# block 1

**src/rtl/mux_arb_pipe_rtl.sv**
```systemverilog
// mux_arb_pipe_rtl
//   Registered N:1 selection stage with val/rdy handshakes on every input and
//   on the single output. The source channel is either a fixed index (sel,
//   mode=0) or round-robin among valid inputs (mode=1). The winning channel's
//   word is captured into a one-entry output register. Draining and loading
//   can happen in the same cycle, so the stage sustains one word per cycle.
//
// Ports
//   clk       in   clock, all state on posedge
//   rst_n     in   synchronous active-low reset
//   mode      in   0 = fixed select via sel, 1 = round-robin
//   sel       in   source index for mode=0 (values >= p_ninputs never grant)
//   in_val    in   per-channel valid
//   in_rdy    out  per-channel ready (combinational, one-hot or zero)
//   in_data   in   channel i at [i*p_nbits +: p_nbits]
//   out_val   out  output register holds a word
//   out_rdy   in   consumer ready
//   out_data  out  registered word
//   out_src   out  channel index that supplied out_data
module mux_arb_pipe_rtl #(
    parameter int p_nbits   = 1,
    parameter int p_ninputs = 2,
    localparam int c_selbits = $clog2(p_ninputs)
) (
    input  logic                           clk,
    input  logic                           rst_n,
    input  logic                           mode,
    input  logic [c_selbits-1:0]           sel,
    input  logic [p_ninputs-1:0]           in_val,
    output logic [p_ninputs-1:0]           in_rdy,
    input  logic [p_ninputs*p_nbits-1:0]   in_data,
    output logic                           out_val,
    input  logic                           out_rdy,
    output logic [p_nbits-1:0]             out_data,
    output logic [c_selbits-1:0]           out_src
);

    logic [p_ninputs-1:0][p_nbits-1:0] in_data_a;
    assign in_data_a = in_data;

    logic                 out_val_q,  out_val_d;
    logic [p_nbits-1:0]   out_data_q, out_data_d;
    logic [c_selbits-1:0] out_src_q,  out_src_d;
    logic [c_selbits-1:0] rr_ptr_q,   rr_ptr_d;

    logic                 grant_valid;
    logic [c_selbits-1:0] grant;
    logic                 can_load;
    logic                 in_xfer;
    int                   idx;

    // Grant selection. Fixed mode compares sel against every legal index so an
    // out-of-range sel simply matches nothing. Round-robin walks the channels
    // starting at rr_ptr, wrapping by subtraction so non-power-of-2 counts work.
    always_comb begin
        grant_valid = 1'b0;
        grant       = '0;
        idx         = 0;
        if (!mode) begin
            for (int i = 0; i < p_ninputs; i++) begin
                if (sel == c_selbits'(i) && in_val[i]) begin
                    grant_valid = 1'b1;
                    grant       = c_selbits'(i);
                end
            end
        end else begin
            for (int k = 0; k < p_ninputs; k++) begin
                idx = int'(rr_ptr_q) + k;
                if (idx >= p_ninputs) idx = idx - p_ninputs;
                if (!grant_valid && in_val[idx]) begin
                    grant_valid = 1'b1;
                    grant       = c_selbits'(idx);
                end
            end
        end
    end

    // A held word that is leaving this cycle frees the register for a new one.
    assign can_load = !out_val_q || out_rdy;

    for (genvar g = 0; g < p_ninputs; g++) begin : g_rdy
        assign in_rdy[g] = rst_n & can_load & grant_valid & (grant == c_selbits'(g));
    end

    assign in_xfer = |(in_val & in_rdy);

    always_comb begin
        out_val_d  = out_val_q;
        out_data_d = out_data_q;
        out_src_d  = out_src_q;
        rr_ptr_d   = rr_ptr_q;
        if (in_xfer) begin
            out_val_d  = 1'b1;
            out_data_d = in_data_a[grant];
            out_src_d  = grant;
            rr_ptr_d   = (grant == c_selbits'(p_ninputs - 1)) ? '0 : grant + 1'b1;
        end else if (out_val_q && out_rdy) begin
            out_val_d = 1'b0;
        end
    end

    always_ff @(posedge clk) begin
        if (!rst_n) begin
            out_val_q  <= 1'b0;
            out_data_q <= '0;
            out_src_q  <= '0;
            rr_ptr_q   <= '0;
        end else begin
            out_val_q  <= out_val_d;
            out_data_q <= out_data_d;
            out_src_q  <= out_src_d;
            rr_ptr_q   <= rr_ptr_d;
        end
    end

    assign out_val  = out_val_q;
    assign out_data = out_data_q;
    assign out_src  = out_src_q;

endmodule
```
**config.mk**
```make
export PLATFORM = sky130hd
export DESIGN_NAME = mux_arb_pipe_rtl
export DESIGN_NICKNAME = d
export VERILOG_FILES = /design/src/rtl/mux_arb_pipe_rtl.sv
export SDC_FILE = /design/constraint.sdc
export NUM_CORES = 1
export LEC_CHECK = 0
export CAP_MARGIN = 20
export CORE_AREA = 4 4 41 43
export CTS_BUF_LIST = sky130_fd_sc_hd__clkbuf_2 sky130_fd_sc_hd__clkbuf_4 sky130_fd_sc_hd__clkbuf_8
export DETAILED_ROUTE_END_ITERATION = 16
export DIE_AREA = 0 0 45 47
export PLACE_DENSITY = 0.46
export SLEW_MARGIN = 5
export SYNTH_ARGS = -nofsm -noshare
export SYNTH_HDL_FRONTEND = slang
export SYNTH_SLANG_ARGS = --single-unit
```
**constraint.sdc**
```tcl
create_clock -name clk -period 1.1 [get_ports clk]
set_clock_uncertainty 0.2 [all_clocks]
set_input_delay 0.275 -clock clk [delete_from_list [all_inputs] [get_ports clk]]
set_output_delay 0.275 -clock clk [all_outputs]
set_load 0.01 [all_outputs]
```
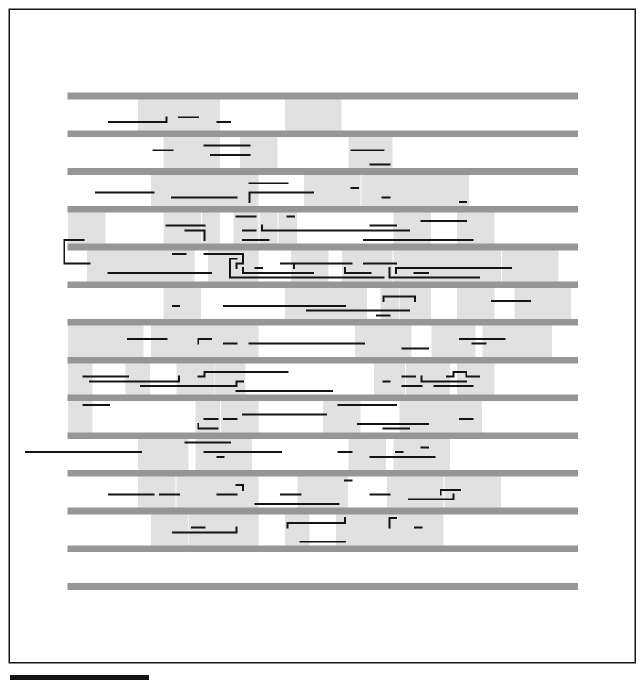
Figure 1: block 1, met1 routing.
The bar under the picture is 10 um long. Supply wires on this layer in gray.
wire length on this layer = 302 um
nets with wire on the layer = 59
main direction = horizontal
share of all routed wire = 36%
longest straight run = 11.0 um
met1 global-route usage: 0.0934
overall routed net length: 840 um
via total after detailed routing: 322

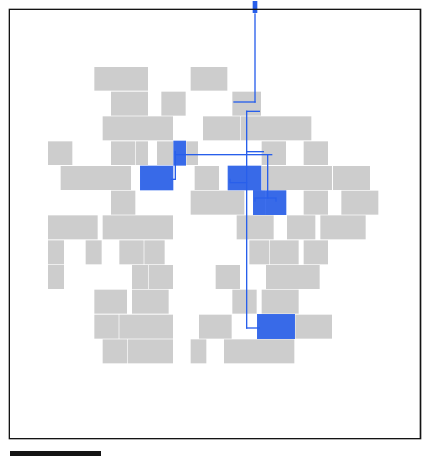
Figure 2: block 1, port wiring.
The bar under the picture is 10 um long.
blue -> rst_n  # bits 1, direction input, end cells 6, buffers 2, wire 64.8 um
quantity of I/O buffers inserted on ports: 13
Ports: 14

==> impl_results.html <==
<p>Metrics extracted from the flow reports.</p>
<table>
<tr><th>Metric</th><th>Value</th></tr>
<tr><th colspan="2">Outcome</th></tr>
<tr><td>Result of the run</td><td>finished with violations</td></tr>
<tr><td>Violated checks</td><td>negative setup slack</td></tr>
<tr><th colspan="2">Min path</th></tr>
<tr><td>Hold Startpoint</td><td>out_src</td></tr>
<tr><td>Worst hold stages</td><td>2</td></tr>
<tr><td>Worst Hold Class</td><td>register to register</td></tr>
<tr><th colspan="2">Logic synthesis</th></tr>
<tr><td>Avg Cell Area, Syn</td><td>~8.3 um^2</td></tr>
<tr><td>Main combinational cell family by area after synthesis</td><td>simple AND/OR/NAND/NOR gates</td></tr>
<tr><td>Post-synthesis share of cell area spent on full adders, half adders and majority gates</td><td>0</td></tr>
<tr><td>Most common flop cell mapped by yosys</td><td>dfxtp_1</td></tr>
<tr><td>Main area contributors</td><td>dfxtp_1 (37%), nand2b_4 (6.4%), nand2_1 (5.2%)</td></tr>
<tr><td>Distinct cell type count of the synthesized netlist</td><td>18</td></tr>
<tr><th colspan="2">Global route</th></tr>
<tr><td>First-pass GRT wire length</td><td>1400 um</td></tr>
<tr><th colspan="2">Cells and area</th></tr>
<tr><td>Final-stage net count</td><td>just under 70</td></tr>
<tr><th colspan="2">Clock tree</th></tr>
<tr><td>H-tree levels</td><td>1</td></tr>
<tr><td>Longest Clk Path Bufs</td><td>2</td></tr>
<tr><th colspan="2">Timing</th></tr>
<tr><td>Relative max-transition margin</td><td>0.867</td></tr>
<tr><td>Period utilisation layout</td><td>1.43</td></tr>
<tr><td>Final critical-path setup slack</td><td>-0.472 ns</td></tr>
<tr><td>Setup violators final</td><td>9</td></tr>
<tr><th colspan="2">Setup path</th></tr>
<tr><td>Endpoint of the worst-slack reg-to-reg timing path</td><td>rr_ptr_q</td></tr>
<tr><td>Dominant delay contributor by cell family on the critical path</td><td>simple AND/OR/NAND/NOR gates</td></tr>
<tr><td>Critical path depth in cells</td><td>4</td></tr>
<tr><th colspan="2">Routing</th></tr>
<tr><td>Count of antenna-violating nets left after detailed routing</td><td>0</td></tr>
<tr><td>Post-DR wirelength/cell</td><td>~12 um</td></tr>
</table>
## flip-flops by register name, summed over array words and instances (netlist names)
| name | count |
|---|---|
| out_val | 1 |
| out_src | 1 |
| out_data | 1 |
| rr_ptr_q | 1 |
## cells in the mapped netlist (2+ instances only)
cell type,n
o21ai_0,2
dfxtp_1,4
nand2_1,3
nand3_1,2
inv_1,2
## stage by stage
stage | utilization | setup TNS (ns) | area, um^2 | cells
finish | 0.468 | -1.60 | 609 | 73
CTS | 0.467 | -2.30 | 608 | 73
detailed placement | 0.392 | -6.55 | 510 | 65
floorplan | - | -0.456 | 279 | 26
global placement | 0.392 | -6.35 | 510 | 65
global route | 0.468 | -2.00 | 609 | 73
## report_power, final
part           leakage [nW]  switching [mW]  internal (mW)
sequential           0.0344          0.0101          0.162
combinational         0.230          0.0879          0.127
clock                0.0138          0.0595          0.122
total                 0.278           0.157          0.411
## layout make-up
type                    count  area share
inverters                   2      0.0123
clock buffers               3      0.0370
well taps                  15      0.0308
flip-flops and latches      4       0.140
repair buffers             29       0.421
multi-input cells          20       0.359
## timing repair
item / in CTS / in global routing
gates resized: 54 / 6
buffers inserted: 6 / 3
pin swaps: 8 / 5
cloned: 0 / 0
setup endpoints to repair: 9 / 9

# block 2

Figure 3. Met1 routing (block 2).
The bar under the picture is 20 um long. Supply wires on this layer in gray.
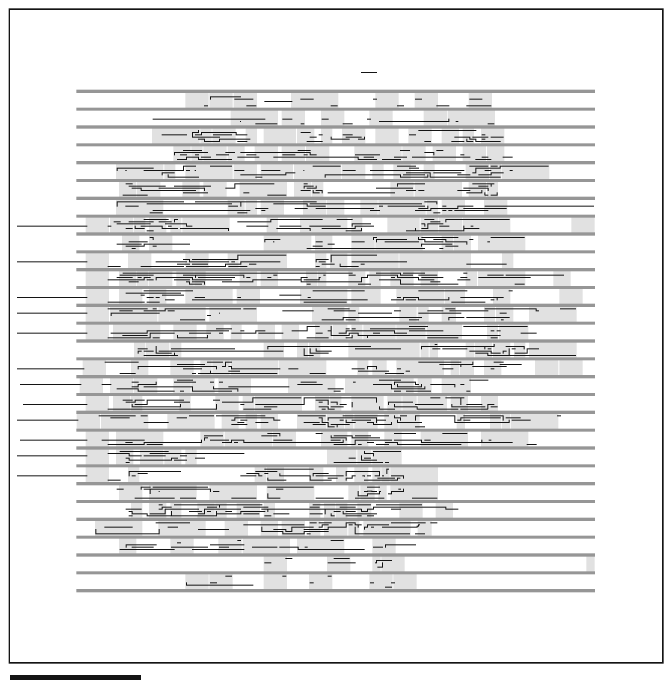
Figure 4. Routed metal, one color a layer (block 2).
Only two layers are drawn.
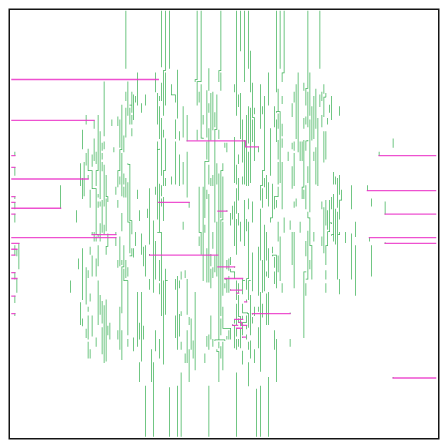
### src/rtl/tas_tx.sv
// tas_tx: LSB-first serial packet transmitter (header + NUM_DATA bytes).
// Define TAS_TX_HDR_CHECK_EN to drop packets whose header is not A5/C3.
module tas_tx #(
  parameter int NUM_DATA   = 4,
  parameter int GAP_CYCLES = 4,
  parameter int BAUD_DIV   = 1
) (
  input  logic                  clk_50,
  input  logic                  reset,
  input  logic                  pkt_valid,
  output logic                  pkt_ready,
  input  logic [7:0]            pkt_hdr,
  input  logic [8*NUM_DATA-1:0] pkt_data,
  output logic                  serial_data,
  output logic                  data_ena,
  output logic                  busy,
  output logic                  pkt_done,
  output logic                  pkt_err
);

  localparam int BW = (NUM_DATA + 1) * 8;
  localparam int CW = $clog2(NUM_DATA + 1);
  localparam int DW = (BAUD_DIV > 1) ? $clog2(BAUD_DIV) : 1;
  localparam int GW = (GAP_CYCLES > 1) ? $clog2(GAP_CYCLES) : 1;
  localparam logic [DW-1:0] BAUD_LAST = DW'(BAUD_DIV - 1);
  localparam logic [GW-1:0] GAP_LAST  = GW'(GAP_CYCLES - 1);
  localparam logic [CW-1:0] BYTE_LAST = CW'(NUM_DATA);

  typedef enum logic [1:0] {IDLE, SHIFT, GAP, TAIL} state_e;

  state_e          state_q, state_d;
  logic [BW-1:0]   buf_q, buf_d;
  logic [DW-1:0]   baud_q, baud_d;
  logic [2:0]      bit_q, bit_d;
  logic [CW-1:0]   byte_q, byte_d;
  logic [GW-1:0]   gap_q, gap_d;
  logic            ser_q, ser_d;
  logic            ena_q, ena_d;
  logic            ready_q, ready_d;
  logic            done_q, done_d;
  logic            accept;
  logic            hdr_ok;

  assign accept = pkt_valid && ready_q && (state_q == IDLE);

`ifdef TAS_TX_HDR_CHECK_EN
  logic err_q;

  assign hdr_ok = (pkt_hdr == 8'hA5) || (pkt_hdr == 8'hC3);

  always_ff @(posedge clk_50) begin
    if (reset) err_q <= 1'b0;
    else       err_q <= accept && !hdr_ok;
  end

  assign pkt_err = err_q;
`else
  assign hdr_ok  = 1'b1;
  assign pkt_err = 1'b0;
`endif

  always_comb begin
    state_d = state_q;
    buf_d   = buf_q;
    baud_d  = baud_q;
    bit_d   = bit_q;
    byte_d  = byte_q;
    gap_d   = gap_q;
    ser_d   = 1'b0;
    ena_d   = 1'b0;
    ready_d = 1'b0;
    done_d  = 1'b0;
    unique case (state_q)
      IDLE: begin
        ready_d = 1'b1;
        if (accept && hdr_ok) begin
          state_d = SHIFT;
          buf_d   = {pkt_data, pkt_hdr};
          ser_d   = pkt_hdr[0];
          ena_d   = 1'b1;
          ready_d = 1'b0;
          baud_d  = '0;
          bit_d   = '0;
          byte_d  = '0;
        end
      end
      SHIFT: begin
        ena_d = 1'b1;
        ser_d = ser_q;
        if (baud_q == BAUD_LAST) begin
          baud_d = '0;
          // buf_q[0] always holds the bit on the wire
          buf_d  = buf_q >> 1;
          if (bit_q == 3'd7) begin
            ena_d = 1'b0;
            ser_d = 1'b0;
            bit_d = '0;
            gap_d = '0;
            if (byte_q == BYTE_LAST) begin
              state_d = TAIL;
            end else begin
              state_d = GAP;
              byte_d  = byte_q + 1'b1;
            end
          end else begin
            bit_d = bit_q + 3'd1;
            ser_d = buf_q[1];
          end
        end else begin
          baud_d = baud_q + 1'b1;
        end
      end
      GAP: begin
        if (gap_q == GAP_LAST) begin
          state_d = SHIFT;
          ena_d   = 1'b1;
          ser_d   = buf_q[0];
        end else begin
          gap_d = gap_q + 1'b1;
        end
      end
      TAIL: begin
        if (gap_q == GAP_LAST) begin
          state_d = IDLE;
          done_d  = 1'b1;
          ready_d = 1'b1;
        end else begin
          gap_d = gap_q + 1'b1;
        end
      end
      default: state_d = IDLE;
    endcase
  end

  always_ff @(posedge clk_50) begin
    if (reset) begin
      state_q <= IDLE;
      buf_q   <= '0;
      baud_q  <= '0;
      bit_q   <= '0;
      byte_q  <= '0;
      gap_q   <= '0;
      ser_q   <= 1'b0;
      ena_q   <= 1'b0;
      ready_q <= 1'b0;
      done_q  <= 1'b0;
    end else begin
      state_q <= state_d;
      buf_q   <= buf_d;
      baud_q  <= baud_d;
      bit_q   <= bit_d;
      byte_q  <= byte_d;
      gap_q   <= gap_d;
      ser_q   <= ser_d;
      ena_q   <= ena_d;
      ready_q <= ready_d;
      done_q  <= done_d;
    end
  end

  assign serial_data = ser_q;
  assign data_ena    = ena_q;
  assign pkt_ready   = ready_q;
  assign pkt_done    = done_q;
  assign busy        = (state_q != IDLE);

endmodule
### config.mk
export PLATFORM = sky130hd
export DESIGN_NAME = tas_tx
export DESIGN_NICKNAME = d
export VERILOG_FILES = /design/src/rtl/tas_tx.sv
export SDC_FILE = /design/constraint.sdc
export NUM_CORES = 1
export LEC_CHECK = 0
export CORE_MARGIN = 10
export CORE_UTILIZATION = 42
export CTS_CLUSTER_SIZE = 16
export DETAILED_ROUTE_END_ITERATION = 6
export PLACE_DENSITY_LB_ADDON = 0.3
export SETUP_SLACK_MARGIN = 0.3
export SLEW_MARGIN = 40
export SYNTH_ARGS = -nofsm -noshare
export SYNTH_HDL_FRONTEND = slang
export SYNTH_SLANG_ARGS = --single-unit
### constraint.sdc
create_clock -name clk_50 -period 3.59 [get_ports clk_50]
set_input_delay 0.718 -clock clk_50 [delete_from_list [all_inputs] [get_ports clk_50]]
set_output_delay 0.718 -clock clk_50 [all_outputs]
set_load 0.03 [all_outputs]
==> impl_results.html <==
<p>Metrics extracted from the flow reports.</p>
<table>
<tr><th>Metric</th><th>Value</th></tr>
<tr><th colspan="2">Global route</th></tr>
<tr><td>Number of antenna violations at the first check in global routing</td><td>0</td></tr>
<tr><td>Total congestion overflow after global routing</td><td>0</td></tr>
<tr><td>Global-route layer with the greatest usage</td><td>met2</td></tr>
<tr><td>Pin count of the biggest net entering global routing</td><td>about 55</td></tr>
<tr><td>Met3 Use GR</td><td>0.0346</td></tr>
<tr><th colspan="2">Die</th></tr>
<tr><td>Die Size</td><td>9890 um^2</td></tr>
<tr><td>Placement row count</td><td>28</td></tr>
<tr><td>Die W</td><td>99.5 um</td></tr>
<tr><th colspan="2">Clock tree</th></tr>
<tr><td># clock sinks</td><td>between 50 and 60</td></tr>
<tr><td>Reg clk slew, reported paths</td><td>about 0.1 ns</td></tr>
<tr><td>Count of buffers added by post-CTS timing repair for setup</td><td>0</td></tr>
<tr><td>H-tree levels</td><td>2</td></tr>
<tr><td>Post_cts resized</td><td>0</td></tr>
<tr><th colspan="2">Setup path</th></tr>
<tr><td>Delay contributed by the slowest stage of the critical path</td><td>0.66 ns</td></tr>
<tr><td>CP endpoint kind</td><td>primary output</td></tr>
<tr><td>Arrival time of the worst setup path</td><td>1.89 ns</td></tr>
<tr><td>Crit Path Category</td><td>register to primary output</td></tr>
<tr><th colspan="2">Cells and area</th></tr>
<tr><td>Inverter count</td><td>7</td></tr>
<tr><td>Reg area</td><td>1080 um^2</td></tr>
<tr><td>Most frequent standard cell in the layout excluding fill and tap cells</td><td>dfxtp_1</td></tr>
<tr><td>Number of clock buffers in the layout</td><td>6</td></tr>
<tr><td>Fraction of area in multi-input gates</td><td>0.430</td></tr>
<tr><td>Share of cells above drive strength 1</td><td>0.0617</td></tr>
<tr><td>Synth-to-layout area growth</td><td>21.9%</td></tr>
<tr><td>Final-stage net count</td><td>between 300 and 400</td></tr>
<tr><td>Sequential cell count of the final layout</td><td>between 50 and 60</td></tr>
<tr><th colspan="2">Logic synthesis</th></tr>
<tr><td>Ranking of synthesized cells by instance count</td><td>dfxtp_1 (54), a211oi_1 (41), nor3_1 (41)</td></tr>
<tr><td>Cell Area, Synth</td><td>2650 um^2</td></tr>
<tr><td>Number of enable-type register cells in the synthesized netlist</td><td>0</td></tr>
<tr><td>Yosys top cell by instances</td><td>dfxtp_1</td></tr>
<tr><th colspan="2">Timing</th></tr>
<tr><td>Slew @ Worst Pin</td><td>0.757 ns</td></tr>
<tr><td>Hold_ws</td><td>between 0.4 and 0.5 ns</td></tr>
<tr><td>Relative max-transition margin</td><td>0.494</td></tr>
<tr><th colspan="2">Routing</th></tr>
<tr><td>Top layer reached by signal wires</td><td>met4</td></tr>
<tr><td>Iteration-0 DRC Markers</td><td>around 120</td></tr>
<tr><td>Via/cell ratio</td><td>5.75</td></tr>
<tr><th colspan="2">Pwr</th></tr>
<tr><td>Post-route total power</td><td>between 2 and 2.5 mW</td></tr>
<tr><td>Worst VDD drop</td><td>about 0.32 mV</td></tr>
<tr><th colspan="2">Placement</th></tr>
<tr><td>Placed cell count</td><td>375</td></tr>
<tr><th colspan="2">Outcome</th></tr>
<tr><td>Result of the run</td><td>completed</td></tr>
<tr><th colspan="2">Flow run</th></tr>
<tr><td>Max cap viols</td><td>0</td></tr>
</table>
## Picture notes: Figure 3
share of all routed wire = 46%
wire length on this layer = 2760 um
main direction = horizontal
met1 global-route usage: 0.138
via total after detailed routing: 2202
overall routed net length: 6030 um

## Picture notes: Figure 4
green -> M2  # wire length 2910 um
magenta -> M3  # wire length 270 um
post-DR wirelength/cell: 15.7 um
Total Routing Usage GR: 0.119

==> flip-flops by register name, indices dropped and copies added, names as in the netlist <==
name and cells:
gap_q 2, byte_q 3, serial_data 1, data_ena 1, state_q 2, pkt_done 1, buf_q 40, pkt_ready 1
bit_q 3
==> power by group <==
| group | internal, mW | total, mW | switching, mW |
|---|---|---|---|
| Sequential | 0.778 | 0.874 | 0.0961 |
| Combinational | 0.439 | 0.972 | 0.534 |
| Clock | 0.297 | 0.499 | 0.202 |
| Total | 1.51 | 2.35 | 0.832 |
==> cell families (layout without fill, tap and decap cells) <==
kind of cell    count (synthesis)  after routing  synth area share
other cells                     1              1           0.00141
fa+ha+maj                       9              9            0.0425
mux                            39             39             0.147
compound gates                 68             68             0.188
flops                          54             54             0.408
buf+inv                        36             66            0.0698
simple gates                   71             71             0.143
==> path summary, 6_finish.rpt <==
path,from,endpoint,slack [ns],cells after the start
max reg2reg,state_q[1],buf_q[32],1.08,7
max,state_q[0],busy,0.99,4
min,buf_q[39],buf_q[39],0.48,2
min reg2reg,buf_q[39],buf_q[39],0.48,2

# block 3

**config.mk**
```make
export PLATFORM = sky130hd
export DESIGN_NAME = alu_mc
export DESIGN_NICKNAME = d
export VERILOG_FILES = /design/src/rtl/alu_pkg.sv /design/src/rtl/alu_muldiv_iter.sv /design/src/rtl/alu_mc.sv
export SDC_FILE = /design/constraint.sdc
export NUM_CORES = 1
export LEC_CHECK = 0
export ABC_AREA = 0
export CELL_PAD_IN_SITES_DETAIL_PLACEMENT = 0
export CELL_PAD_IN_SITES_GLOBAL_PLACEMENT = 2
export CORE_MARGIN = 1.5
export CORE_UTILIZATION = 30
export CTS_CLUSTER_DIAMETER = 200
export DETAILED_ROUTE_END_ITERATION = 7
export GPL_TIMING_DRIVEN = 0
export PLACE_DENSITY = 0.68
export SLEW_MARGIN = 20
export SYNTH_ARGS = -nofsm -noshare
export SYNTH_HDL_FRONTEND = slang
export SYNTH_HIERARCHICAL = 1
export SYNTH_SLANG_ARGS = --single-unit
```
**constraint.sdc**
```tcl
create_clock -name clk -period 7 [get_ports clk]
set_clock_uncertainty 0.15 [all_clocks]
set_input_delay 1.4 -clock clk [delete_from_list [all_inputs] [get_ports clk]]
set_output_delay 1.4 -clock clk [all_outputs]
set_load 0.02 [all_outputs]
```
**src/rtl/alu_pkg.sv**
```systemverilog
// Shared constants for the multi-cycle ALU: opcodes, FSM state encoding and PSW bit positions.
package alu_pkg;

  typedef enum logic [1:0] {
    ST_IDLE = 2'd0,
    ST_ITER = 2'd1,
    ST_DONE = 2'd2
  } state_t;

  localparam logic [31:0] OP_ADD  = 32'h00;
  localparam logic [31:0] OP_ADDC = 32'h01;
  localparam logic [31:0] OP_INC  = 32'h02;
  localparam logic [31:0] OP_DEC  = 32'h03;
  localparam logic [31:0] OP_SUBB = 32'h04;
  localparam logic [31:0] OP_MUL  = 32'h05;
  localparam logic [31:0] OP_DIV  = 32'h06;
  localparam logic [31:0] OP_DA   = 32'h07;
  localparam logic [31:0] OP_ANL  = 32'h08;
  localparam logic [31:0] OP_ORL  = 32'h09;
  localparam logic [31:0] OP_XRL  = 32'h0A;
  localparam logic [31:0] OP_SETB = 32'h0B;
  localparam logic [31:0] OP_CLR  = 32'h0C;
  localparam logic [31:0] OP_CPL  = 32'h0D;
  localparam logic [31:0] OP_RL   = 32'h0E;
  localparam logic [31:0] OP_RLC  = 32'h0F;
  localparam logic [31:0] OP_RR   = 32'h10;
  localparam logic [31:0] OP_RRC  = 32'h11;
  localparam logic [31:0] OP_SWAP = 32'h12;

  localparam int PSW_CY = 7;
  localparam int PSW_AC = 6;
  localparam int PSW_OV = 2;
  localparam int PSW_P  = 0;

endpackage

```
**src/rtl/alu_muldiv_iter.sv**
```systemverilog
// Iterative engine: shift-add multiply / restoring divide, one step per cycle, WIDTH steps.
// The first step is applied on the start edge so the final step lands WIDTH-1 cycles later.
module alu_muldiv_iter #(
  parameter int WIDTH = 8
) (
  input  logic             clk,
  input  logic             rst_n,
  input  logic             start,
  input  logic             is_div,
  input  logic [WIDTH-1:0] a_data,
  input  logic [WIDTH-1:0] b_data,
  output logic             done,
  output logic [WIDTH-1:0] hi,
  output logic [WIDTH-1:0] lo
);

  localparam int CNT_W = $clog2(WIDTH);

  logic [CNT_W-1:0] cnt_q;
  logic             run_q;
  logic             div_q;
  logic [WIDTH-1:0] opnd_q;

  logic [WIDTH-1:0] src_hi, src_lo, src_d, addend, nxt_hi, nxt_lo;
  logic             src_div;
  logic [WIDTH:0]   mul_sum, div_shift, div_diff;

  // hi/lo hold {partial product, multiplier} for MUL and {remainder, dividend/quotient} for DIV.
  always_comb begin
    src_hi    = start ? '0 : hi;
    src_lo    = start ? a_data : lo;
    src_d     = start ? b_data : opnd_q;
    src_div   = start ? is_div : div_q;
    addend    = src_lo[0] ? src_d : '0;
    mul_sum   = {1'b0, src_hi} + {1'b0, addend};
    div_shift = {src_hi, src_lo[WIDTH-1]};
    div_diff  = div_shift - {1'b0, src_d};
    if (src_div) begin
      if (!div_diff[WIDTH]) begin
        nxt_hi = div_diff[WIDTH-1:0];
        nxt_lo = {src_lo[WIDTH-2:0], 1'b1};
      end else begin
        nxt_hi = div_shift[WIDTH-1:0];
        nxt_lo = {src_lo[WIDTH-2:0], 1'b0};
      end
    end else begin
      nxt_hi = mul_sum[WIDTH:1];
      nxt_lo = {mul_sum[0], src_lo[WIDTH-1:1]};
    end
  end

  // NOTE: state registers use non-blocking assignments so every flop samples pre-edge values.
  always_ff @(posedge clk) begin
    if (!rst_n) begin
      hi     <= '0;
      lo     <= '0;
      opnd_q <= '0;
      cnt_q  <= '0;
      run_q  <= 1'b0;
      div_q  <= 1'b0;
      done   <= 1'b0;
    end else begin
      done <= 1'b0;
      if (start) begin
        hi     <= nxt_hi;
        lo     <= nxt_lo;
        opnd_q <= b_data;
        div_q  <= is_div;
        cnt_q  <= CNT_W'(WIDTH - 1);
        run_q  <= 1'b1;
      end else if (run_q) begin
        hi    <= nxt_hi;
        lo    <= nxt_lo;
        cnt_q <= cnt_q - CNT_W'(1);
        if (cnt_q == CNT_W'(1)) begin
          run_q <= 1'b0;
          done  <= 1'b1;
        end
      end
    end
  end

endmodule

```
**src/rtl/alu_mc.sv**
```systemverilog
// Multi-cycle 8051-style ALU: single-cycle logic/arith ops, iterative MUL/DIV.
// Optional decimal adjust (DA, opcode 0x07) is built only when ALU_MC_DA_EN is defined.
module alu_mc
  import alu_pkg::*;
#(
  parameter int WIDTH = 8,
  parameter int OP_W  = 5
) (
  input  logic             clk,
  input  logic             rst_n,
  input  logic             start,
  input  logic [OP_W-1:0]  op,
  input  logic [WIDTH-1:0] a_data,
  input  logic [WIDTH-1:0] b_data,
  input  logic [7:0]       psw_in,
  output logic             busy,
  output logic             done,
  output logic [WIDTH-1:0] ans,
  output logic [WIDTH-1:0] ans_hi,
  output logic [7:0]       psw_out
);

  state_t state_q, state_d;

  logic [31:0]      op_ext;
  logic             is_md, accept;
  logic [WIDTH-1:0] res_ans;
  logic [7:0]       res_psw, md_psw, psw_lat;
  logic             bzero_q, div_q;
  logic [WIDTH:0]   wide;
  logic [4:0]       nib;
  logic             c0;
  logic             md_done;
  logic [WIDTH-1:0] md_hi, md_lo;
`ifdef ALU_MC_DA_EN
  logic [8:0]       da_v;
  logic             da_cy;
`endif

  assign op_ext = 32'(op);
  assign is_md  = (op_ext == OP_MUL) || (op_ext == OP_DIV);
  assign accept = start && (state_q == ST_IDLE);

  alu_muldiv_iter #(.WIDTH(WIDTH)) u_muldiv (
    .clk    (clk),
    .rst_n  (rst_n),
    .start  (accept && is_md),
    .is_div (op_ext == OP_DIV),
    .a_data (a_data),
    .b_data (b_data),
    .done   (md_done),
    .hi     (md_hi),
    .lo     (md_lo)
  );

  always_ff @(posedge clk) begin
    if (!rst_n) state_q <= ST_IDLE;
    else        state_q <= state_d;
  end

  always_comb begin
    state_d = state_q;
    case (state_q)
      ST_IDLE: if (start) state_d = is_md ? ST_ITER : ST_DONE;
      ST_ITER: if (md_done) state_d = ST_DONE;
      default: state_d = ST_IDLE;
    endcase
  end

  always_comb begin
    busy = (state_q != ST_IDLE);
    done = (state_q == ST_DONE);
  end

  // NOTE: every variable gets a default before the case so no path leaves it unassigned (no latch).
  always_comb begin
    res_ans = '0;
    res_psw = psw_in;
    wide    = '0;
    nib     = '0;
    c0      = 1'b0;
`ifdef ALU_MC_DA_EN
    da_v    = '0;
    da_cy   = 1'b0;
`endif
    case (op_ext)
      OP_ADD, OP_ADDC: begin
        c0   = (op_ext == OP_ADDC) && psw_in[PSW_CY];
        wide = {1'b0, a_data} + {1'b0, b_data} + {{WIDTH{1'b0}}, c0};
        nib  = {1'b0, a_data[3:0]} + {1'b0, b_data[3:0]} + {4'b0, c0};
        res_ans         = wide[WIDTH-1:0];
        res_psw[PSW_CY] = wide[WIDTH];
        res_psw[PSW_AC] = nib[4];
        res_psw[PSW_OV] = (a_data[WIDTH-1] == b_data[WIDTH-1]) && (wide[WIDTH-1] != a_data[WIDTH-1]);
      end
      OP_SUBB: begin
        c0   = psw_in[PSW_CY];
        wide = {1'b0, a_data} - {1'b0, b_data} - {{WIDTH{1'b0}}, c0};
        nib  = {1'b0, a_data[3:0]} - {1'b0, b_data[3:0]} - {4'b0, c0};
        res_ans         = wide[WIDTH-1:0];
        res_psw[PSW_CY] = wide[WIDTH];
        res_psw[PSW_AC] = nib[4];
        res_psw[PSW_OV] = (a_data[WIDTH-1] != b_data[WIDTH-1]) && (wide[WIDTH-1] != a_data[WIDTH-1]);
      end
      OP_INC:  res_ans = a_data + WIDTH'(1);
      OP_DEC:  res_ans = a_data - WIDTH'(1);
`ifdef ALU_MC_DA_EN
      OP_DA: begin
        da_v = {1'b0, 8'(a_data)};
        if (da_v[3:0] > 4'd9 || psw_in[PSW_AC]) da_v = da_v + 9'h006;
        da_cy = psw_in[PSW_CY] | da_v[8];
        if (da_v[7:4] > 4'd9 || da_cy) da_v = {1'b0, da_v[7:0]} + 9'h060;
        else                           da_v = {1'b0, da_v[7:0]};
        da_cy           = da_cy | da_v[8];
        res_ans         = (a_data & ~WIDTH'(8'hFF)) | WIDTH'(da_v[7:0]);
        res_psw[PSW_CY] = da_cy;
      end
`endif
      OP_ANL:  res_ans = a_data & b_data;
      OP_ORL:  res_ans = a_data | b_data;
      OP_XRL:  res_ans = a_data ^ b_data;
      OP_SETB: res_ans = WIDTH'(1);
      OP_CLR:  res_ans = '0;
      OP_CPL:  res_ans = ~a_data;
      OP_RL:   res_ans = {a_data[WIDTH-2:0], a_data[WIDTH-1]};
      OP_RLC: begin
        res_ans         = {a_data[WIDTH-2:0], psw_in[PSW_CY]};
        res_psw[PSW_CY] = a_data[WIDTH-1];
      end
      OP_RR:   res_ans = {a_data[0], a_data[WIDTH-1:1]};
      OP_RRC: begin
        res_ans         = {psw_in[PSW_CY], a_data[WIDTH-1:1]};
        res_psw[PSW_CY] = a_data[0];
      end
      OP_SWAP: res_ans = {a_data[WIDTH/2-1:0], a_data[WIDTH-1:WIDTH/2]};
      default: res_ans = '0;
    endcase
    res_psw[PSW_P] = ^res_ans;
  end

  // MUL/DIV flags are formed at completion from the PSW captured when the op was accepted.
  always_comb begin
    md_psw         = psw_lat;
    md_psw[PSW_CY] = 1'b0;
    md_psw[PSW_OV] = div_q ? bzero_q : (md_hi != '0);
    md_psw[PSW_P]  = ^md_lo;
  end

  always_ff @(posedge clk) begin
    if (!rst_n) begin
      ans     <= '0;
      ans_hi  <= '0;
      psw_out <= '0;
      psw_lat <= '0;
      bzero_q <= 1'b0;
      div_q   <= 1'b0;
    end else begin
      if (accept) begin
        psw_lat <= psw_in;
        bzero_q <= (b_data == '0);
        div_q   <= (op_ext == OP_DIV);
        if (!is_md) begin
          ans     <= res_ans;
          ans_hi  <= '0;
          psw_out <= res_psw;
        end
      end
      if (state_q == ST_ITER && md_done) begin
        ans     <= md_lo;
        ans_hi  <= md_hi;
        psw_out <= md_psw;
      end
    end
  end

endmodule
```
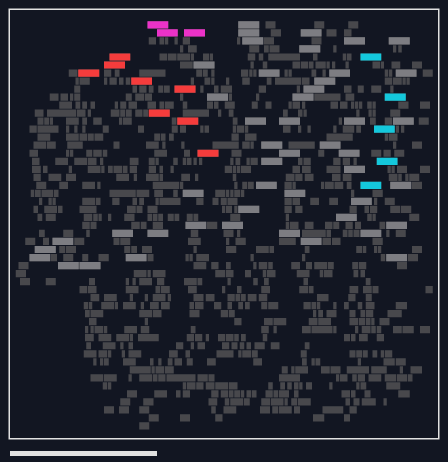
Figure 5: block 3, where the registers sit.
The bar under the picture is 50 um long. Other sequential cells in the stronger gray, the rest of the logic in the fainter gray.
magenta -> u_muldiv/cnt_q  # sequential cells 3
red -> u_muldiv/hi  # sequential cells 8
cyan -> psw_lat  # sequential cells 5, where north-east
power in sequential cells: 383 uW
share of the final layout cell area in sequential cells: 0.174

==> impl_results.html <==
<p>Metrics extracted from the flow reports.</p>
<table>
<tr><th>Metric</th><th>Value</th></tr>
<tr><th colspan="2">Routing</th></tr>
<tr><td>Iteration-0 DRC Markers</td><td>about 300</td></tr>
<tr><td>Overall routed net length</td><td>roughly 21000 um</td></tr>
<tr><td>Drc violations</td><td>0</td></tr>
<tr><th colspan="2">Logic synthesis</th></tr>
<tr><td>Xor and xnor fraction of the mapped netlist area</td><td>0.0731</td></tr>
<tr><td>Flops &amp; latches, synth</td><td>roughly 63</td></tr>
<tr><td>Main combinational cell family by area after synthesis</td><td>AND-OR/OR-AND gates</td></tr>
<tr><td>Yosys warning tally</td><td>6</td></tr>
<tr><td>Biggest area consumer among synthesized cells</td><td>dfxtp_1</td></tr>
<tr><td>MUX area fraction</td><td>0.0359</td></tr>
<tr><td>Post-Syn Instances</td><td>about 750</td></tr>
<tr><th colspan="2">Outcome</th></tr>
<tr><td>Result of the run</td><td>completed</td></tr>
<tr><th colspan="2">Global route</th></tr>
<tr><td>Via count of the first global-routing pass</td><td>approximately 5700</td></tr>
<tr><td>Met1 global-route usage</td><td>0.292</td></tr>
<tr><td>First-pass GRT wire length</td><td>around 33000 um</td></tr>
<tr><td>Pin count of the biggest net entering global routing</td><td>15</td></tr>
<tr><th colspan="2">Placement</th></tr>
<tr><td>Placed cell count</td><td>1069</td></tr>
<tr><td>Detailed-placement wirelength estimate</td><td>16800 um</td></tr>
<tr><th colspan="2">Clock tree</th></tr>
<tr><td>CTS tree</td><td>done</td></tr>
<tr><td>H-tree levels</td><td>3</td></tr>
<tr><td>Longest Clk Path Bufs</td><td>2</td></tr>
<tr><th colspan="2">Cells and area</th></tr>
<tr><td>Final-stage net count</td><td>906</td></tr>
<tr><td>Plain + repair buffers</td><td>97</td></tr>
<tr><td>Number of combinational gates with multiple inputs</td><td>about 600</td></tr>
<tr><td>Share of the core filled with cells in the final layout</td><td>0.368</td></tr>
<tr><td>Largest cell class by area</td><td>multi-input combinational cells</td></tr>
<tr><td>Synth-to-layout area growth</td><td>19.3%</td></tr>
<tr><td>Reg area</td><td>about 1300 um^2</td></tr>
<tr><td>Final-layout fill cell count</td><td>around 2100</td></tr>
<tr><td>Most frequent standard cell in the layout excluding fill and tap cells</td><td>nand2_1</td></tr>
<tr><td>Non-clock buffer share of cell area</td><td>0.106</td></tr>
<tr><td>ClkCell Share</td><td>0.0424</td></tr>
<tr><th colspan="2">Setup path</th></tr>
<tr><td>CP endpoint kind</td><td>register</td></tr>
<tr><td>Setup slack on the worst flop-to-flop path</td><td>between 1.5 and 2 ns</td></tr>
<tr><td>Start of the worst register-to-register path</td><td>state_q[1]</td></tr>
<tr><th colspan="2">Pwr</th></tr>
<tr><td>Leakage power summed over all cells</td><td>roughly 2.8 nW</td></tr>
<tr><th colspan="2">Timing</th></tr>
<tr><td>FMAX</td><td>between 150 and 200 MHz</td></tr>
<tr><td>Setup repair after global routing missed its margin</td><td>false</td></tr>
<tr><th colspan="2">Die</th></tr>
<tr><td>Die W</td><td>roughly 150 um</td></tr>
<tr><th colspan="2">Min path</th></tr>
<tr><td>Worst hold stages</td><td>2</td></tr>
</table>
==> registers in the layout, summed over array words and instances (netlist names), 2 cells and up <==
signal and cells:
ans 8, u_muldiv/hi 8, u_muldiv/opnd_q 8, state_q 2, ans_hi 8, psw_lat 5
psw_out 8, u_muldiv/cnt_q 3, u_muldiv/lo 8
==> what timing repair did <==
action,CTS,global route
setup endpoints to repair,0,9
gates resized,0,2
setup buffers,0,0
hold buffers,0,0
==> critical path, cell delays in order <==
cell,delay [ns]
clkdlybuf4s50_1,0.53
buf_6,0.16
buf_2,0.20
xor2_1,0.16
nand3_1,0.23
nor2_4,0.36
buf_2,0.30
buf_2,0.30
buf_2,0.32
mux2i_1,0.38
inv_1,0.08
ha_1,0.24
inv_1,0.08
fa_1,0.31
and4bb_1,0.25
a41oi_2,0.05
a31oi_2,0.32
o22ai_4,0.16
xnor2_4,0.31
mux2i_1,0.32
a221oi_1,0.11
==> report_power, final <==
group	total (mW)	internal, mW	switching (mW)
logic	0.360	0.152	0.208
clock network	0.458	0.286	0.172
registers	0.383	0.372	0.0107

# block 4

File: config.mk
export PLATFORM = sky130hd
export DESIGN_NAME = fwd_track_unit
export DESIGN_NICKNAME = d
export VERILOG_FILES = /design/src/rtl/fwd_track_unit.sv
export SDC_FILE = /design/constraint.sdc
export NUM_CORES = 1
export LEC_CHECK = 0
export CORE_ASPECT_RATIO = 0.6
export CORE_MARGIN = 3
export CORE_UTILIZATION = 50
export DETAILED_ROUTE_END_ITERATION = 8
export HOLD_SLACK_MARGIN = 0.15
export PLACE_DENSITY = 0.8
export SLEW_MARGIN = 20
export SYNTH_ARGS = -nofsm -noshare
export SYNTH_HDL_FRONTEND = slang
export SYNTH_SLANG_ARGS = --single-unit
File: constraint.sdc
create_clock -name clk -period 3.15 [get_ports clk]
set_clock_uncertainty 0.2 [all_clocks]
set_input_delay 0.63 -clock clk [delete_from_list [all_inputs] [get_ports clk]]
set_output_delay 0.63 -clock clk [all_outputs]
set_load 0.01 [all_outputs]
File: src/rtl/fwd_track_unit.sv
// ----------------------------------------------------------------------------
// fwd_track_unit
//   Tracks destination registers of the DEPTH instructions downstream of ID
//   (entry 0 = EX ... entry DEPTH-1 = WB). It produces per-port forwarding
//   selects and a load-use stall, both combinationally in the same cycle.
//
// Ports
//   clk, rst_n          : clock (rising edge), async active-low reset
//   id_valid            : ID holds a real instruction
//   id_rw/id_regwr      : ID destination register / writes a register
//   id_memtoreg         : ID instruction is a load
//   id_ra/id_ruse       : per-port source addresses and read enables
//   flush               : squash the ID instruction (beats stall)
//   cnt_clr             : synchronous clear of stall_cnt
//   fwd_sel             : per port, 0 = register file, k = entry k-1
//   stall               : hold PC/ID and insert a bubble
//   stall_cnt           : saturating count of stall cycles
// ----------------------------------------------------------------------------
module fwd_track_unit #(
    parameter int unsigned REG_AW   = 5,
    parameter int unsigned NPORT    = 2,
    parameter int unsigned DEPTH    = 3,
    parameter int unsigned LOAD_LAT = 1,
    localparam int unsigned SELW    = $clog2(DEPTH + 1)
) (
    input  logic                      clk,
    input  logic                      rst_n,
    input  logic                      id_valid,
    input  logic [REG_AW-1:0]         id_rw,
    input  logic                      id_regwr,
    input  logic                      id_memtoreg,
    input  logic [NPORT*REG_AW-1:0]   id_ra,
    input  logic [NPORT-1:0]          id_ruse,
    input  logic                      flush,
    input  logic                      cnt_clr,
    output logic [NPORT*SELW-1:0]     fwd_sel,
    output logic                      stall,
    output logic [15:0]               stall_cnt
);

    localparam logic [15:0] CNT_MAX = 16'hFFFF;

    logic [DEPTH-1:0]                 r_v;
    logic [DEPTH-1:0]                 r_regwr;
    logic [DEPTH-1:0]                 r_ld;
    logic [DEPTH-1:0][REG_AW-1:0]     r_rw;
    logic [15:0]                      r_cnt;

    logic [NPORT-1:0][SELW-1:0]       w_sel;
    logic [NPORT-1:0]                 w_ldu;
    logic [REG_AW-1:0]                w_ra;
    logic                             w_stall;
    logic                             w_issue;

    // Entry shift: entry 0 takes ID (or a bubble), older entries age by one.
    assign w_issue = id_valid & ~w_stall & ~flush;

    always_ff @(posedge clk or negedge rst_n) begin
        if (!rst_n) begin
            r_v     <= '0;
            r_regwr <= '0;
            r_ld    <= '0;
            r_rw    <= '0;
        end else begin
            r_v[0]     <= w_issue;
            r_regwr[0] <= id_regwr;
            r_ld[0]    <= id_memtoreg;
            r_rw[0]    <= id_rw;
            for (int i = 1; i < int'(DEPTH); i++) begin
                r_v[i]     <= r_v[i-1];
                r_regwr[i] <= r_regwr[i-1];
                r_ld[i]    <= r_ld[i-1];
                r_rw[i]    <= r_rw[i-1];
            end
        end
    end

    // Per-port match search; scanning oldest to youngest lets the youngest
    // match overwrite, and only that match decides whether a load blocks.
    always_comb begin
        w_sel = '0;
        w_ldu = '0;
        w_ra  = '0;
        for (int p = 0; p < int'(NPORT); p++) begin
            w_ra = id_ra[p*REG_AW +: REG_AW];
            for (int i = int'(DEPTH) - 1; i >= 0; i--) begin
                if (r_v[i] && r_regwr[i] && (r_rw[i] == w_ra) &&
                    (w_ra != '0) && id_ruse[p]) begin
                    w_sel[p] = SELW'(i + 1);
                    w_ldu[p] = r_ld[i] && (i < int'(LOAD_LAT));
                end
            end
        end
    end

    assign w_stall = id_valid & ~flush & (|w_ldu);
    assign stall   = w_stall;
    assign fwd_sel = w_stall ? '0 : w_sel;

    // Saturating stall counter; clear wins over increment.
    always_ff @(posedge clk or negedge rst_n) begin
        if (!rst_n) begin
            r_cnt <= '0;
        end else if (cnt_clr) begin
            r_cnt <= '0;
        end else if (w_stall && (r_cnt != CNT_MAX)) begin
            r_cnt <= r_cnt + 16'd1;
        end
    end

    assign stall_cnt = r_cnt;

endmodule

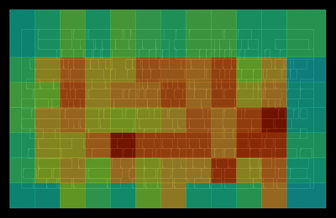
Figure 6: block 4, routing congestion map.
met1 global-route usage: 0.372
global-route layer with the greatest usage: met2
met2 Usage GRT: 0.406

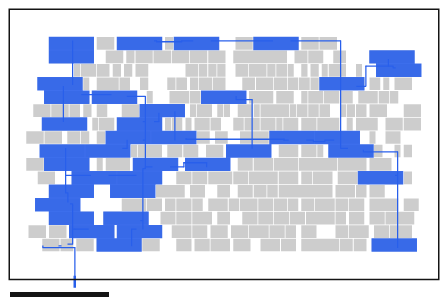
Figure 7: block 4, port wiring.
The bar under the picture is 20 um long.
blue -> rst_n  # bits 1, direction input, end cells 38, buffers 2, wire 264 um
quantity of I/O buffers inserted on ports: 44
Ports: 45

==> impl_results.html <==
<p>Metrics extracted from the flow reports.</p>
<table>
<tr><th>Metric</th><th>Value</th></tr>
<tr><th colspan="2">Pwr</th></tr>
<tr><td>Reg power frac</td><td>0.445</td></tr>
<tr><td>Pwr Density</td><td>approximately 400 nW/um^2</td></tr>
<tr><td>Post-route total power</td><td>1.16 mW</td></tr>
<tr><td>Power in sequential cells</td><td>around 520 uW</td></tr>
<tr><td>Power attributed to combinational cells</td><td>between 100 and 150 uW</td></tr>
<tr><th colspan="2">Timing</th></tr>
<tr><td>Final period demand of the worst path</td><td>roughly 3.1 ns</td></tr>
<tr><td>Number of slew-limit violations in the final report</td><td>0</td></tr>
<tr><td>Hold_ws</td><td>~0.18 ns</td></tr>
<tr><td>Setup violators final</td><td>0</td></tr>
<tr><td>Relative max-transition margin</td><td>0.526</td></tr>
<tr><td>Final critical-path setup slack</td><td>approximately 0.078 ns</td></tr>
<tr><th colspan="2">Logic synthesis</th></tr>
<tr><td>Yosys cell count</td><td>181</td></tr>
<tr><td>Fraction of the yosys area taken by sequential cells</td><td>0.488</td></tr>
<tr><td>Proportion of register bits with asynchronous set or reset after synthesis</td><td>1.00</td></tr>
<tr><td>Main area contributors</td><td>dfrtp_1 (49%), xnor2_1 (11%), xor2_1 (4.9%)</td></tr>
<tr><td>Flops &amp; latches, synth</td><td>38</td></tr>
<tr><td>Avg Cell Area, Syn</td><td>between 10 and 15 um^2</td></tr>
<tr><td>Yosys warning tally</td><td>0</td></tr>
<tr><td>Biggest area consumer among synthesized cells</td><td>dfrtp_1</td></tr>
<tr><td>Number of enable-type register cells in the synthesized netlist</td><td>0</td></tr>
<tr><td>Distinct cell type count of the synthesized netlist</td><td>37</td></tr>
<tr><th colspan="2">Clock tree</th></tr>
<tr><td>Post-cts hold-fix buffer tally</td><td>0</td></tr>
<tr><td># clock sinks</td><td>38</td></tr>
<tr><td>H-tree levels</td><td>2</td></tr>
<tr><th colspan="2">Setup path</th></tr>
<tr><td>Crit Path Category</td><td>input port to primary output</td></tr>
<tr><td>Arrival time of the worst setup path</td><td>2.24 ns</td></tr>
<tr><td>Dominant delay contributor by cell family on the critical path</td><td>simple AND/OR/NAND/NOR gates</td></tr>
<tr><td>Worst setup path startpoint</td><td>id_ra[6]</td></tr>
<tr><td>Number of cells traversed by the worst register-to-register path</td><td>9</td></tr>
<tr><td>Crit path cell chain</td><td>clkdlybuf4s15_1 -&gt; buf_4 -&gt; xnor2_1 -&gt; nand4_1 -&gt; or4_4 -&gt; nand2b_1 -&gt; nor3b_2 -&gt; buf_2</td></tr>
<tr><th colspan="2">Outcome</th></tr>
<tr><td>Result of the run</td><td>completed</td></tr>
<tr><th colspan="2">Cells and area</th></tr>
<tr><td>Non-filler instance count after layout</td><td>about 300</td></tr>
<tr><td>Most frequent standard cell in the layout excluding fill and tap cells</td><td>dfrtp_1</td></tr>
<tr><td>Reg area</td><td>between 900 and 1000 um^2</td></tr>
<tr><td>Number of diodes added for antenna fixing</td><td>0</td></tr>
<tr><td>ClkCell Share</td><td>0.0502</td></tr>
<tr><td>Inverter count</td><td>0</td></tr>
<tr><th colspan="2">Flow run</th></tr>
<tr><td>Tool warning count</td><td>27</td></tr>
<tr><th colspan="2">Routing</th></tr>
<tr><td>Post-DR wirelength/cell</td><td>between 15 and 20 um</td></tr>
<tr><td>Count of antenna-violating nets left after detailed routing</td><td>0</td></tr>
<tr><th colspan="2">Die</th></tr>
<tr><td>Die Size</td><td>between 4000 and 5000 um^2</td></tr>
<tr><td>Pre-placement core utilization</td><td>0.560</td></tr>
<tr><td>Die W</td><td>around 87 um</td></tr>
<tr><td>Count of inserted tapcells</td><td>45</td></tr>
<tr><th colspan="2">Placement</th></tr>
<tr><td>Placed cell count</td><td>287</td></tr>
<tr><td>Cell area after placement</td><td>2570 um^2</td></tr>
<tr><th colspan="2">Min path</th></tr>
<tr><td>Worst hold stages</td><td>0</td></tr>
</table>
==> routing by layer <==
layer | GRT usage | wire [um] | vias to the layer above
met5 | 0 | 0 | -
met4 | 0.0803 | 63 | 0
met2 | 0.406 | 2490 | 108
met1 | 0.372 | 2600 | 862
met3 | 0.0632 | 614 | 10
li1 | - | - | 795
==> logic make-up (layout without fill, tap and decap cells) <==
logic type | count (synthesis) | in the layout | share of synthesized area
AND-OR/OR-AND | 25 | 25 | 0.0835
flip-flops | 38 | 38 | 0.488
XOR/XNOR | 35 | 35 | 0.157
AND/OR/NAND/NOR | 75 | 75 | 0.230
adder cells (fa/ha/maj) | 1 | 1 | 0.00642
multiplexers | 4 | 4 | 0.0218
buffers and inverters | 3 | 74 | 0.0128
==> synth_stat cells (2+ instances only) <==
library cell	instances
a21oi_1	8
dfrtp_1	38
mux2_2	2
mux2i_1	2
nand2_1	9
nand2b_1	3
nand3_1	4
nand4_1	11
nor2_1	18
nor2b_1	3
nor3b_1	2
nor4_1	5
nor4_4	2
o2111ai_1	3
o21ai_0	6
o21ai_2	3
or2_2	2
or3_2	2
or4_1	7
xnor2_1	24
xor2_1	11

# block 5

Figure 8. Where the registers sit (block 5).
The bar under the picture is 10 um long. Other sequential cells in the stronger gray, the rest of the logic in the fainter gray.
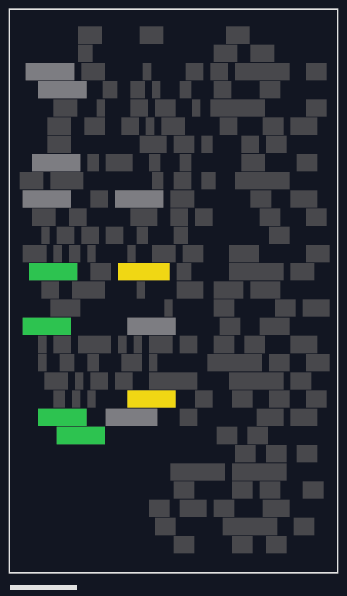
Figure 9. Routing congestion map (block 5).
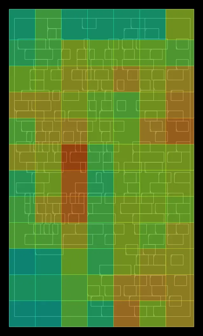
<file path="src/rtl/rr_mux_arbiter4_pkg.sv">
// Shared types and helpers for the 4-way round-robin mux arbiter.
// Latency: n/a (declarations and pure functions only).
// Backpressure: n/a.
package rr_mux_arbiter4_pkg;

    localparam int NREQ  = 4;
    localparam int SEL_W = 2;

    typedef enum logic [0:0] {
        IDLE  = 1'b0,
        OWNED = 1'b1
    } state_e;

    // First requester at or after start, wrapping mod NREQ. Walks the
    // offsets from farthest to nearest so the nearest hit is written last
    // and wins. Returns start when nothing is requesting.
    function automatic logic [SEL_W-1:0] rr_pick(input logic [NREQ-1:0]  req,
                                                 input logic [SEL_W-1:0] start);
        logic [SEL_W-1:0] idx;
        rr_pick = start;
        for (int k = NREQ - 1; k >= 0; k--) begin
            idx = start + SEL_W'(k);
            if (req[idx]) begin
                rr_pick = idx;
            end
        end
    endfunction

    function automatic logic [NREQ-1:0] idx_to_onehot(input logic [SEL_W-1:0] idx);
        return NREQ'(1) << idx;
    endfunction

endpackage

</file>
<file path="src/rtl/rr_mux_arbiter4_pick.sv">
// Rotating-priority picker: first set bit of req starting at start.
// Latency: combinational. Backpressure: none.
// Ports: req/start in, idx (winner) and any (some request present) out.
module rr_priority_pick
    import rr_mux_arbiter4_pkg::*;
(
    input  logic [NREQ-1:0]  req,
    input  logic [SEL_W-1:0] start,
    output logic [SEL_W-1:0] idx,
    output logic             any
);

    always_comb begin
        idx = rr_pick(req, start);
        any = |req;
    end

endmodule

</file>
<file path="src/rtl/rr_mux_arbiter4.sv">
// Round-robin arbiter owning a shared W-bit 4:1 mux, bounded hold of MAX_HOLD.
// Latency: req->grant 1 edge; owner release -> re-grant on the same edge.
// Backpressure: losers wait while req held; owner keeps grant until drop or hold limit.
// Ports: clk, rst (sync, active-high), req[3:0], din[4*W-1:0] in;
//        grant[3:0], sel[1:0], busy (registered) and dout (mux of din) out.
module rr_mux_arbiter4
    import rr_mux_arbiter4_pkg::*;
#(
    parameter int W        = 8,
    parameter int MAX_HOLD = 8
) (
    input  logic              clk,
    input  logic              rst,
    input  logic [NREQ-1:0]   req,
    input  logic [NREQ*W-1:0] din,
    output logic [NREQ-1:0]   grant,
    output logic [SEL_W-1:0]  sel,
    output logic              busy,
    output logic [W-1:0]      dout
);

    localparam int               HC_W      = $clog2(MAX_HOLD + 1);
    localparam logic [HC_W-1:0]  HOLD_LAST = HC_W'(MAX_HOLD - 1);

    state_e             state_q,    state_d;
    logic [NREQ-1:0]    grant_q,    grant_d;
    logic [SEL_W-1:0]   sel_q,      sel_d;
    logic [SEL_W-1:0]   ptr_q,      ptr_d;
    logic [HC_W-1:0]    hold_cnt_q, hold_cnt_d;

    logic [SEL_W-1:0]   pick_start;
    logic [SEL_W-1:0]   pick_idx;
    logic               pick_any;

    // When idle, rotation resumes from ptr; when owned, the only pick that
    // matters is the re-grant on release, which starts just past the owner.
    assign pick_start = (state_q == OWNED) ? sel_q + 2'd1 : ptr_q;

    rr_priority_pick u_pick (
        .req   (req),
        .start (pick_start),
        .idx   (pick_idx),
        .any   (pick_any)
    );

    always_comb begin
        state_d    = state_q;
        grant_d    = grant_q;
        sel_d      = sel_q;
        ptr_d      = ptr_q;
        hold_cnt_d = hold_cnt_q;

        if (state_q == IDLE) begin
            if (pick_any) begin
                state_d    = OWNED;
                grant_d    = idx_to_onehot(pick_idx);
                sel_d      = pick_idx;
                hold_cnt_d = '0;
            end
        end else begin
            if (req[sel_q] && (hold_cnt_q < HOLD_LAST)) begin
                hold_cnt_d = hold_cnt_q + HC_W'(1);
            end else begin
                ptr_d = sel_q + 2'd1;
                if (pick_any) begin
                    // Back-to-back handover (possibly to the same owner on a
                    // timeout with no other requester) keeps grant gap-free.
                    grant_d    = idx_to_onehot(pick_idx);
                    sel_d      = pick_idx;
                    hold_cnt_d = '0;
                end else begin
                    state_d = IDLE;
                    grant_d = '0;
                end
            end
        end
    end

    always_ff @(posedge clk) begin
        if (rst) begin
            state_q    <= IDLE;
            grant_q    <= '0;
            sel_q      <= '0;
            ptr_q      <= '0;
            hold_cnt_q <= '0;
        end else begin
            state_q    <= state_d;
            grant_q    <= grant_d;
            sel_q      <= sel_d;
            ptr_q      <= ptr_d;
            hold_cnt_q <= hold_cnt_d;
        end
    end

    always_comb begin
        dout = '0;
        if (state_q == OWNED) begin
            dout = din[sel_q*W +: W];
        end
    end

    assign grant = grant_q;
    assign sel   = sel_q;
    assign busy  = (state_q == OWNED);

endmodule

</file>
<file path="config.mk">
export PLATFORM = sky130hd
export DESIGN_NAME = rr_mux_arbiter4
export DESIGN_NICKNAME = d
export VERILOG_FILES = /design/src/rtl/rr_mux_arbiter4_pkg.sv /design/src/rtl/rr_mux_arbiter4_pick.sv /design/src/rtl/rr_mux_arbiter4.sv
export SDC_FILE = /design/constraint.sdc
export NUM_CORES = 1
export LEC_CHECK = 0
export ABC_CLOCK_PERIOD_IN_PS = 2200
export CELL_PAD_IN_SITES_DETAIL_PLACEMENT = 1
export CELL_PAD_IN_SITES_GLOBAL_PLACEMENT = 1
export CORE_ASPECT_RATIO = 1.75
export CORE_UTILIZATION = 24
export CTS_CLUSTER_DIAMETER = 80
export DETAILED_ROUTE_END_ITERATION = 8
export HOLD_SLACK_MARGIN = 0.12
export PLACE_DENSITY_LB_ADDON = 0.1
export SLEW_MARGIN = 20
export SYNTH_ARGS = -nofsm -noshare
export SYNTH_HDL_FRONTEND = slang
export SYNTH_SLANG_ARGS = --single-unit
export TNS_END_PERCENT = 5
</file>
<file path="constraint.sdc">
create_clock -name clk -period 2.2 [get_ports clk]
set_input_delay 0.55 -clock clk [delete_from_list [all_inputs] [get_ports clk]]
set_output_delay 0.55 -clock clk [all_outputs]
set_load 0.02 [all_outputs]
</file>
==> impl_results.html <==
<p>Metrics extracted from the flow reports.</p>
<table>
<tr><th>Metric</th><th>Value</th></tr>
<tr><th colspan="2">Clock tree</th></tr>
<tr><td>Clock root cell</td><td>clkbuf_8</td></tr>
<tr><td>Longest Clk Path Bufs</td><td>2</td></tr>
<tr><td>Count of buffers added by post-CTS timing repair for setup</td><td>1</td></tr>
<tr><td>Post_cts resized</td><td>~95</td></tr>
<tr><td>H-tree levels</td><td>1</td></tr>
<tr><td>Number of buffers created by CTS</td><td>3</td></tr>
<tr><td># clock sinks</td><td>13</td></tr>
<tr><td>CTS tree</td><td>done</td></tr>
<tr><th colspan="2">Die</th></tr>
<tr><td>Pre-placement core utilization</td><td>0.252</td></tr>
<tr><td>Die span in y</td><td>approximately 84 um</td></tr>
<tr><th colspan="2">Cells and area</th></tr>
<tr><td>Top library cells by usage in the layout, fill and taps aside</td><td>dlygate4sd2_1 (28), buf_4 (16), dfxtp_1 (11)</td></tr>
<tr><td>Final-stage net count</td><td>approximately 200</td></tr>
<tr><td>Synth-to-layout area growth</td><td>83.3%</td></tr>
<tr><td>Most frequent standard cell in the layout excluding fill and tap cells</td><td>dlygate4sd2_1</td></tr>
<tr><th colspan="2">Routing</th></tr>
<tr><td>Drc violations</td><td>0</td></tr>
<tr><td>Met1 WL</td><td>between 1000 and 1500 um</td></tr>
<tr><td>Top layer reached by signal wires</td><td>met4</td></tr>
<tr><td>Via/cell ratio</td><td>just under 5</td></tr>
<tr><td>Iteration-0 DRC Markers</td><td>13</td></tr>
<tr><td>Via total after detailed routing</td><td>1034</td></tr>
<tr><td>Drt first pass iters</td><td>4</td></tr>
<tr><td>Count of antenna-violating nets left after detailed routing</td><td>0</td></tr>
<tr><td>Overall routed net length</td><td>a little over 3000 um</td></tr>
<tr><th colspan="2">Logic synthesis</th></tr>
<tr><td>Number of enable-type register cells in the synthesized netlist</td><td>0</td></tr>
<tr><td>AND-OR/OR-AND Cells, Area Fraction</td><td>0.175</td></tr>
<tr><td>Post-Syn Instances</td><td>~95</td></tr>
<tr><td>Ranking of synthesized cells by instance count</td><td>dfxtp_1 (13), nor2_1 (10), and2_1 (9), mux4_2 (9), a21oi_1 (6)</td></tr>
<tr><td>MUX area fraction</td><td>0.275</td></tr>
<tr><td>Main combinational cell family by area after synthesis</td><td>multiplexers</td></tr>
<tr><td>Most common flop cell mapped by yosys</td><td>dfxtp_1</td></tr>
<tr><th colspan="2">Outcome</th></tr>
<tr><td>Result of the run</td><td>completed</td></tr>
<tr><th colspan="2">Pwr</th></tr>
<tr><td>Internal power consumption</td><td>629 uW</td></tr>
<tr><td>Clk pwr share</td><td>0.232</td></tr>
<tr><td>Part of the power in combinational logic</td><td>0.461</td></tr>
<tr><th colspan="2">Setup path</th></tr>
<tr><td>Worst Path Max Fanout</td><td>1</td></tr>
<tr><td>Worst setup path startpoint</td><td>din[0]</td></tr>
<tr><td>Critical path buffer and inverter count</td><td>2</td></tr>
<tr><td>Capturing instance or port of the critical path</td><td>dout[0]</td></tr>
<tr><td>Crit path required time</td><td>1.65 ns</td></tr>
<tr><td>Setup slack on the worst flop-to-flop path</td><td>0.14 ns</td></tr>
<tr><td>Start of the worst register-to-register path</td><td>sel[0]</td></tr>
<tr><th colspan="2">Min path</th></tr>
<tr><td>Worst hold stages</td><td>2</td></tr>
<tr><td>Hold Startpoint</td><td>hold_cnt_q[3]</td></tr>
<tr><th colspan="2">Global route</th></tr>
<tr><td>Number of antenna violations at the first check in global routing</td><td>0</td></tr>
<tr><td>Total congestion overflow after global routing</td><td>0</td></tr>
<tr><th colspan="2">Timing</th></tr>
<tr><td>Setup repair after global routing missed its margin</td><td>false</td></tr>
<tr><td>Hold_ws</td><td>roughly 0.45 ns</td></tr>
</table>
About Figure 8:
green -> hold_cnt_q  # sequential cells 4
yellow -> sel  # sequential cells 2
share of the core filled with cells in the final layout: 0.461
share of the final layout cell area in sequential cells: 0.155

About Figure 9:
met1 global-route usage: 0.179
met3 Use GR: 0.0219
Total Routing Usage GR: 0.164

-- cell type report --
cell class / count / area, um^2
sequential: 13 / 263
clock buffer: 4 / 45.0
multi-input combinational: 73 / 653
timing repair buffer: 70 / 657
fill: 418 / 1970
inverter: 4 / 15.0
tap: 46 / 57.6
-- worst reg2reg max path: stages (launching register included) --
cell,delay (ns)
dfxtp_2,0.33
buf_6,0.14
mux4_2,0.54
and3_4,0.20
or2_4,0.23
buf_4,0.14
nor2_1,0.12
buf_4,0.15
a32o_1,0.16
-- registers in the layout, indices dropped and copies added, names as in the netlist --
signal,flops
grant,4
busy,1
sel,2
ptr_q,2
hold_cnt_q,4
-- power by group through the flow --
stage / sequential [mW] / combinational (mW) / clock [mW]
floorplan: 0.292 / 0.191 / 0
global placement: 0.278 / 0.398 / 0
detailed placement: 0.279 / 0.403 / 0
CTS: 0.276 / 0.414 / 0.216
global route: 0.278 / 0.449 / 0.224
finish: 0.275 / 0.414 / 0.208
-- routing by layer --
layer,GRT usage,vias up
met5,0,-
met4,0.0642,0
met3,0.0219,5
met2,0.308,38
met1,0.179,491
li1,-,500

# block 6

Figure 10. Where the registers sit (block 6).
The bar under the picture is 20 um long. Other sequential cells in the stronger gray, the rest of the logic in the fainter gray.
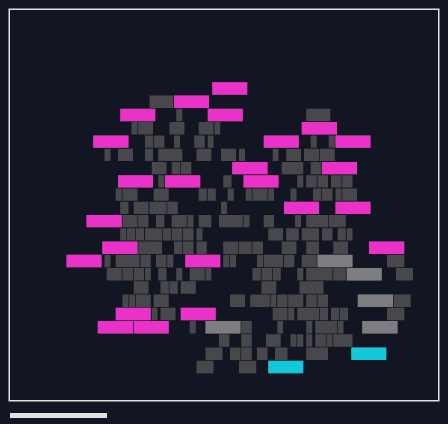
Figure 11. Port wiring (block 6).
The bar under the picture is 20 um long.
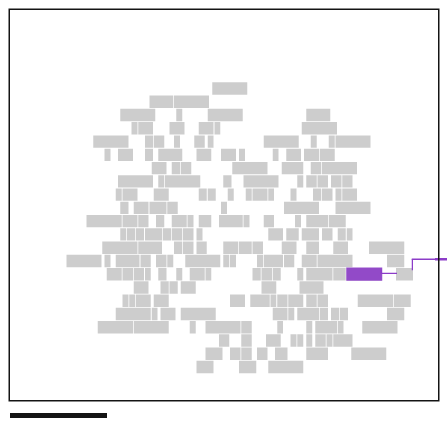
## src/rtl/button_press_classifier_pkg.sv

```systemverilog
// Shared state encodings and default timing constants for the
// button classifier and its neighbours (debouncer, score logic).
package button_press_classifier_pkg;

   typedef enum logic [1:0] {
      ST_IDLE  = 2'd0,
      ST_PRESS = 2'd1,
      ST_HELD  = 2'd2
   } state_e;

   localparam int unsigned CLK_HZ            = 10_000_000;
   localparam int unsigned LONG_CYCLES_DEF   = 10_000_000;
   localparam int unsigned REPEAT_CYCLES_DEF = 2_000_000;
   localparam int unsigned DEBOUNCE_CYCLES   = CLK_HZ / 100;

endpackage

```

## src/rtl/button_press_classifier_edge_detect.sv

```systemverilog
// Registers the previous button level and flags rising/falling edges.
// btn_prev resets high so a button held through reset shows no rise.
module button_edge_detect (
   input  logic clk_i,
   input  logic rst_i,
   input  logic btn_i,
   output logic rise_o,
   output logic fall_o
);

   logic btn_prev;

   always_ff @(posedge clk_i) begin
      if (rst_i) begin
         btn_prev <= 1'b1;
      end else begin
         btn_prev <= btn_i;
      end
   end

   assign rise_o = btn_i & ~btn_prev;
   assign fall_o = ~btn_i & btn_prev;

endmodule

```

## src/rtl/button_press_classifier.sv

```systemverilog
// Turns a debounced button level into short/long/repeat event pulses
// plus a pressed level, all registered.
module button_press_classifier
   import button_press_classifier_pkg::*;
#(
   parameter int unsigned CNT_W         = 24,
   parameter int unsigned LONG_CYCLES   = LONG_CYCLES_DEF,
   parameter int unsigned REPEAT_CYCLES = REPEAT_CYCLES_DEF,
   parameter bit          REPEAT_EN     = 1'b1
) (
   input  logic clk_i,
   input  logic rst_i,
   input  logic button_db_i,
   input  logic en_i,
   output logic short_press_o,
   output logic long_press_o,
   output logic repeat_o,
   output logic pressed_o
);

   localparam logic [CNT_W-1:0] LONG_LAST = CNT_W'(LONG_CYCLES - 1);
   localparam logic [CNT_W-1:0] REP_LAST  = CNT_W'(REPEAT_CYCLES - 1);

   state_e           state;
   logic [CNT_W-1:0] timer;
   logic             rise;
   logic             fall;

   button_edge_detect u_edge (
      .clk_i  (clk_i),
      .rst_i  (rst_i),
      .btn_i  (button_db_i),
      .rise_o (rise),
      .fall_o (fall)
   );

   // In PRESS/HELD the previous level is always 1, so fall == release.
   always_ff @(posedge clk_i) begin
      if (rst_i) begin
         state         <= ST_IDLE;
         timer         <= '0;
         short_press_o <= 1'b0;
         long_press_o  <= 1'b0;
         repeat_o      <= 1'b0;
         pressed_o     <= 1'b0;
      end else begin
         short_press_o <= 1'b0;
         long_press_o  <= 1'b0;
         repeat_o      <= 1'b0;
         if (!en_i) begin
            state     <= ST_IDLE;
            timer     <= '0;
            pressed_o <= 1'b0;
         end else begin
            case (state)
               ST_IDLE: begin
                  if (rise) begin
                     state     <= ST_PRESS;
                     timer     <= '0;
                     pressed_o <= 1'b1;
                  end
               end
               ST_PRESS: begin
                  if (fall) begin
                     short_press_o <= 1'b1;
                     state         <= ST_IDLE;
                     pressed_o     <= 1'b0;
                  end else if (timer == LONG_LAST) begin
                     long_press_o <= 1'b1;
                     state        <= ST_HELD;
                     timer        <= '0;
                  end else begin
                     timer <= timer + 1'b1;
                  end
               end
               ST_HELD: begin
                  if (fall) begin
                     state     <= ST_IDLE;
                     pressed_o <= 1'b0;
                  end else if (REPEAT_EN) begin
                     if (timer == REP_LAST) begin
                        repeat_o <= 1'b1;
                        timer    <= '0;
                     end else begin
                        timer <= timer + 1'b1;
                     end
                  end
               end
               default: begin
                  state     <= ST_IDLE;
                  timer     <= '0;
                  pressed_o <= 1'b0;
               end
            endcase
         end
      end
   end

endmodule

```

## config.mk

```make
export PLATFORM = sky130hd
export DESIGN_NAME = button_press_classifier
export DESIGN_NICKNAME = d
export VERILOG_FILES = /design/src/rtl/button_press_classifier_pkg.sv /design/src/rtl/button_press_classifier_edge_detect.sv /design/src/rtl/button_press_classifier.sv
export SDC_FILE = /design/constraint.sdc
export NUM_CORES = 1
export LEC_CHECK = 0
export ABC_CLOCK_PERIOD_IN_PS = 3450
export CAP_MARGIN = 20
export CORE_ASPECT_RATIO = 0.9
export CORE_MARGIN = 5
export CORE_UTILIZATION = 30
export DETAILED_ROUTE_END_ITERATION = 7
export SETUP_SLACK_MARGIN = 0.15
export SYNTH_ARGS = -nofsm -noshare
export SYNTH_HDL_FRONTEND = slang
export SYNTH_SLANG_ARGS = --single-unit
```

## constraint.sdc

```tcl
create_clock -name clk_i -period 3.45 [get_ports clk_i]
set_clock_uncertainty 0.2 [all_clocks]
set_input_delay 1.035 -clock clk_i [delete_from_list [all_inputs] [get_ports clk_i]]
set_output_delay 1.035 -clock clk_i [all_outputs]
set_load 0.02 [all_outputs]
```

==> impl_results.html <==
<p>Metrics extracted from the flow reports.</p>
<table>
<tr><th>Metric</th><th>Value</th></tr>
<tr><th colspan="2">Outcome</th></tr>
<tr><td>Result of the run</td><td>completed</td></tr>
<tr><th colspan="2">Logic synthesis</th></tr>
<tr><td>Post-Syn Instances</td><td>about 190</td></tr>
<tr><td>Yosys cell count</td><td>between 150 and 200</td></tr>
<tr><td>Cell Area, Synth</td><td>between 1500 and 2000 um^2</td></tr>
<tr><td>Biggest area consumer among synthesized cells</td><td>dfxtp_1</td></tr>
<tr><td>Yosys warning tally</td><td>0</td></tr>
<tr><td>Flops &amp; latches, synth</td><td>31</td></tr>
<tr><td>Most common flop cell mapped by yosys</td><td>dfxtp_1</td></tr>
<tr><td>Yosys top cell by instances</td><td>dfxtp_1</td></tr>
<tr><td>Main area contributors</td><td>dfxtp_1 (38%), xor2_1 (7.5%), nor2_1 (6.9%)</td></tr>
<tr><th colspan="2">Setup path</th></tr>
<tr><td>Crit path required time</td><td>3.47 ns</td></tr>
<tr><td>Capturing instance or port of the critical path</td><td>timer[20]</td></tr>
<tr><td>Startpoint type of the worst setup path</td><td>input port</td></tr>
<tr><td>Start of the worst register-to-register path</td><td>timer[0]</td></tr>
<tr><td>CP endpoint kind</td><td>register</td></tr>
<tr><td>Worst Path Max Fanout</td><td>9</td></tr>
<tr><td>Delay contributed by the slowest stage of the critical path</td><td>roughly 0.50 ns</td></tr>
<tr><td>Crit path cell chain</td><td>clkdlybuf4s50_1 -&gt; nand2b_1 -&gt; o221a_2 -&gt; nand3_1 -&gt; or3_1 -&gt; a21oi_1</td></tr>
<tr><td>Worst setup path startpoint</td><td>button_db_i</td></tr>
<tr><th colspan="2">Routing</th></tr>
<tr><td>Via total after detailed routing</td><td>between 1000 and 1500</td></tr>
<tr><td>Iteration-0 DRC Markers</td><td>approximately 76</td></tr>
<tr><td>Drt first pass iters</td><td>4</td></tr>
<tr><td>Count of antenna-violating nets left after detailed routing</td><td>0</td></tr>
<tr><td>Amount of wire on met3 after detailed routing</td><td>200 um</td></tr>
<tr><th colspan="2">Pwr</th></tr>
<tr><td>Pwr Density</td><td>about 380 nW/um^2</td></tr>
<tr><td>Clk pwr share</td><td>0.450</td></tr>
<tr><td>Power in the clock group</td><td>318 uW</td></tr>
<tr><td>Largest power group</td><td>sequential cells</td></tr>
<tr><td>Leakage power summed over all cells</td><td>between 0.5 and 0.6 nW</td></tr>
<tr><td>Worst VDD drop</td><td>0.204 mV</td></tr>
<tr><th colspan="2">Global route</th></tr>
<tr><td>Number of antenna violations at the first check in global routing</td><td>0</td></tr>
<tr><td>First-pass GRT wire length</td><td>between 6000 and 7000 um</td></tr>
<tr><td>Via count of the first global-routing pass</td><td>roughly 1300</td></tr>
<tr><td>Met3 Use GR</td><td>0.0475</td></tr>
<tr><td>Pin count of the biggest net entering global routing</td><td>22</td></tr>
<tr><th colspan="2">Timing</th></tr>
<tr><td>Number of slew-limit violations in the final report</td><td>0</td></tr>
<tr><td>Final period demand of the worst path</td><td>between 2 and 3 ns</td></tr>
<tr><td>Final hold violation count</td><td>0</td></tr>
<tr><td>Setup violators final</td><td>0</td></tr>
<tr><td>FMAX</td><td>between 300 and 400 MHz</td></tr>
<tr><td>Period utilisation layout</td><td>0.811</td></tr>
<tr><th colspan="2">Placement</th></tr>
<tr><td>Final weighted congestion in routability-driven placement</td><td>0.856</td></tr>
<tr><th colspan="2">Min path</th></tr>
<tr><td>Capture endpoint of the worst hold path</td><td>pressed_o</td></tr>
<tr><th colspan="2">Clock tree</th></tr>
<tr><td>Post-cts hold-fix buffer tally</td><td>0</td></tr>
<tr><td># clock sinks</td><td>31</td></tr>
<tr><td>Post_cts resized</td><td>0</td></tr>
<tr><td>Count of buffers added by post-CTS timing repair for setup</td><td>0</td></tr>
<tr><td>Clock latency reported for the late side of the worst-skew pair</td><td>0.29 ns</td></tr>
<tr><td>Clock root cell</td><td>clkbuf_8</td></tr>
<tr><td>CTS tree</td><td>done</td></tr>
<tr><th colspan="2">Cells and area</th></tr>
<tr><td>Final-stage net count</td><td>about 210</td></tr>
<tr><td>Share of cells above drive strength 1</td><td>0.0796</td></tr>
<tr><th colspan="2">Die</th></tr>
<tr><td>Core area</td><td>5290 um^2</td></tr>
<tr><td>Die span in y</td><td>about 80 um</td></tr>
<tr><td>Pre-placement core utilization</td><td>0.309</td></tr>
<tr><td>Placement row count</td><td>25</td></tr>
<tr><th colspan="2">Flow run</th></tr>
<tr><td>Tool warning count</td><td>28</td></tr>
<tr><td>Max cap viols</td><td>0</td></tr>
</table>
Notes on Figure 10 above:
magenta -> timer  # sequential cells 24
cyan -> state  # sequential cells 2
not colored = 5
share of the core filled with cells in the final layout: 0.353
power in sequential cells: 360 uW
share of the final layout cell area in sequential cells: 0.333
Reg area: 621 um^2

Notes on Figure 11 above:
purple -> repeat_o  # bits 1, direction output, end cells 1, buffers 1, wire 11.0 um
Ports: 8
quantity of I/O buffers inserted on ports: 7

## worst max-delay path: cells and delay by family
kind / cells / cell delay [ns]
simple gates: 3 / 0.76
compound gates: 2 / 0.51
buf+inv: 1 / 0.50
## cells by family after synthesis
group / Yosys count / share of synthesized area
fa+ha+maj: 4 / 0.0306
flops: 31 / 0.379
xor+xnor: 20 / 0.107
simple gates: 102 / 0.339
buf+inv: 15 / 0.0405
compound gates: 20 / 0.103
## through the flow
step	instance area, um^2	setup WS (ns)	cells	power [mW]	hold slack, ns
4_1_cts	1860	0.673	268	0.722	0.302
3_5_place_dp	1760	0.370	260	0.398	0.288
3_3_place_gp	1760	0.407	260	0.397	0.287
2_1_floorplan	1640	0.833	192	0.388	0.275
5_1_grt	1860	0.460	268	0.739	0.328
6_report	1860	0.652	268	0.708	0.298
## flip-flops by register name (all words and copies together) (netlist names)
register         flops
u_edge.btn_prev      1
repeat_o             1
timer               24
long_press_o         1
pressed_o            1
state                2
short_press_o        1
## cell type report
cell class	instances	area [um^2]	share of cell area
Timing Repair Buffer	9	85.1	0.0456
Multi-Input combinational cell	146	948	0.509
Tap cell	67	83.8	0.0450
Inverter	7	26.3	0.0141
Sequential cell	31	621	0.333
Clock buffer	8	100	0.0537

# block 7

[src/rtl/program_counter_ext_if.sv]
// Command/status bundle between the sequencer and the extended program counter.
// The master side drives the commands and the slave side returns the PC and the stack status.
interface program_counter_ext_if #(
    parameter int unsigned LOW_WIDTH   = 8,
    parameter int unsigned HIGH_WIDTH  = 8,
    parameter int unsigned STACK_DEPTH = 4
);
    localparam int unsigned LVL_W = $clog2(STACK_DEPTH + 1);

    logic                  clk_ph2_enable;
    logic [LOW_WIDTH-1:0]  ADL_in;
    logic [HIGH_WIDTH-1:0] ADH_in;
    logic                  ADL_in_en;
    logic                  ADH_in_en;
    logic                  INC_en;
    logic                  BR_en;
    logic [LOW_WIDTH-1:0]  BR_offset;
    logic                  SAVE_en;
    logic                  RESTORE_en;

    logic [LOW_WIDTH-1:0]  PCL_out;
    logic [HIGH_WIDTH-1:0] PCH_out;
    logic                  fixup_busy;
    logic [LVL_W-1:0]      stack_level;
    logic                  stack_full;
    logic                  stack_empty;
    logic                  stack_err;

    modport master (
        output clk_ph2_enable, ADL_in, ADH_in, ADL_in_en, ADH_in_en, INC_en,
               BR_en, BR_offset, SAVE_en, RESTORE_en,
        input  PCL_out, PCH_out, fixup_busy, stack_level, stack_full,
               stack_empty, stack_err
    );

    modport slave (
        input  clk_ph2_enable, ADL_in, ADH_in, ADL_in_en, ADH_in_en, INC_en,
               BR_en, BR_offset, SAVE_en, RESTORE_en,
        output PCL_out, PCH_out, fixup_busy, stack_level, stack_full,
               stack_empty, stack_err
    );
endinterface

[src/rtl/program_counter_ext.sv]
// Program counter with split PCL/PCH load/increment, relative branch with
// page-cross fixup cycle, and a small LIFO of saved PC values.
module program_counter_ext #(
    parameter int unsigned                      LOW_WIDTH   = 8,
    parameter int unsigned                      HIGH_WIDTH  = 8,
    parameter logic [HIGH_WIDTH+LOW_WIDTH-1:0]  RESET_PC    = '0,
    parameter int unsigned                      STACK_DEPTH = 4
) (
    input  logic                  sys_clock,
    input  logic                  reset,
    program_counter_ext_if.slave  bus
);
    localparam int unsigned PC_W  = HIGH_WIDTH + LOW_WIDTH;
    localparam int unsigned LVL_W = $clog2(STACK_DEPTH + 1);
    localparam int unsigned IDX_W = (STACK_DEPTH > 1) ? $clog2(STACK_DEPTH) : 1;

    typedef enum logic {S_RUN, S_FIXUP} state_e;

    state_e                state_q, state_d;
    logic [LOW_WIDTH-1:0]  pcl_q, pcl_d;
    logic [HIGH_WIDTH-1:0] pch_q, pch_d;
    logic                  dir_up_q, dir_up_d;
    logic [LVL_W-1:0]      level_q, level_d;
    logic                  err_q, err_d;
    logic                  full_q, full_d;
    logic                  empty_q, empty_d;
    logic                  busy_q, busy_d;

    logic [PC_W-1:0]       stack_q [STACK_DEPTH];

    logic                  push_c;
    logic [IDX_W-1:0]      push_idx_c;
    logic [IDX_W-1:0]      top_idx_c;
    logic                  save_c, restore_c, conflict_c, cross_c;
    logic [LOW_WIDTH:0]    br_sum_c;
    logic [PC_W-1:0]       ld_pc_c, inc_pc_c;

    // Next-state decode for PC, FSM and stack bookkeeping
    always_comb begin
        state_d    = state_q;
        pcl_d      = pcl_q;
        pch_d      = pch_q;
        dir_up_d   = dir_up_q;
        level_d    = level_q;
        err_d      = 1'b0;
        busy_d     = 1'b0;
        push_c     = 1'b0;
        cross_c    = 1'b0;
        save_c     = bus.SAVE_en & ~bus.RESTORE_en;
        restore_c  = bus.RESTORE_en & ~bus.SAVE_en;
        conflict_c = bus.SAVE_en & bus.RESTORE_en;
        push_idx_c = IDX_W'(level_q);
        top_idx_c  = IDX_W'(level_q - LVL_W'(1));
        br_sum_c   = {1'b0, pcl_q} + {1'b0, bus.BR_offset};
        ld_pc_c    = {(bus.ADH_in_en ? bus.ADH_in : pch_q),
                      (bus.ADL_in_en ? bus.ADL_in : pcl_q)};
        inc_pc_c   = ld_pc_c + PC_W'(1);

        case (state_q)
            S_RUN: begin
                if (restore_c) begin
                    if (!empty_q) begin
                        {pch_d, pcl_d} = stack_q[top_idx_c];
                        level_d        = level_q - LVL_W'(1);
                    end else begin
                        err_d = 1'b1;
                    end
                end else begin
                    if (conflict_c) begin
                        err_d = 1'b1;
                    end else if (save_c) begin
                        if (full_q) begin
                            err_d = 1'b1;
                        end else begin
                            push_c  = 1'b1;
                            level_d = level_q + LVL_W'(1);
                        end
                    end

                    if (bus.BR_en) begin
                        // Crossing iff offset sign disagrees with the carry out of PCL
                        pcl_d    = br_sum_c[LOW_WIDTH-1:0];
                        cross_c  = bus.BR_offset[LOW_WIDTH-1] ^ br_sum_c[LOW_WIDTH];
                        dir_up_d = ~bus.BR_offset[LOW_WIDTH-1];
                        busy_d   = cross_c;
                        state_d  = cross_c ? S_FIXUP : S_RUN;
                    end else if (bus.INC_en) begin
                        {pch_d, pcl_d} = inc_pc_c;
                    end else begin
                        {pch_d, pcl_d} = ld_pc_c;
                    end
                end
            end
            S_FIXUP: begin
                pch_d   = dir_up_q ? pch_q + HIGH_WIDTH'(1) : pch_q - HIGH_WIDTH'(1);
                state_d = S_RUN;
            end
            default: state_d = S_RUN;
        endcase

        full_d  = (level_d == LVL_W'(STACK_DEPTH));
        empty_d = (level_d == '0);
    end

    always_ff @(posedge sys_clock or negedge reset) begin
        if (!reset) begin
            state_q  <= S_RUN;
            pcl_q    <= RESET_PC[LOW_WIDTH-1:0];
            pch_q    <= RESET_PC[PC_W-1:LOW_WIDTH];
            dir_up_q <= 1'b0;
            level_q  <= '0;
            err_q    <= 1'b0;
            full_q   <= (STACK_DEPTH == 0);
            empty_q  <= 1'b1;
            busy_q   <= 1'b0;
        end else if (bus.clk_ph2_enable) begin
            state_q  <= state_d;
            pcl_q    <= pcl_d;
            pch_q    <= pch_d;
            dir_up_q <= dir_up_d;
            level_q  <= level_d;
            err_q    <= err_d;
            full_q   <= full_d;
            empty_q  <= empty_d;
            busy_q   <= busy_d;
        end
    end

    // Stack storage carries no reset; validity is tracked by level_q
    always_ff @(posedge sys_clock) begin
        if (bus.clk_ph2_enable && push_c) begin
            stack_q[push_idx_c] <= {pch_q, pcl_q};
        end
    end

    assign bus.PCL_out     = pcl_q;
    assign bus.PCH_out     = pch_q;
    assign bus.fixup_busy  = busy_q;
    assign bus.stack_level = level_q;
    assign bus.stack_full  = full_q;
    assign bus.stack_empty = empty_q;
    assign bus.stack_err   = err_q;

endmodule

[src/flat_wrapper.sv]
// flat-port wrapper written by rule: the top's interface ports become plain ports
module program_counter_ext_flat 
#(
    parameter int unsigned                      LOW_WIDTH   = 8,
    parameter int unsigned                      HIGH_WIDTH  = 8,
    parameter logic [HIGH_WIDTH+LOW_WIDTH-1:0]  RESET_PC    = '0,
    parameter int unsigned                      STACK_DEPTH = 4
)
  (sys_clock, reset, bus_clk_ph2_enable, bus_ADL_in, bus_ADH_in, bus_ADL_in_en, bus_ADH_in_en, bus_INC_en, bus_BR_en, bus_BR_offset, bus_SAVE_en, bus_RESTORE_en, bus_PCL_out, bus_PCH_out, bus_fixup_busy, bus_stack_level, bus_stack_full, bus_stack_empty, bus_stack_err);
  program_counter_ext_if #(.LOW_WIDTH(LOW_WIDTH), .HIGH_WIDTH(HIGH_WIDTH), .STACK_DEPTH(STACK_DEPTH)) bus_i ();
  input  logic sys_clock;
  input  logic reset;
  input wire logic [$bits(bus_i.clk_ph2_enable)-1:0] bus_clk_ph2_enable;
  input wire logic [$bits(bus_i.ADL_in)-1:0] bus_ADL_in;
  input wire logic [$bits(bus_i.ADH_in)-1:0] bus_ADH_in;
  input wire logic [$bits(bus_i.ADL_in_en)-1:0] bus_ADL_in_en;
  input wire logic [$bits(bus_i.ADH_in_en)-1:0] bus_ADH_in_en;
  input wire logic [$bits(bus_i.INC_en)-1:0] bus_INC_en;
  input wire logic [$bits(bus_i.BR_en)-1:0] bus_BR_en;
  input wire logic [$bits(bus_i.BR_offset)-1:0] bus_BR_offset;
  input wire logic [$bits(bus_i.SAVE_en)-1:0] bus_SAVE_en;
  input wire logic [$bits(bus_i.RESTORE_en)-1:0] bus_RESTORE_en;
  output wire logic [$bits(bus_i.PCL_out)-1:0] bus_PCL_out;
  output wire logic [$bits(bus_i.PCH_out)-1:0] bus_PCH_out;
  output wire logic [$bits(bus_i.fixup_busy)-1:0] bus_fixup_busy;
  output wire logic [$bits(bus_i.stack_level)-1:0] bus_stack_level;
  output wire logic [$bits(bus_i.stack_full)-1:0] bus_stack_full;
  output wire logic [$bits(bus_i.stack_empty)-1:0] bus_stack_empty;
  output wire logic [$bits(bus_i.stack_err)-1:0] bus_stack_err;
  assign bus_i.clk_ph2_enable = bus_clk_ph2_enable;
  assign bus_i.ADL_in = bus_ADL_in;
  assign bus_i.ADH_in = bus_ADH_in;
  assign bus_i.ADL_in_en = bus_ADL_in_en;
  assign bus_i.ADH_in_en = bus_ADH_in_en;
  assign bus_i.INC_en = bus_INC_en;
  assign bus_i.BR_en = bus_BR_en;
  assign bus_i.BR_offset = bus_BR_offset;
  assign bus_i.SAVE_en = bus_SAVE_en;
  assign bus_i.RESTORE_en = bus_RESTORE_en;
  assign bus_PCL_out = bus_i.PCL_out;
  assign bus_PCH_out = bus_i.PCH_out;
  assign bus_fixup_busy = bus_i.fixup_busy;
  assign bus_stack_level = bus_i.stack_level;
  assign bus_stack_full = bus_i.stack_full;
  assign bus_stack_empty = bus_i.stack_empty;
  assign bus_stack_err = bus_i.stack_err;
  program_counter_ext #(.LOW_WIDTH(LOW_WIDTH), .HIGH_WIDTH(HIGH_WIDTH), .RESET_PC(RESET_PC), .STACK_DEPTH(STACK_DEPTH)) u_core (.sys_clock(sys_clock), .reset(reset), .bus(bus_i));
endmodule
[config.mk]
export PLATFORM = sky130hd
export DESIGN_NAME = program_counter_ext_flat
export DESIGN_NICKNAME = d
export VERILOG_FILES = /design/src/rtl/program_counter_ext_if.sv /design/src/rtl/program_counter_ext.sv /design/src/flat_wrapper.sv
export SDC_FILE = /design/constraint.sdc
export NUM_CORES = 1
export LEC_CHECK = 0
export CORE_MARGIN = 5
export CORE_UTILIZATION = 46
export DETAILED_ROUTE_END_ITERATION = 8
export HOLD_SLACK_MARGIN = 0.12
export PLACE_DENSITY = 0.7
export SYNTH_ARGS = -nofsm -noshare
export SYNTH_HDL_FRONTEND = slang
export SYNTH_SLANG_ARGS = --single-unit
[constraint.sdc]
create_clock -name sys_clock -period 2.3 [get_ports sys_clock]
set_input_delay 0.23 -clock sys_clock [delete_from_list [all_inputs] [get_ports sys_clock]]
set_output_delay 0.23 -clock sys_clock [all_outputs]
set_load 0.02 [all_outputs]
==> impl_results.html <==
<p>Metrics extracted from the flow reports.</p>
<table>
<tr><th>Metric</th><th>Value</th></tr>
<tr><th colspan="2">Outcome</th></tr>
<tr><td>Result of the run</td><td>completed</td></tr>
<tr><th colspan="2">Logic synthesis</th></tr>
<tr><td>Yosys cell count</td><td>slightly above 400</td></tr>
<tr><td>Post-synthesis share of cell area spent on full adders, half adders and majority gates</td><td>0.0555</td></tr>
<tr><td>Avg Cell Area, Syn</td><td>between 10 and 15 um^2</td></tr>
<tr><td>Number of enable-type register cells in the synthesized netlist</td><td>approximately 64</td></tr>
<tr><td>Distinct cell type count of the synthesized netlist</td><td>about 62</td></tr>
<tr><td>Proportion of register bits with asynchronous set or reset after synthesis</td><td>0.273</td></tr>
<tr><td>Post-Syn Instances</td><td>406</td></tr>
<tr><td>Fraction of the yosys area taken by sequential cells</td><td>0.504</td></tr>
<tr><td>MUX area fraction</td><td>0.112</td></tr>
<tr><td>Main area contributors</td><td>edfxtp_1 (38%), dfrtp_1 (12%), mux4_2 (7.2%)</td></tr>
<tr><td>Ranking of synthesized cells by instance count</td><td>edfxtp_1 (64), nor2_1 (33), nand2_1 (29)</td></tr>
<tr><td>Xor and xnor fraction of the mapped netlist area</td><td>0.0488</td></tr>
<tr><th colspan="2">Clock tree</th></tr>
<tr><td>Reg clk slew, reported paths</td><td>~0.09 ns</td></tr>
<tr><td>Clock latency reported for the late side of the worst-skew pair</td><td>0.37 ns</td></tr>
<tr><td>Longest Clk Path Bufs</td><td>2</td></tr>
<tr><th colspan="2">Global route</th></tr>
<tr><td>Pin count of the biggest net entering global routing</td><td>25</td></tr>
<tr><td>Number of antenna violations at the first check in global routing</td><td>0</td></tr>
<tr><th colspan="2">Setup path</th></tr>
<tr><td>Start of the worst register-to-register path</td><td>u_core.dir_up_q</td></tr>
<tr><td>Arrival time of the worst setup path</td><td>around 2.4 ns</td></tr>
<tr><td>Delay contributed by the slowest stage of the critical path</td><td>around 0.40 ns</td></tr>
<tr><td>Cell with the most instances on the worst path</td><td>a221oi_2</td></tr>
<tr><td>Capturing instance or port of the critical path</td><td>u_core.bus.PCH_out[7]</td></tr>
<tr><td>Crit path required time</td><td>2.58 ns</td></tr>
<tr><td>Worst setup path startpoint</td><td>u_core.dir_up_q</td></tr>
<tr><th colspan="2">Placement</th></tr>
<tr><td>Final weighted congestion in routability-driven placement</td><td>slightly below 0.9</td></tr>
<tr><td>Worst setup timing slack at the placement stage</td><td>-0.177 ns</td></tr>
<tr><td>Detailed-placement wirelength estimate</td><td>~9000 um</td></tr>
<tr><th colspan="2">Cells and area</th></tr>
<tr><td>Number of flip-flops under the largest register name</td><td>64</td></tr>
<tr><td>Share of cells above drive strength 1</td><td>0.202</td></tr>
<tr><td>Final Instance Area</td><td>6240 um^2</td></tr>
<tr><td>Most frequent standard cell in the layout excluding fill and tap cells</td><td>edfxtp_1</td></tr>
<tr><td>Synth-to-layout area growth</td><td>24.7%</td></tr>
<tr><td>Top reg by flops</td><td>u_core.stack_q</td></tr>
<tr><td>Number of diodes added for antenna fixing</td><td>0</td></tr>
<tr><th colspan="2">Timing</th></tr>
<tr><td>Final period demand of the worst path</td><td>2.15 ns</td></tr>
<tr><td>Relative max-transition margin</td><td>0.663</td></tr>
<tr><td>Setup repair after global routing missed its margin</td><td>false</td></tr>
<tr><td>Final hold violation count</td><td>0</td></tr>
<tr><th colspan="2">Die</th></tr>
<tr><td>Placement row count</td><td>38</td></tr>
<tr><td>Core area</td><td>between 10000 and 15000 um^2</td></tr>
<tr><th colspan="2">Routing</th></tr>
<tr><td>Via/cell ratio</td><td>5.72</td></tr>
<tr><td>Via total after detailed routing</td><td>3715</td></tr>
<tr><td>Iteration-0 DRC Markers</td><td>about 310</td></tr>
<tr><td>Drc violations</td><td>0</td></tr>
<tr><th colspan="2">Pwr</th></tr>
<tr><td>Leakage power summed over all cells</td><td>between 2 and 2.5 nW</td></tr>
<tr><th colspan="2">Flow run</th></tr>
<tr><td>Tool warning count</td><td>29</td></tr>
<tr><th colspan="2">Min path</th></tr>
<tr><td>Worst Hold Class</td><td>input port to async pin</td></tr>
</table>
-- report_power, final --
group | leakage [nW] | switching [mW] | internal [mW]
Combinational | 1.41 | 2.08 | 1.91
Clock | 0.0891 | 0.569 | 0.508
Sequential | 0.867 | 0.303 | 2.13
Total | 2.36 | 2.96 | 4.55
-- worst max-delay path, delay by kind of cell, from the launching register on --
family / cells / cell delay [ns]
flip-flops: 1 / 0.40
adder cells (fa/ha/maj): 1 / 0.30
AND/OR/NAND/NOR: 1 / 0.20
multiplexers: 1 / 0.13
buffers and inverters: 1 / 0.13
AND-OR/OR-AND: 3 / 0.75
XOR/XNOR: 1 / 0.16
-- final cells by class --
cell class                      count  area, um^2  share of cell area
Multi-Input combinational cell    289        2340               0.374
Sequential cell                    88        2520               0.405
Timing Repair Buffer              104         956               0.153
Clock buffer                       10         128              0.0205
Tap cell                          140         175              0.0281
Clock inverter                      6        70.1              0.0112
Inverter                           13        48.8             0.00782
-- per-stage QoR --
step / cells / hold WS (ns) / util
floorplan: 406 / -0.0656 / -
global placement: 634 / 0.477 / 0.562
detailed placement: 634 / 0.481 / 0.562
CTS: 650 / 0.239 / 0.581
global route: 650 / 0.243 / 0.581
finish: 650 / 0.240 / 0.581
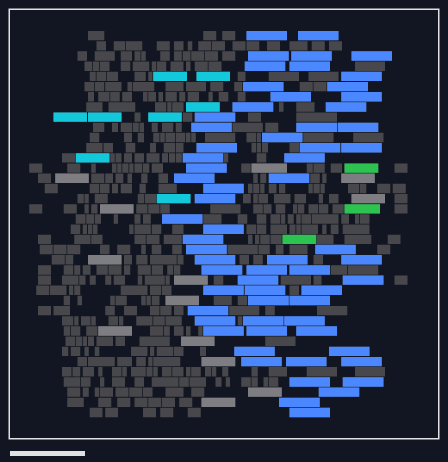
Figure 12: block 7, where the registers sit.
The bar under the picture is 20 um long. Other sequential cells in the stronger gray, the rest of the logic in the fainter gray.
cyan -> u_core.bus.PCH_out  # sequential cells 8
blue -> u_core.stack_q  # sequential cells 64
green -> u_core.bus.stack_level  # sequential cells 3
not colored = 13
share of the core filled with cells in the final layout: 0.581
power in sequential cells: 2.44 mW
Reg area: 2520 um^2

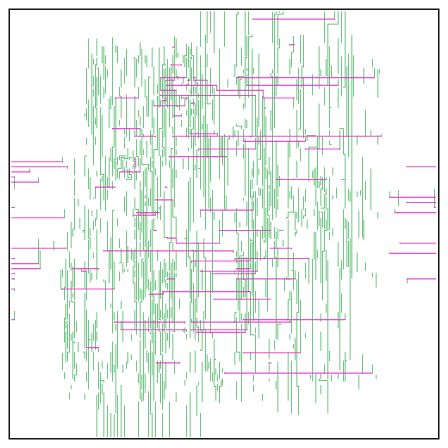
Figure 13: block 7, routed metal, one color a layer.
Only two layers are drawn.
green -> M2  # wire length 5480 um
magenta -> M3  # wire length 932 um
post-DR wirelength/cell: 18.6 um
Total Routing Usage GR: 0.194


# block 8

Figure 14. Port wiring (block 8).
The bar under the picture is 10 um long.
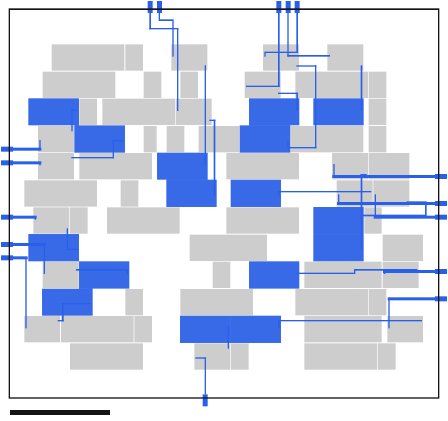
Figure 15. Routed metal, one color a layer (block 8).
Only two layers are drawn.
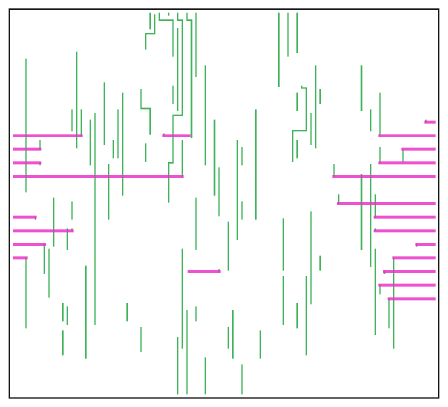
Figure 16. Met1 routing (block 8).
The bar under the picture is 10 um long. Supply wires on this layer in gray.
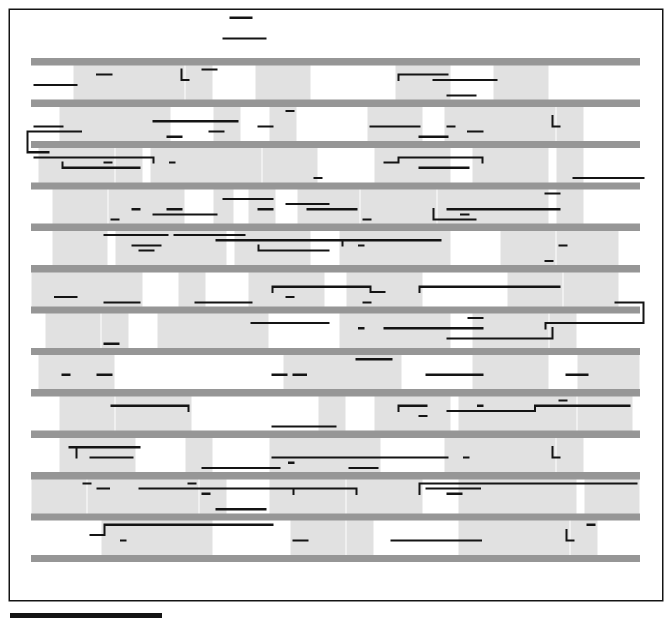
## src/rtl/pipo_pkg.sv

```systemverilog
// Shared width, reset value and word type for the 16-bit PIPO holding register.
package pipo_pkg;
  localparam int PIPO_WIDTH = 16;
  localparam logic [PIPO_WIDTH-1:0] PIPO_RESET_VALUE = '0;
  typedef logic [PIPO_WIDTH-1:0] pipo_word_t;
endpackage

```

## src/rtl/pipo_dff_bit.sv

```systemverilog
// Single D flip-flop with synchronous active-high reset to a per-bit reset value.
module pipo_dff_bit #(
  parameter logic RESET_VALUE = 1'b0
) (
  input  logic i_clk,
  input  logic i_rst,
  input  logic i_d,
  output logic o_q
);
  logic r_q;

  always_ff @(posedge i_clk) begin
    if (i_rst) r_q <= RESET_VALUE;
    else       r_q <= i_d;
  end

  assign o_q = r_q;
endmodule

```

## src/rtl/parallel_in_parallel_out_pipo_16_bit.sv

```systemverilog
// Parallel-in/parallel-out register: loads the whole input word on every rising edge.
module parallel_in_parallel_out_pipo_16_bit
  import pipo_pkg::*;
#(
  parameter int               WIDTH       = PIPO_WIDTH,
  parameter logic [WIDTH-1:0] RESET_VALUE = PIPO_RESET_VALUE
) (
  input  logic             Clk_In,
  input  logic             Reset_In,
  input  logic [WIDTH-1:0] Parallel_Data_In,
  output logic [WIDTH-1:0] Parallel_Data_Out
);
  // Bits are independent flops, so the output is flop-driven with no cross-bit path.
  for (genvar i = 0; i < WIDTH; i++) begin : g_bit
    pipo_dff_bit #(
      .RESET_VALUE (RESET_VALUE[i])
    ) u_bit (
      .i_clk (Clk_In),
      .i_rst (Reset_In),
      .i_d   (Parallel_Data_In[i]),
      .o_q   (Parallel_Data_Out[i])
    );
  end
endmodule

```

## config.mk

```make
export PLATFORM = sky130hd
export DESIGN_NAME = parallel_in_parallel_out_pipo_16_bit
export DESIGN_NICKNAME = d
export VERILOG_FILES = /design/src/rtl/pipo_pkg.sv /design/src/rtl/pipo_dff_bit.sv /design/src/rtl/parallel_in_parallel_out_pipo_16_bit.sv
export SDC_FILE = /design/constraint.sdc
export NUM_CORES = 1
export LEC_CHECK = 0
export CAP_MARGIN = 20
export CORE_ASPECT_RATIO = 0.9
export CORE_UTILIZATION = 36
export CTS_BUF_LIST = sky130_fd_sc_hd__clkbuf_2
export CTS_CLUSTER_DIAMETER = 200
export CTS_CLUSTER_SIZE = 8
export DETAILED_ROUTE_END_ITERATION = 6
export PLACE_DENSITY = 0.79
export SYNTH_ARGS = -nofsm -noshare
export SYNTH_HDL_FRONTEND = slang
export SYNTH_HIERARCHICAL = 1
export SYNTH_SLANG_ARGS = --single-unit
```

## constraint.sdc

```tcl
create_clock -name Clk_In -period 0.8 [get_ports Clk_In]
set_input_delay 0.16 -clock Clk_In [delete_from_list [all_inputs] [get_ports Clk_In]]
set_output_delay 0.16 -clock Clk_In [all_outputs]
set_load 0.01 [all_outputs]
```

==> impl_results.html <==
<p>Metrics extracted from the flow reports.</p>
<table>
<tr><th>Metric</th><th>Value</th></tr>
<tr><th colspan="2">Logic synthesis</th></tr>
<tr><td>Proportion of register bits with asynchronous set or reset after synthesis</td><td>0</td></tr>
<tr><td>Largest type area fraction</td><td>0.593</td></tr>
<tr><td>Yosys chip area</td><td>~540 um^2</td></tr>
<tr><td>AND-OR/OR-AND Cells, Area Fraction</td><td>0</td></tr>
<tr><td>Main area contributors</td><td>dfxtp_1 (59%), nor2b_4 (41%)</td></tr>
<tr><th colspan="2">Timing</th></tr>
<tr><td>Final critical-path setup slack</td><td>-0.105 ns</td></tr>
<tr><td>FMAX</td><td>approximately 1100 MHz</td></tr>
<tr><td>Setup violators final</td><td>16</td></tr>
<tr><td>Final period demand of the worst path</td><td>0.905 ns</td></tr>
<tr><td>Slew @ Worst Pin</td><td>between 0.1 and 0.15 ns</td></tr>
<tr><th colspan="2">Clock tree</th></tr>
<tr><td>Post-cts hold-fix buffer tally</td><td>0</td></tr>
<tr><th colspan="2">Outcome</th></tr>
<tr><td>Result of the run</td><td>finished with violations</td></tr>
<tr><td>Violated checks</td><td>negative setup slack</td></tr>
<tr><th colspan="2">Die</th></tr>
<tr><td>Die W</td><td>42.8 um</td></tr>
<tr><td>Die span in y</td><td>between 30 and 40 um</td></tr>
<tr><td>Core area</td><td>roughly 1300 um^2</td></tr>
<tr><td>Pre-placement core utilization</td><td>0.414</td></tr>
<tr><th colspan="2">Setup path</th></tr>
<tr><td>Arrival time of the worst setup path</td><td>0.74 ns</td></tr>
<tr><td>Startpoint type of the worst setup path</td><td>register</td></tr>
<tr><td>Critical path buffer and inverter count</td><td>1</td></tr>
<tr><td>CP endpoint kind</td><td>primary output</td></tr>
<tr><td>Worst Path Max Fanout</td><td>1</td></tr>
<tr><th colspan="2">Pwr</th></tr>
<tr><td>Power in sequential cells</td><td>about 850 uW</td></tr>
<tr><td>Reg power frac</td><td>0.577</td></tr>
<tr><th colspan="2">Routing</th></tr>
<tr><td>DR WL met2</td><td>422 um</td></tr>
<tr><th colspan="2">Global route</th></tr>
<tr><td>Number of antenna violations at the first check in global routing</td><td>0</td></tr>
<tr><th colspan="2">Placement</th></tr>
<tr><td>Final weighted congestion in routability-driven placement</td><td>~0.62</td></tr>
</table>
About Figure 14:
blue -> Parallel_Data_In  # bits 16, direction input, end cells 16, buffers 16, wire 232 um
quantity of I/O buffers inserted on ports: 33
Ports: 34

About Figure 15:
green -> M2  # wire length 423 um
magenta -> M3  # wire length 113 um
post-DR wirelength/cell: 10.2 um
via total after detailed routing: 362
overall routed net length: 864 um
Total Routing Usage GR: 0.120

About Figure 16:
share of all routed wire = 36%
main direction = horizontal
nets with wire on the layer = 66
wire length on this layer = 315 um
met1 global-route usage: 0.123

[final cells by class]
| cell class | count | area (um^2) |
|---|---|---|
| fill | 100 | 422 |
| sequential | 16 | 324 |
| timing repair buffer | 35 | 304 |
| multi-input combinational | 16 | 220 |
| tap | 14 | 17.5 |
| clock buffer | 3 | 15.0 |
| clock inverter | 1 | 3.75 |
[worst paths after layout]
| kind | depth (start not counted) | endpoint |
|---|---|---|
| worst max-delay path | 1 | Parallel_Data_Out[3] |
| worst min-delay path | 3 | g_bit[3].u_bit/o_q |
[repair_timing]
item | 4_1_cts | 5_1_grt
setup endpoints to repair | 16 | 16
endpoints found under the hold margin | 0 | 0
cloned | 0 | 0
resized | 66 | 4
[metrics by stage]
stage | setup TNS (ns) | instance area, um^2 | worst slack [ns] | cells
2_1_floorplan | 0 | 541 | 0.309 | 32
3_3_place_gp | -2.70 | 923 | -0.184 | 81
3_5_place_dp | -2.81 | 923 | -0.195 | 81
4_1_cts | -1.68 | 870 | -0.130 | 85
5_1_grt | -2.34 | 885 | -0.163 | 85
6_report | -1.39 | 885 | -0.105 | 85

# block 9

Figure 17. Port wiring (block 9).
The bar under the picture is 20 um long.
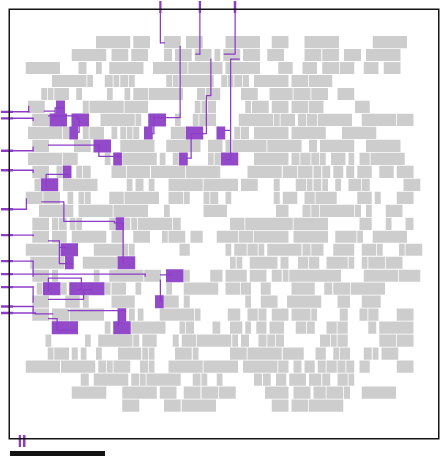
Figure 18. Routing congestion map (block 9).
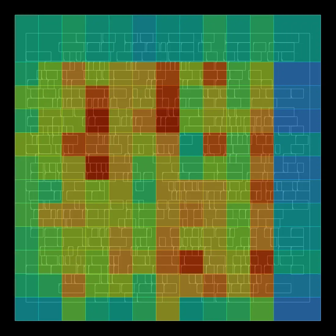
Figure 19. Met1 routing (block 9).
The bar under the picture is 20 um long. Supply wires on this layer in gray.
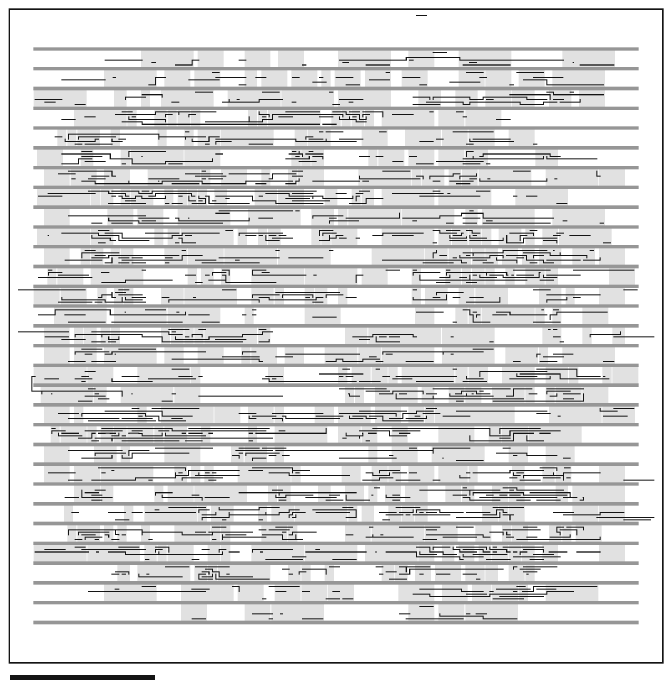
--- src/rtl/adma_fetch_responder_if.sv ---
// ROM-side request/acknowledge bus of the ADMA fetch responder.
// The master drives the request and address; the ROM controller answers with ack and data.
interface adma_fetch_responder_if #(
  parameter int unsigned ROM_AW = 17
);
  logic              mem_req;
  logic [ROM_AW-1:0] mem_addr;
  logic              mem_ack;
  logic [7:0]        mem_data;

  modport master (
    output mem_req,
    output mem_addr,
    input  mem_ack,
    input  mem_data
  );

  modport slave (
    input  mem_req,
    input  mem_addr,
    output mem_ack,
    output mem_data
  );
endinterface

--- src/rtl/adma_fetch_responder.sv ---
// Memory-side responder for ADMA sample fetches: 2-entry request queue, CPU-gated issue,
// req/ack ROM transaction with timeout, and a one-cycle valid pulse per returned byte.
module adma_fetch_responder #(
  parameter int unsigned       ROM_AW    = 17,
  parameter logic [ROM_AW-1:0] ROM_MASK  = 17'h1FFFF,
  parameter int unsigned       TIMEOUT   = 64,
  parameter logic [7:0]        FILL_BYTE = 8'h00
) (
  input  logic                          clk,
  input  logic                          reset,
  input  logic                          adma_read,
  input  logic [15:0]                   adma_addr,
  input  logic [2:0]                    adma_bank,
  input  logic                          cpu_busy,
  adma_fetch_responder_if.master        mem,
  output logic [7:0]                    sample_data,
  output logic                          sample_valid,
  output logic                          timeout_flag,
  output logic [7:0]                    overrun_cnt,
  input  logic                          clr_status
);

  typedef enum logic [1:0] {StIdle, StIssue, StWait, StReturn} state_e;

  state_e            state_q, state_d;
  logic [ROM_AW-1:0] fifo_q [2];
  logic [ROM_AW-1:0] fifo_d [2];
  logic [1:0]        level_q, level_d;
  logic [ROM_AW-1:0] mem_addr_q, mem_addr_d;
  logic [7:0]        timer_q, timer_d;
  logic [7:0]        sample_data_q, sample_data_d;
  logic [7:0]        overrun_q, overrun_d, overrun_base;
  logic              timeout_q, timeout_d;

  logic [16:0]       raw_addr;
  logic [ROM_AW-1:0] new_entry;
  logic              pop, push, drop, wr_idx, terminal, timeout_evt;
  logic              unused_addr_hi;

  // Bits 15:14 of the ADMA address are outside the 16 KiB bank window.
  assign unused_addr_hi = ^adma_addr[15:14];
  assign raw_addr       = {adma_bank, adma_addr[13:0]};
  assign new_entry      = ROM_AW'(raw_addr) & ROM_MASK;
  assign terminal       = (timer_q == 8'(TIMEOUT - 1));

  always_comb begin
    state_d       = state_q;
    timer_d       = timer_q;
    mem_addr_d    = mem_addr_q;
    sample_data_d = sample_data_q;
    pop           = 1'b0;
    timeout_evt   = 1'b0;
    unique case (state_q)
      StIdle: begin
        if (level_q != 2'd0 && !cpu_busy) begin
          pop        = 1'b1;
          mem_addr_d = fifo_q[0];
          state_d    = StIssue;
        end
      end
      StIssue: begin
        timer_d = 8'd0;
        state_d = StWait;
      end
      StWait: begin
        timer_d = timer_q + 8'd1;
        // An ack on the terminal-count cycle takes priority over the timeout.
        if (mem.mem_ack) begin
          sample_data_d = mem.mem_data;
          state_d       = StReturn;
        end else if (terminal) begin
          sample_data_d = FILL_BYTE;
          timeout_evt   = 1'b1;
          state_d       = StReturn;
        end
      end
      StReturn: state_d = StIdle;
      default:  state_d = StIdle;
    endcase
  end

  // A pop frees the head slot before the push is placed, so a full queue can still accept.
  always_comb begin
    push      = adma_read && (level_q != 2'd2 || pop);
    drop      = adma_read && !push;
    wr_idx    = pop ? (level_q == 2'd2) : (level_q == 2'd1);
    fifo_d[0] = fifo_q[0];
    fifo_d[1] = fifo_q[1];
    if (pop) fifo_d[0] = fifo_q[1];
    if (push) fifo_d[wr_idx] = new_entry;
    level_d = level_q + {1'b0, push} - {1'b0, pop};
  end

  always_comb begin
    overrun_base = clr_status ? 8'd0 : overrun_q;
    overrun_d    = (drop && overrun_base != 8'hFF) ? overrun_base + 8'd1 : overrun_base;
    timeout_d    = (timeout_q && !clr_status) || timeout_evt;
  end

  always_ff @(posedge clk) begin
    if (reset) begin
      state_q       <= StIdle;
      fifo_q[0]     <= '0;
      fifo_q[1]     <= '0;
      level_q       <= 2'd0;
      mem_addr_q    <= '0;
      timer_q       <= 8'd0;
      sample_data_q <= 8'd0;
      overrun_q     <= 8'd0;
      timeout_q     <= 1'b0;
    end else begin
      state_q       <= state_d;
      fifo_q[0]     <= fifo_d[0];
      fifo_q[1]     <= fifo_d[1];
      level_q       <= level_d;
      mem_addr_q    <= mem_addr_d;
      timer_q       <= timer_d;
      sample_data_q <= sample_data_d;
      overrun_q     <= overrun_d;
      timeout_q     <= timeout_d;
    end
  end

  assign mem.mem_req   = (state_q == StIssue) || (state_q == StWait);
  assign mem.mem_addr  = mem_addr_q;
  assign sample_data   = sample_data_q;
  assign sample_valid  = (state_q == StReturn);
  assign timeout_flag  = timeout_q;
  assign overrun_cnt   = overrun_q;

endmodule
--- src/flat_wrapper.sv ---
// flat-port wrapper written by rule: the top's interface ports become plain ports
module adma_fetch_responder_flat 
#(
  parameter int unsigned       ROM_AW    = 17,
  parameter logic [ROM_AW-1:0] ROM_MASK  = 17'h1FFFF,
  parameter int unsigned       TIMEOUT   = 64,
  parameter logic [7:0]        FILL_BYTE = 8'h00
)
  (clk, reset, adma_read, adma_addr, adma_bank, cpu_busy, sample_data, sample_valid, timeout_flag, overrun_cnt, clr_status, mem_mem_req, mem_mem_addr, mem_mem_ack, mem_mem_data);
  adma_fetch_responder_if #(.ROM_AW(ROM_AW)) mem_i ();
  input  logic clk;
  input  logic reset;
  input  logic adma_read;
  input  logic [15:0] adma_addr;
  input  logic [2:0] adma_bank;
  input  logic cpu_busy;
  output logic [7:0] sample_data;
  output logic sample_valid;
  output logic timeout_flag;
  output logic [7:0] overrun_cnt;
  input  logic clr_status;
  output wire logic [$bits(mem_i.mem_req)-1:0] mem_mem_req;
  output wire logic [$bits(mem_i.mem_addr)-1:0] mem_mem_addr;
  input wire logic [$bits(mem_i.mem_ack)-1:0] mem_mem_ack;
  input wire logic [$bits(mem_i.mem_data)-1:0] mem_mem_data;
  assign mem_mem_req = mem_i.mem_req;
  assign mem_mem_addr = mem_i.mem_addr;
  assign mem_i.mem_ack = mem_mem_ack;
  assign mem_i.mem_data = mem_mem_data;
  adma_fetch_responder #(.ROM_AW(ROM_AW), .ROM_MASK(ROM_MASK), .TIMEOUT(TIMEOUT), .FILL_BYTE(FILL_BYTE)) u_core (.clk(clk), .reset(reset), .adma_read(adma_read), .adma_addr(adma_addr), .adma_bank(adma_bank), .cpu_busy(cpu_busy), .mem(mem_i), .sample_data(sample_data), .sample_valid(sample_valid), .timeout_flag(timeout_flag), .overrun_cnt(overrun_cnt), .clr_status(clr_status));
endmodule
--- config.mk ---
export PLATFORM = sky130hd
export DESIGN_NAME = adma_fetch_responder_flat
export DESIGN_NICKNAME = d
export VERILOG_FILES = /design/src/rtl/adma_fetch_responder_if.sv /design/src/rtl/adma_fetch_responder.sv /design/src/flat_wrapper.sv
export SDC_FILE = /design/constraint.sdc
export NUM_CORES = 1
export LEC_CHECK = 0
export CAP_MARGIN = 10
export CORE_MARGIN = 3
export CORE_UTILIZATION = 48
export CTS_CLUSTER_DIAMETER = 50
export CTS_CLUSTER_SIZE = 8
export DETAILED_ROUTE_END_ITERATION = 16
export PLACE_DENSITY = 0.73
export RECOVER_POWER = 25
export SLEW_MARGIN = 20
export SYNTH_ARGS = -nofsm -noshare
export SYNTH_HDL_FRONTEND = slang
export SYNTH_SLANG_ARGS = --single-unit
--- constraint.sdc ---
create_clock -name clk -period 6.2 [get_ports clk]
set_input_delay 0.93 -clock clk [delete_from_list [all_inputs] [get_ports clk]]
set_output_delay 0.93 -clock clk [all_outputs]
set_load 0.03 [all_outputs]
==> impl_results.html <==
<p>Metrics extracted from the flow reports.</p>
<table>
<tr><th>Metric</th><th>Value</th></tr>
<tr><th colspan="2">Outcome</th></tr>
<tr><td>Result of the run</td><td>finished with violations</td></tr>
<tr><td>Violated checks</td><td>max-capacitance violations, max-slew violations</td></tr>
<tr><th colspan="2">Clock tree</th></tr>
<tr><td>Post-cts hold-fix buffer tally</td><td>0</td></tr>
<tr><td>H-tree levels</td><td>3</td></tr>
<tr><td>Longest Clk Path Bufs</td><td>2</td></tr>
<tr><th colspan="2">Global route</th></tr>
<tr><td>Pin count of the biggest net entering global routing</td><td>~67</td></tr>
<tr><td>Total Routing Usage GR</td><td>0.199</td></tr>
<tr><th colspan="2">Setup path</th></tr>
<tr><td>Crit path cell chain</td><td>buf_2 -&gt; clkbuf_1 -&gt; clkinv_1 -&gt; and3_1 -&gt; mux2_2</td></tr>
<tr><td>CP endpoint kind</td><td>register</td></tr>
<tr><td>Delay contributed by the slowest stage of the critical path</td><td>roughly 2.0 ns</td></tr>
<tr><td>Crit Path Category</td><td>input port to register</td></tr>
<tr><td>Critical path buffer and inverter count</td><td>3</td></tr>
<tr><th colspan="2">Pwr</th></tr>
<tr><td>Power in sequential cells</td><td>~670 uW</td></tr>
<tr><td>Net switching power</td><td>approximately 570 uW</td></tr>
<tr><td>Reg power frac</td><td>0.421</td></tr>
<tr><td>Pwr Density</td><td>369 nW/um^2</td></tr>
<tr><td>Worst VDD drop</td><td>about 0.17 mV</td></tr>
<tr><td>Leakage power summed over all cells</td><td>1.50 nW</td></tr>
<tr><td>Part of the power in combinational logic</td><td>0.342</td></tr>
<tr><td>Power in the clock group</td><td>approximately 370 uW</td></tr>
<tr><th colspan="2">Cells and area</th></tr>
<tr><td>Final Instance Area</td><td>~4300 um^2</td></tr>
<tr><td>Final-stage net count</td><td>slightly below 500</td></tr>
<tr><td>Non-filler instance count after layout</td><td>around 540</td></tr>
<tr><td>Synth-to-layout area growth</td><td>27.1%</td></tr>
<tr><td>Most frequent standard cell in the layout excluding fill and tap cells</td><td>dfxtp_1</td></tr>
<tr><td>Number of diodes added for antenna fixing</td><td>0</td></tr>
<tr><th colspan="2">Min path</th></tr>
<tr><td>Capture endpoint of the worst hold path</td><td>u_core.mem.mem_addr[4]</td></tr>
<tr><th colspan="2">Logic synthesis</th></tr>
<tr><td>Avg Cell Area, Syn</td><td>8.77 um^2</td></tr>
<tr><td>Yosys chip area</td><td>~3400 um^2</td></tr>
<tr><td>Post-synthesis share of cell area spent on full adders, half adders and majority gates</td><td>0.0261</td></tr>
<tr><td>Yosys cell count</td><td>383</td></tr>
<tr><td>Flops &amp; latches, synth</td><td>~80</td></tr>
<tr><td>Largest type area fraction</td><td>0.477</td></tr>
<tr><td>Fraction of the yosys area taken by sequential cells</td><td>0.477</td></tr>
<tr><th colspan="2">Flow run</th></tr>
<tr><td>Tool warning count</td><td>31</td></tr>
<tr><td>Max cap viols</td><td>1</td></tr>
<tr><th colspan="2">Routing</th></tr>
<tr><td>Top layer reached by signal wires</td><td>met4</td></tr>
<tr><td>Met1 WL</td><td>approximately 3400 um</td></tr>
<tr><td>DR WL met2</td><td>around 3700 um</td></tr>
<tr><th colspan="2">Die</th></tr>
<tr><td>Placement row count</td><td>29</td></tr>
<tr><td>Core area</td><td>~6600 um^2</td></tr>
<tr><th colspan="2">Placement</th></tr>
<tr><td>Cell area after placement</td><td>~4000 um^2</td></tr>
<tr><th colspan="2">Timing</th></tr>
<tr><td>Slew @ Worst Pin</td><td>approximately 2.8 ns</td></tr>
<tr><td>Relative max-transition margin</td><td>-0.896</td></tr>
<tr><td>Clock skew after layout</td><td>0.00709 ns</td></tr>
<tr><td>FMAX</td><td>222 MHz</td></tr>
<tr><td>Final critical-path setup slack</td><td>about 1.7 ns</td></tr>
<tr><td>Final hold violation count</td><td>0</td></tr>
<tr><td>Setup repair after global routing missed its margin</td><td>false</td></tr>
<tr><td>Number of slew-limit violations in the final report</td><td>~67</td></tr>
<tr><td>Final period demand of the worst path</td><td>between 4 and 5 ns</td></tr>
</table>
## Picture notes: Figure 17
purple -> adma_addr  # bits 16, direction input, end cells 28, buffers 14, wire 330 um
Ports: 69
quantity of I/O buffers inserted on ports: 66

## Picture notes: Figure 18
met3 Use GR: 0.0520
post-DR wirelength/cell: 13.9 um
met2 Usage GRT: 0.344
global-route layer with the greatest usage: met2
met1 global-route usage: 0.236

## Picture notes: Figure 19
share of all routed wire = 45%
main direction = horizontal
overall routed net length: 7520 um
via total after detailed routing: 2954

synth_stat cells, drive strengths merged:
cell     instances
a2111oi          1
a211oi           2
a21o             2
a21oi           25
a221oi           1
a22o             8
a311o            1
a311oi          17
a32oi            1
and2             2
and3             2
and4bb           1
buf              7
clkbuf          14
clkinv           2
dfxtp           80
ha               7
inv              9
mux2             2
mux2i           21
nand2           76
nand2b           5
nand3           11
nand3b           1
nand4            6
nor2            26
nor2b            4
nor3            22
nor4             3
o21ai            8
o31ai            2
o41ai            1
or2              1
or3              6
xnor2            3
xor2             3
final cells by class:
| type | count | area (um^2) | share of cell area |
|---|---|---|---|
| repair buffers | 72 | 697 | 0.163 |
| multi-input cells | 271 | 1630 | 0.381 |
| flip-flops and latches | 80 | 1600 | 0.375 |
| clock inverters | 4 | 53.8 | 0.0126 |
| inverters | 11 | 41.3 | 0.00966 |
| clock buffers | 12 | 135 | 0.0316 |
| well taps | 93 | 116 | 0.0272 |
stage by stage:
| stage | utilization | power [mW] |
|---|---|---|
| finish | 0.651 | 1.58 |
| global route | 0.651 | 1.68 |
| CTS | 0.651 | 1.59 |
| global placement | 0.622 | 1.21 |
| floorplan | - | 1.06 |
| detailed placement | 0.622 | 1.22 |

# block 10

**config.mk**
```make
export PLATFORM = sky130hd
export DESIGN_NAME = seq_scan_arbiter_flat
export DESIGN_NICKNAME = d
export VERILOG_FILES = /design/src/rtl/seq_scan_arbiter_if.sv /design/src/rtl/seq_scan_arbiter.sv /design/src/flat_wrapper.sv
export SDC_FILE = /design/constraint.sdc
export NUM_CORES = 1
export LEC_CHECK = 0
export ABC_AREA = 1
export CORE_ASPECT_RATIO = 2
export CORE_MARGIN = 1.5
export CORE_UTILIZATION = 25
export DETAILED_ROUTE_END_ITERATION = 10
export PLACE_DENSITY = 0.42
export SLEW_MARGIN = 20
export SYNTH_ARGS = -nofsm -noshare
export SYNTH_HDL_FRONTEND = slang
export SYNTH_SLANG_ARGS = --single-unit
```
**constraint.sdc**
```tcl
create_clock -name clk -period 5.4 [get_ports clk]
set_input_delay 0.54 -clock clk [delete_from_list [all_inputs] [get_ports clk]]
set_output_delay 0.54 -clock clk [all_outputs]
set_load 0.05 [all_outputs]
```
**src/rtl/seq_scan_arbiter_if.sv**
```systemverilog
// Source-side bundle for the four-way serial pattern-scan arbiter.
// Sources drive request, serial data and pattern config; status and grant flow back.
interface seq_scan_arbiter_if #(
  parameter int CNT_W = 8
);
  logic [3:0]       req;
  logic [3:0]       x_in;
  logic             cfg_we;
  logic [3:0]       cfg_pat;
  logic [2:0]       cfg_len;
  logic [3:0]       gnt;
  logic             busy;
  logic             hit;
  logic [1:0]       hit_id;
  logic [CNT_W-1:0] hit_cnt;
  logic             done;
  logic             abort;

  modport master (
    output req, x_in, cfg_we, cfg_pat, cfg_len,
    input  gnt, busy, hit, hit_id, hit_cnt, done, abort
  );

  modport slave (
    input  req, x_in, cfg_we, cfg_pat, cfg_len,
    output gnt, busy, hit, hit_id, hit_cnt, done, abort
  );
endinterface

```
**src/rtl/seq_scan_arbiter.sv**
```systemverilog
// Round-robin share of one overlapping serial pattern recognizer; grant 1 cycle after req, frame = FRAME_LEN+3 cycles.
// No backpressure: a granted source must hold req for the frame, dropping it aborts the frame.
module seq_scan_arbiter #(
  parameter int FRAME_LEN = 16,
  parameter int CNT_W     = 8
) (
  input  logic               clk,
  input  logic               reset_,
  seq_scan_arbiter_if.slave  bus
);

  typedef enum logic [1:0] {
    ST_IDLE,
    ST_GRANT,
    ST_SCAN,
    ST_DONE
  } state_t;

  localparam logic [8:0] FRAME_LAST = 9'(FRAME_LEN);

  state_t           state_q;
  logic [3:0]       gnt_q;
  logic             hit_q;
  logic [1:0]       hit_id_q;
  logic [CNT_W-1:0] hit_cnt_q;
  logic             done_q;
  logic             abort_q;
  logic [3:0]       pat_q;
  logic [2:0]       len_q;
  logic [1:0]       rr_ptr_q;
  // Only three history bits are kept; the fourth comes from the incoming bit.
  logic [2:0]       shift_q;
  logic [7:0]       bit_cnt_q;

  logic             sel_vld;
  logic [1:0]       sel_idx;
  logic [3:0]       shift_d;
  logic [8:0]       bit_cnt_d;
  logic [3:0]       len_mask;
  logic             match_d;
  logic             cfg_ok;
  logic [CNT_W-1:0] hit_cnt_d;

  // Lowest offset from rr_ptr wins, so iterate from the far end down.
  always_comb begin
    sel_vld = 1'b0;
    sel_idx = rr_ptr_q;
    for (int k = 3; k >= 0; k--) begin
      if (bus.req[rr_ptr_q + 2'(k)]) begin
        sel_vld = 1'b1;
        sel_idx = rr_ptr_q + 2'(k);
      end
    end
  end

  always_comb begin
    case (len_q)
      3'd1:    len_mask = 4'b0001;
      3'd2:    len_mask = 4'b0011;
      3'd3:    len_mask = 4'b0111;
      default: len_mask = 4'b1111;
    endcase
  end

  assign shift_d   = {shift_q, bus.x_in[hit_id_q]};
  assign bit_cnt_d = {1'b0, bit_cnt_q} + 9'd1;
  assign match_d   = (bit_cnt_d >= {6'd0, len_q}) &&
                     ((shift_d & len_mask) == (pat_q & len_mask));
  assign cfg_ok    = bus.cfg_we && (bus.cfg_len != 3'd0) && (bus.cfg_len <= 3'd4);
  assign hit_cnt_d = (&hit_cnt_q) ? hit_cnt_q : hit_cnt_q + CNT_W'(1);

  always_ff @(posedge clk or negedge reset_) begin
    if (!reset_) begin
      state_q   <= ST_IDLE;
      gnt_q     <= 4'b0000;
      hit_q     <= 1'b0;
      hit_id_q  <= 2'd0;
      hit_cnt_q <= '0;
      done_q    <= 1'b0;
      abort_q   <= 1'b0;
      pat_q     <= 4'b0010;
      len_q     <= 3'd4;
      rr_ptr_q  <= 2'd0;
      shift_q   <= 3'd0;
      bit_cnt_q <= 8'd0;
    end else begin
      hit_q  <= 1'b0;
      done_q <= 1'b0;
      case (state_q)
        ST_IDLE: begin
          if (cfg_ok) begin
            pat_q <= bus.cfg_pat;
            len_q <= bus.cfg_len;
          end
          if (sel_vld) begin
            gnt_q    <= 4'b0001 << sel_idx;
            hit_id_q <= sel_idx;
            rr_ptr_q <= sel_idx + 2'd1;
            state_q  <= ST_GRANT;
          end
        end
        ST_GRANT: begin
          shift_q   <= 3'd0;
          bit_cnt_q <= 8'd0;
          hit_cnt_q <= '0;
          abort_q   <= 1'b0;
          state_q   <= ST_SCAN;
        end
        ST_SCAN: begin
          if (bus.req[hit_id_q]) begin
            shift_q   <= shift_d[2:0];
            bit_cnt_q <= bit_cnt_d[7:0];
            if (match_d) begin
              hit_q     <= 1'b1;
              hit_cnt_q <= hit_cnt_d;
            end
            if (bit_cnt_d == FRAME_LAST) begin
              gnt_q   <= 4'b0000;
              done_q  <= 1'b1;
              state_q <= ST_DONE;
            end
          end else begin
            abort_q <= 1'b1;
            gnt_q   <= 4'b0000;
            done_q  <= 1'b1;
            state_q <= ST_DONE;
          end
        end
        ST_DONE: begin
          state_q <= ST_IDLE;
        end
        default: begin
          state_q <= ST_IDLE;
        end
      endcase
    end
  end

  assign bus.gnt     = gnt_q;
  assign bus.busy    = (state_q != ST_IDLE);
  assign bus.hit     = hit_q;
  assign bus.hit_id  = hit_id_q;
  assign bus.hit_cnt = hit_cnt_q;
  assign bus.done    = done_q;
  assign bus.abort   = abort_q;

endmodule
```
**src/flat_wrapper.sv**
```systemverilog
// flat-port wrapper written by rule: the top's interface ports become plain ports
module seq_scan_arbiter_flat 
#(
  parameter int FRAME_LEN = 16,
  parameter int CNT_W     = 8
)
  (clk, reset_, bus_req, bus_x_in, bus_cfg_we, bus_cfg_pat, bus_cfg_len, bus_gnt, bus_busy, bus_hit, bus_hit_id, bus_hit_cnt, bus_done, bus_abort);
  seq_scan_arbiter_if #(.CNT_W(CNT_W)) bus_i ();
  input  logic clk;
  input  logic reset_;
  input wire logic [$bits(bus_i.req)-1:0] bus_req;
  input wire logic [$bits(bus_i.x_in)-1:0] bus_x_in;
  input wire logic [$bits(bus_i.cfg_we)-1:0] bus_cfg_we;
  input wire logic [$bits(bus_i.cfg_pat)-1:0] bus_cfg_pat;
  input wire logic [$bits(bus_i.cfg_len)-1:0] bus_cfg_len;
  output wire logic [$bits(bus_i.gnt)-1:0] bus_gnt;
  output wire logic [$bits(bus_i.busy)-1:0] bus_busy;
  output wire logic [$bits(bus_i.hit)-1:0] bus_hit;
  output wire logic [$bits(bus_i.hit_id)-1:0] bus_hit_id;
  output wire logic [$bits(bus_i.hit_cnt)-1:0] bus_hit_cnt;
  output wire logic [$bits(bus_i.done)-1:0] bus_done;
  output wire logic [$bits(bus_i.abort)-1:0] bus_abort;
  assign bus_i.req = bus_req;
  assign bus_i.x_in = bus_x_in;
  assign bus_i.cfg_we = bus_cfg_we;
  assign bus_i.cfg_pat = bus_cfg_pat;
  assign bus_i.cfg_len = bus_cfg_len;
  assign bus_gnt = bus_i.gnt;
  assign bus_busy = bus_i.busy;
  assign bus_hit = bus_i.hit;
  assign bus_hit_id = bus_i.hit_id;
  assign bus_hit_cnt = bus_i.hit_cnt;
  assign bus_done = bus_i.done;
  assign bus_abort = bus_i.abort;
  seq_scan_arbiter #(.FRAME_LEN(FRAME_LEN), .CNT_W(CNT_W)) u_core (.clk(clk), .reset_(reset_), .bus(bus_i));
endmodule
```
==> impl_results.html <==
<p>Metrics extracted from the flow reports.</p>
<table>
<tr><th>Metric</th><th>Value</th></tr>
<tr><th colspan="2">Logic synthesis</th></tr>
<tr><td>Number of enable-type register cells in the synthesized netlist</td><td>0</td></tr>
<tr><td>Distinct cell type count of the synthesized netlist</td><td>36</td></tr>
<tr><td>Post-synthesis share of cell area spent on full adders, half adders and majority gates</td><td>0.0640</td></tr>
<tr><td>Most common flop cell mapped by yosys</td><td>dfrtp_1</td></tr>
<tr><td>Yosys top cell by instances</td><td>nand2_1</td></tr>
<tr><td>Post-Syn Instances</td><td>approximately 330</td></tr>
<tr><td>MUX area fraction</td><td>0.00887</td></tr>
<tr><td>Biggest area consumer among synthesized cells</td><td>dfrtp_1</td></tr>
<tr><td>Largest type area fraction</td><td>0.365</td></tr>
<tr><td>Main combinational cell family by area after synthesis</td><td>simple AND/OR/NAND/NOR gates</td></tr>
<tr><td>Ranking of synthesized cells by instance count</td><td>nand2_1 (104), inv_1 (39), dfrtp_1 (37)</td></tr>
<tr><td>Flops &amp; latches, synth</td><td>39</td></tr>
<tr><td>Post-Synth Simple-Gate Area</td><td>0.369</td></tr>
<tr><td>Fraction of the yosys area taken by sequential cells</td><td>0.385</td></tr>
<tr><th colspan="2">Setup path</th></tr>
<tr><td>Cell with the most instances on the worst path</td><td>inv_1</td></tr>
<tr><td>Setup slack on the worst flop-to-flop path</td><td>~3.2 ns</td></tr>
<tr><td>Delay contributed by the slowest stage of the critical path</td><td>roughly 0.82 ns</td></tr>
<tr><td>Endpoint of the worst-slack reg-to-reg timing path</td><td>u_core.bus.hit_cnt[6]</td></tr>
<tr><td>Number of cells traversed by the worst register-to-register path</td><td>13</td></tr>
<tr><td>Start of the worst register-to-register path</td><td>u_core.bit_cnt_q[0]</td></tr>
<tr><td>Crit path cell chain</td><td>inv_1 -&gt; ha_1 -&gt; inv_1 -&gt; clkdlybuf4s50_1</td></tr>
<tr><td>CP endpoint kind</td><td>primary output</td></tr>
<tr><td>Cell at the slowest stage of the critical path</td><td>clkdlybuf4s50_1</td></tr>
<tr><td>Arrival time of the worst setup path</td><td>1.96 ns</td></tr>
<tr><td>Crit path required time</td><td>4.86 ns</td></tr>
<tr><td>Worst Path Max Fanout</td><td>3</td></tr>
<tr><th colspan="2">Die</th></tr>
<tr><td>Die W</td><td>between 70 and 80 um</td></tr>
<tr><td>Ports</td><td>36</td></tr>
<tr><td>Core area</td><td>a little under 10000 um^2</td></tr>
<tr><td>Die Size</td><td>roughly 11000 um^2</td></tr>
<tr><td>Placement row count</td><td>51</td></tr>
<tr><th colspan="2">Clock tree</th></tr>
<tr><td>Reg clk slew, reported paths</td><td>0.06 ns</td></tr>
<tr><td>Number of buffers created by CTS</td><td>5</td></tr>
<tr><td>Clock root cell</td><td>clkbuf_16</td></tr>
<tr><th colspan="2">Cells and area</th></tr>
<tr><td>Non-filler instance count after layout</td><td>503</td></tr>
<tr><td>Number of diodes added for antenna fixing</td><td>0</td></tr>
<tr><td>Synth-to-layout area growth</td><td>25.3%</td></tr>
<tr><td>Most frequent standard cell in the layout excluding fill and tap cells</td><td>nand2_1</td></tr>
<tr><th colspan="2">Timing</th></tr>
<tr><td>Relative max-transition margin</td><td>0.396</td></tr>
<tr><td>Clock skew after layout</td><td>0.00179 ns</td></tr>
<tr><td>Final period demand of the worst path</td><td>2.50 ns</td></tr>
<tr><td>Number of slew-limit violations in the final report</td><td>0</td></tr>
<tr><td>Setup repair after global routing missed its margin</td><td>false</td></tr>
<tr><td>Setup violators final</td><td>0</td></tr>
<tr><th colspan="2">Routing</th></tr>
<tr><td>Iteration-0 DRC Markers</td><td>90</td></tr>
<tr><td>Drt first pass iters</td><td>6</td></tr>
<tr><td>Count of antenna-violating nets left after detailed routing</td><td>0</td></tr>
<tr><th colspan="2">Placement</th></tr>
<tr><td>Quantity of I/O buffers inserted on ports</td><td>35</td></tr>
<tr><td>Detailed-placement wirelength estimate</td><td>between 4000 and 5000 um</td></tr>
<tr><th colspan="2">Flow run</th></tr>
<tr><td>Tool warning count</td><td>32</td></tr>
<tr><td>Max cap viols</td><td>0</td></tr>
<tr><th colspan="2">Outcome</th></tr>
<tr><td>Result of the run</td><td>completed</td></tr>
<tr><th colspan="2">Global route</th></tr>
<tr><td>Via count of the first global-routing pass</td><td>~2200</td></tr>
<tr><td>Pin count of the biggest net entering global routing</td><td>~40</td></tr>
<tr><td>First-pass GRT wire length</td><td>about 10000 um</td></tr>
<tr><th colspan="2">Min path</th></tr>
<tr><td>Worst Hold Class</td><td>input port to async pin</td></tr>
<tr><th colspan="2">Pwr</th></tr>
<tr><td>Worst VDD drop</td><td>between 0.2 and 0.3 mV</td></tr>
<tr><td>Pwr Density</td><td>569 nW/um^2</td></tr>
<tr><td>Post-route total power</td><td>around 1.8 mW</td></tr>
</table>
## flip-flops by register name (all words and copies together) (netlist names)
| register | cells |
|---|---|
| u_core.bit_cnt_q | 8 |
| u_core.bus.abort | 1 |
| u_core.bus.done | 1 |
| u_core.bus.gnt | 4 |
| u_core.bus.hit | 1 |
| u_core.bus.hit_cnt | 8 |
| u_core.bus.hit_id | 2 |
| u_core.len_q | 3 |
| u_core.pat_q | 4 |
| u_core.rr_ptr_q | 2 |
| u_core.shift_q | 3 |
| u_core.state_q | 2 |
## where the power goes
part           total [mW]  switching, mW  internal (mW)
sequential          0.484         0.0943          0.390
clock               0.315          0.118          0.197
combinational        1.01          0.667          0.344
## area by class of cell
class	instances	area, um^2
well taps	132	165
inverters	46	178
clock buffers	8	156
fillers	1083	6650
multi-input cells	243	1360
flip-flops and latches	39	978
repair buffers	35	345
## through the flow
stage | setup WS, ns | util
finish | 2.90 | 0.324
floorplan | 3.40 | -
global route | 2.81 | 0.324
detailed placement | 2.90 | 0.308
CTS | 2.87 | 0.324
global placement | 2.94 | 0.308
## routing by layer
metal | wire, um | vias to the layer above
li1 | - | 1138
met1 | 2360 | 994
met2 | 3320 | 34
met3 | 128 | 11
met4 | 185 | 0
met5 | 0 | -
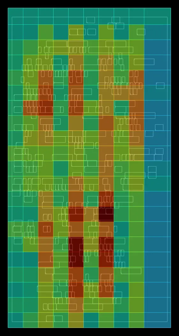
Figure 20: block 10, routing congestion map.
global-route layer with the greatest usage: met2
post-DR wirelength/cell: 11.9 um
Total Routing Usage GR: 0.125
share of the core filled with cells in the final layout: 0.324

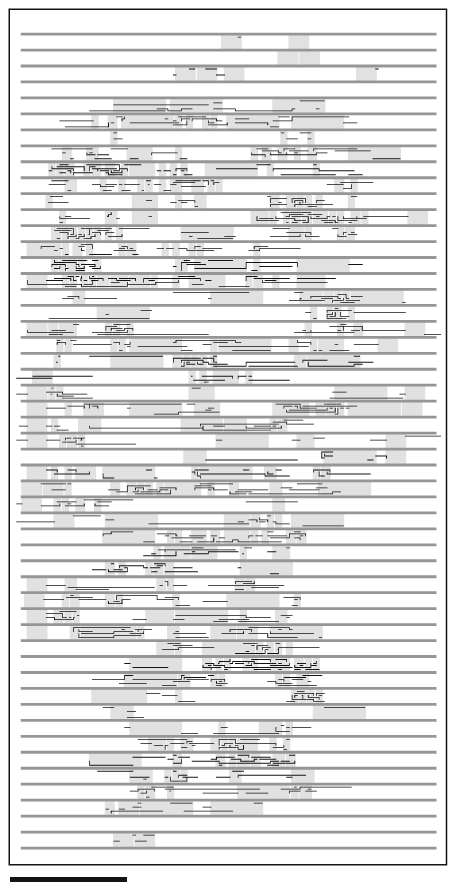
Figure 21: block 10, met1 routing.
The bar under the picture is 20 um long. Supply wires on this layer in gray.
share of all routed wire = 39%
main direction = horizontal
wire length on this layer = 2360 um
longest straight run = 19.3 um
nets with wire on the layer = 353
overall routed net length: 5990 um
met1 global-route usage: 0.130
via total after detailed routing: 2177


# block 11

Figure 22. Routing congestion map (block 11).
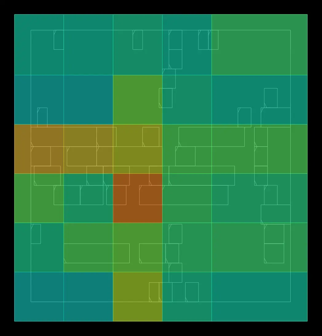
Figure 23. Routed metal, one color a layer (block 11).
Only two layers are drawn.
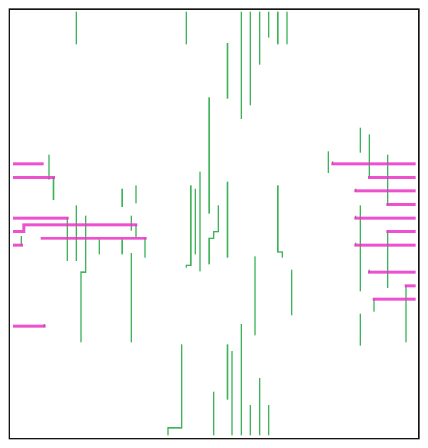
--- config.mk ---
export PLATFORM = sky130hd
export DESIGN_NAME = qpsk_modulator
export DESIGN_NICKNAME = d
export VERILOG_FILES = /design/src/rtl/qpsk_modulator.sv
export SDC_FILE = /design/constraint.sdc
export NUM_CORES = 1
export LEC_CHECK = 0
export CAP_MARGIN = 30
export CORE_AREA = 2 2 39 41
export DETAILED_ROUTE_END_ITERATION = 10
export DIE_AREA = 0 0 41 43
export MAX_ROUTING_LAYER = met4
export PLACE_DENSITY = 0.69
export SLEW_MARGIN = 10
export SYNTH_ARGS = -nofsm -noshare
export SYNTH_HDL_FRONTEND = slang
export SYNTH_SLANG_ARGS = --single-unit
--- constraint.sdc ---
create_clock -name clk -period 0.95 [get_ports clk]
set_input_delay 0.19 -clock clk [delete_from_list [all_inputs] [get_ports clk]]
set_output_delay 0.19 -clock clk [all_outputs]
set_load 0.02 [all_outputs]
--- src/rtl/qpsk_modulator.sv ---
// qpsk_modulator
//   QPSK symbol mapper and rectangular upsampler for the TX baseband path.
//   One dibit (i_I, i_Q) is accepted per symbol and mapped to a signed
//   DATA_W-bit I/Q sample, which is held on the outputs for SPS clock cycles.
//   When the final sample of a symbol goes out and a new dibit is offered,
//   the new symbol follows with no gap cycle.
//
// Configuration macro:
//   QPSK_DIFF_EN  defined   -> differential (DQPSK) encoding through a 2-bit
//                              phase accumulator
//                 undefined -> absolute mapping, bit 0 -> +AMP, bit 1 -> -AMP
//
// Ports:
//   clk      in   1       system clock
//   rst_n    in   1       asynchronous active-low reset
//   i_I      in   1       in-phase bit of the offered symbol
//   i_Q      in   1       quadrature bit of the offered symbol
//   i_valid  in   1       symbol valid
//   o_ready  out  1       a symbol can be accepted this cycle (combinational)
//   o_valid  out  1       o_I/o_Q carry a valid sample
//   o_I      out  DATA_W  signed in-phase sample
//   o_Q      out  DATA_W  signed quadrature sample
//
// States:
//   state    | meaning
//   ST_IDLE  | no symbol being held past its first sample (always for SPS == 1)
//   ST_HOLD  | repeating the current symbol; cnt counts samples already shown

module qpsk_modulator #(
    parameter int DATA_W = 12,
    parameter int AMP    = 1448,
    parameter int SPS    = 1
) (
    input  logic                     clk,
    input  logic                     rst_n,
    input  logic                     i_I,
    input  logic                     i_Q,
    input  logic                     i_valid,
    output logic                     o_ready,
    output logic                     o_valid,
    output logic signed [DATA_W-1:0] o_I,
    output logic signed [DATA_W-1:0] o_Q
);

    // Keep the counter at least one bit wide so SPS == 1 still elaborates.
    localparam int                       CNT_W    = (SPS > 1) ? $clog2(SPS) : 1;
    localparam logic [CNT_W-1:0]         CNT_LAST = CNT_W'(SPS - 1);
    localparam logic signed [DATA_W-1:0] POS_AMP  = DATA_W'(AMP);
    localparam logic signed [DATA_W-1:0] NEG_AMP  = -POS_AMP;

    typedef enum logic {
        ST_IDLE = 1'b0,
        ST_HOLD = 1'b1
    } state_t;

    state_t                     state, state_nxt;
    logic [CNT_W-1:0]           cnt, cnt_nxt;
    logic                       ready_en;
    logic                       valid_nxt;
    logic signed [DATA_W-1:0]   smp_i_nxt, smp_q_nxt;
    logic                       accept;
    logic                       sym_i, sym_q;

    assign o_ready = ready_en && ((state == ST_IDLE) || (cnt == CNT_LAST));
    assign accept  = i_valid && o_ready;

`ifdef QPSK_DIFF_EN
    logic [1:0] phase, phase_inc, phase_nxt;

    // Gray-ordered increment so adjacent phase steps differ by one bit.
    always_comb begin
        phase_inc = 2'd0;
        case ({i_I, i_Q})
            2'b00:   phase_inc = 2'd0;
            2'b01:   phase_inc = 2'd1;
            2'b11:   phase_inc = 2'd2;
            default: phase_inc = 2'd3;
        endcase
    end

    assign phase_nxt = phase + phase_inc;

    // The sample reflects the phase after this symbol's increment:
    // 0 -> (+,+), 1 -> (-,+), 2 -> (-,-), 3 -> (+,-).
    assign sym_i = phase_nxt[1] ^ phase_nxt[0];
    assign sym_q = phase_nxt[1];

    always_ff @(posedge clk or negedge rst_n) begin
        if (!rst_n) begin
            phase <= 2'd0;
        end else if (accept) begin
            phase <= phase_nxt;
        end
    end
`else
    assign sym_i = i_I;
    assign sym_q = i_Q;
`endif

    always_comb begin
        state_nxt = state;
        cnt_nxt   = cnt;
        valid_nxt = o_valid;
        smp_i_nxt = o_I;
        smp_q_nxt = o_Q;

        if (accept) begin
            valid_nxt = 1'b1;
            smp_i_nxt = sym_i ? NEG_AMP : POS_AMP;
            smp_q_nxt = sym_q ? NEG_AMP : POS_AMP;
            cnt_nxt   = '0;
            state_nxt = (SPS > 1) ? ST_HOLD : ST_IDLE;
        end else if ((state == ST_HOLD) && (cnt != CNT_LAST)) begin
            cnt_nxt   = cnt + CNT_W'(1);
        end else begin
            // Symbol finished (or nothing in flight) and no new dibit offered.
            valid_nxt = 1'b0;
            smp_i_nxt = '0;
            smp_q_nxt = '0;
            cnt_nxt   = '0;
            state_nxt = ST_IDLE;
        end
    end

    always_ff @(posedge clk or negedge rst_n) begin
        if (!rst_n) begin
            state    <= ST_IDLE;
            cnt      <= '0;
            ready_en <= 1'b0;
            o_valid  <= 1'b0;
            o_I      <= '0;
            o_Q      <= '0;
        end else begin
            state    <= state_nxt;
            cnt      <= cnt_nxt;
            ready_en <= 1'b1;
            o_valid  <= valid_nxt;
            o_I      <= smp_i_nxt;
            o_Q      <= smp_q_nxt;
        end
    end

endmodule

==> impl_results.html <==
<p>Metrics extracted from the flow reports.</p>
<table>
<tr><th>Metric</th><th>Value</th></tr>
<tr><th colspan="2">Cells and area</th></tr>
<tr><td>Non-filler instance count after layout</td><td>a little over 60</td></tr>
<tr><td>Final-layout fill cell count</td><td>157</td></tr>
<tr><td>MI comb area</td><td>between 60 and 70 um^2</td></tr>
<tr><td>Final Instance Area</td><td>between 400 and 500 um^2</td></tr>
<tr><td>Most frequent standard cell in the layout excluding fill and tap cells</td><td>buf_2</td></tr>
<tr><td>Final-stage net count</td><td>around 53</td></tr>
<tr><td>Number of diodes added for antenna fixing</td><td>0</td></tr>
<tr><th colspan="2">Setup path</th></tr>
<tr><td>Number of cells traversed by the worst register-to-register path</td><td>2</td></tr>
<tr><td>CP endpoint kind</td><td>primary output</td></tr>
<tr><td>Endpoint of the worst-slack reg-to-reg timing path</td><td>o_Q[3]</td></tr>
<tr><td>Crit path cell chain</td><td>buf_2</td></tr>
<tr><td>Critical path depth in cells</td><td>1</td></tr>
<tr><td>Worst setup path startpoint</td><td>o_I[10]</td></tr>
<tr><td>Setup slack on the worst flop-to-flop path</td><td>about 0.15 ns</td></tr>
<tr><td>Critical path buffer and inverter count</td><td>1</td></tr>
<tr><td>Delay contributed by the slowest stage of the critical path</td><td>roughly 0.39 ns</td></tr>
<tr><td>Capturing instance or port of the critical path</td><td>o_I[5]</td></tr>
<tr><td>Crit Path Category</td><td>register to primary output</td></tr>
<tr><td>Startpoint type of the worst setup path</td><td>register</td></tr>
<tr><th colspan="2">Die</th></tr>
<tr><td>Core area</td><td>between 1000 and 1500 um^2</td></tr>
<tr><td>Placement row count</td><td>14</td></tr>
<tr><td>Die Size</td><td>approximately 1800 um^2</td></tr>
<tr><td>Die W</td><td>a little over 40 um</td></tr>
<tr><td>Pre-placement core utilization</td><td>0.250</td></tr>
<tr><th colspan="2">Global route</th></tr>
<tr><td>First-pass GRT wire length</td><td>slightly above 700 um</td></tr>
<tr><td>Number of antenna violations at the first check in global routing</td><td>0</td></tr>
<tr><td>Via count of the first global-routing pass</td><td>around 190</td></tr>
<tr><th colspan="2">Placement</th></tr>
<tr><td>Detailed-placement wirelength estimate</td><td>between 400 and 500 um</td></tr>
<tr><td>Quantity of I/O buffers inserted on ports</td><td>24</td></tr>
<tr><td>Worst setup timing slack at the placement stage</td><td>-0.238 ns</td></tr>
<tr><th colspan="2">Logic synthesis</th></tr>
<tr><td>Yosys warning tally</td><td>0</td></tr>
<tr><td>Cell Area, Synth</td><td>around 350 um^2</td></tr>
<tr><td>Fraction of the yosys area taken by sequential cells</td><td>0.435</td></tr>
<tr><td>Avg Cell Area, Syn</td><td>10.5 um^2</td></tr>
<tr><td>Yosys chip area</td><td>about 350 um^2</td></tr>
<tr><th colspan="2">Timing</th></tr>
<tr><td>Final critical-path setup slack</td><td>-0.0400 ns</td></tr>
<tr><td>Final period demand of the worst path</td><td>~0.99 ns</td></tr>
<tr><td>Sum of negative setup slack</td><td>-0.575 ns</td></tr>
<tr><td>Setup violators final</td><td>19</td></tr>
<tr><td>Number of slew-limit violations in the final report</td><td>0</td></tr>
<tr><td>Clock skew after layout</td><td>roughly 0.0035 ns</td></tr>
<tr><td>FMAX</td><td>approximately 1000 MHz</td></tr>
<tr><th colspan="2">Pwr</th></tr>
<tr><td>Sw frac</td><td>0.282</td></tr>
<tr><td>Pwr Density</td><td>between 1500 and 2000 nW/um^2</td></tr>
<tr><td>Reg power frac</td><td>0.427</td></tr>
<tr><td>Clk pwr share</td><td>0.348</td></tr>
<tr><td>Worst VDD drop</td><td>0.850 mV</td></tr>
<tr><th colspan="2">Clock tree</th></tr>
<tr><td># clock sinks</td><td>6</td></tr>
<tr><td>Post_cts resized</td><td>86</td></tr>
<tr><td>Reg clk slew, reported paths</td><td>about 0.04 ns</td></tr>
<tr><td>Count of buffers added by post-CTS timing repair for setup</td><td>0</td></tr>
<tr><td>H-tree levels</td><td>1</td></tr>
<tr><td>Clock latency reported for the late side of the worst-skew pair</td><td>between 0.2 and 0.25 ns</td></tr>
<tr><td>CTS tree</td><td>done</td></tr>
<tr><th colspan="2">Outcome</th></tr>
<tr><td>Violated checks</td><td>negative setup slack</td></tr>
<tr><td>Result of the run</td><td>finished with violations</td></tr>
<tr><th colspan="2">Routing</th></tr>
<tr><td>Met1 WL</td><td>194 um</td></tr>
<tr><td>DR WL met2</td><td>~250 um</td></tr>
<tr><td>Drt first pass iters</td><td>1</td></tr>
<tr><th colspan="2">Flow run</th></tr>
<tr><td>Max cap viols</td><td>0</td></tr>
<tr><th colspan="2">Min path</th></tr>
<tr><td>Worst Hold Class</td><td>input port to async pin</td></tr>
</table>
About Figure 22:
Total Routing Usage GR: 0.0685
global-route layer with the greatest usage: met2
met3 Use GR: 0.0681
post-DR wirelength/cell: 8.68 um

About Figure 23:
magenta -> M3  # wire length 83.8 um
green -> M2  # wire length 253 um
via total after detailed routing: 217
overall routed net length: 538 um

==> cells in the mapped netlist (all sizes together) <==
library cell,number,area share
and3b,2,0.051
dfrtp,6,0.43
and3,2,0.036
conb,2,0.022
buf,20,0.43
and2,1,0.022
==> state kept, by name, summed over array words and instances (netlist names) <==
signal,flops
o_Q,3
o_I,2
ready_en,1
==> power by group through the flow <==
stage	logic [mW]	clock network (mW)	registers (mW)
global placement	0.170	0	0.279
finish	0.145	0.225	0.276
detailed placement	0.171	0	0.280
CTS	0.145	0.237	0.276
floorplan	0.113	0	0.294
global route	0.155	0.248	0.278
==> area by class of cell <==
class | count | share of cell area
repair buffers | 25 | 0.401
clock buffers | 3 | 0.0526
well taps | 16 | 0.0468
flip-flops and latches | 6 | 0.351
multi-input cells | 12 | 0.149
==> logic make-up (layout without fill, tap and decap cells) <==
| kind of cell | count (synthesis) | in the layout | share of synthesized area |
|---|---|---|---|
| other | 2 | 7 | 0.0217 |
| buffers and inverters | 20 | 28 | 0.435 |
| DFF | 6 | 6 | 0.435 |
| and+or+nand+nor | 5 | 5 | 0.109 |

# block 12

Figure 24. Routed metal, one color a layer (block 12).
Only two layers are drawn.
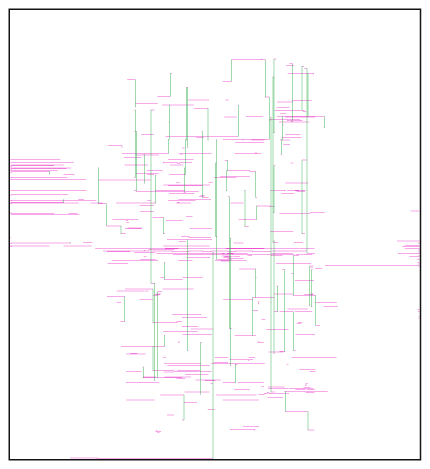
Figure 25. Routing congestion map (block 12).
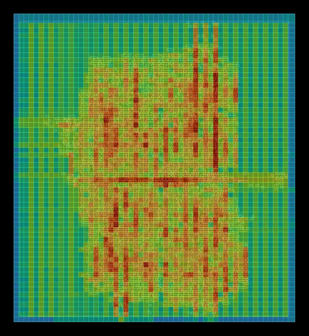
`src/rtl/ram_2p_bytewr.sv`:
```
// Dual-port (1W/1R) RAM with per-byte write enables, registered read with valid/error strobes,
// write-first forwarding on same-address collisions, and an optional post-reset zeroing sweep.
module ram_2p_bytewr #(
  parameter int ADDRESS_WIDTH = 5,
  parameter int DATA_WIDTH    = 32,
  parameter int MEMORY_DEPTH  = 32,
  parameter int INIT_ON_RESET = 1
) (
  input  logic                      clk_i,
  input  logic                      rst_ni,
  input  logic                      wr_en_i,
  input  logic [ADDRESS_WIDTH-1:0]  wr_addr_i,
  input  logic [DATA_WIDTH-1:0]     wr_data_i,
  input  logic [DATA_WIDTH/8-1:0]   wr_be_i,
  input  logic                      rd_en_i,
  input  logic [ADDRESS_WIDTH-1:0]  rd_addr_i,
  output logic [DATA_WIDTH-1:0]     rd_data_o,
  output logic                      rd_valid_o,
  output logic                      rd_err_o,
  output logic                      ready_o
);

  localparam int NUM_BYTES = DATA_WIDTH / 8;
  // One extra bit so DEPTH and the clear counter can represent 2^ADDRESS_WIDTH.
  localparam logic [ADDRESS_WIDTH:0] DEPTH = (ADDRESS_WIDTH + 1)'(MEMORY_DEPTH);
  localparam logic [ADDRESS_WIDTH:0] LAST  = (ADDRESS_WIDTH + 1)'(MEMORY_DEPTH - 1);

  typedef enum logic {ST_INIT, ST_READY} state_t;

  state_t                   state;
  logic [ADDRESS_WIDTH:0]   clr_cnt;
  logic [DATA_WIDTH-1:0]    mem [MEMORY_DEPTH];
  logic [DATA_WIDTH-1:0]    rd_word;
  logic                     wr_in_range;
  logic                     rd_in_range;
  logic                     wr_go;
  logic                     rd_go;

  // Requests are accepted only once ready_o was already high at the previous edge.
  assign wr_in_range = {1'b0, wr_addr_i} < DEPTH;
  assign rd_in_range = {1'b0, rd_addr_i} < DEPTH;
  assign wr_go       = ready_o & wr_en_i & wr_in_range;
  assign rd_go       = ready_o & rd_en_i;

  always_ff @(posedge clk_i or negedge rst_ni) begin
    if (!rst_ni) begin
      state   <= (INIT_ON_RESET != 0) ? ST_INIT : ST_READY;
      clr_cnt <= '0;
      ready_o <= 1'b0;
    end else begin
      case (state)
        ST_INIT: begin
          clr_cnt <= clr_cnt + 1'b1;
          if (clr_cnt == LAST) begin
            state   <= ST_READY;
            ready_o <= 1'b1;
          end
        end
        ST_READY: ready_o <= 1'b1;
        default:  state   <= ST_READY;
      endcase
    end
  end

  // Storage array carries no reset; the INIT sweep is the only way it gets cleared.
  always_ff @(posedge clk_i) begin
    if (state == ST_INIT) begin
      mem[clr_cnt[ADDRESS_WIDTH-1:0]] <= '0;
    end else if (wr_go) begin
      for (int b = 0; b < NUM_BYTES; b++) begin
        if (wr_be_i[b]) mem[wr_addr_i][8*b +: 8] <= wr_data_i[8*b +: 8];
      end
    end
  end

  // Write-first: enabled bytes of a same-address write override the stored word.
  always_comb begin
    rd_word = mem[rd_addr_i];
    if (wr_go && (wr_addr_i == rd_addr_i)) begin
      for (int b = 0; b < NUM_BYTES; b++) begin
        if (wr_be_i[b]) rd_word[8*b +: 8] = wr_data_i[8*b +: 8];
      end
    end
  end

  always_ff @(posedge clk_i or negedge rst_ni) begin
    if (!rst_ni) begin
      rd_data_o  <= '0;
      rd_valid_o <= 1'b0;
      rd_err_o   <= 1'b0;
    end else begin
      rd_valid_o <= rd_go;
      rd_err_o   <= rd_go & ~rd_in_range;
      if (rd_go) rd_data_o <= rd_in_range ? rd_word : '0;
    end
  end

endmodule

```
`config.mk`:
```
export PLATFORM = sky130hd
export DESIGN_NAME = ram_2p_bytewr
export DESIGN_NICKNAME = d
export VERILOG_FILES = /design/src/rtl/ram_2p_bytewr.sv
export SDC_FILE = /design/constraint.sdc
export NUM_CORES = 1
export LEC_CHECK = 0
export ABC_AREA = 0
export CORE_ASPECT_RATIO = 1.1
export CORE_MARGIN = 8
export CORE_UTILIZATION = 28
export CTS_CLUSTER_DIAMETER = 60
export DETAILED_ROUTE_END_ITERATION = 16
export SKIP_CTS_REPAIR_TIMING = 1
export SLEW_MARGIN = 40
export SYNTH_ARGS = -nofsm -noshare
export SYNTH_HDL_FRONTEND = slang
export SYNTH_SLANG_ARGS = --single-unit
```
`constraint.sdc`:
```
create_clock -name clk_i -period 3.3 [get_ports clk_i]
set_clock_uncertainty 0.1 [all_clocks]
set_input_delay 0.33 -clock clk_i [delete_from_list [all_inputs] [get_ports clk_i]]
set_output_delay 0.33 -clock clk_i [all_outputs]
set_load 0.05 [all_outputs]
```
==> impl_results.html <==
<p>Metrics extracted from the flow reports.</p>
<table>
<tr><th>Metric</th><th>Value</th></tr>
<tr><th colspan="2">Timing</th></tr>
<tr><td>Setup repair after global routing missed its margin</td><td>false</td></tr>
<tr><td>Sum of negative setup slack</td><td>0 ns</td></tr>
<tr><td>Number of slew-limit violations in the final report</td><td>0</td></tr>
<tr><td>FMAX</td><td>approximately 360 MHz</td></tr>
<tr><th colspan="2">Logic synthesis</th></tr>
<tr><td>Distinct cell type count of the synthesized netlist</td><td>around 48</td></tr>
<tr><td>Main area contributors</td><td>edfxtp_1 (72%), mux2i_1 (12%), a22oi_1 (2.8%)</td></tr>
<tr><td>Most common flop cell mapped by yosys</td><td>edfxtp_1</td></tr>
<tr><td>Yosys warning tally</td><td>0</td></tr>
<tr><td>Ranking of synthesized cells by instance count</td><td>edfxtp_1 (1024), mux2i_1 (512), nand2_1 (172)</td></tr>
<tr><td>Avg Cell Area, Syn</td><td>~16 um^2</td></tr>
<tr><td>Post-Synth Simple-Gate Area</td><td>0.0648</td></tr>
<tr><td>Synthesized Nets</td><td>2682</td></tr>
<tr><td>Xor and xnor fraction of the mapped netlist area</td><td>0.00204</td></tr>
<tr><td>MUX area fraction</td><td>0.122</td></tr>
<tr><th colspan="2">Pwr</th></tr>
<tr><td>Pwr Density</td><td>approximately 570 nW/um^2</td></tr>
<tr><th colspan="2">Placement</th></tr>
<tr><td>Quantity of I/O buffers inserted on ports</td><td>a little over 80</td></tr>
<tr><td>Detailed-placement wirelength estimate</td><td>70100 um</td></tr>
<tr><td>Placed cell count</td><td>between 4000 and 5000</td></tr>
<tr><th colspan="2">Clock tree</th></tr>
<tr><td>H-tree levels</td><td>3</td></tr>
<tr><td>CTS tree</td><td>done</td></tr>
<tr><td>Clock root cell</td><td>clkbuf_16</td></tr>
<tr><th colspan="2">Setup path</th></tr>
<tr><td>Crit path cell chain</td><td>and2_0 -&gt; and3_4 -&gt; buf_4 -&gt; mux2i_4 -&gt; nand2_1 -&gt; buf_4 -&gt; nor2_1</td></tr>
<tr><td>Capturing instance or port of the critical path</td><td>mem[7][25]</td></tr>
<tr><td>Endpoint of the worst-slack reg-to-reg timing path</td><td>mem[7][25]</td></tr>
<tr><td>Delay contributed by the slowest stage of the critical path</td><td>0.57 ns</td></tr>
<tr><td>Critical path buffer and inverter count</td><td>2</td></tr>
<tr><td>Number of cells traversed by the worst register-to-register path</td><td>7</td></tr>
<tr><td>Cell at the slowest stage of the critical path</td><td>nor2_1</td></tr>
<tr><th colspan="2">Die</th></tr>
<tr><td>Pre-placement core utilization</td><td>0.282</td></tr>
<tr><td>Die W</td><td>a little under 400 um</td></tr>
<tr><td>Die Size</td><td>166000 um^2</td></tr>
<tr><td>Ports</td><td>between 80 and 90</td></tr>
<tr><th colspan="2">Outcome</th></tr>
<tr><td>Result of the run</td><td>completed</td></tr>
<tr><th colspan="2">Min path</th></tr>
<tr><td>Worst Hold Class</td><td>input port to async pin</td></tr>
<tr><th colspan="2">Global route</th></tr>
<tr><td>First-pass GRT wire length</td><td>around 160000 um</td></tr>
<tr><td>Number of antenna violations at the first check in global routing</td><td>12</td></tr>
<tr><th colspan="2">Cells and area</th></tr>
<tr><td>Synth-to-layout area growth</td><td>20.4%</td></tr>
<tr><th colspan="2">Routing</th></tr>
<tr><td>Count of antenna-violating nets left after detailed routing</td><td>0</td></tr>
</table>
Notes on Figure 24 above:
magenta -> M3  # wire length 6230 um
green -> M4  # wire length 3560 um
Total Routing Usage GR: 0.130
post-DR wirelength/cell: 22.5 um

Notes on Figure 25 above:
met2 Usage GRT: 0.218
met1 global-route usage: 0.168

## layout by cell type, fill, tap and decap left out, types with 10 or more instances in the layout
cell type,netlist,final
edfxtp_1,1024,1024
clkinv_1,0,15
a21oi_1,98,96
nor3_2,14,16
nand2_1,172,171
mux2i_1,512,512
o221ai_1,32,32
bufinv_16,0,18
clkinvlp_4,0,10
a22oi_1,160,160
nor2_1,35,33
buf_4,7,240
nand3_1,130,130
clkdlybuf4s50_1,0,81
nor3_1,95,92
buf_12,1,40
and2_1,34,33
and4_1,32,32
clkinv_2,0,12
dfrtp_1,41,41
clkbuf_1,90,24
clkbuf_16,0,105
## area by class of cell
type | count | area (um^2)
clock inverters | 60 | 791
diodes | 4 | 10.0
inverters | 5 | 18.8
clock buffers | 130 | 2730
well taps | 1976 | 2470
flip-flops and latches | 1065 | 31800
fillers | 14500 | 100000
repair buffers | 365 | 3450
multi-input cells | 1378 | 10400
## through the flow
step / util / hold slack [ns]
finish: 0.340 / 0.0716
global route: 0.340 / 0.155
CTS: 0.340 / -0.465
detailed placement: 0.316 / 0.274
global placement: 0.316 / 0.268
floorplan: - / -0.0656
## where the power goes
group	switching [mW]	internal (mW)
clock network	4.97	7.26
logic	1.41	0.686
registers	0.0361	14.9

# block 13

File: src/rtl/hier_node_pkg.sv
// rtl/hier_node_pkg.sv - shared types and constants for the hierarchy-node controller
package hier_node_pkg;

  typedef enum logic [1:0] {
    IDLE   = 2'd0,
    LAUNCH = 2'd1,
    WAIT   = 2'd2,
    FINISH = 2'd3
  } state_t;

  localparam logic MODE_SEQ = 1'b0;
  localparam logic MODE_PAR = 1'b1;

  localparam int DEF_NUM_CHILD      = 5;
  localparam int DEF_TIMEOUT_CYCLES = 256;

endpackage

File: src/rtl/hier_node_timeout_ctr.sv
// rtl/hier_node_timeout_ctr.sv - per-launch wait counter with clear, increment and expiry flag
module hier_node_timeout_ctr #(
  parameter int TIMEOUT_CYCLES = 256,
  parameter int TIMEOUT_W      = $clog2(TIMEOUT_CYCLES)
) (
  input  logic clk,
  input  logic rst_n,
  input  logic clr_i,
  input  logic inc_i,
  output logic expire_o
);

  localparam logic [TIMEOUT_W-1:0] CNT_LAST = TIMEOUT_W'(TIMEOUT_CYCLES - 1);

  logic [TIMEOUT_W-1:0] cnt_q, cnt_d;

  // Saturates at the last value so a stalled caller never sees a wrap.
  always_comb begin
    cnt_d = cnt_q;
    if (clr_i) begin
      cnt_d = '0;
    end else if (inc_i && (cnt_q != CNT_LAST)) begin
      cnt_d = cnt_q + TIMEOUT_W'(1);
    end
  end

  always_ff @(posedge clk) begin
    if (!rst_n) begin
      cnt_q <= '0;
    end else begin
      cnt_q <= cnt_d;
    end
  end

  assign expire_o = inc_i && (cnt_q == CNT_LAST);

endmodule

File: src/rtl/hier_node_ctrl.sv
// rtl/hier_node_ctrl.sv - child launch/track sequencer; HIER_NODE_TIMEOUT_EN enables per-launch timeouts
module hier_node_ctrl
  import hier_node_pkg::*;
#(
  parameter int NUM_CHILD      = DEF_NUM_CHILD,
  parameter int TIMEOUT_CYCLES = DEF_TIMEOUT_CYCLES,
  parameter int TIMEOUT_W      = $clog2(TIMEOUT_CYCLES),
  parameter int IDX_W          = (NUM_CHILD > 1) ? $clog2(NUM_CHILD) : 1
) (
  input  logic                 clk,
  input  logic                 rst_n,
  input  logic                 start_i,
  input  logic                 mode_i,
  output logic                 busy_o,
  output logic                 done_o,
  output logic                 err_o,
  output logic [NUM_CHILD-1:0] child_start_o,
  input  logic [NUM_CHILD-1:0] child_done_i,
  output logic [NUM_CHILD-1:0] done_mask_o,
  output logic [NUM_CHILD-1:0] timeout_mask_o
);

  localparam logic [IDX_W-1:0] IDX_LAST = IDX_W'(NUM_CHILD - 1);

  state_t               state_q, state_d;
  logic                 mode_q, mode_d;
  logic [IDX_W-1:0]     idx_q, idx_d;
  logic                 busy_q, busy_d;
  logic                 done_q, done_d;
  logic                 err_q, err_d;
  logic [NUM_CHILD-1:0] child_start_q, child_start_d;
  logic [NUM_CHILD-1:0] done_mask_q, done_mask_d;
  logic [NUM_CHILD-1:0] tmo_mask_q, tmo_mask_d;

  logic                 expire;
  logic [NUM_CHILD-1:0] idx_onehot;
  logic [NUM_CHILD-1:0] pending;
  logic [NUM_CHILD-1:0] new_done;
  logic [NUM_CHILD-1:0] new_tmo;
  logic [NUM_CHILD-1:0] resolved;

`ifdef HIER_NODE_TIMEOUT_EN
  hier_node_timeout_ctr #(
    .TIMEOUT_CYCLES (TIMEOUT_CYCLES),
    .TIMEOUT_W      (TIMEOUT_W)
  ) u_timeout_ctr (
    .clk      (clk),
    .rst_n    (rst_n),
    .clr_i    (state_q == LAUNCH),
    .inc_i    (state_q == WAIT),
    .expire_o (expire)
  );
`else
  localparam int unused_timeout_cfg = TIMEOUT_CYCLES + TIMEOUT_W;
  assign expire = 1'b0;
`endif

  // A child is pending only while launched and unresolved; in sequential mode that is just idx.
  always_comb begin
    idx_onehot = NUM_CHILD'(1) << idx_q;
    pending    = ~(done_mask_q | tmo_mask_q);
    if (mode_q == MODE_SEQ) begin
      pending = pending & idx_onehot;
    end
    new_done = (state_q == WAIT) ? (child_done_i & pending) : '0;
    new_tmo  = (state_q == WAIT && expire) ? (pending & ~new_done) : '0;
    resolved = done_mask_q | tmo_mask_q | new_done | new_tmo;
  end

  always_comb begin
    state_d       = state_q;
    mode_d        = mode_q;
    idx_d         = idx_q;
    busy_d        = busy_q;
    done_d        = 1'b0;
    err_d         = err_q;
    child_start_d = '0;
    done_mask_d   = done_mask_q;
    tmo_mask_d    = tmo_mask_q;

    case (state_q)
      IDLE: begin
        if (start_i) begin
          mode_d        = mode_i;
          idx_d         = '0;
          busy_d        = 1'b1;
          err_d         = 1'b0;
          done_mask_d   = '0;
          tmo_mask_d    = '0;
          child_start_d = (mode_i == MODE_PAR) ? '1 : NUM_CHILD'(1);
          state_d       = LAUNCH;
        end
      end
      LAUNCH: begin
        state_d = WAIT;
      end
      WAIT: begin
        done_mask_d = done_mask_q | new_done;
        tmo_mask_d  = tmo_mask_q | new_tmo;
        if (|new_tmo) begin
          err_d = 1'b1;
        end
        if (mode_q == MODE_SEQ) begin
          if (|(new_done | new_tmo)) begin
            if (idx_q == IDX_LAST) begin
              done_d  = 1'b1;
              state_d = FINISH;
            end else begin
              idx_d         = idx_q + IDX_W'(1);
              child_start_d = idx_onehot << 1;
              state_d       = LAUNCH;
            end
          end
        end else if (&resolved) begin
          done_d  = 1'b1;
          state_d = FINISH;
        end
      end
      FINISH: begin
        busy_d  = 1'b0;
        state_d = IDLE;
      end
      default: begin
        state_d = IDLE;
        busy_d  = 1'b0;
      end
    endcase
  end

  always_ff @(posedge clk) begin
    if (!rst_n) begin
      state_q       <= IDLE;
      mode_q        <= MODE_SEQ;
      idx_q         <= '0;
      busy_q        <= 1'b0;
      done_q        <= 1'b0;
      err_q         <= 1'b0;
      child_start_q <= '0;
      done_mask_q   <= '0;
      tmo_mask_q    <= '0;
    end else begin
      state_q       <= state_d;
      mode_q        <= mode_d;
      idx_q         <= idx_d;
      busy_q        <= busy_d;
      done_q        <= done_d;
      err_q         <= err_d;
      child_start_q <= child_start_d;
      done_mask_q   <= done_mask_d;
      tmo_mask_q    <= tmo_mask_d;
    end
  end

  assign busy_o         = busy_q;
  assign done_o         = done_q;
  assign err_o          = err_q;
  assign child_start_o  = child_start_q;
  assign done_mask_o    = done_mask_q;
  assign timeout_mask_o = tmo_mask_q;

endmodule

File: config.mk
export PLATFORM = sky130hd
export DESIGN_NAME = hier_node_ctrl
export DESIGN_NICKNAME = d
export VERILOG_FILES = /design/src/rtl/hier_node_pkg.sv /design/src/rtl/hier_node_timeout_ctr.sv /design/src/rtl/hier_node_ctrl.sv
export SDC_FILE = /design/constraint.sdc
export NUM_CORES = 1
export LEC_CHECK = 0
export ABC_CLOCK_PERIOD_IN_PS = 1950
export CORE_UTILIZATION = 47
export CTS_BUF_LIST = sky130_fd_sc_hd__clkbuf_16
export CTS_CLUSTER_SIZE = 25
export DETAILED_ROUTE_END_ITERATION = 12
export GPL_ROUTABILITY_DRIVEN = 0
export PLACE_DENSITY = 0.78
export SLEW_MARGIN = 20
export SYNTH_ARGS = -nofsm -noshare
export SYNTH_HDL_FRONTEND = slang
export SYNTH_SLANG_ARGS = --single-unit
File: constraint.sdc
create_clock -name clk -period 1.95 [get_ports clk]
set_input_delay 0.195 -clock clk [delete_from_list [all_inputs] [get_ports clk]]
set_output_delay 0.195 -clock clk [all_outputs]
set_load 0.02 [all_outputs]
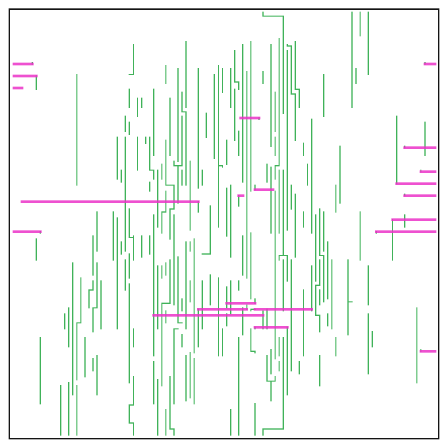
Figure 26: block 13, routed metal, one color a layer.
Only two layers are drawn.
magenta -> M3  # wire length 91.3 um
green -> M2  # wire length 1040 um
overall routed net length: 2070 um
via total after detailed routing: 866
post-DR wirelength/cell: 12.5 um
Total Routing Usage GR: 0.194

==> impl_results.html <==
<p>Metrics extracted from the flow reports.</p>
<table>
<tr><th>Metric</th><th>Value</th></tr>
<tr><th colspan="2">Cells and area</th></tr>
<tr><td>Reg area</td><td>between 300 and 400 um^2</td></tr>
<tr><td>Number of diodes added for antenna fixing</td><td>0</td></tr>
<tr><td>Share of cells above drive strength 1</td><td>0.129</td></tr>
<tr><td>Final-layout fill cell count</td><td>roughly 160</td></tr>
<tr><th colspan="2">Min path</th></tr>
<tr><td>Capture endpoint of the worst hold path</td><td>idx_q[1]</td></tr>
<tr><td>Worst hold stages</td><td>1</td></tr>
<tr><th colspan="2">Logic synthesis</th></tr>
<tr><td>MUX area fraction</td><td>0.00979</td></tr>
<tr><td>Yosys chip area</td><td>between 1000 and 1500 um^2</td></tr>
<tr><td>Post-synthesis share of cell area spent on full adders, half adders and majority gates</td><td>0.0612</td></tr>
<tr><td>Most common flop cell mapped by yosys</td><td>dfxtp_1</td></tr>
<tr><td>AND-OR/OR-AND Cells, Area Fraction</td><td>0.302</td></tr>
<tr><td>Biggest area consumer among synthesized cells</td><td>dfxtp_1</td></tr>
<tr><td>Fraction of the yosys area taken by sequential cells</td><td>0.353</td></tr>
<tr><td>Yosys warning tally</td><td>0</td></tr>
<tr><td>Yosys cell count</td><td>~120</td></tr>
<tr><td>Post-Syn Instances</td><td>117</td></tr>
<tr><td>Avg Cell Area, Syn</td><td>roughly 8.7 um^2</td></tr>
<tr><td>Main combinational cell family by area after synthesis</td><td>AND-OR/OR-AND gates</td></tr>
<tr><th colspan="2">Global route</th></tr>
<tr><td>Pin count of the biggest net entering global routing</td><td>11</td></tr>
<tr><td>Number of antenna violations at the first check in global routing</td><td>0</td></tr>
<tr><td>Via count of the first global-routing pass</td><td>about 810</td></tr>
<tr><th colspan="2">Setup path</th></tr>
<tr><td>CP endpoint kind</td><td>register</td></tr>
<tr><td>Dominant delay contributor by cell family on the critical path</td><td>AND-OR/OR-AND gates</td></tr>
<tr><td>Arrival time of the worst setup path</td><td>about 2 ns</td></tr>
<tr><td>Crit path required time</td><td>around 2.1 ns</td></tr>
<tr><td>Crit path cell chain</td><td>inv_1 -&gt; ha_1 -&gt; nor2b_2 -&gt; o211ai_4 -&gt; o221ai_4 -&gt; o311a_1 -&gt; a21oi_2</td></tr>
<tr><td>Start of the worst register-to-register path</td><td>idx_q[0]</td></tr>
<tr><td>Delay contributed by the slowest stage of the critical path</td><td>approximately 0.4 ns</td></tr>
<tr><td>Capturing instance or port of the critical path</td><td>idx_q[0]</td></tr>
<tr><td>Startpoint type of the worst setup path</td><td>register</td></tr>
<tr><td>Critical path buffer and inverter count</td><td>1</td></tr>
<tr><th colspan="2">Die</th></tr>
<tr><td>Die W</td><td>48.6 um</td></tr>
<tr><td>Core area</td><td>2000 um^2</td></tr>
<tr><td>Die span in y</td><td>~49 um</td></tr>
<tr><td>Pre-placement core utilization</td><td>0.511</td></tr>
<tr><td>Die Size</td><td>approximately 2400 um^2</td></tr>
<tr><th colspan="2">Pwr</th></tr>
<tr><td>Worst VDD drop</td><td>between 0.5 and 0.6 mV</td></tr>
<tr><td>Pwr Density</td><td>approximately 840 nW/um^2</td></tr>
<tr><th colspan="2">Timing</th></tr>
<tr><td>Final hold violation count</td><td>0</td></tr>
<tr><td>Setup violators final</td><td>0</td></tr>
<tr><td>Final period demand of the worst path</td><td>1.81 ns</td></tr>
<tr><td>FMAX</td><td>about 550 MHz</td></tr>
<tr><td>Clock skew after layout</td><td>0.00498 ns</td></tr>
<tr><td>Final critical-path setup slack</td><td>0.137 ns</td></tr>
<tr><th colspan="2">Outcome</th></tr>
<tr><td>Result of the run</td><td>completed</td></tr>
<tr><th colspan="2">Placement</th></tr>
<tr><td>Detailed-placement wirelength estimate</td><td>1550 um</td></tr>
<tr><td>Cell area after placement</td><td>approximately 1200 um^2</td></tr>
<tr><th colspan="2">Clock tree</th></tr>
<tr><td>Clock root cell</td><td>clkbuf_16</td></tr>
<tr><td>Post-cts hold-fix buffer tally</td><td>0</td></tr>
<tr><td>Reg clk slew, reported paths</td><td>0.05 ns</td></tr>
<tr><td>H-tree levels</td><td>1</td></tr>
<tr><th colspan="2">Routing</th></tr>
<tr><td>Iteration-0 DRC Markers</td><td>3</td></tr>
<tr><td>Drc violations</td><td>0</td></tr>
</table>
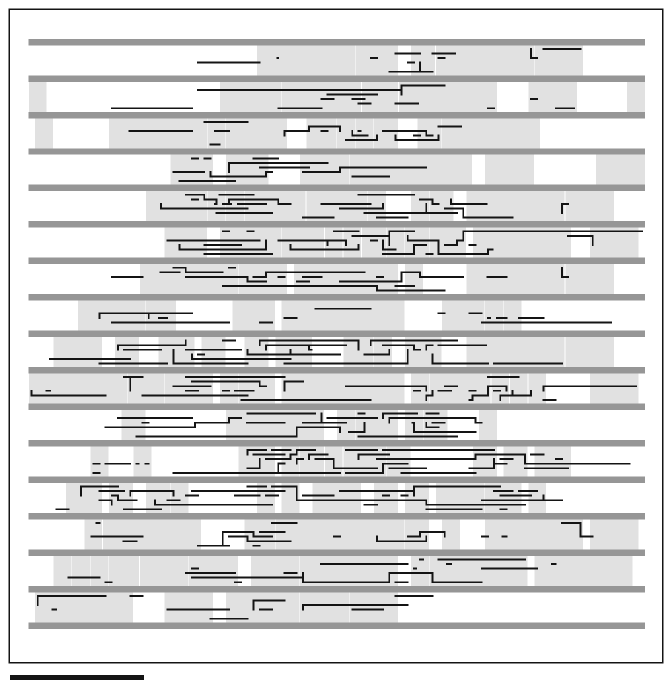
Figure 27: block 13, met1 routing.
The bar under the picture is 10 um long. Supply wires on this layer in gray.
main direction = horizontal
longest straight run = 15.2 um
wire length on this layer = 902 um
share of all routed wire = 44%
met1 global-route usage: 0.238

==> area by class of cell <==
type	count	area share
multi-input combinational	84	0.440
sequential	18	0.275
timing repair buffer	23	0.170
clock buffer	3	0.0574
inverter	10	0.0287
tap	27	0.0258
clock inverter	1	0.00287
==> cells by family (layout without fill, tap and decap cells) <==
family | Yosys count | after routing
other | 1 | 6
buffers and inverters | 20 | 37
and+or+nand+nor | 31 | 31
muxes | 1 | 1
adders and majority gates | 5 | 5
AOI/OAI and AO/OA | 41 | 41
DFF | 18 | 18
==> power breakdown <==
group | leakage [nW] | internal, mW | switching, mW
registers | 0.147 | 0.394 | 0.0273
clock network | 0.0385 | 0.272 | 0.135
logic | 0.320 | 0.114 | 0.152
total | 0.506 | 0.781 | 0.315
==> sequential cells by signal, summed over array words and instances (netlist names) <==
| name | flops |
|---|---|
| idx_q | 3 |
| done_o | 1 |
| state_q | 2 |
| busy_o | 1 |
| mode_q | 1 |
| done_mask_o | 5 |
| child_start_o | 5 |
==> metal layers <==
metal  global-route usage  wire length (um)
met1                0.238               902
met2                0.329              1040
met4               0.0882                37
met5                    0                 0
met3               0.0314                91
==> what timing repair did <==
item                       CTS  global route
gates resized                0             3
setup endpoints to repair    0             3
buffers inserted             0             0

# block 14

[src/rtl/icap_stream_ctrl.sv]
// AXI-stream to ICAPE3 bitstream writer: each 64-bit beat becomes one or two
// 32-bit ICAP words (low word first), with error, timeout and abort handling.
module icap_stream_ctrl #(
  parameter int BIT_SWAP = 1,
  parameter int TIMEOUT  = 1024
) (
  input  logic        AxiBusClock,
  input  logic        xAxiBusReset,
  input  logic [63:0] xS_tdata,
  input  logic [7:0]  xS_tkeep,
  input  logic        xS_tlast,
  input  logic        xS_tvalid,
  output logic        xS_tready,
  input  logic        xEnable,
  input  logic        xAbort,
  input  logic        xClearErr,
  input  logic        xIcapAvail,
  input  logic        xIcapPrError,
  output logic        xIcapCsib,
  output logic        xIcapRdWrB,
  output logic [31:0] xIcapData,
  output logic        xBusy,
  output logic        xDone,
  output logic        xError,
  output logic [1:0]  xErrCode,
  output logic [31:0] xWordCount
);

  localparam int TO_W = $clog2(TIMEOUT + 1);

  typedef enum logic [2:0] {
    S_IDLE  = 3'd0,
    S_WR_LO = 3'd1,
    S_WR_HI = 3'd2,
    S_DONE  = 3'd3,
    S_DRAIN = 3'd4
  } state_t;

  state_t            state_q, state_d;
  logic [63:0]       beat_data_q, beat_data_d;
  logic [7:0]        beat_keep_q, beat_keep_d;
  logic              beat_last_q, beat_last_d;
  logic              csib_q, csib_d;
  logic [31:0]       icap_data_q, icap_data_d;
  logic [31:0]       word_cnt_q, word_cnt_d;
  logic [TO_W-1:0]   to_cnt_q, to_cnt_d;
  logic              err_q, err_d;
  logic [1:0]        err_code_q, err_code_d;
  logic              new_frame_q, new_frame_d;

  logic              tready;
  logic              hs;
  logic              frame_start;
  logic              err_set;
  logic [1:0]        err_code_new;
  logic              go_drain;
  logic              keep_bad;
  logic [31:0]       word_sel;

  function automatic logic [31:0] swap32(input logic [31:0] w);
    logic [31:0] r;
    for (int b = 0; b < 4; b++) begin
      for (int i = 0; i < 8; i++) begin
        r[b*8 + i] = w[b*8 + 7 - i];
      end
    end
    return (BIT_SWAP != 0) ? r : w;
  endfunction

  always_comb begin
    state_d      = state_q;
    beat_data_d  = beat_data_q;
    beat_keep_d  = beat_keep_q;
    beat_last_d  = beat_last_q;
    csib_d       = 1'b1;
    icap_data_d  = icap_data_q;
    to_cnt_d     = '0;
    new_frame_d  = new_frame_q;
    frame_start  = 1'b0;
    err_set      = 1'b0;
    err_code_new = 2'b00;
    go_drain     = 1'b0;
    keep_bad     = 1'b0;
    word_sel     = (state_q == S_WR_HI) ? beat_data_q[63:32] : beat_data_q[31:0];

    // Mid-frame beats are accepted even after xEnable drops.
    tready = !xAxiBusReset &&
             (((state_q == S_IDLE) && !err_q && (xEnable || !new_frame_q)) ||
              (state_q == S_DRAIN));
    hs = xS_tvalid && tready;

    case (state_q)
      S_IDLE: begin
        if (hs) begin
          beat_data_d = xS_tdata;
          beat_keep_d = xS_tkeep;
          beat_last_d = xS_tlast;
          state_d     = S_WR_LO;
          if (new_frame_q) begin
            new_frame_d = 1'b0;
            frame_start = 1'b1;
          end
        end
      end
      S_WR_LO, S_WR_HI: begin
        keep_bad = (state_q == S_WR_LO) &&
                   !((beat_keep_q == 8'hFF) || ((beat_keep_q == 8'h0F) && beat_last_q));
        if (xIcapPrError) begin
          err_set      = 1'b1;
          err_code_new = 2'b01;
          go_drain     = 1'b1;
        end else if (keep_bad) begin
          err_set      = 1'b1;
          err_code_new = 2'b11;
          go_drain     = 1'b1;
        end else if (!xIcapAvail && (to_cnt_q == TO_W'(TIMEOUT - 1))) begin
          err_set      = 1'b1;
          err_code_new = 2'b10;
          go_drain     = 1'b1;
        end else if (xAbort) begin
          go_drain = 1'b1;
        end else if (xIcapAvail) begin
          csib_d      = 1'b0;
          icap_data_d = swap32(word_sel);
          if (state_q == S_WR_LO) begin
            state_d = (beat_keep_q == 8'hFF) ? S_WR_HI : S_DONE;
          end else begin
            state_d = beat_last_q ? S_DONE : S_IDLE;
          end
        end else begin
          to_cnt_d = to_cnt_q + TO_W'(1);
        end
      end
      S_DONE: begin
        if (xIcapPrError) begin
          err_set      = 1'b1;
          err_code_new = 2'b01;
        end
        new_frame_d = 1'b1;
        state_d     = S_IDLE;
      end
      S_DRAIN: begin
        if (xIcapPrError) begin
          err_set      = 1'b1;
          err_code_new = 2'b01;
        end
        new_frame_d = 1'b1;
        if (hs && xS_tlast) begin
          state_d = S_IDLE;
        end
      end
      default: state_d = S_IDLE;
    endcase

    // A beat that already carried tlast has nothing left to drain.
    if (go_drain) begin
      new_frame_d = 1'b1;
      state_d     = beat_last_q ? S_IDLE : S_DRAIN;
    end

    if (err_set) begin
      err_d      = 1'b1;
      err_code_d = err_code_new;
    end else if (xClearErr) begin
      err_d      = 1'b0;
      err_code_d = 2'b00;
    end else begin
      err_d      = err_q;
      err_code_d = err_code_q;
    end

    if (frame_start) begin
      word_cnt_d = '0;
    end else if (!csib_q && (word_cnt_q != 32'hFFFF_FFFF)) begin
      word_cnt_d = word_cnt_q + 32'd1;
    end else begin
      word_cnt_d = word_cnt_q;
    end
  end

  always_ff @(posedge AxiBusClock or posedge xAxiBusReset) begin
    if (xAxiBusReset) begin
      state_q     <= S_IDLE;
      csib_q      <= 1'b1;
      icap_data_q <= '0;
      word_cnt_q  <= '0;
      to_cnt_q    <= '0;
      err_q       <= 1'b0;
      err_code_q  <= 2'b00;
      new_frame_q <= 1'b1;
    end else begin
      state_q     <= state_d;
      csib_q      <= csib_d;
      icap_data_q <= icap_data_d;
      word_cnt_q  <= word_cnt_d;
      to_cnt_q    <= to_cnt_d;
      err_q       <= err_d;
      err_code_q  <= err_code_d;
      new_frame_q <= new_frame_d;
    end
  end

  // Beat holding register: pure data, qualified by state.
  always_ff @(posedge AxiBusClock) begin
    beat_data_q <= beat_data_d;
    beat_keep_q <= beat_keep_d;
    beat_last_q <= beat_last_d;
  end

  assign xS_tready  = tready;
  assign xIcapCsib  = csib_q;
  assign xIcapRdWrB = 1'b0;
  assign xIcapData  = icap_data_q;
  assign xBusy      = (state_q != S_IDLE);
  assign xDone      = (state_q == S_DONE);
  assign xError     = err_q;
  assign xErrCode   = err_code_q;
  assign xWordCount = word_cnt_q;

endmodule

[config.mk]
export PLATFORM = sky130hd
export DESIGN_NAME = icap_stream_ctrl
export DESIGN_NICKNAME = d
export VERILOG_FILES = /design/src/rtl/icap_stream_ctrl.sv
export SDC_FILE = /design/constraint.sdc
export NUM_CORES = 1
export LEC_CHECK = 0
export CORE_MARGIN = 1
export CORE_UTILIZATION = 40
export CTS_BUF_LIST = sky130_fd_sc_hd__clkbuf_4
export CTS_CLUSTER_SIZE = 14
export DETAILED_ROUTE_END_ITERATION = 16
export MAX_ROUTING_LAYER = met4
export PLACE_DENSITY = 0.69
export SYNTH_ARGS = -nofsm -noshare
export SYNTH_HDL_FRONTEND = slang
export SYNTH_SLANG_ARGS = --single-unit
[constraint.sdc]
create_clock -name AxiBusClock -period 4.4 [get_ports AxiBusClock]
set_clock_uncertainty 0.15 [all_clocks]
set_input_delay 0.44 -clock AxiBusClock [delete_from_list [all_inputs] [get_ports AxiBusClock]]
set_output_delay 0.44 -clock AxiBusClock [all_outputs]
set_load 0.03 [all_outputs]
==> impl_results.html <==
<p>Metrics extracted from the flow reports.</p>
<table>
<tr><th>Metric</th><th>Value</th></tr>
<tr><th colspan="2">Die</th></tr>
<tr><td>Ports</td><td>153</td></tr>
<tr><td>Placement row count</td><td>45</td></tr>
<tr><th colspan="2">Clock tree</th></tr>
<tr><td>Number of buffers created by CTS</td><td>17</td></tr>
<tr><td>Clock root cell</td><td>clkbuf_4</td></tr>
<tr><th colspan="2">Pwr</th></tr>
<tr><td>Leakage power summed over all cells</td><td>around 3.2 nW</td></tr>
<tr><td>Pwr Density</td><td>572 nW/um^2</td></tr>
<tr><td>Net switching power</td><td>approximately 1.7 mW</td></tr>
<tr><th colspan="2">Setup path</th></tr>
<tr><td>Number of cells traversed by the worst register-to-register path</td><td>7</td></tr>
<tr><th colspan="2">Logic synthesis</th></tr>
<tr><td>Post-Syn Instances</td><td>between 500 and 600</td></tr>
<tr><td>Main area contributors</td><td>edfxtp_1 (34%), dfrtp_1 (32%), mux2i_1 (5.2%)</td></tr>
<tr><td>Yosys warning tally</td><td>0</td></tr>
<tr><th colspan="2">Timing</th></tr>
<tr><td>Period utilisation layout</td><td>0.656</td></tr>
<tr><th colspan="2">Cells and area</th></tr>
<tr><td>Number of diodes added for antenna fixing</td><td>0</td></tr>
<tr><td>Non-filler instance count after layout</td><td>approximately 890</td></tr>
<tr><th colspan="2">Outcome</th></tr>
<tr><td>Result of the run</td><td>completed</td></tr>
<tr><th colspan="2">Placement</th></tr>
<tr><td>Final weighted congestion in routability-driven placement</td><td>between 0.8 and 0.9</td></tr>
</table>
layout make-up:
cell class,count,area (um^2)
clock inverter,14,238
sequential,156,4270
tap,211,264
multi-input combinational,330,2000
clock buffer,18,135
timing repair buffer,156,1560
inverter,8,31.3
fill,1314,6870
routing by layer:
metal,track usage,part of all wire
met1,0.218,0.43
met4,0.0664,0.015
met3,0.0563,0.072
met2,0.282,0.48
met5,-,0
power groups by stage:
stage | clock (mW) | sequential (mW) | combinational, mW
6_report | 1.08 | 2.19 | 1.59
5_1_grt | 1.18 | 2.24 | 1.71
4_1_cts | 1.11 | 2.19 | 1.61
3_5_place_dp | 0 | 2.22 | 1.60
3_3_place_gp | 0 | 2.20 | 1.58
2_1_floorplan | 0 | 2.62 | 0.436
flip-flops by register name (all words and copies together) (netlist names):
signal / count
state_q: 3
beat_last_q: 1
beat_keep_q: 8
beat_data_q: 64
xIcapCsib: 1
xIcapData: 32
to_cnt_q: 11
xWordCount: 32
new_frame_q: 1
xError: 1
xErrCode: 2
critical path, cell delays in order, from the launching register on:
cell and delay [ns]:
dfrtp_1 0.61, a21oi_1 0.08, nor4_1 0.30, clkdlybuf4s50_1 0.75
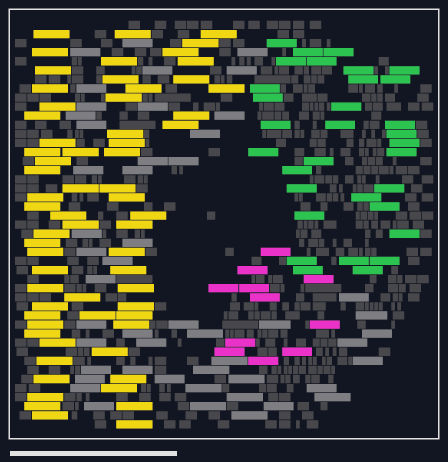
Figure 28: block 14, where the registers sit.
The bar under the picture is 50 um long. Other sequential cells in the stronger gray, the rest of the logic in the fainter gray.
magenta -> to_cnt_q  # sequential cells 11
yellow -> beat_data_q  # sequential cells 64
green -> xWordCount  # sequential cells 32
not colored = 49
power in sequential cells: 2.19 mW
share of the core filled with cells in the final layout: 0.553
Reg area: 4270 um^2
share of the final layout cell area in sequential cells: 0.502

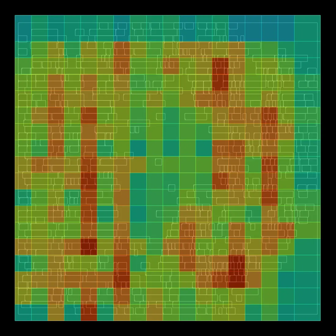
Figure 29: block 14, routing congestion map.
met1 global-route usage: 0.218
met3 Use GR: 0.0563
met2 Usage GRT: 0.282
global-route layer with the greatest usage: met2
Total Routing Usage GR: 0.180


# block 15

Figure 30. Routed metal, one color a layer (block 15).
Only two layers are drawn.
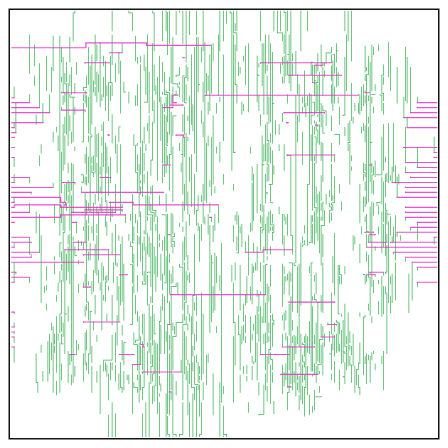
Figure 31. Met1 routing (block 15).
The bar under the picture is 20 um long. Supply wires on this layer in gray.
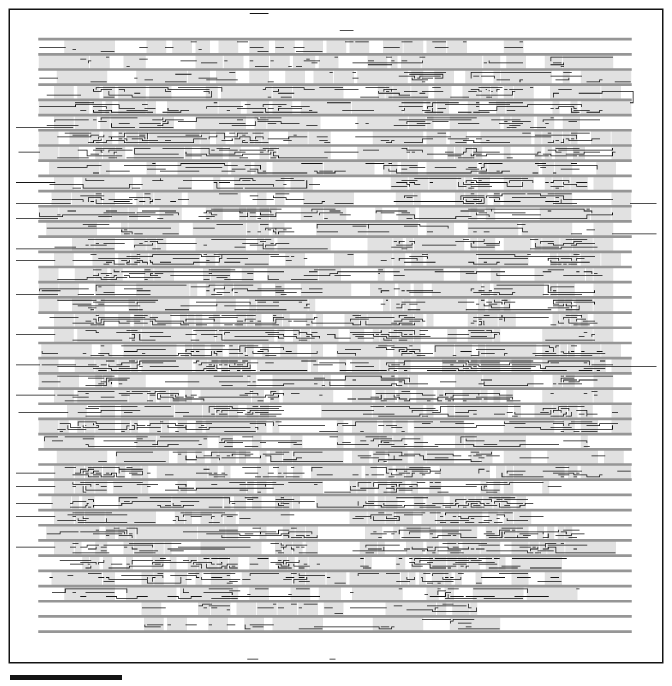
Figure 32. Port wiring (block 15).
The bar under the picture is 20 um long.
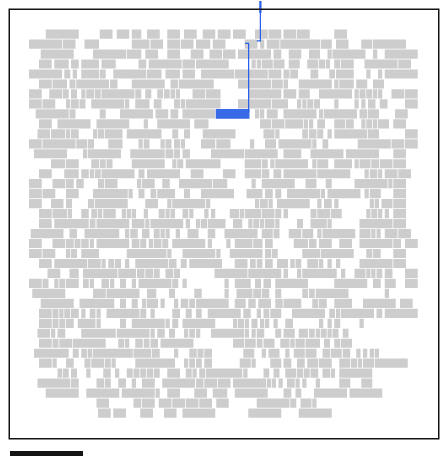
File: src/rtl/rand_share_arbiter.sv
// -----------------------------------------------------------------------------
// rand_share_arbiter
//
// Shares a single 49-bit LFSR random source among N_REQ requesters using
// round-robin arbitration. At most one random word is issued per clock. The
// LFSR advances only when a word is issued, so for a given request pattern
// the sequence of words is fully deterministic. After reset, and after every
// seed load, the LFSR is advanced WARMUP_CYCLES times before any request is
// served.
//
// Ports:
//   clk        in   1             clock
//   rst        in   1             asynchronous active-high reset
//   req        in   N_REQ         level-sensitive per-requester requests
//   gnt        out  N_REQ         registered one-hot grant, zero when idle
//   rnd_out    out  RET_INT_SIZE  random word, valid while rnd_valid is high
//   rnd_valid  out  1             one-cycle strobe coincident with gnt
//   busy       out  1             high during warm-up; requests are ignored
//   seed_load  in   1             synchronous seed-load strobe
//   seed_in    in   49            seed value (all-ones replaced by SEED)
//   issue_cnt  out  32            words issued since reset / seed load, wraps
// -----------------------------------------------------------------------------
module rand_share_arbiter #(
    parameter int          N_REQ         = 4,
    parameter int          RET_INT_SIZE  = 20,
    parameter logic [48:0] SEED          = 49'd1234567890,
    parameter int          WARMUP_CYCLES = 64
) (
    input  logic                    clk,
    input  logic                    rst,
    input  logic [N_REQ-1:0]        req,
    output logic [N_REQ-1:0]        gnt,
    output logic [RET_INT_SIZE-1:0] rnd_out,
    output logic                    rnd_valid,
    output logic                    busy,
    input  logic                    seed_load,
    input  logic [48:0]             seed_in,
    output logic [31:0]             issue_cnt
);

    localparam int          PTR_W    = (N_REQ > 1) ? $clog2(N_REQ) : 1;
    localparam logic [48:0] ALL_ONES = '1;

    typedef enum logic {
        WARMUP = 1'b0,
        SERVE  = 1'b1
    } state_t;

    // XNOR feedback: the all-ones state is the only lock-up state.
    function automatic logic [48:0] lfsr_next(input logic [48:0] st);
        return {st[47:0], ~(st[48] ^ st[39])};
    endfunction

    state_t             fsm;
    logic [48:0]        s;
    logic [48:0]        nxt;
    logic [15:0]        warm_cnt;
    logic [PTR_W-1:0]   ptr;
    logic               win_found;
    logic [PTR_W-1:0]   win_idx;
    logic [PTR_W-1:0]   cand;
    int                 cand_i;

    assign nxt = lfsr_next(s);

    // Circular priority search starting at ptr; the first active request wins.
    always_comb begin
        win_found = 1'b0;
        win_idx   = '0;
        cand_i    = 0;
        cand      = '0;
        for (int k = 0; k < N_REQ; k++) begin
            cand_i = int'(ptr) + k;
            if (cand_i >= N_REQ) begin
                cand_i = cand_i - N_REQ;
            end
            cand = PTR_W'(cand_i);
            if (!win_found && req[cand]) begin
                win_found = 1'b1;
                win_idx   = cand;
            end
        end
    end

    always_ff @(posedge clk or posedge rst) begin
        if (rst) begin
            s         <= SEED;
            fsm       <= WARMUP;
            warm_cnt  <= '0;
            ptr       <= '0;
            gnt       <= '0;
            rnd_valid <= 1'b0;
            rnd_out   <= '0;
            issue_cnt <= '0;
            busy      <= 1'b1;
        end else if (seed_load) begin
            // A seed load overrides everything, including a pending grant.
            s         <= (seed_in == ALL_ONES) ? SEED : seed_in;
            fsm       <= WARMUP;
            warm_cnt  <= '0;
            ptr       <= '0;
            issue_cnt <= '0;
            gnt       <= '0;
            rnd_valid <= 1'b0;
            busy      <= 1'b1;
        end else begin
            case (fsm)
                WARMUP: begin
                    gnt       <= '0;
                    rnd_valid <= 1'b0;
                    if (WARMUP_CYCLES == 0) begin
                        fsm  <= SERVE;
                        busy <= 1'b0;
                    end else begin
                        s        <= nxt;
                        warm_cnt <= warm_cnt + 16'd1;
                        // Leave on the edge that performs the last advance.
                        if (({1'b0, warm_cnt} + 17'd1) == 17'(WARMUP_CYCLES)) begin
                            fsm  <= SERVE;
                            busy <= 1'b0;
                        end
                    end
                end
                SERVE: begin
                    if (win_found) begin
                        gnt       <= {{(N_REQ-1){1'b0}}, 1'b1} << win_idx;
                        rnd_out   <= nxt[RET_INT_SIZE-1:0];
                        rnd_valid <= 1'b1;
                        s         <= nxt;
                        ptr       <= (win_idx == PTR_W'(N_REQ-1)) ? '0 : win_idx + 1'b1;
                        issue_cnt <= issue_cnt + 32'd1;
                    end else begin
                        gnt       <= '0;
                        rnd_valid <= 1'b0;
                    end
                end
                default: begin
                    fsm <= WARMUP;
                end
            endcase
        end
    end

endmodule
File: config.mk
export PLATFORM = sky130hd
export DESIGN_NAME = rand_share_arbiter
export DESIGN_NICKNAME = d
export VERILOG_FILES = /design/src/rtl/rand_share_arbiter.sv
export SDC_FILE = /design/constraint.sdc
export NUM_CORES = 1
export LEC_CHECK = 0
export CORE_MARGIN = 5
export CORE_UTILIZATION = 54
export CTS_BUF_LIST = sky130_fd_sc_hd__clkbuf_2 sky130_fd_sc_hd__clkbuf_4 sky130_fd_sc_hd__clkbuf_8
export DETAILED_ROUTE_END_ITERATION = 8
export GPL_TIMING_DRIVEN = 0
export PLACE_DENSITY_LB_ADDON = 0.1
export SETUP_SLACK_MARGIN = 0.2
export SLEW_MARGIN = 25
export SYNTH_ARGS = -nofsm -noshare
export SYNTH_HDL_FRONTEND = slang
export SYNTH_SLANG_ARGS = --single-unit
File: constraint.sdc
create_clock -name clk -period 4.86 [get_ports clk]
set_input_delay 0.972 -clock clk [delete_from_list [all_inputs] [get_ports clk]]
set_output_delay 0.972 -clock clk [all_outputs]
set_load 0.01 [all_outputs]
==> impl_results.html <==
<p>Metrics extracted from the flow reports.</p>
<table>
<tr><th>Metric</th><th>Value</th></tr>
<tr><th colspan="2">Outcome</th></tr>
<tr><td>Result of the run</td><td>completed</td></tr>
<tr><th colspan="2">Die</th></tr>
<tr><td>Count of inserted tapcells</td><td>about 140</td></tr>
<tr><td>Die Size</td><td>between 10000 and 15000 um^2</td></tr>
<tr><td>Pre-placement core utilization</td><td>0.546</td></tr>
<tr><td>Placement row count</td><td>39</td></tr>
<tr><th colspan="2">Min path</th></tr>
<tr><td>Worst hold stages</td><td>1</td></tr>
<tr><td>Worst Hold Class</td><td>register to register</td></tr>
<tr><th colspan="2">Cells and area</th></tr>
<tr><td>Share of the final layout cell area in sequential cells</td><td>0.400</td></tr>
<tr><td>Number of combinational gates with multiple inputs</td><td>466</td></tr>
<tr><td>Top library cells by usage in the layout, fill and taps aside</td><td>nor2_1 (113), dfrtp_1 (113), clkdlybuf4s50_1 (113)</td></tr>
<tr><td>Final-stage net count</td><td>between 800 and 900</td></tr>
<tr><td>Non-clock buffer share of cell area</td><td>0.166</td></tr>
<tr><td>Largest cell class by area</td><td>flip-flops and latches</td></tr>
<tr><td>Inverter count</td><td>9</td></tr>
<tr><td>Synth-to-layout area growth</td><td>28.8%</td></tr>
<tr><td>Reg area</td><td>3170 um^2</td></tr>
<tr><td>Final Instance Area</td><td>7920 um^2</td></tr>
<tr><th colspan="2">Timing</th></tr>
<tr><td>Slew @ Worst Pin</td><td>~0.77 ns</td></tr>
<tr><td>Number of slew-limit violations in the final report</td><td>0</td></tr>
<tr><td>Setup repair after global routing missed its margin</td><td>false</td></tr>
<tr><td>Final hold violation count</td><td>0</td></tr>
<tr><td>Hold_ws</td><td>about 0.51 ns</td></tr>
<tr><td>Setup violators final</td><td>0</td></tr>
<tr><td>Clock skew after layout</td><td>approximately 0.0077 ns</td></tr>
<tr><th colspan="2">Pwr</th></tr>
<tr><td>Worst VDD drop</td><td>between 0.2 and 0.25 mV</td></tr>
<tr><td>Post-route total power</td><td>about 2.4 mW</td></tr>
<tr><th colspan="2">Flow run</th></tr>
<tr><td>Tool warning count</td><td>30</td></tr>
<tr><th colspan="2">Logic synthesis</th></tr>
<tr><td>Proportion of register bits with asynchronous set or reset after synthesis</td><td>1.00</td></tr>
<tr><td>Fraction of the yosys area taken by sequential cells</td><td>0.515</td></tr>
<tr><td>Xor and xnor fraction of the mapped netlist area</td><td>0.0698</td></tr>
<tr><td>Main combinational cell family by area after synthesis</td><td>simple AND/OR/NAND/NOR gates</td></tr>
<tr><td>Cell Area, Synth</td><td>slightly above 6000 um^2</td></tr>
<tr><td>AND-OR/OR-AND Cells, Area Fraction</td><td>0.0992</td></tr>
<tr><td>Post-Syn Instances</td><td>between 600 and 700</td></tr>
<tr><th colspan="2">Clock tree</th></tr>
<tr><td># clock sinks</td><td>around 130</td></tr>
<tr><td>Reg clk slew, reported paths</td><td>approximately 0.08 ns</td></tr>
<tr><td>H-tree levels</td><td>4</td></tr>
<tr><td>Longest Clk Path Bufs</td><td>2</td></tr>
<tr><td>Clock latency reported for the late side of the worst-skew pair</td><td>between 0.4 and 0.5 ns</td></tr>
<tr><td>Count of buffers added by post-CTS timing repair for setup</td><td>0</td></tr>
<tr><td>Post-cts hold-fix buffer tally</td><td>0</td></tr>
<tr><th colspan="2">Setup path</th></tr>
<tr><td>Cell at the slowest stage of the critical path</td><td>or4_1</td></tr>
<tr><td>Setup slack on the worst flop-to-flop path</td><td>~2.3 ns</td></tr>
<tr><td>CP endpoint kind</td><td>register</td></tr>
<tr><td>Crit path required time</td><td>between 5 and 6 ns</td></tr>
<tr><td>Number of cells traversed by the worst register-to-register path</td><td>7</td></tr>
<tr><td>Start of the worst register-to-register path</td><td>fsm</td></tr>
<tr><td>Delay contributed by the slowest stage of the critical path</td><td>0.54 ns</td></tr>
<tr><th colspan="2">Routing</th></tr>
<tr><td>Drt first pass iters</td><td>5</td></tr>
<tr><td>Count of antenna-violating nets left after detailed routing</td><td>0</td></tr>
<tr><td>Iteration-0 DRC Markers</td><td>around 320</td></tr>
<tr><th colspan="2">Placement</th></tr>
<tr><td>Placed cell count</td><td>between 800 and 900</td></tr>
<tr><td>Worst setup timing slack at the placement stage</td><td>around 1.4 ns</td></tr>
<tr><td>Detailed-placement wirelength estimate</td><td>11100 um</td></tr>
<tr><th colspan="2">Global route</th></tr>
<tr><td>Via count of the first global-routing pass</td><td>~5200</td></tr>
</table>
Notes on Figure 30 above:
magenta -> M3  # wire length 875 um
green -> M2  # wire length 7560 um
via total after detailed routing: 5196
Total Routing Usage GR: 0.234

Notes on Figure 31 above:
main direction = horizontal
nets with wire on the layer = 755
wire length on this layer = 6430 um
overall routed net length: 15200 um
met1 global-route usage: 0.301

Notes on Figure 32 above:
blue -> rnd_valid  # bits 1, direction output, end cells 1, buffers 1, wire 28.7 um
quantity of I/O buffers inserted on ports: 113
Ports: 114

==> sequential cells by signal, indices dropped and copies added (netlist names) <==
register	cells
gnt	4
fsm	1
rnd_valid	1
s	49
busy	1
ptr	2
rnd_out	20
issue_cnt	32
warm_cnt	16
==> Yosys cell counts, types with 12 or more instances <==
master	count
dfrtp_1	113
nor2_1	113
a21oi_1	94
nor2b_1	39
clkbuf_1	31
nand4_1	26
xnor2_1	25
xor2_1	24
nand2_1	23
mux2_2	19
mux2i_1	16
dfstp_2	13
nand3_1	13
nor3_1	12
==> worst max-delay path by stage <==
stage / depth (start not counted) / slack, ns / endpoint
2_1_floorplan: 1 / 0.55 / fsm
3_3_place_gp: 2 / -1.17 / issue_cnt[12]
3_5_place_dp: 7 / 1.40 / s[13]
4_1_cts: 7 / 1.88 / s[13]
5_1_grt: 7 / 1.71 / s[13]
6_report: 7 / 1.82 / s[13]
==> power by group <==
part           internal (mW)  leakage, nW  switching (mW)
Combinational          0.125         1.46           0.112
Clock                  0.571        0.218           0.407
Sequential              1.11         1.63          0.0366
==> layer usage <==
metal	global-route usage	wire length, um	vias up
met5	0	0	-
met4	0.102	384	0
met3	0.0580	874	36
met2	0.376	7560	159
met1	0.301	6430	2539
li1	-	-	2462

# block 16

Figure 33. Routing congestion map (block 16).
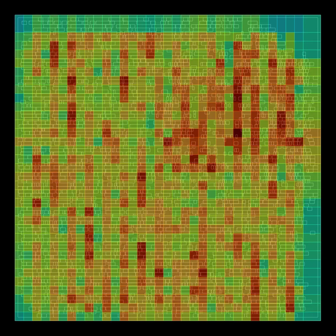
[src/rtl/replay_buffer_param.sv]
// ---------------------------------------------------------------------------
// replay_buffer_param
//   Data-link-layer replay buffer. Holds up to DEPTH outgoing TLPs, tags each
//   with a modular sequence number and serialises them MSB-first onto an
//   OUT_W-bit link. ACK purges acknowledged TLPs. NAK or timer expiry replays
//   every outstanding transmitted TLP. Replay starts are counted, and a
//   rollover pulse is raised for link retrain.
//
// Ports
//   clk             rising-edge clock
//   reset_n         synchronous active-low reset
//   we / din        new TLP word; accepted only while ready=1
//   ready           a slot is free and no replay is running
//   ack_nack / seq  01=ACK, 10=NAK carrying sequence number seq
//   tim_out         replay timer expiry pulse
//   busy_n          downstream accepts the current beat this cycle
//   dout            current beat; dout_valid / dout_sof qualify it
//   next_seq        sequence number the next accepted write receives
//   count           outstanding (unpurged) TLPs
//   replay_rollover 1-cycle pulse when the replay counter rolls over
// ---------------------------------------------------------------------------
module replay_buffer_param #(
  parameter int IN_W       = 128,
  parameter int OUT_W      = 16,
  parameter int DEPTH      = 4,
  parameter int SEQ_W      = 12,
  parameter int REPLAY_MAX = 3
) (
  input  logic                   clk,
  input  logic                   reset_n,
  input  logic                   we,
  input  logic [IN_W-1:0]        din,
  output logic                   ready,
  input  logic [1:0]             ack_nack,
  input  logic [SEQ_W-1:0]       seq,
  input  logic                   tim_out,
  input  logic                   busy_n,
  output logic [OUT_W-1:0]       dout,
  output logic                   dout_valid,
  output logic                   dout_sof,
  output logic [SEQ_W-1:0]       next_seq,
  output logic [$clog2(DEPTH):0] count,
  output logic                   replay_rollover
);

  localparam int BEATS = IN_W / OUT_W;
  localparam int AW    = $clog2(DEPTH);
  localparam int BW    = (BEATS > 1) ? $clog2(BEATS) : 1;
  localparam int RW    = $clog2(REPLAY_MAX + 2);

  typedef enum logic [1:0] {
    IDLE   = 2'd0,
    SEND   = 2'd1,
    REPLAY = 2'd2
  } state_t;

  // Slots are addressed by the low bits of their sequence number, so the
  // read/transmit/write pointers are simply oldest_seq, tx_seq and next_seq.
  // Keeping full sequence numbers removes the empty/full pointer ambiguity.
  state_t           state;
  state_t           state_n;
  logic [IN_W-1:0]  mem [DEPTH];
  logic [IN_W-1:0]  shreg;        // word being serialised, current beat on top
  logic [SEQ_W-1:0] oldest_seq;   // oldest unpurged TLP
  logic [SEQ_W-1:0] tx_seq;       // first never-transmitted TLP
  logic [SEQ_W-1:0] cur_seq;      // TLP currently on the link
  logic [BW-1:0]    beat_idx;
  logic             pend;
  logic [RW-1:0]    replay_cnt;

  logic [SEQ_W-1:0] outstanding;
  logic [SEQ_W-1:0] s_off;
  logic [SEQ_W-1:0] win;
  logic [SEQ_W-1:0] oldest_n;
  logic [SEQ_W-1:0] tx_b;
  logic [SEQ_W-1:0] rp_b;
  logic [SEQ_W-1:0] load_seq;
  logic [RW-1:0]    cnt_base;
  logic             is_ack;
  logic             is_nak;
  logic             in_win;
  logic             purge;
  logic             cnt_clr;
  logic             pend_set;
  logic             pend_b;
  logic             wr;
  logic             fin;
  logic             adv;
  logic             can_pick;
  logic             rep_go;
  logic             rep_cont;
  logic             snd_go;
  logic             load;
  logic             roll_hit;

  always_comb begin
    outstanding = next_seq - oldest_seq;
    count       = outstanding[AW:0];
    ready       = (outstanding < SEQ_W'(DEPTH)) && (state != REPLAY);
    wr          = we && ready;
    dout        = shreg[IN_W-1 -: OUT_W];

    // ACK/NAK window is [oldest_seq, tx_seq-1], measured as a modular offset.
    is_ack   = (ack_nack == 2'b01);
    is_nak   = (ack_nack == 2'b10);
    s_off    = seq - oldest_seq;
    win      = tx_seq - oldest_seq;
    in_win   = (s_off < win);
    purge    = (is_ack || is_nak) && in_win;
    cnt_clr  = is_ack && in_win;
    oldest_n = purge ? (seq + SEQ_W'(1)) : oldest_seq;
    // An ACK in the same cycle swallows the timer pulse; a NAK replays anyway.
    pend_set = is_nak || (tim_out && !is_ack && (outstanding != '0));
    pend_b   = pend || pend_set;

    fin  = dout_valid && busy_n && (beat_idx == BW'(BEATS - 1));
    adv  = dout_valid && busy_n && !fin;
    tx_b = tx_seq + ((state == SEND && fin) ? SEQ_W'(1) : '0);

    // Next replay slot; if a purge overtook it, skip ahead to the new oldest.
    rp_b = cur_seq + SEQ_W'(1);
    if ((tx_b - rp_b) > (tx_b - oldest_n)) rp_b = oldest_n;

    // A new TLP is only chosen between TLPs, so a replay never truncates one.
    can_pick = (state == IDLE) || fin;
    rep_go   = can_pick && pend_b && (oldest_n != tx_b);
    rep_cont = can_pick && !rep_go && (state == REPLAY) && (rp_b != tx_b);
    snd_go   = can_pick && !rep_go && !rep_cont && (tx_b != next_seq);
    load     = rep_go || rep_cont || snd_go;
    load_seq = rep_go ? oldest_n : (rep_cont ? rp_b : tx_b);

    state_n = state;
    if (can_pick) begin
      if (rep_go || rep_cont) state_n = REPLAY;
      else if (snd_go)        state_n = SEND;
      else                    state_n = IDLE;
    end

    cnt_base = cnt_clr ? '0 : replay_cnt;
    roll_hit = rep_go && (cnt_base == RW'(REPLAY_MAX));
  end

  always_ff @(posedge clk) begin
    if (!reset_n) begin
      state           <= IDLE;
      oldest_seq      <= '0;
      tx_seq          <= '0;
      cur_seq         <= '0;
      next_seq        <= '0;
      beat_idx        <= '0;
      pend            <= 1'b0;
      replay_cnt      <= '0;
      replay_rollover <= 1'b0;
      dout_valid      <= 1'b0;
      dout_sof        <= 1'b0;
      shreg           <= '0;
    end else begin
      if (wr) next_seq <= next_seq + SEQ_W'(1);
      oldest_seq      <= oldest_n;
      tx_seq          <= tx_b;
      state           <= state_n;
      // Pending is consumed at every pick point; with nothing transmitted
      // outstanding there is nothing to replay and it is dropped.
      pend            <= can_pick ? 1'b0 : pend_b;
      replay_rollover <= roll_hit;
      if (rep_go) replay_cnt <= roll_hit ? '0 : (cnt_base + RW'(1));
      else        replay_cnt <= cnt_base;

      // Output stage: the word is latched whole, so a purge or overwrite of
      // its slot cannot corrupt a TLP already on the link.
      if (load) begin
        cur_seq    <= load_seq;
        shreg      <= mem[load_seq[AW-1:0]];
        beat_idx   <= '0;
        dout_valid <= 1'b1;
        dout_sof   <= 1'b1;
      end else if (adv) begin
        shreg      <= shreg << OUT_W;
        beat_idx   <= beat_idx + BW'(1);
        dout_sof   <= 1'b0;
      end else if (fin) begin
        dout_valid <= 1'b0;
        dout_sof   <= 1'b0;
      end
    end
  end

  always_ff @(posedge clk) begin
    if (wr) mem[next_seq[AW-1:0]] <= din;
  end

endmodule
[config.mk]
export PLATFORM = sky130hd
export DESIGN_NAME = replay_buffer_param
export DESIGN_NICKNAME = d
export VERILOG_FILES = /design/src/rtl/replay_buffer_param.sv
export SDC_FILE = /design/constraint.sdc
export NUM_CORES = 1
export LEC_CHECK = 0
export CAP_MARGIN = 20
export CORE_MARGIN = 2
export CORE_UTILIZATION = 56
export CTS_CLUSTER_SIZE = 30
export DETAILED_ROUTE_END_ITERATION = 10
export PLACE_DENSITY_LB_ADDON = 0.2
export REMOVE_ABC_BUFFERS = 1
export SLEW_MARGIN = 40
export SYNTH_ARGS = -nofsm -noshare
export SYNTH_HDL_FRONTEND = slang
export SYNTH_SLANG_ARGS = --single-unit
[constraint.sdc]
create_clock -name clk -period 16.6 [get_ports clk]
set_input_delay 2.49 -clock clk [delete_from_list [all_inputs] [get_ports clk]]
set_output_delay 2.49 -clock clk [all_outputs]
set_load 0.02 [all_outputs]
==> impl_results.html <==
<p>Metrics extracted from the flow reports.</p>
<table>
<tr><th>Metric</th><th>Value</th></tr>
<tr><th colspan="2">Die</th></tr>
<tr><td>Placement row count</td><td>between 80 and 90</td></tr>
<tr><td>Die Size</td><td>around 58000 um^2</td></tr>
<tr><td>Die span in y</td><td>between 200 and 250 um</td></tr>
<tr><th colspan="2">Logic synthesis</th></tr>
<tr><td>Yosys chip area</td><td>~32000 um^2</td></tr>
<tr><td>Avg Cell Area, Syn</td><td>roughly 14 um^2</td></tr>
<tr><td>Number of enable-type register cells in the synthesized netlist</td><td>512</td></tr>
<tr><td>Largest type area fraction</td><td>0.487</td></tr>
<tr><td>Yosys warning tally</td><td>0</td></tr>
<tr><td>MUX area fraction</td><td>0.110</td></tr>
<tr><td>Fraction of the yosys area taken by sequential cells</td><td>0.606</td></tr>
<tr><td>Biggest area consumer among synthesized cells</td><td>edfxtp_1</td></tr>
<tr><td>AND-OR/OR-AND Cells, Area Fraction</td><td>0.113</td></tr>
<tr><th colspan="2">Cells and area</th></tr>
<tr><td>Number of clock buffers in the layout</td><td>103</td></tr>
<tr><td>Plain + repair buffers</td><td>between 200 and 250</td></tr>
<tr><td>Synth-to-layout area growth</td><td>15.3%</td></tr>
<tr><td>Inverter count</td><td>roughly 74</td></tr>
<tr><td>Final-stage net count</td><td>approximately 2700</td></tr>
<tr><td>ClkCell Share</td><td>0.0633</td></tr>
<tr><td>Fraction of area in multi-input gates</td><td>0.316</td></tr>
<tr><td>Top library cells by usage in the layout, fill and taps aside</td><td>edfxtp_1 (512), mux2i_1 (221), dfxtp_1 (188)</td></tr>
<tr><td>Share of cells above drive strength 1</td><td>0.167</td></tr>
<tr><td>Most frequent standard cell in the layout excluding fill and tap cells</td><td>edfxtp_1</td></tr>
<tr><th colspan="2">Setup path</th></tr>
<tr><td>Worst setup path startpoint</td><td>seq[1]</td></tr>
<tr><td>Start of the worst register-to-register path</td><td>oldest_seq[0]</td></tr>
<tr><td>Crit path required time</td><td>17.06 ns</td></tr>
<tr><td>Crit Path Category</td><td>input port to register</td></tr>
<tr><td>Dominant delay contributor by cell family on the critical path</td><td>AND-OR/OR-AND gates</td></tr>
<tr><td>Endpoint of the worst-slack reg-to-reg timing path</td><td>shreg[102]</td></tr>
<tr><th colspan="2">Min path</th></tr>
<tr><td>Capture endpoint of the worst hold path</td><td>replay_cnt[2]</td></tr>
<tr><td>Worst Hold Class</td><td>register to register</td></tr>
<tr><td>Worst hold stages</td><td>2</td></tr>
<tr><th colspan="2">Placement</th></tr>
<tr><td>Final weighted congestion in routability-driven placement</td><td>0.928</td></tr>
<tr><td>Worst setup timing slack at the placement stage</td><td>2.54 ns</td></tr>
<tr><th colspan="2">Pwr</th></tr>
<tr><td>Pwr Density</td><td>roughly 160 nW/um^2</td></tr>
<tr><td>Leakage power summed over all cells</td><td>14.1 nW</td></tr>
<tr><th colspan="2">Global route</th></tr>
<tr><td>Number of antenna violations at the first check in global routing</td><td>15</td></tr>
<tr><td>Total Routing Usage GR</td><td>0.251</td></tr>
<tr><th colspan="2">Routing</th></tr>
<tr><td>Count of antenna-violating nets left after detailed routing</td><td>0</td></tr>
<tr><td>Iteration-0 DRC Markers</td><td>between 1000 and 1500</td></tr>
<tr><td>Overall routed net length</td><td>around 72000 um</td></tr>
<tr><th colspan="2">Clock tree</th></tr>
<tr><td>Post_cts resized</td><td>0</td></tr>
<tr><td>Clock root cell</td><td>clkbuf_16</td></tr>
<tr><td>Count of buffers added by post-CTS timing repair for setup</td><td>0</td></tr>
<tr><td>Clock latency reported for the late side of the worst-skew pair</td><td>around 0.61 ns</td></tr>
<tr><th colspan="2">Timing</th></tr>
<tr><td>Number of slew-limit violations in the final report</td><td>0</td></tr>
<tr><td>Final critical-path setup slack</td><td>between 3 and 4 ns</td></tr>
<tr><td>Relative max-transition margin</td><td>0.439</td></tr>
<tr><td>Slew @ Worst Pin</td><td>0.842 ns</td></tr>
<tr><td>FMAX</td><td>between 70 and 80 MHz</td></tr>
<tr><th colspan="2">Outcome</th></tr>
<tr><td>Result of the run</td><td>completed</td></tr>
</table>
## Picture notes: Figure 33
post-DR wirelength/cell: 22.0 um
global-route layer with the greatest usage: met2
met2 Usage GRT: 0.419
met3 Use GR: 0.0509

[metal layers]
metal	wire length, um	global-route usage
met4	2420	0.103
met5	70	0
met3	3550	0.0509
met1	30900	0.321
met2	35300	0.419
[sequential cells by signal, indices dropped and copies added (netlist names)]
name,count
beat_idx,3
cur_seq,12
dout_sof,1
dout_valid,1
mem,512
next_seq,12
oldest_seq,12
pend,1
replay_cnt,3
replay_rollover,1
shreg,128
state,2
tx_seq,12
[metrics by stage]
| step | util | hold WS [ns] | total power, mW |
|---|---|---|---|
| finish | 0.649 | 0.469 | 5.90 |
| global route | 0.649 | 0.487 | 6.24 |
| CTS | 0.648 | 0.469 | 5.92 |
| detailed placement | 0.607 | 0.454 | 4.37 |
| global placement | 0.606 | 0.442 | 4.32 |
| floorplan | - | 0.432 | 3.93 |
[where the power goes]
| group | internal [mW] | switching [mW] | leakage (nW) | total (mW) |
|---|---|---|---|---|
| sequential | 2.00 | 0.0817 | 6.14 | 2.08 |
| clock | 0.885 | 0.663 | 1.13 | 1.55 |
| combinational | 0.941 | 1.33 | 6.83 | 2.27 |

# block 17

Figure 34. Where the registers sit (block 17).
The bar under the picture is 20 um long. Other sequential cells in the stronger gray, the rest of the logic in the fainter gray.
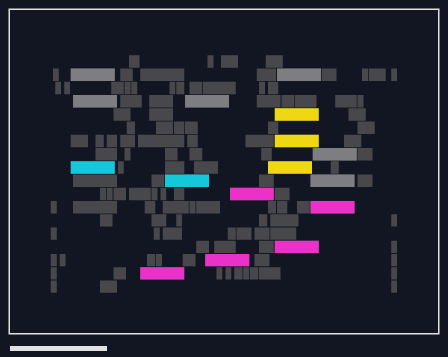
Figure 35. Port wiring (block 17).
The bar under the picture is 20 um long.
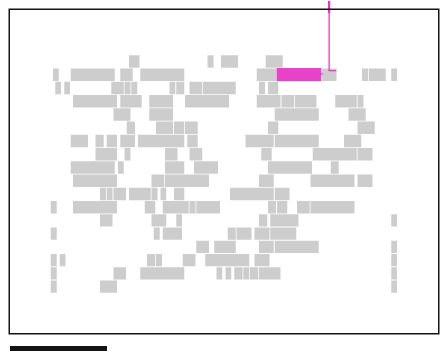
<file path="config.mk">
export PLATFORM = sky130hd
export DESIGN_NAME = filt_ctrl
export DESIGN_NICKNAME = d
export VERILOG_FILES = /design/src/rtl/filt_ctrl_pkg.sv /design/src/rtl/ask4_map.sv /design/src/rtl/filt_ctrl.sv
export SDC_FILE = /design/constraint.sdc
export NUM_CORES = 1
export LEC_CHECK = 0
export CAP_MARGIN = 20
export CELL_PAD_IN_SITES_DETAIL_PLACEMENT = 0
export CELL_PAD_IN_SITES_GLOBAL_PLACEMENT = 2
export CORE_ASPECT_RATIO = 0.7
export CORE_MARGIN = 8
export CORE_UTILIZATION = 28
export DETAILED_ROUTE_END_ITERATION = 12
export PLACE_DENSITY_LB_ADDON = 0.08
export SETUP_SLACK_MARGIN = 0.4
export SYNTH_ARGS = -nofsm -noshare
export SYNTH_HDL_FRONTEND = slang
export SYNTH_SLANG_ARGS = --single-unit
</file>
<file path="constraint.sdc">
create_clock -name clk -period 2 [get_ports clk]
set_input_delay 0.6 -clock clk [delete_from_list [all_inputs] [get_ports clk]]
set_output_delay 0.6 -clock clk [all_outputs]
set_load 0.03 [all_outputs]
</file>
<file path="src/rtl/filt_ctrl_pkg.sv">
// Shared types and 4-ASK level helper for the TX filter input sequencer.
package filt_ctrl_pkg;

  typedef enum logic [1:0] {
    IDLE  = 2'd0,
    RUN   = 2'd1,
    FLUSH = 2'd2
  } state_t;

  // Gray-coded 4-ASK symbol codes, ordered from most negative to most positive level
  localparam logic [1:0] CODE_NEG3 = 2'b00;
  localparam logic [1:0] CODE_NEG1 = 2'b01;
  localparam logic [1:0] CODE_POS1 = 2'b11;
  localparam logic [1:0] CODE_POS3 = 2'b10;

  function automatic int ask_level(input logic [1:0] code, input int amp);
    int lvl;
    case (code)
      CODE_NEG3: lvl = -3 * amp;
      CODE_NEG1: lvl = -amp;
      CODE_POS1: lvl = amp;
      CODE_POS3: lvl = 3 * amp;
      default:   lvl = 0;
    endcase
    return lvl;
  endfunction

endpackage

</file>
<file path="src/rtl/ask4_map.sv">
// Combinational 4-ASK mapper: symbol code to signed 1s17 level.
module ask4_map
  import filt_ctrl_pkg::*;
#(
  parameter int WIDTH = 18,
  parameter int AMP   = 32768
) (
  input  logic [1:0]       code,
  output logic [WIDTH-1:0] level
);

  // 3*AMP fits in WIDTH, so truncating the 32-bit level keeps the two's-complement value
  assign level = WIDTH'(ask_level(code, AMP));

endmodule

</file>
<file path="src/rtl/filt_ctrl.sv">
// Pulse-shaping filter input sequencer: symbol handshake, zero-insertion upsampling, flush.
// Define FILT_CTRL_ZOH_EN to hold each level for the whole symbol period instead.
module filt_ctrl
  import filt_ctrl_pkg::*;
#(
  parameter int WIDTH     = 18,
  parameter int OSR       = 4,
  parameter int FLUSH_LEN = 21,
  parameter int AMP       = 32768
) (
  input  logic             clk,
  input  logic             reset,
  input  logic             start,
  input  logic [1:0]       sym_in,
  input  logic             sym_valid,
  input  logic             sym_last,
  output logic             sym_ready,
  output logic [WIDTH-1:0] x_out,
  output logic             busy,
  output logic             done,
  output logic             underrun
);

  localparam int PHASE_W = $clog2(OSR);
  localparam int FLUSH_W = (FLUSH_LEN > 1) ? $clog2(FLUSH_LEN) : 1;
  localparam logic [PHASE_W-1:0] PHASE_LAST = PHASE_W'(OSR - 1);
  localparam logic [FLUSH_W-1:0] FLUSH_LAST = FLUSH_W'(FLUSH_LEN - 1);

  state_t             state, state_nxt;
  logic [PHASE_W-1:0] phase, phase_nxt;
  logic [FLUSH_W-1:0] flush_cnt, flush_cnt_nxt;
  logic               last_seen, last_seen_nxt;
  logic [WIDTH-1:0]   level, x_nxt;
  logic               busy_nxt, done_nxt, underrun_nxt;
  logic               slot, accept;

  ask4_map #(
    .WIDTH (WIDTH),
    .AMP   (AMP)
  ) u_map (
    .code  (sym_in),
    .level (level)
  );

  // Once the last symbol is taken, the trailing phase-0 cycle is not a new slot
  assign slot      = (state == RUN) && (phase == '0) && !last_seen;
  assign sym_ready = slot;
  assign accept    = slot && sym_valid;

  always_comb begin
    state_nxt     = state;
    phase_nxt     = phase;
    flush_cnt_nxt = flush_cnt;
    last_seen_nxt = last_seen;
    underrun_nxt  = 1'b0;
    case (state)
      IDLE: begin
        if (start) begin
          state_nxt     = RUN;
          phase_nxt     = '0;
          last_seen_nxt = 1'b0;
        end
      end
      RUN: begin
        phase_nxt = (phase == PHASE_LAST) ? '0 : phase + PHASE_W'(1);
        if (accept && sym_last) begin
          last_seen_nxt = 1'b1;
        end
        if (slot && !sym_valid) begin
          underrun_nxt = 1'b1;
        end
        if (last_seen && (phase == '0)) begin
          state_nxt     = FLUSH;
          phase_nxt     = '0;
          flush_cnt_nxt = '0;
          last_seen_nxt = 1'b0;
        end
      end
      FLUSH: begin
        if (flush_cnt == FLUSH_LAST) begin
          state_nxt     = IDLE;
          flush_cnt_nxt = '0;
        end else begin
          flush_cnt_nxt = flush_cnt + FLUSH_W'(1);
        end
      end
      default: begin
        state_nxt = IDLE;
      end
    endcase
  end

  // Sample only carries a level while staying in RUN; entering FLUSH or IDLE forces zero
  always_comb begin
    x_nxt = '0;
    if (state_nxt == RUN) begin
      if (accept) begin
        x_nxt = level;
      end else begin
`ifdef FILT_CTRL_ZOH_EN
        x_nxt = x_out;
`else
        x_nxt = '0;
`endif
      end
    end
  end

  assign busy_nxt = (state_nxt != IDLE);
  assign done_nxt = (state_nxt == FLUSH) && (flush_cnt_nxt == FLUSH_LAST);

  always_ff @(posedge clk or negedge reset) begin
    if (!reset) begin
      state     <= IDLE;
      phase     <= '0;
      flush_cnt <= '0;
      last_seen <= 1'b0;
      x_out     <= '0;
      busy      <= 1'b0;
      done      <= 1'b0;
      underrun  <= 1'b0;
    end else begin
      state     <= state_nxt;
      phase     <= phase_nxt;
      flush_cnt <= flush_cnt_nxt;
      last_seen <= last_seen_nxt;
      x_out     <= x_nxt;
      busy      <= busy_nxt;
      done      <= done_nxt;
      underrun  <= underrun_nxt;
    end
  end

endmodule

</file>
==> impl_results.html <==
<p>Metrics extracted from the flow reports.</p>
<table>
<tr><th>Metric</th><th>Value</th></tr>
<tr><th colspan="2">Cells and area</th></tr>
<tr><td>Non-clock buffer share of cell area</td><td>0.157</td></tr>
<tr><td>Most frequent standard cell in the layout excluding fill and tap cells</td><td>dfrtp_1</td></tr>
<tr><td>Number of combinational gates with multiple inputs</td><td>a little over 70</td></tr>
<tr><td>MI comb area</td><td>approximately 600 um^2</td></tr>
<tr><td>Fraction of area in multi-input gates</td><td>0.431</td></tr>
<tr><td>ClkCell Share</td><td>0.0399</td></tr>
<tr><td>Share of cells above drive strength 1</td><td>0.285</td></tr>
<tr><td>Number of clock buffers in the layout</td><td>4</td></tr>
<tr><td>Synth-to-layout area growth</td><td>36.3%</td></tr>
<tr><td>Top library cells by usage in the layout, fill and taps aside</td><td>dfrtp_1 (16), conb_1 (15), buf_4 (11)</td></tr>
<tr><th colspan="2">Flow run</th></tr>
<tr><td>Tool warning count</td><td>35</td></tr>
<tr><td>Max cap viols</td><td>0</td></tr>
<tr><th colspan="2">Logic synthesis</th></tr>
<tr><td>Main combinational cell family by area after synthesis</td><td>buffers and inverters</td></tr>
<tr><td>Ranking of synthesized cells by instance count</td><td>dfrtp_1 (16), buf_4 (15), inv_1 (13)</td></tr>
<tr><td>Cell Area, Synth</td><td>~1000 um^2</td></tr>
<tr><td>Xor and xnor fraction of the mapped netlist area</td><td>0.00864</td></tr>
<tr><td>Yosys chip area</td><td>roughly 1000 um^2</td></tr>
<tr><td>Post-Syn Instances</td><td>102</td></tr>
<tr><td>MUX area fraction</td><td>0.00988</td></tr>
<tr><td>Largest type area fraction</td><td>0.395</td></tr>
<tr><td>Avg Cell Area, Syn</td><td>9.94 um^2</td></tr>
<tr><th colspan="2">Clock tree</th></tr>
<tr><td>Clock root cell</td><td>clkbuf_8</td></tr>
<tr><td>Reg clk slew, reported paths</td><td>0.07 ns</td></tr>
<tr><td>Clock latency reported for the late side of the worst-skew pair</td><td>around 0.25 ns</td></tr>
<tr><td># clock sinks</td><td>16</td></tr>
<tr><td>Number of buffers created by CTS</td><td>3</td></tr>
<tr><th colspan="2">Die</th></tr>
<tr><td>Die Size</td><td>5830 um^2</td></tr>
<tr><td>Die span in y</td><td>66.3 um</td></tr>
<tr><th colspan="2">Pwr</th></tr>
<tr><td>Reg power frac</td><td>0.258</td></tr>
<tr><td>Internal power consumption</td><td>1.02 mW</td></tr>
<tr><td>Clk pwr share</td><td>0.168</td></tr>
<tr><td>Largest power group</td><td>combinational cells</td></tr>
<tr><td>Leakage power summed over all cells</td><td>about 0.69 nW</td></tr>
<tr><td>Pwr Density</td><td>1260 nW/um^2</td></tr>
<tr><td>Part of the power in combinational logic</td><td>0.574</td></tr>
<tr><th colspan="2">Min path</th></tr>
<tr><td>Worst Hold Class</td><td>register to register</td></tr>
<tr><th colspan="2">Setup path</th></tr>
<tr><td>CP endpoint kind</td><td>primary output</td></tr>
<tr><td>Startpoint type of the worst setup path</td><td>register</td></tr>
<tr><td>Arrival time of the worst setup path</td><td>about 1.3 ns</td></tr>
<tr><th colspan="2">Routing</th></tr>
<tr><td>Iteration-0 DRC Markers</td><td>23</td></tr>
<tr><td>Via/cell ratio</td><td>4.08</td></tr>
<tr><td>Drt first pass iters</td><td>4</td></tr>
<tr><td>Via total after detailed routing</td><td>approximately 740</td></tr>
<tr><td>Overall routed net length</td><td>2230 um</td></tr>
<tr><td>DR WL met2</td><td>about 850 um</td></tr>
<tr><th colspan="2">Global route</th></tr>
<tr><td>Pin count of the biggest net entering global routing</td><td>17</td></tr>
<tr><td>First-pass GRT wire length</td><td>3630 um</td></tr>
<tr><td>Met1 global-route usage</td><td>0.112</td></tr>
<tr><td>Global-route layer with the greatest usage</td><td>met2</td></tr>
<tr><td>Total Routing Usage GR</td><td>0.0830</td></tr>
<tr><td>Number of antenna violations at the first check in global routing</td><td>0</td></tr>
<tr><th colspan="2">Timing</th></tr>
<tr><td>Sum of negative setup slack</td><td>0 ns</td></tr>
<tr><td>Clock skew after layout</td><td>between 0.005 and 0.006 ns</td></tr>
<tr><td>Setup violators final</td><td>0</td></tr>
<tr><td>Period utilisation layout</td><td>0.947</td></tr>
<tr><td>Final period demand of the worst path</td><td>about 1.9 ns</td></tr>
<tr><td>Number of slew-limit violations in the final report</td><td>0</td></tr>
<tr><th colspan="2">Outcome</th></tr>
<tr><td>Result of the run</td><td>completed</td></tr>
</table>
About Figure 34:
magenta -> flush_cnt  # sequential cells 5, where south
yellow -> x_out  # sequential cells 3
cyan -> state  # sequential cells 2
not colored = 6
power in sequential cells: 448 uW
share of the final layout cell area in sequential cells: 0.290
share of the core filled with cells in the final layout: 0.396
Reg area: 400 um^2

About Figure 35:
magenta -> underrun  # bits 1, direction output, end cells 1, buffers 1, wire 14.0 um
quantity of I/O buffers inserted on ports: 13
Ports: 29

-- flip-flops by register name, indices dropped and copies added, names as in the netlist --
signal,flops
x_out,3
phase,2
flush_cnt,5
done,1
last_seen,1
state,2
underrun,1
busy,1
-- what timing repair did --
action | in CTS | in global routing
setup buffers | 8 | 2
setup endpoints to repair | 13 | 10
gates resized | 14 | 9
pin swaps | 6 | 3
-- final timing paths --
path / from / end / slack (ns) / cells past startpoint
max in group asynchronous: reset / underrun / 1.14 / 2
min in group asynchronous: reset / state[0] / 0.66 / 2
worst min-delay path: phase[1] / phase[1] / 0.53 / 1
worst min register to register: phase[1] / phase[1] / 0.53 / 1
worst max-delay path: state[1] / sym_ready / 0.11 / 5
worst max register to register: state[1] / done / 0.21 / 8
-- per-stage QoR --
step	instance area, um^2	power, mW	instances	hold WS, ns
floorplan	1110	1.06	116	0.304
global placement	1200	1.27	166	0.523
detailed placement	1200	1.28	166	0.522
CTS	1330	1.72	178	0.539
global route	1380	1.89	180	0.561
finish	1380	1.74	180	0.535
-- worst max-delay path, cell delays in order (launching register included) --
cell and delay (ns):
dfrtp_1 0.41, inv_2 0.08, ha_4 0.15, inv_4 0.04, nor3b_4 0.20, buf_6 0.16

# block 18

==> src/rtl/io_arb_pkg.sv <==
// Shared types and constants for the io_bus_arbiter codebase slice.
//
// Contents:
//   IO_ADDR_W   - width of I/O-space addresses
//   IO_DATA_W   - width of I/O-space data
//   IO_BE_W     - number of byte write enables on the write port
//   arb_state_t - arbiter state: idle, granted for one transfer, or locked
//   arb_busy()  - true when a master currently owns the bus
package io_arb_pkg;

    localparam int unsigned IO_ADDR_W = 16;
    localparam int unsigned IO_DATA_W = 16;
    localparam int unsigned IO_BE_W   = IO_DATA_W / 8;

    typedef enum logic [1:0] {
        ARB_IDLE   = 2'd0,
        ARB_GRANT  = 2'd1,
        ARB_LOCKED = 2'd2
    } arb_state_t;

    function automatic logic arb_busy(input arb_state_t s);
        return s != ARB_IDLE;
    endfunction

endpackage

==> src/rtl/rr_pick.sv <==
// Combinational round-robin picker.
//
// Scans the request vector starting at index `start` and wrapping modulo NUM_REQ,
// skipping any requester whose `exclude` bit is set, and returns the first
// eligible index.
//
// Ports:
//   req     in  NUM_REQ  request vector
//   start   in  IDX_W    index that ranks first in this scan
//   exclude in  NUM_REQ  requesters removed from this scan
//   idx     out IDX_W    winning index (0 when nothing found)
//   found   out 1        at least one eligible requester
module rr_pick #(
    parameter int unsigned NUM_REQ = 2,
    localparam int unsigned IDX_W  = (NUM_REQ > 1) ? $clog2(NUM_REQ) : 1
) (
    input  logic [NUM_REQ-1:0] req,
    input  logic [IDX_W-1:0]   start,
    input  logic [NUM_REQ-1:0] exclude,
    output logic [IDX_W-1:0]   idx,
    output logic               found
);

    logic [NUM_REQ-1:0] eligible;
    logic [IDX_W-1:0]   cand;

    assign eligible = req & ~exclude;

    always_comb begin
        idx   = '0;
        found = 1'b0;
        cand  = '0;
        for (int unsigned i = 0; i < NUM_REQ; i++) begin
            cand = IDX_W'((32'(start) + i) % NUM_REQ);
            if (!found && eligible[cand]) begin
                found = 1'b1;
                idx   = cand;
            end
        end
    end

endmodule

==> src/rtl/io_bus_arbiter.sv <==
// Round-robin arbiter sharing the single iosystem I/O bus between NUM_MASTERS
// bus masters, with an optional per-master bus lock and a lock-timeout guard.
//
// Parameters:
//   NUM_MASTERS  number of requesters, 2..8
//   MAX_LOCK     max consecutive LOCKED cycles before forced release (0: never)
//
// Ports:
//   clk, reset                  clock and asynchronous active-low reset
//   m_req / m_lock              per-master request and lock-after-transfer
//   m_read_addr, m_write_addr   per-master addresses
//   m_write_data, m_write_en    per-master write data and byte enables
//   m_gnt                       one-hot grant (from registered state)
//   m_rvalid                    per-master read valid, registered
//   m_read_data                 broadcast read data (io_dread_data passthrough)
//   io_dread_addr, io_dwrite_*  bus towards iosystem, muxed from the owner
//   io_dread_data               registered read data from iosystem
//   lock_timeout                one-cycle pulse on forced lock release
module io_bus_arbiter
    import io_arb_pkg::*;
#(
    parameter int unsigned NUM_MASTERS = 2,
    parameter int unsigned MAX_LOCK    = 16
) (
    input  logic                                  clk,
    input  logic                                  reset,
    input  logic [NUM_MASTERS-1:0]                m_req,
    input  logic [NUM_MASTERS-1:0]                m_lock,
    input  logic [NUM_MASTERS-1:0][IO_ADDR_W-1:0] m_read_addr,
    input  logic [NUM_MASTERS-1:0][IO_ADDR_W-1:0] m_write_addr,
    input  logic [NUM_MASTERS-1:0][IO_DATA_W-1:0] m_write_data,
    input  logic [NUM_MASTERS-1:0][IO_BE_W-1:0]   m_write_en,
    output logic [NUM_MASTERS-1:0]                m_gnt,
    output logic [NUM_MASTERS-1:0]                m_rvalid,
    output logic [IO_DATA_W-1:0]                  m_read_data,
    output logic [IO_ADDR_W-1:0]                  io_dread_addr,
    output logic [IO_ADDR_W-1:0]                  io_dwrite_addr,
    output logic [IO_DATA_W-1:0]                  io_dwrite_data,
    output logic [IO_BE_W-1:0]                    io_dwrite_en,
    input  logic [IO_DATA_W-1:0]                  io_dread_data,
    output logic                                  lock_timeout
);

    localparam int unsigned IDX_W = $clog2(NUM_MASTERS);
    localparam int unsigned CNT_W = (MAX_LOCK > 1) ? $clog2(MAX_LOCK) : 1;
    // Counter saturation value; with the timeout disabled it simply parks at all-ones.
    localparam logic [CNT_W-1:0] CNT_SAT =
        CNT_W'((MAX_LOCK == 0) ? ((1 << CNT_W) - 1) : (MAX_LOCK - 1));

    arb_state_t               state_q, state_d;
    logic [IDX_W-1:0]         owner_q, owner_d;
    logic [IDX_W-1:0]         rr_ptr_q, rr_ptr_d;
    logic [CNT_W-1:0]         lock_cnt_q, lock_cnt_d;
    logic [NUM_MASTERS-1:0]   rvalid_q, rvalid_d;
    logic                     timeout_q, timeout_d;

    logic                     busy;
    logic [NUM_MASTERS-1:0]   owner_oh;
    logic                     xfer;
    logic                     keep_lock;
    logic                     timeout_at;
    logic                     others_req;
    logic                     force_rel;
    logic [IDX_W-1:0]         start_ptr;
    logic [NUM_MASTERS-1:0]   pick_excl;
    logic [IDX_W-1:0]         pick_idx;
    logic                     pick_found;

    assign busy      = arb_busy(state_q);
    assign owner_oh  = NUM_MASTERS'(1) << owner_q;
    assign xfer      = busy && m_req[owner_q];
    assign keep_lock = xfer && m_lock[owner_q];

    // rr_ptr holds the last winner, so the scan starts one past it.
    assign start_ptr = (rr_ptr_q == IDX_W'(NUM_MASTERS - 1)) ? '0 : rr_ptr_q + 1'b1;

    assign timeout_at = (MAX_LOCK != 0) && (state_q == ARB_LOCKED) && (lock_cnt_q == CNT_SAT);
    assign others_req = |(m_req & ~owner_oh);
    // A lock is only broken when someone else is actually waiting.
    assign force_rel  = keep_lock && timeout_at && others_req;
    assign pick_excl  = force_rel ? owner_oh : '0;

    rr_pick #(
        .NUM_REQ (NUM_MASTERS)
    ) u_rr_pick (
        .req     (m_req),
        .start   (start_ptr),
        .exclude (pick_excl),
        .idx     (pick_idx),
        .found   (pick_found)
    );

    always_comb begin
        state_d    = state_q;
        owner_d    = owner_q;
        rr_ptr_d   = rr_ptr_q;
        lock_cnt_d = '0;
        timeout_d  = 1'b0;
        rvalid_d   = xfer ? owner_oh : '0;

        unique case (state_q)
            ARB_IDLE: begin
                if (pick_found) begin
                    state_d  = ARB_GRANT;
                    owner_d  = pick_idx;
                    rr_ptr_d = pick_idx;
                end
            end
            ARB_GRANT, ARB_LOCKED: begin
                if (keep_lock && !force_rel) begin
                    state_d = ARB_LOCKED;
                    // First LOCKED cycle starts from zero; only consecutive cycles count.
                    if (state_q == ARB_LOCKED) begin
                        lock_cnt_d = (lock_cnt_q == CNT_SAT) ? lock_cnt_q : lock_cnt_q + 1'b1;
                    end
                end else if (pick_found) begin
                    state_d   = ARB_GRANT;
                    owner_d   = pick_idx;
                    rr_ptr_d  = pick_idx;
                    timeout_d = force_rel;
                end else begin
                    state_d = ARB_IDLE;
                end
            end
            default: begin
                state_d = ARB_IDLE;
            end
        endcase
    end

    always_ff @(posedge clk or negedge reset) begin
        if (!reset) begin
            state_q    <= ARB_IDLE;
            owner_q    <= '0;
            rr_ptr_q   <= IDX_W'(NUM_MASTERS - 1);
            lock_cnt_q <= '0;
            rvalid_q   <= '0;
            timeout_q  <= 1'b0;
        end else begin
            state_q    <= state_d;
            owner_q    <= owner_d;
            rr_ptr_q   <= rr_ptr_d;
            lock_cnt_q <= lock_cnt_d;
            rvalid_q   <= rvalid_d;
            timeout_q  <= timeout_d;
        end
    end

    // Bus is parked at zero while idle (and therefore throughout reset) so
    // no stale owner address or data is presented to iosystem.
    always_comb begin
        m_gnt          = busy ? owner_oh : '0;
        io_dread_addr  = busy ? m_read_addr[owner_q]  : '0;
        io_dwrite_addr = busy ? m_write_addr[owner_q] : '0;
        io_dwrite_data = busy ? m_write_data[owner_q] : '0;
        io_dwrite_en   = xfer ? m_write_en[owner_q]   : '0;
    end

    assign m_rvalid     = rvalid_q;
    assign m_read_data  = io_dread_data;
    assign lock_timeout = timeout_q;

endmodule
==> config.mk <==
export PLATFORM = sky130hd
export DESIGN_NAME = io_bus_arbiter
export DESIGN_NICKNAME = d
export VERILOG_FILES = /design/src/rtl/io_arb_pkg.sv /design/src/rtl/rr_pick.sv /design/src/rtl/io_bus_arbiter.sv
export SDC_FILE = /design/constraint.sdc
export NUM_CORES = 1
export LEC_CHECK = 0
export ABC_AREA = 1
export CAP_MARGIN = 20
export CORE_MARGIN = 4
export CORE_UTILIZATION = 25
export CTS_BUF_LIST = sky130_fd_sc_hd__clkbuf_4 sky130_fd_sc_hd__clkbuf_8 sky130_fd_sc_hd__clkbuf_16
export CTS_CLUSTER_SIZE = 14
export DETAILED_ROUTE_END_ITERATION = 16
export HOLD_SLACK_MARGIN = 0.15
export PLACE_DENSITY = 0.86
export SLEW_MARGIN = 20
export SYNTH_ARGS = -nofsm -noshare
export SYNTH_HDL_FRONTEND = slang
export SYNTH_SLANG_ARGS = --single-unit
==> constraint.sdc <==
create_clock -name clk -period 3.48 [get_ports clk]
set_clock_uncertainty 0.05 [all_clocks]
set_input_delay 0.348 -clock clk [delete_from_list [all_inputs] [get_ports clk]]
set_output_delay 0.348 -clock clk [all_outputs]
set_load 0.01 [all_outputs]
==> impl_results.html <==
<p>Metrics extracted from the flow reports.</p>
<table>
<tr><th>Metric</th><th>Value</th></tr>
<tr><th colspan="2">Cells and area</th></tr>
<tr><td>MI comb area</td><td>817 um^2</td></tr>
<tr><td>Most frequent standard cell in the layout excluding fill and tap cells</td><td>clkdlybuf4s50_1</td></tr>
<tr><td>Plain + repair buffers</td><td>~160</td></tr>
<tr><td>Inverter count</td><td>9</td></tr>
<tr><td>Non-clock buffer share of cell area</td><td>0.564</td></tr>
<tr><th colspan="2">Logic synthesis</th></tr>
<tr><td>Post-Syn Instances</td><td>around 170</td></tr>
<tr><td>Yosys chip area</td><td>1300 um^2</td></tr>
<tr><td>Avg Cell Area, Syn</td><td>a little under 8 um^2</td></tr>
<tr><td>Flops &amp; latches, synth</td><td>11</td></tr>
<tr><td>Yosys cell count</td><td>165</td></tr>
<tr><td>Xor and xnor fraction of the mapped netlist area</td><td>0.00674</td></tr>
<tr><th colspan="2">Setup path</th></tr>
<tr><td>Cell at the slowest stage of the critical path</td><td>nor2_4</td></tr>
<tr><td>Crit path cell chain</td><td>inv_1 -&gt; ha_1 -&gt; nor2_4 -&gt; buf_4 -&gt; a22o_1 -&gt; clkdlybuf4s50_1</td></tr>
<tr><td>Dominant delay contributor by cell family on the critical path</td><td>buffers and inverters</td></tr>
<tr><td>Critical path buffer and inverter count</td><td>3</td></tr>
<tr><th colspan="2">Pwr</th></tr>
<tr><td>Part of the power in combinational logic</td><td>0.847</td></tr>
<tr><td>Sw frac</td><td>0.411</td></tr>
<tr><td>Clk pwr share</td><td>0.065</td></tr>
<tr><th colspan="2">Clock tree</th></tr>
<tr><td>Longest Clk Path Bufs</td><td>2</td></tr>
<tr><td>Post_cts resized</td><td>0</td></tr>
<tr><th colspan="2">Global route</th></tr>
<tr><td>Met1 global-route usage</td><td>0.188</td></tr>
<tr><td>Total congestion overflow after global routing</td><td>0</td></tr>
<tr><th colspan="2">Timing</th></tr>
<tr><td>Setup repair after global routing missed its margin</td><td>false</td></tr>
<tr><td>Final period demand of the worst path</td><td>2.93 ns</td></tr>
<tr><th colspan="2">Routing</th></tr>
<tr><td>Via/cell ratio</td><td>approximately 4.8</td></tr>
<tr><th colspan="2">Die</th></tr>
<tr><td>Die Size</td><td>roughly 6400 um^2</td></tr>
<tr><td>Placement row count</td><td>25</td></tr>
<tr><th colspan="2">Outcome</th></tr>
<tr><td>Result of the run</td><td>completed</td></tr>
</table>
per-stage QoR:
stage               std cells  hold WS (ns)  power [mW]  utilization
detailed placement        369         0.412        1.97        0.583
global placement          369         0.407        1.95        0.583
finish                    373         0.387        2.09        0.593
CTS                       373         0.406        2.11        0.593
floorplan                 165       0.00241        1.08            -
global route              373         0.421        2.23        0.593
how the worst max path moves through the flow:
| stage | from | endpoint | slack (ns) | cells past startpoint |
|---|---|---|---|---|
| 3_5_place_dp | state_q[0] | io_dwrite_data[7] | 0.81 | 6 |
| 2_1_floorplan | state_q[0] | io_dwrite_addr[10] | 1.74 | 6 |
| 5_1_grt | state_q[0] | io_dwrite_data[12] | 0.41 | 6 |
| 4_1_cts | state_q[1] | io_dwrite_data[7] | 0.54 | 6 |
| 6_report | state_q[1] | io_dwrite_data[5] | 0.55 | 6 |
| 3_3_place_gp | state_q[0] | io_dwrite_data[10] | 0.85 | 6 |
logic make-up (layout without fill, tap and decap cells):
family / count (synthesis) / after routing
compound gates: 54 / 54
xor+xnor: 1 / 1
buf+inv: 36 / 177
simple gates: 59 / 59
fa+ha+maj: 4 / 4
flops: 11 / 11
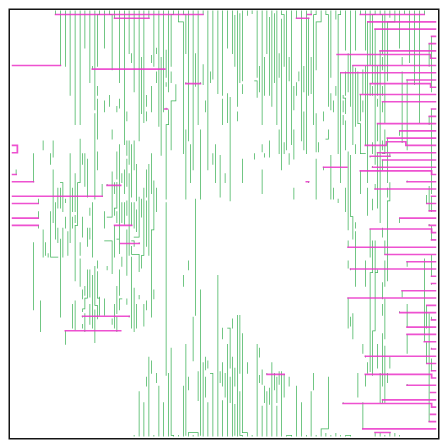
Figure 36: block 18, routed metal, one color a layer.
Only two layers are drawn.
green -> M2  # wire length 3230 um
magenta -> M3  # wire length 590 um
post-DR wirelength/cell: 16.5 um
Total Routing Usage GR: 0.173
via total after detailed routing: 1780
overall routed net length: 6150 um


# block 19

### config.mk
export PLATFORM = sky130hd
export DESIGN_NAME = reg_bank_step_flat
export DESIGN_NICKNAME = d
export VERILOG_FILES = /design/src/rtl/reg_bank_pkg.sv /design/src/rtl/reg_bank_step_if.sv /design/src/rtl/reg_bank_step_cell.sv /design/src/rtl/reg_bank_step.sv /design/src/flat_wrapper.sv
export SDC_FILE = /design/constraint.sdc
export NUM_CORES = 1
export LEC_CHECK = 0
export CORE_UTILIZATION = 45
export CTS_BUF_LIST = sky130_fd_sc_hd__clkbuf_4
export CTS_CLUSTER_SIZE = 24
export DETAILED_ROUTE_END_ITERATION = 16
export PLACE_DENSITY = 0.66
export SYNTH_ARGS = -nofsm -noshare
export SYNTH_HDL_FRONTEND = slang
export SYNTH_SLANG_ARGS = --single-unit
### constraint.sdc
create_clock -name Clk -period 6.3 [get_ports Clk]
set_input_delay 1.26 -clock Clk [delete_from_list [all_inputs] [get_ports Clk]]
set_output_delay 1.26 -clock Clk [all_outputs]
set_load 0.02 [all_outputs]
### src/rtl/reg_bank_pkg.sv
// Shared constants and helpers for the stepping register bank.
// Holds the step-direction encoding and the address-width rule.
package reg_bank_pkg;

   localparam logic DIR_UP = 1'b0;
   localparam logic DIR_DN = 1'b1;

   // Address width never collapses to zero, even for a single-entry bank.
   function automatic int unsigned addr_width(input int unsigned nreg);
      return (nreg <= 2) ? 1 : $clog2(nreg);
   endfunction

endpackage

### src/rtl/reg_bank_step_if.sv
// Bus-side signal bundle of the register bank: write port, step port, read port.
// The master modport drives requests; the slave modport is the bank itself.
interface reg_bank_step_if
   import reg_bank_pkg::*;
#(
   parameter int unsigned WIDTH = 8,
   parameter int unsigned NREG  = 4
);
   localparam int unsigned AW = addr_width(NREG);

   logic             Clr;
   logic             Wen;
   logic [AW-1:0]    Waddr;
   logic [WIDTH-1:0] BusOut;
   logic             Step;
   logic             Dir;
   logic [AW-1:0]    Saddr;
   logic [AW-1:0]    Raddr;
   logic [WIDTH-1:0] dout;
   logic             dzero;
   logic             dovf;
   logic             collide;

   modport master (
      output Clr, Wen, Waddr, BusOut, Step, Dir, Saddr, Raddr,
      input  dout, dzero, dovf, collide
   );

   modport slave (
      input  Clr, Wen, Waddr, BusOut, Step, Dir, Saddr, Raddr,
      output dout, dzero, dovf, collide
   );

endinterface

### src/rtl/reg_bank_step_cell.sv
// One bank entry: value register plus sticky overflow flag.
// Priority clear > write > step; step arithmetic wraps or clamps.
module reg_step_cell
   import reg_bank_pkg::*;
#(
   parameter int unsigned      WIDTH     = 8,
   parameter int unsigned      SATURATE  = 0,
   parameter logic [WIDTH-1:0] RESET_VAL = '0
) (
   input  logic             clk,
   input  logic             rst_n,
   input  logic             clr,
   input  logic             wen,
   input  logic [WIDTH-1:0] wdata,
   input  logic             step,
   input  logic             dir,
   output logic [WIDTH-1:0] value,
   output logic             ovf
);

   localparam int unsigned XW = WIDTH + 1;

   logic [XW-1:0]    inc_w;
   logic [XW-1:0]    dec_w;
   logic [WIDTH-1:0] value_d;
   logic             ovf_d;

   // Extra top bit of inc_w/dec_w is the carry/borrow out of the step.
   always_comb begin
      inc_w   = {1'b0, value} + XW'(1);
      dec_w   = {1'b0, value} - XW'(1);
      value_d = value;
      ovf_d   = ovf;
      if (clr) begin
         value_d = RESET_VAL;
         ovf_d   = 1'b0;
      end else if (wen) begin
         value_d = wdata;
         ovf_d   = 1'b0;
      end else if (step) begin
         if (dir == DIR_UP) begin
            if (inc_w[WIDTH]) begin
               ovf_d   = 1'b1;
               value_d = (SATURATE != 0) ? '1 : inc_w[WIDTH-1:0];
            end else begin
               value_d = inc_w[WIDTH-1:0];
            end
         end else begin
            if (dec_w[WIDTH]) begin
               ovf_d   = 1'b1;
               value_d = (SATURATE != 0) ? '0 : dec_w[WIDTH-1:0];
            end else begin
               value_d = dec_w[WIDTH-1:0];
            end
         end
      end
   end

   always_ff @(posedge clk or negedge rst_n) begin
      if (!rst_n) begin
         value <= RESET_VAL;
         ovf   <= 1'b0;
      end else begin
         value <= value_d;
         ovf   <= ovf_d;
      end
   end

endmodule

### src/rtl/reg_bank_step.sv
// General-purpose counter/register store: NREG entries with bus write, +/-1 step,
// global clear, sticky per-entry overflow and a combinational read port.
module reg_bank_step
   import reg_bank_pkg::*;
#(
   parameter int unsigned      WIDTH     = 8,
   parameter int unsigned      NREG      = 4,
   parameter int unsigned      SATURATE  = 0,
   parameter logic [WIDTH-1:0] RESET_VAL = '0
) (
   input  logic           Clk,
   input  logic           RSTn,
   reg_bank_step_if.slave bus
);

   localparam int unsigned AW = addr_width(NREG);

   logic [WIDTH-1:0] reg_q [NREG];
   logic [NREG-1:0]  ovf_q;
   logic [NREG-1:0]  wen_sel;
   logic [NREG-1:0]  step_sel;
   logic             collide_d;
   logic             collide_q;

   // Out-of-range addresses decode to no entry, so they never change state.
   always_comb begin
      wen_sel  = '0;
      step_sel = '0;
      for (int unsigned i = 0; i < NREG; i++) begin
         wen_sel[i]  = bus.Wen  && (bus.Waddr == AW'(i));
         step_sel[i] = bus.Step && (bus.Saddr == AW'(i));
      end
   end

   for (genvar g = 0; g < int'(NREG); g++) begin : g_cell
      reg_step_cell #(
         .WIDTH     (WIDTH),
         .SATURATE  (SATURATE),
         .RESET_VAL (RESET_VAL)
      ) u_cell (
         .clk   (Clk),
         .rst_n (RSTn),
         .clr   (bus.Clr),
         .wen   (wen_sel[g]),
         .wdata (bus.BusOut),
         .step  (step_sel[g]),
         .dir   (bus.Dir),
         .value (reg_q[g]),
         .ovf   (ovf_q[g])
      );
   end

   // A dropped step is flagged only when both requests hit the same valid entry.
   assign collide_d = !bus.Clr && (|(wen_sel & step_sel));

   always_ff @(posedge Clk or negedge RSTn) begin
      if (!RSTn) begin
         collide_q <= 1'b0;
      end else begin
         collide_q <= collide_d;
      end
   end

   assign bus.collide = collide_q;

   // Read mux: unmatched (out-of-range) address reads as zero with no overflow.
   always_comb begin
      bus.dout = '0;
      bus.dovf = 1'b0;
      for (int unsigned i = 0; i < NREG; i++) begin
         if (bus.Raddr == AW'(i)) begin
            bus.dout = reg_q[i];
            bus.dovf = ovf_q[i];
         end
      end
      bus.dzero = (bus.dout == '0);
   end

endmodule

### src/flat_wrapper.sv
// flat-port wrapper written by rule: the top's interface ports become plain ports
module reg_bank_step_flat import reg_bank_pkg::*;
#(
   parameter int unsigned      WIDTH     = 8,
   parameter int unsigned      NREG      = 4,
   parameter int unsigned      SATURATE  = 0,
   parameter logic [WIDTH-1:0] RESET_VAL = '0
)
  (Clk, RSTn, bus_Clr, bus_Wen, bus_Waddr, bus_BusOut, bus_Step, bus_Dir, bus_Saddr, bus_Raddr, bus_dout, bus_dzero, bus_dovf, bus_collide);
  reg_bank_step_if #(.WIDTH(WIDTH), .NREG(NREG)) bus_i ();
  input  logic Clk;
  input  logic RSTn;
  input wire logic [$bits(bus_i.Clr)-1:0] bus_Clr;
  input wire logic [$bits(bus_i.Wen)-1:0] bus_Wen;
  input wire logic [$bits(bus_i.Waddr)-1:0] bus_Waddr;
  input wire logic [$bits(bus_i.BusOut)-1:0] bus_BusOut;
  input wire logic [$bits(bus_i.Step)-1:0] bus_Step;
  input wire logic [$bits(bus_i.Dir)-1:0] bus_Dir;
  input wire logic [$bits(bus_i.Saddr)-1:0] bus_Saddr;
  input wire logic [$bits(bus_i.Raddr)-1:0] bus_Raddr;
  output wire logic [$bits(bus_i.dout)-1:0] bus_dout;
  output wire logic [$bits(bus_i.dzero)-1:0] bus_dzero;
  output wire logic [$bits(bus_i.dovf)-1:0] bus_dovf;
  output wire logic [$bits(bus_i.collide)-1:0] bus_collide;
  assign bus_i.Clr = bus_Clr;
  assign bus_i.Wen = bus_Wen;
  assign bus_i.Waddr = bus_Waddr;
  assign bus_i.BusOut = bus_BusOut;
  assign bus_i.Step = bus_Step;
  assign bus_i.Dir = bus_Dir;
  assign bus_i.Saddr = bus_Saddr;
  assign bus_i.Raddr = bus_Raddr;
  assign bus_dout = bus_i.dout;
  assign bus_dzero = bus_i.dzero;
  assign bus_dovf = bus_i.dovf;
  assign bus_collide = bus_i.collide;
  reg_bank_step #(.WIDTH(WIDTH), .NREG(NREG), .SATURATE(SATURATE), .RESET_VAL(RESET_VAL)) u_core (.Clk(Clk), .RSTn(RSTn), .bus(bus_i));
endmodule
==> impl_results.html <==
<p>Metrics extracted from the flow reports.</p>
<table>
<tr><th>Metric</th><th>Value</th></tr>
<tr><th colspan="2">Outcome</th></tr>
<tr><td>Result of the run</td><td>completed</td></tr>
<tr><th colspan="2">Cells and area</th></tr>
<tr><td>Inverter count</td><td>13</td></tr>
<tr><td>Share of cells above drive strength 1</td><td>0.0612</td></tr>
<tr><td>Fraction of area in multi-input gates</td><td>0.555</td></tr>
<tr><td>Number of combinational gates with multiple inputs</td><td>254</td></tr>
<tr><td>Final Instance Area</td><td>approximately 3300 um^2</td></tr>
<tr><th colspan="2">Timing</th></tr>
<tr><td>Sum of negative setup slack</td><td>0 ns</td></tr>
<tr><td>Final critical-path setup slack</td><td>between 1 and 1.5 ns</td></tr>
<tr><td>Setup violators final</td><td>0</td></tr>
<tr><td>FMAX</td><td>192 MHz</td></tr>
<tr><td>Relative max-transition margin</td><td>0.239</td></tr>
<tr><td>Hold_ws</td><td>0.539 ns</td></tr>
<tr><th colspan="2">Die</th></tr>
<tr><td>Die W</td><td>about 82 um</td></tr>
<tr><th colspan="2">Setup path</th></tr>
<tr><td>Cell at the slowest stage of the critical path</td><td>clkdlybuf4s50_1</td></tr>
<tr><td>Crit path required time</td><td>between 5 and 6 ns</td></tr>
<tr><td>Delay contributed by the slowest stage of the critical path</td><td>between 0.8 and 0.9 ns</td></tr>
<tr><th colspan="2">Clock tree</th></tr>
<tr><td>Reg clk slew, reported paths</td><td>around 0.12 ns</td></tr>
<tr><td>H-tree levels</td><td>2</td></tr>
<tr><td>Post_cts resized</td><td>0</td></tr>
<tr><th colspan="2">Pwr</th></tr>
<tr><td>Reg power frac</td><td>0.460</td></tr>
<tr><td>Largest power group</td><td>sequential cells</td></tr>
<tr><th colspan="2">Global route</th></tr>
<tr><td>Number of antenna violations at the first check in global routing</td><td>0</td></tr>
<tr><td>Total Routing Usage GR</td><td>0.256</td></tr>
<tr><th colspan="2">Placement</th></tr>
<tr><td>Cell area after placement</td><td>about 3200 um^2</td></tr>
<tr><td>Placed cell count</td><td>a little over 400</td></tr>
<tr><th colspan="2">Routing</th></tr>
<tr><td>Top layer reached by signal wires</td><td>met4</td></tr>
<tr><td>Via/cell ratio</td><td>6.02</td></tr>
<tr><td>Iteration-0 DRC Markers</td><td>227</td></tr>
<tr><th colspan="2">Logic synthesis</th></tr>
<tr><td>Main area contributors</td><td>dfrtp_1 (32%), mux4_2 (7.0%), a211oi_1 (6.2%)</td></tr>
<tr><td>Synthesized Nets</td><td>359</td></tr>
<tr><td>Flops &amp; latches, synth</td><td>37</td></tr>
<tr><td>Yosys cell count</td><td>~330</td></tr>
<tr><th colspan="2">Flow run</th></tr>
<tr><td>Tool warning count</td><td>30</td></tr>
<tr><th colspan="2">Min path</th></tr>
<tr><td>Capture endpoint of the worst hold path</td><td>u_core.g_cell[1].u_cell.ovf</td></tr>
</table>
==> critical path: cells and delay by family <==
kind,cells,cell delay [ns]
AND/OR/NAND/NOR,2,0.64
multiplexers,1,0.61
buffers and inverters,2,1.43
==> kinds of logic (layout without fill, tap and decap cells) <==
family                     after synthesis  count (layout)  synth area share
AOI/OAI and AO/OA                       67              67             0.152
DFF                                     37              37             0.318
adders and majority gates                8               8            0.0343
and+or+nand+nor                        134             134             0.255
xor gates and xnor gates                30              30            0.0901
muxes                                   15              15            0.0901
buffers and inverters                   40              52            0.0609
==> flip-flops by register name (all words and copies together) (netlist names) <==
register / count
u_core.g_cell.u_cell.value: 32
u_core.g_cell.u_cell.ovf: 4
u_core.bus.collide: 1
==> through the flow <==
stage | total power [mW] | utilization
final | 0.615 | 0.535
after detailed placement | 0.443 | 0.522
after global placement | 0.441 | 0.522
after floorplan | 0.387 | -
after global routing | 0.650 | 0.535
after CTS | 0.618 | 0.535
==> layer usage <==
layer	vias up	global-route usage
met5	-	0
met4	0	0.0603
met3	11	0.0571
met2	91	0.399
met1	1197	0.362
li1	1219	-
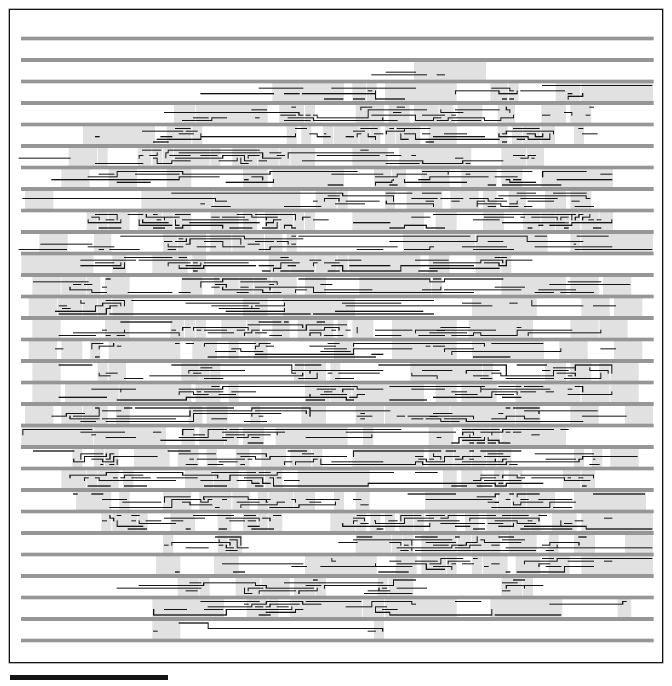
Figure 37: block 19, met1 routing.
The bar under the picture is 20 um long. Supply wires on this layer in gray.
main direction = horizontal
nets with wire on the layer = 321
share of all routed wire = 46%
wire length on this layer = 3530 um
longest straight run = 38.2 um
via total after detailed routing: 2518
met1 global-route usage: 0.362

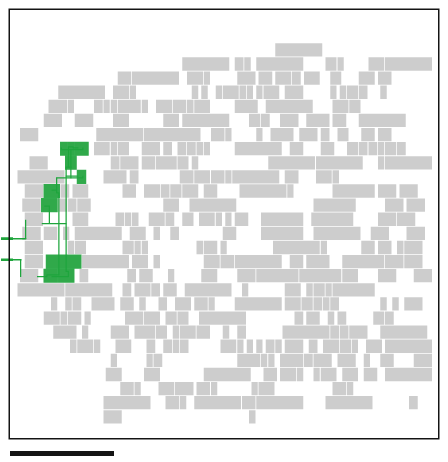
Figure 38: block 19, port wiring.
The bar under the picture is 20 um long.
green -> bus_Saddr  # bits 2, direction input, end cells 10, buffers 2, wire 94.1 um
Ports: 31
quantity of I/O buffers inserted on ports: 30



==> screenshots <==
Port wiring.
image #1
The bar under the picture is 20 um long.
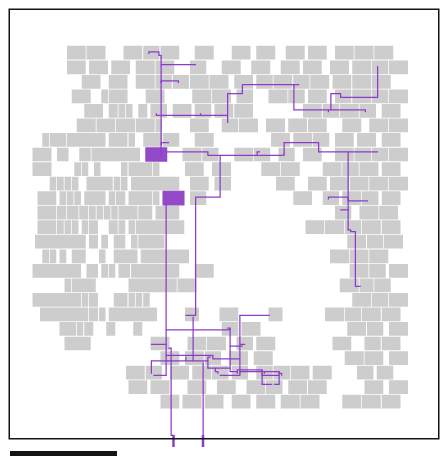
image #2
The bar under the picture is 10 um long.
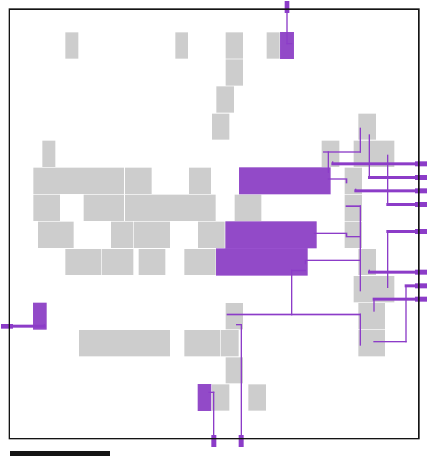
image #3
The bar under the picture is 20 um long.
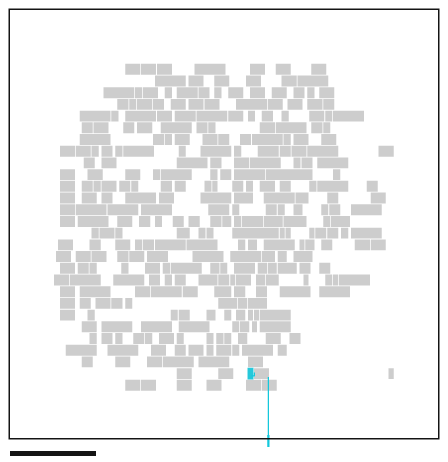
image #4
The bar under the picture is 50 um long.
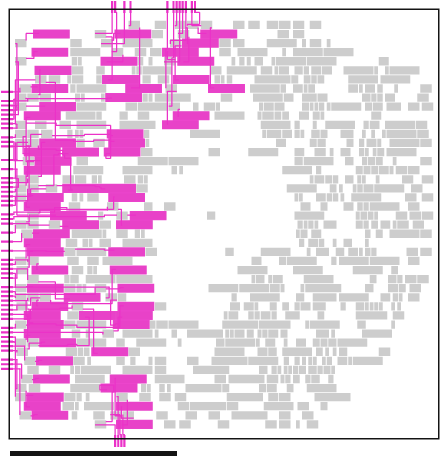
image #5
The bar under the picture is 10 um long.
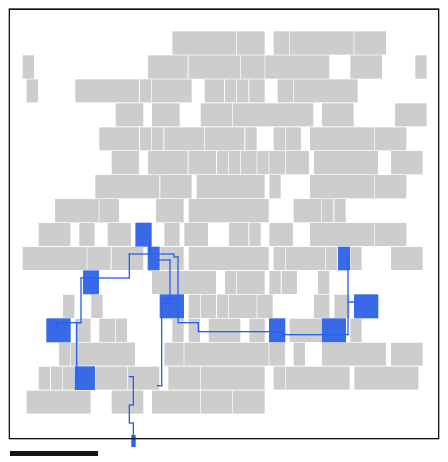
image #6
The bar under the picture is 20 um long.
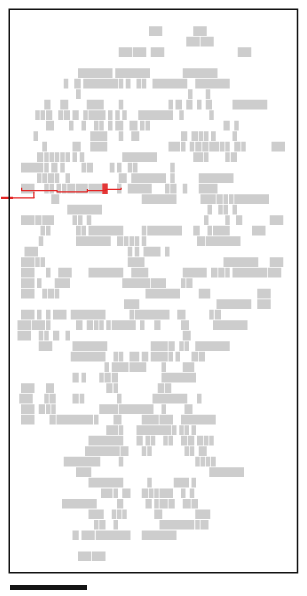
Image #4 is block 14.
Image #2 is block 11.
Image #1 is block 18.
Image #3 is block 2.
Image #6 is block 10.
Image #5 is block 13.
Of these, fewest cells: image #2
Of these, most cells: image #4


==> gallery <==
Routing congestion map.
shot_01.png
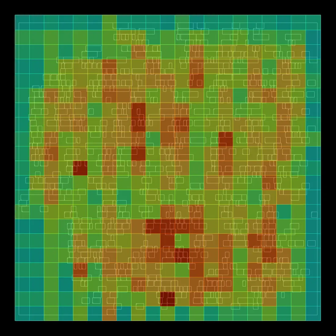
shot_02.png
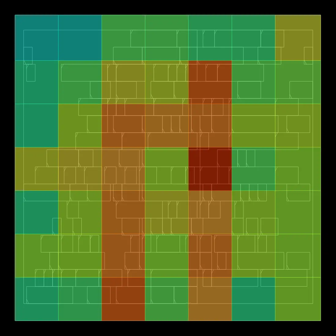
shot_03.png
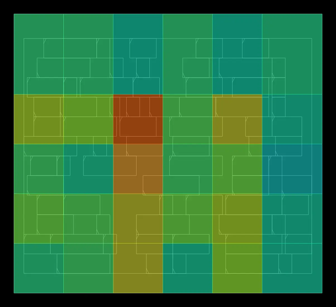
shot_04.png
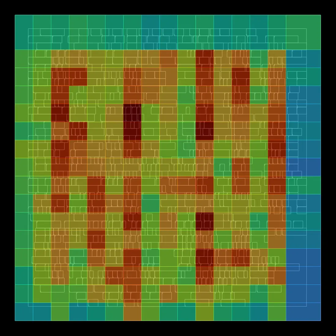
shot_05.png
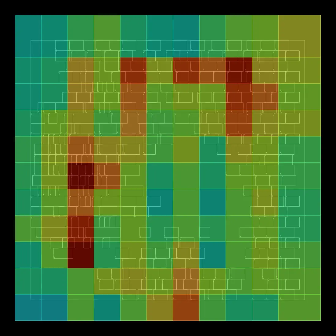
shot_06.png
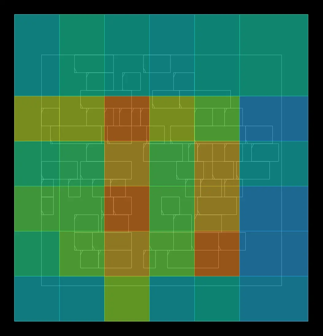
| picture | from |
|---|---|
| shot_05.png | block 18 |
| shot_06.png | block 1 |
| shot_01.png | block 3 |
| shot_02.png | block 13 |
| shot_03.png | block 8 |
| shot_04.png | block 15 |

Power figures rest on the tool's default switching activity, not on a simulated workload.
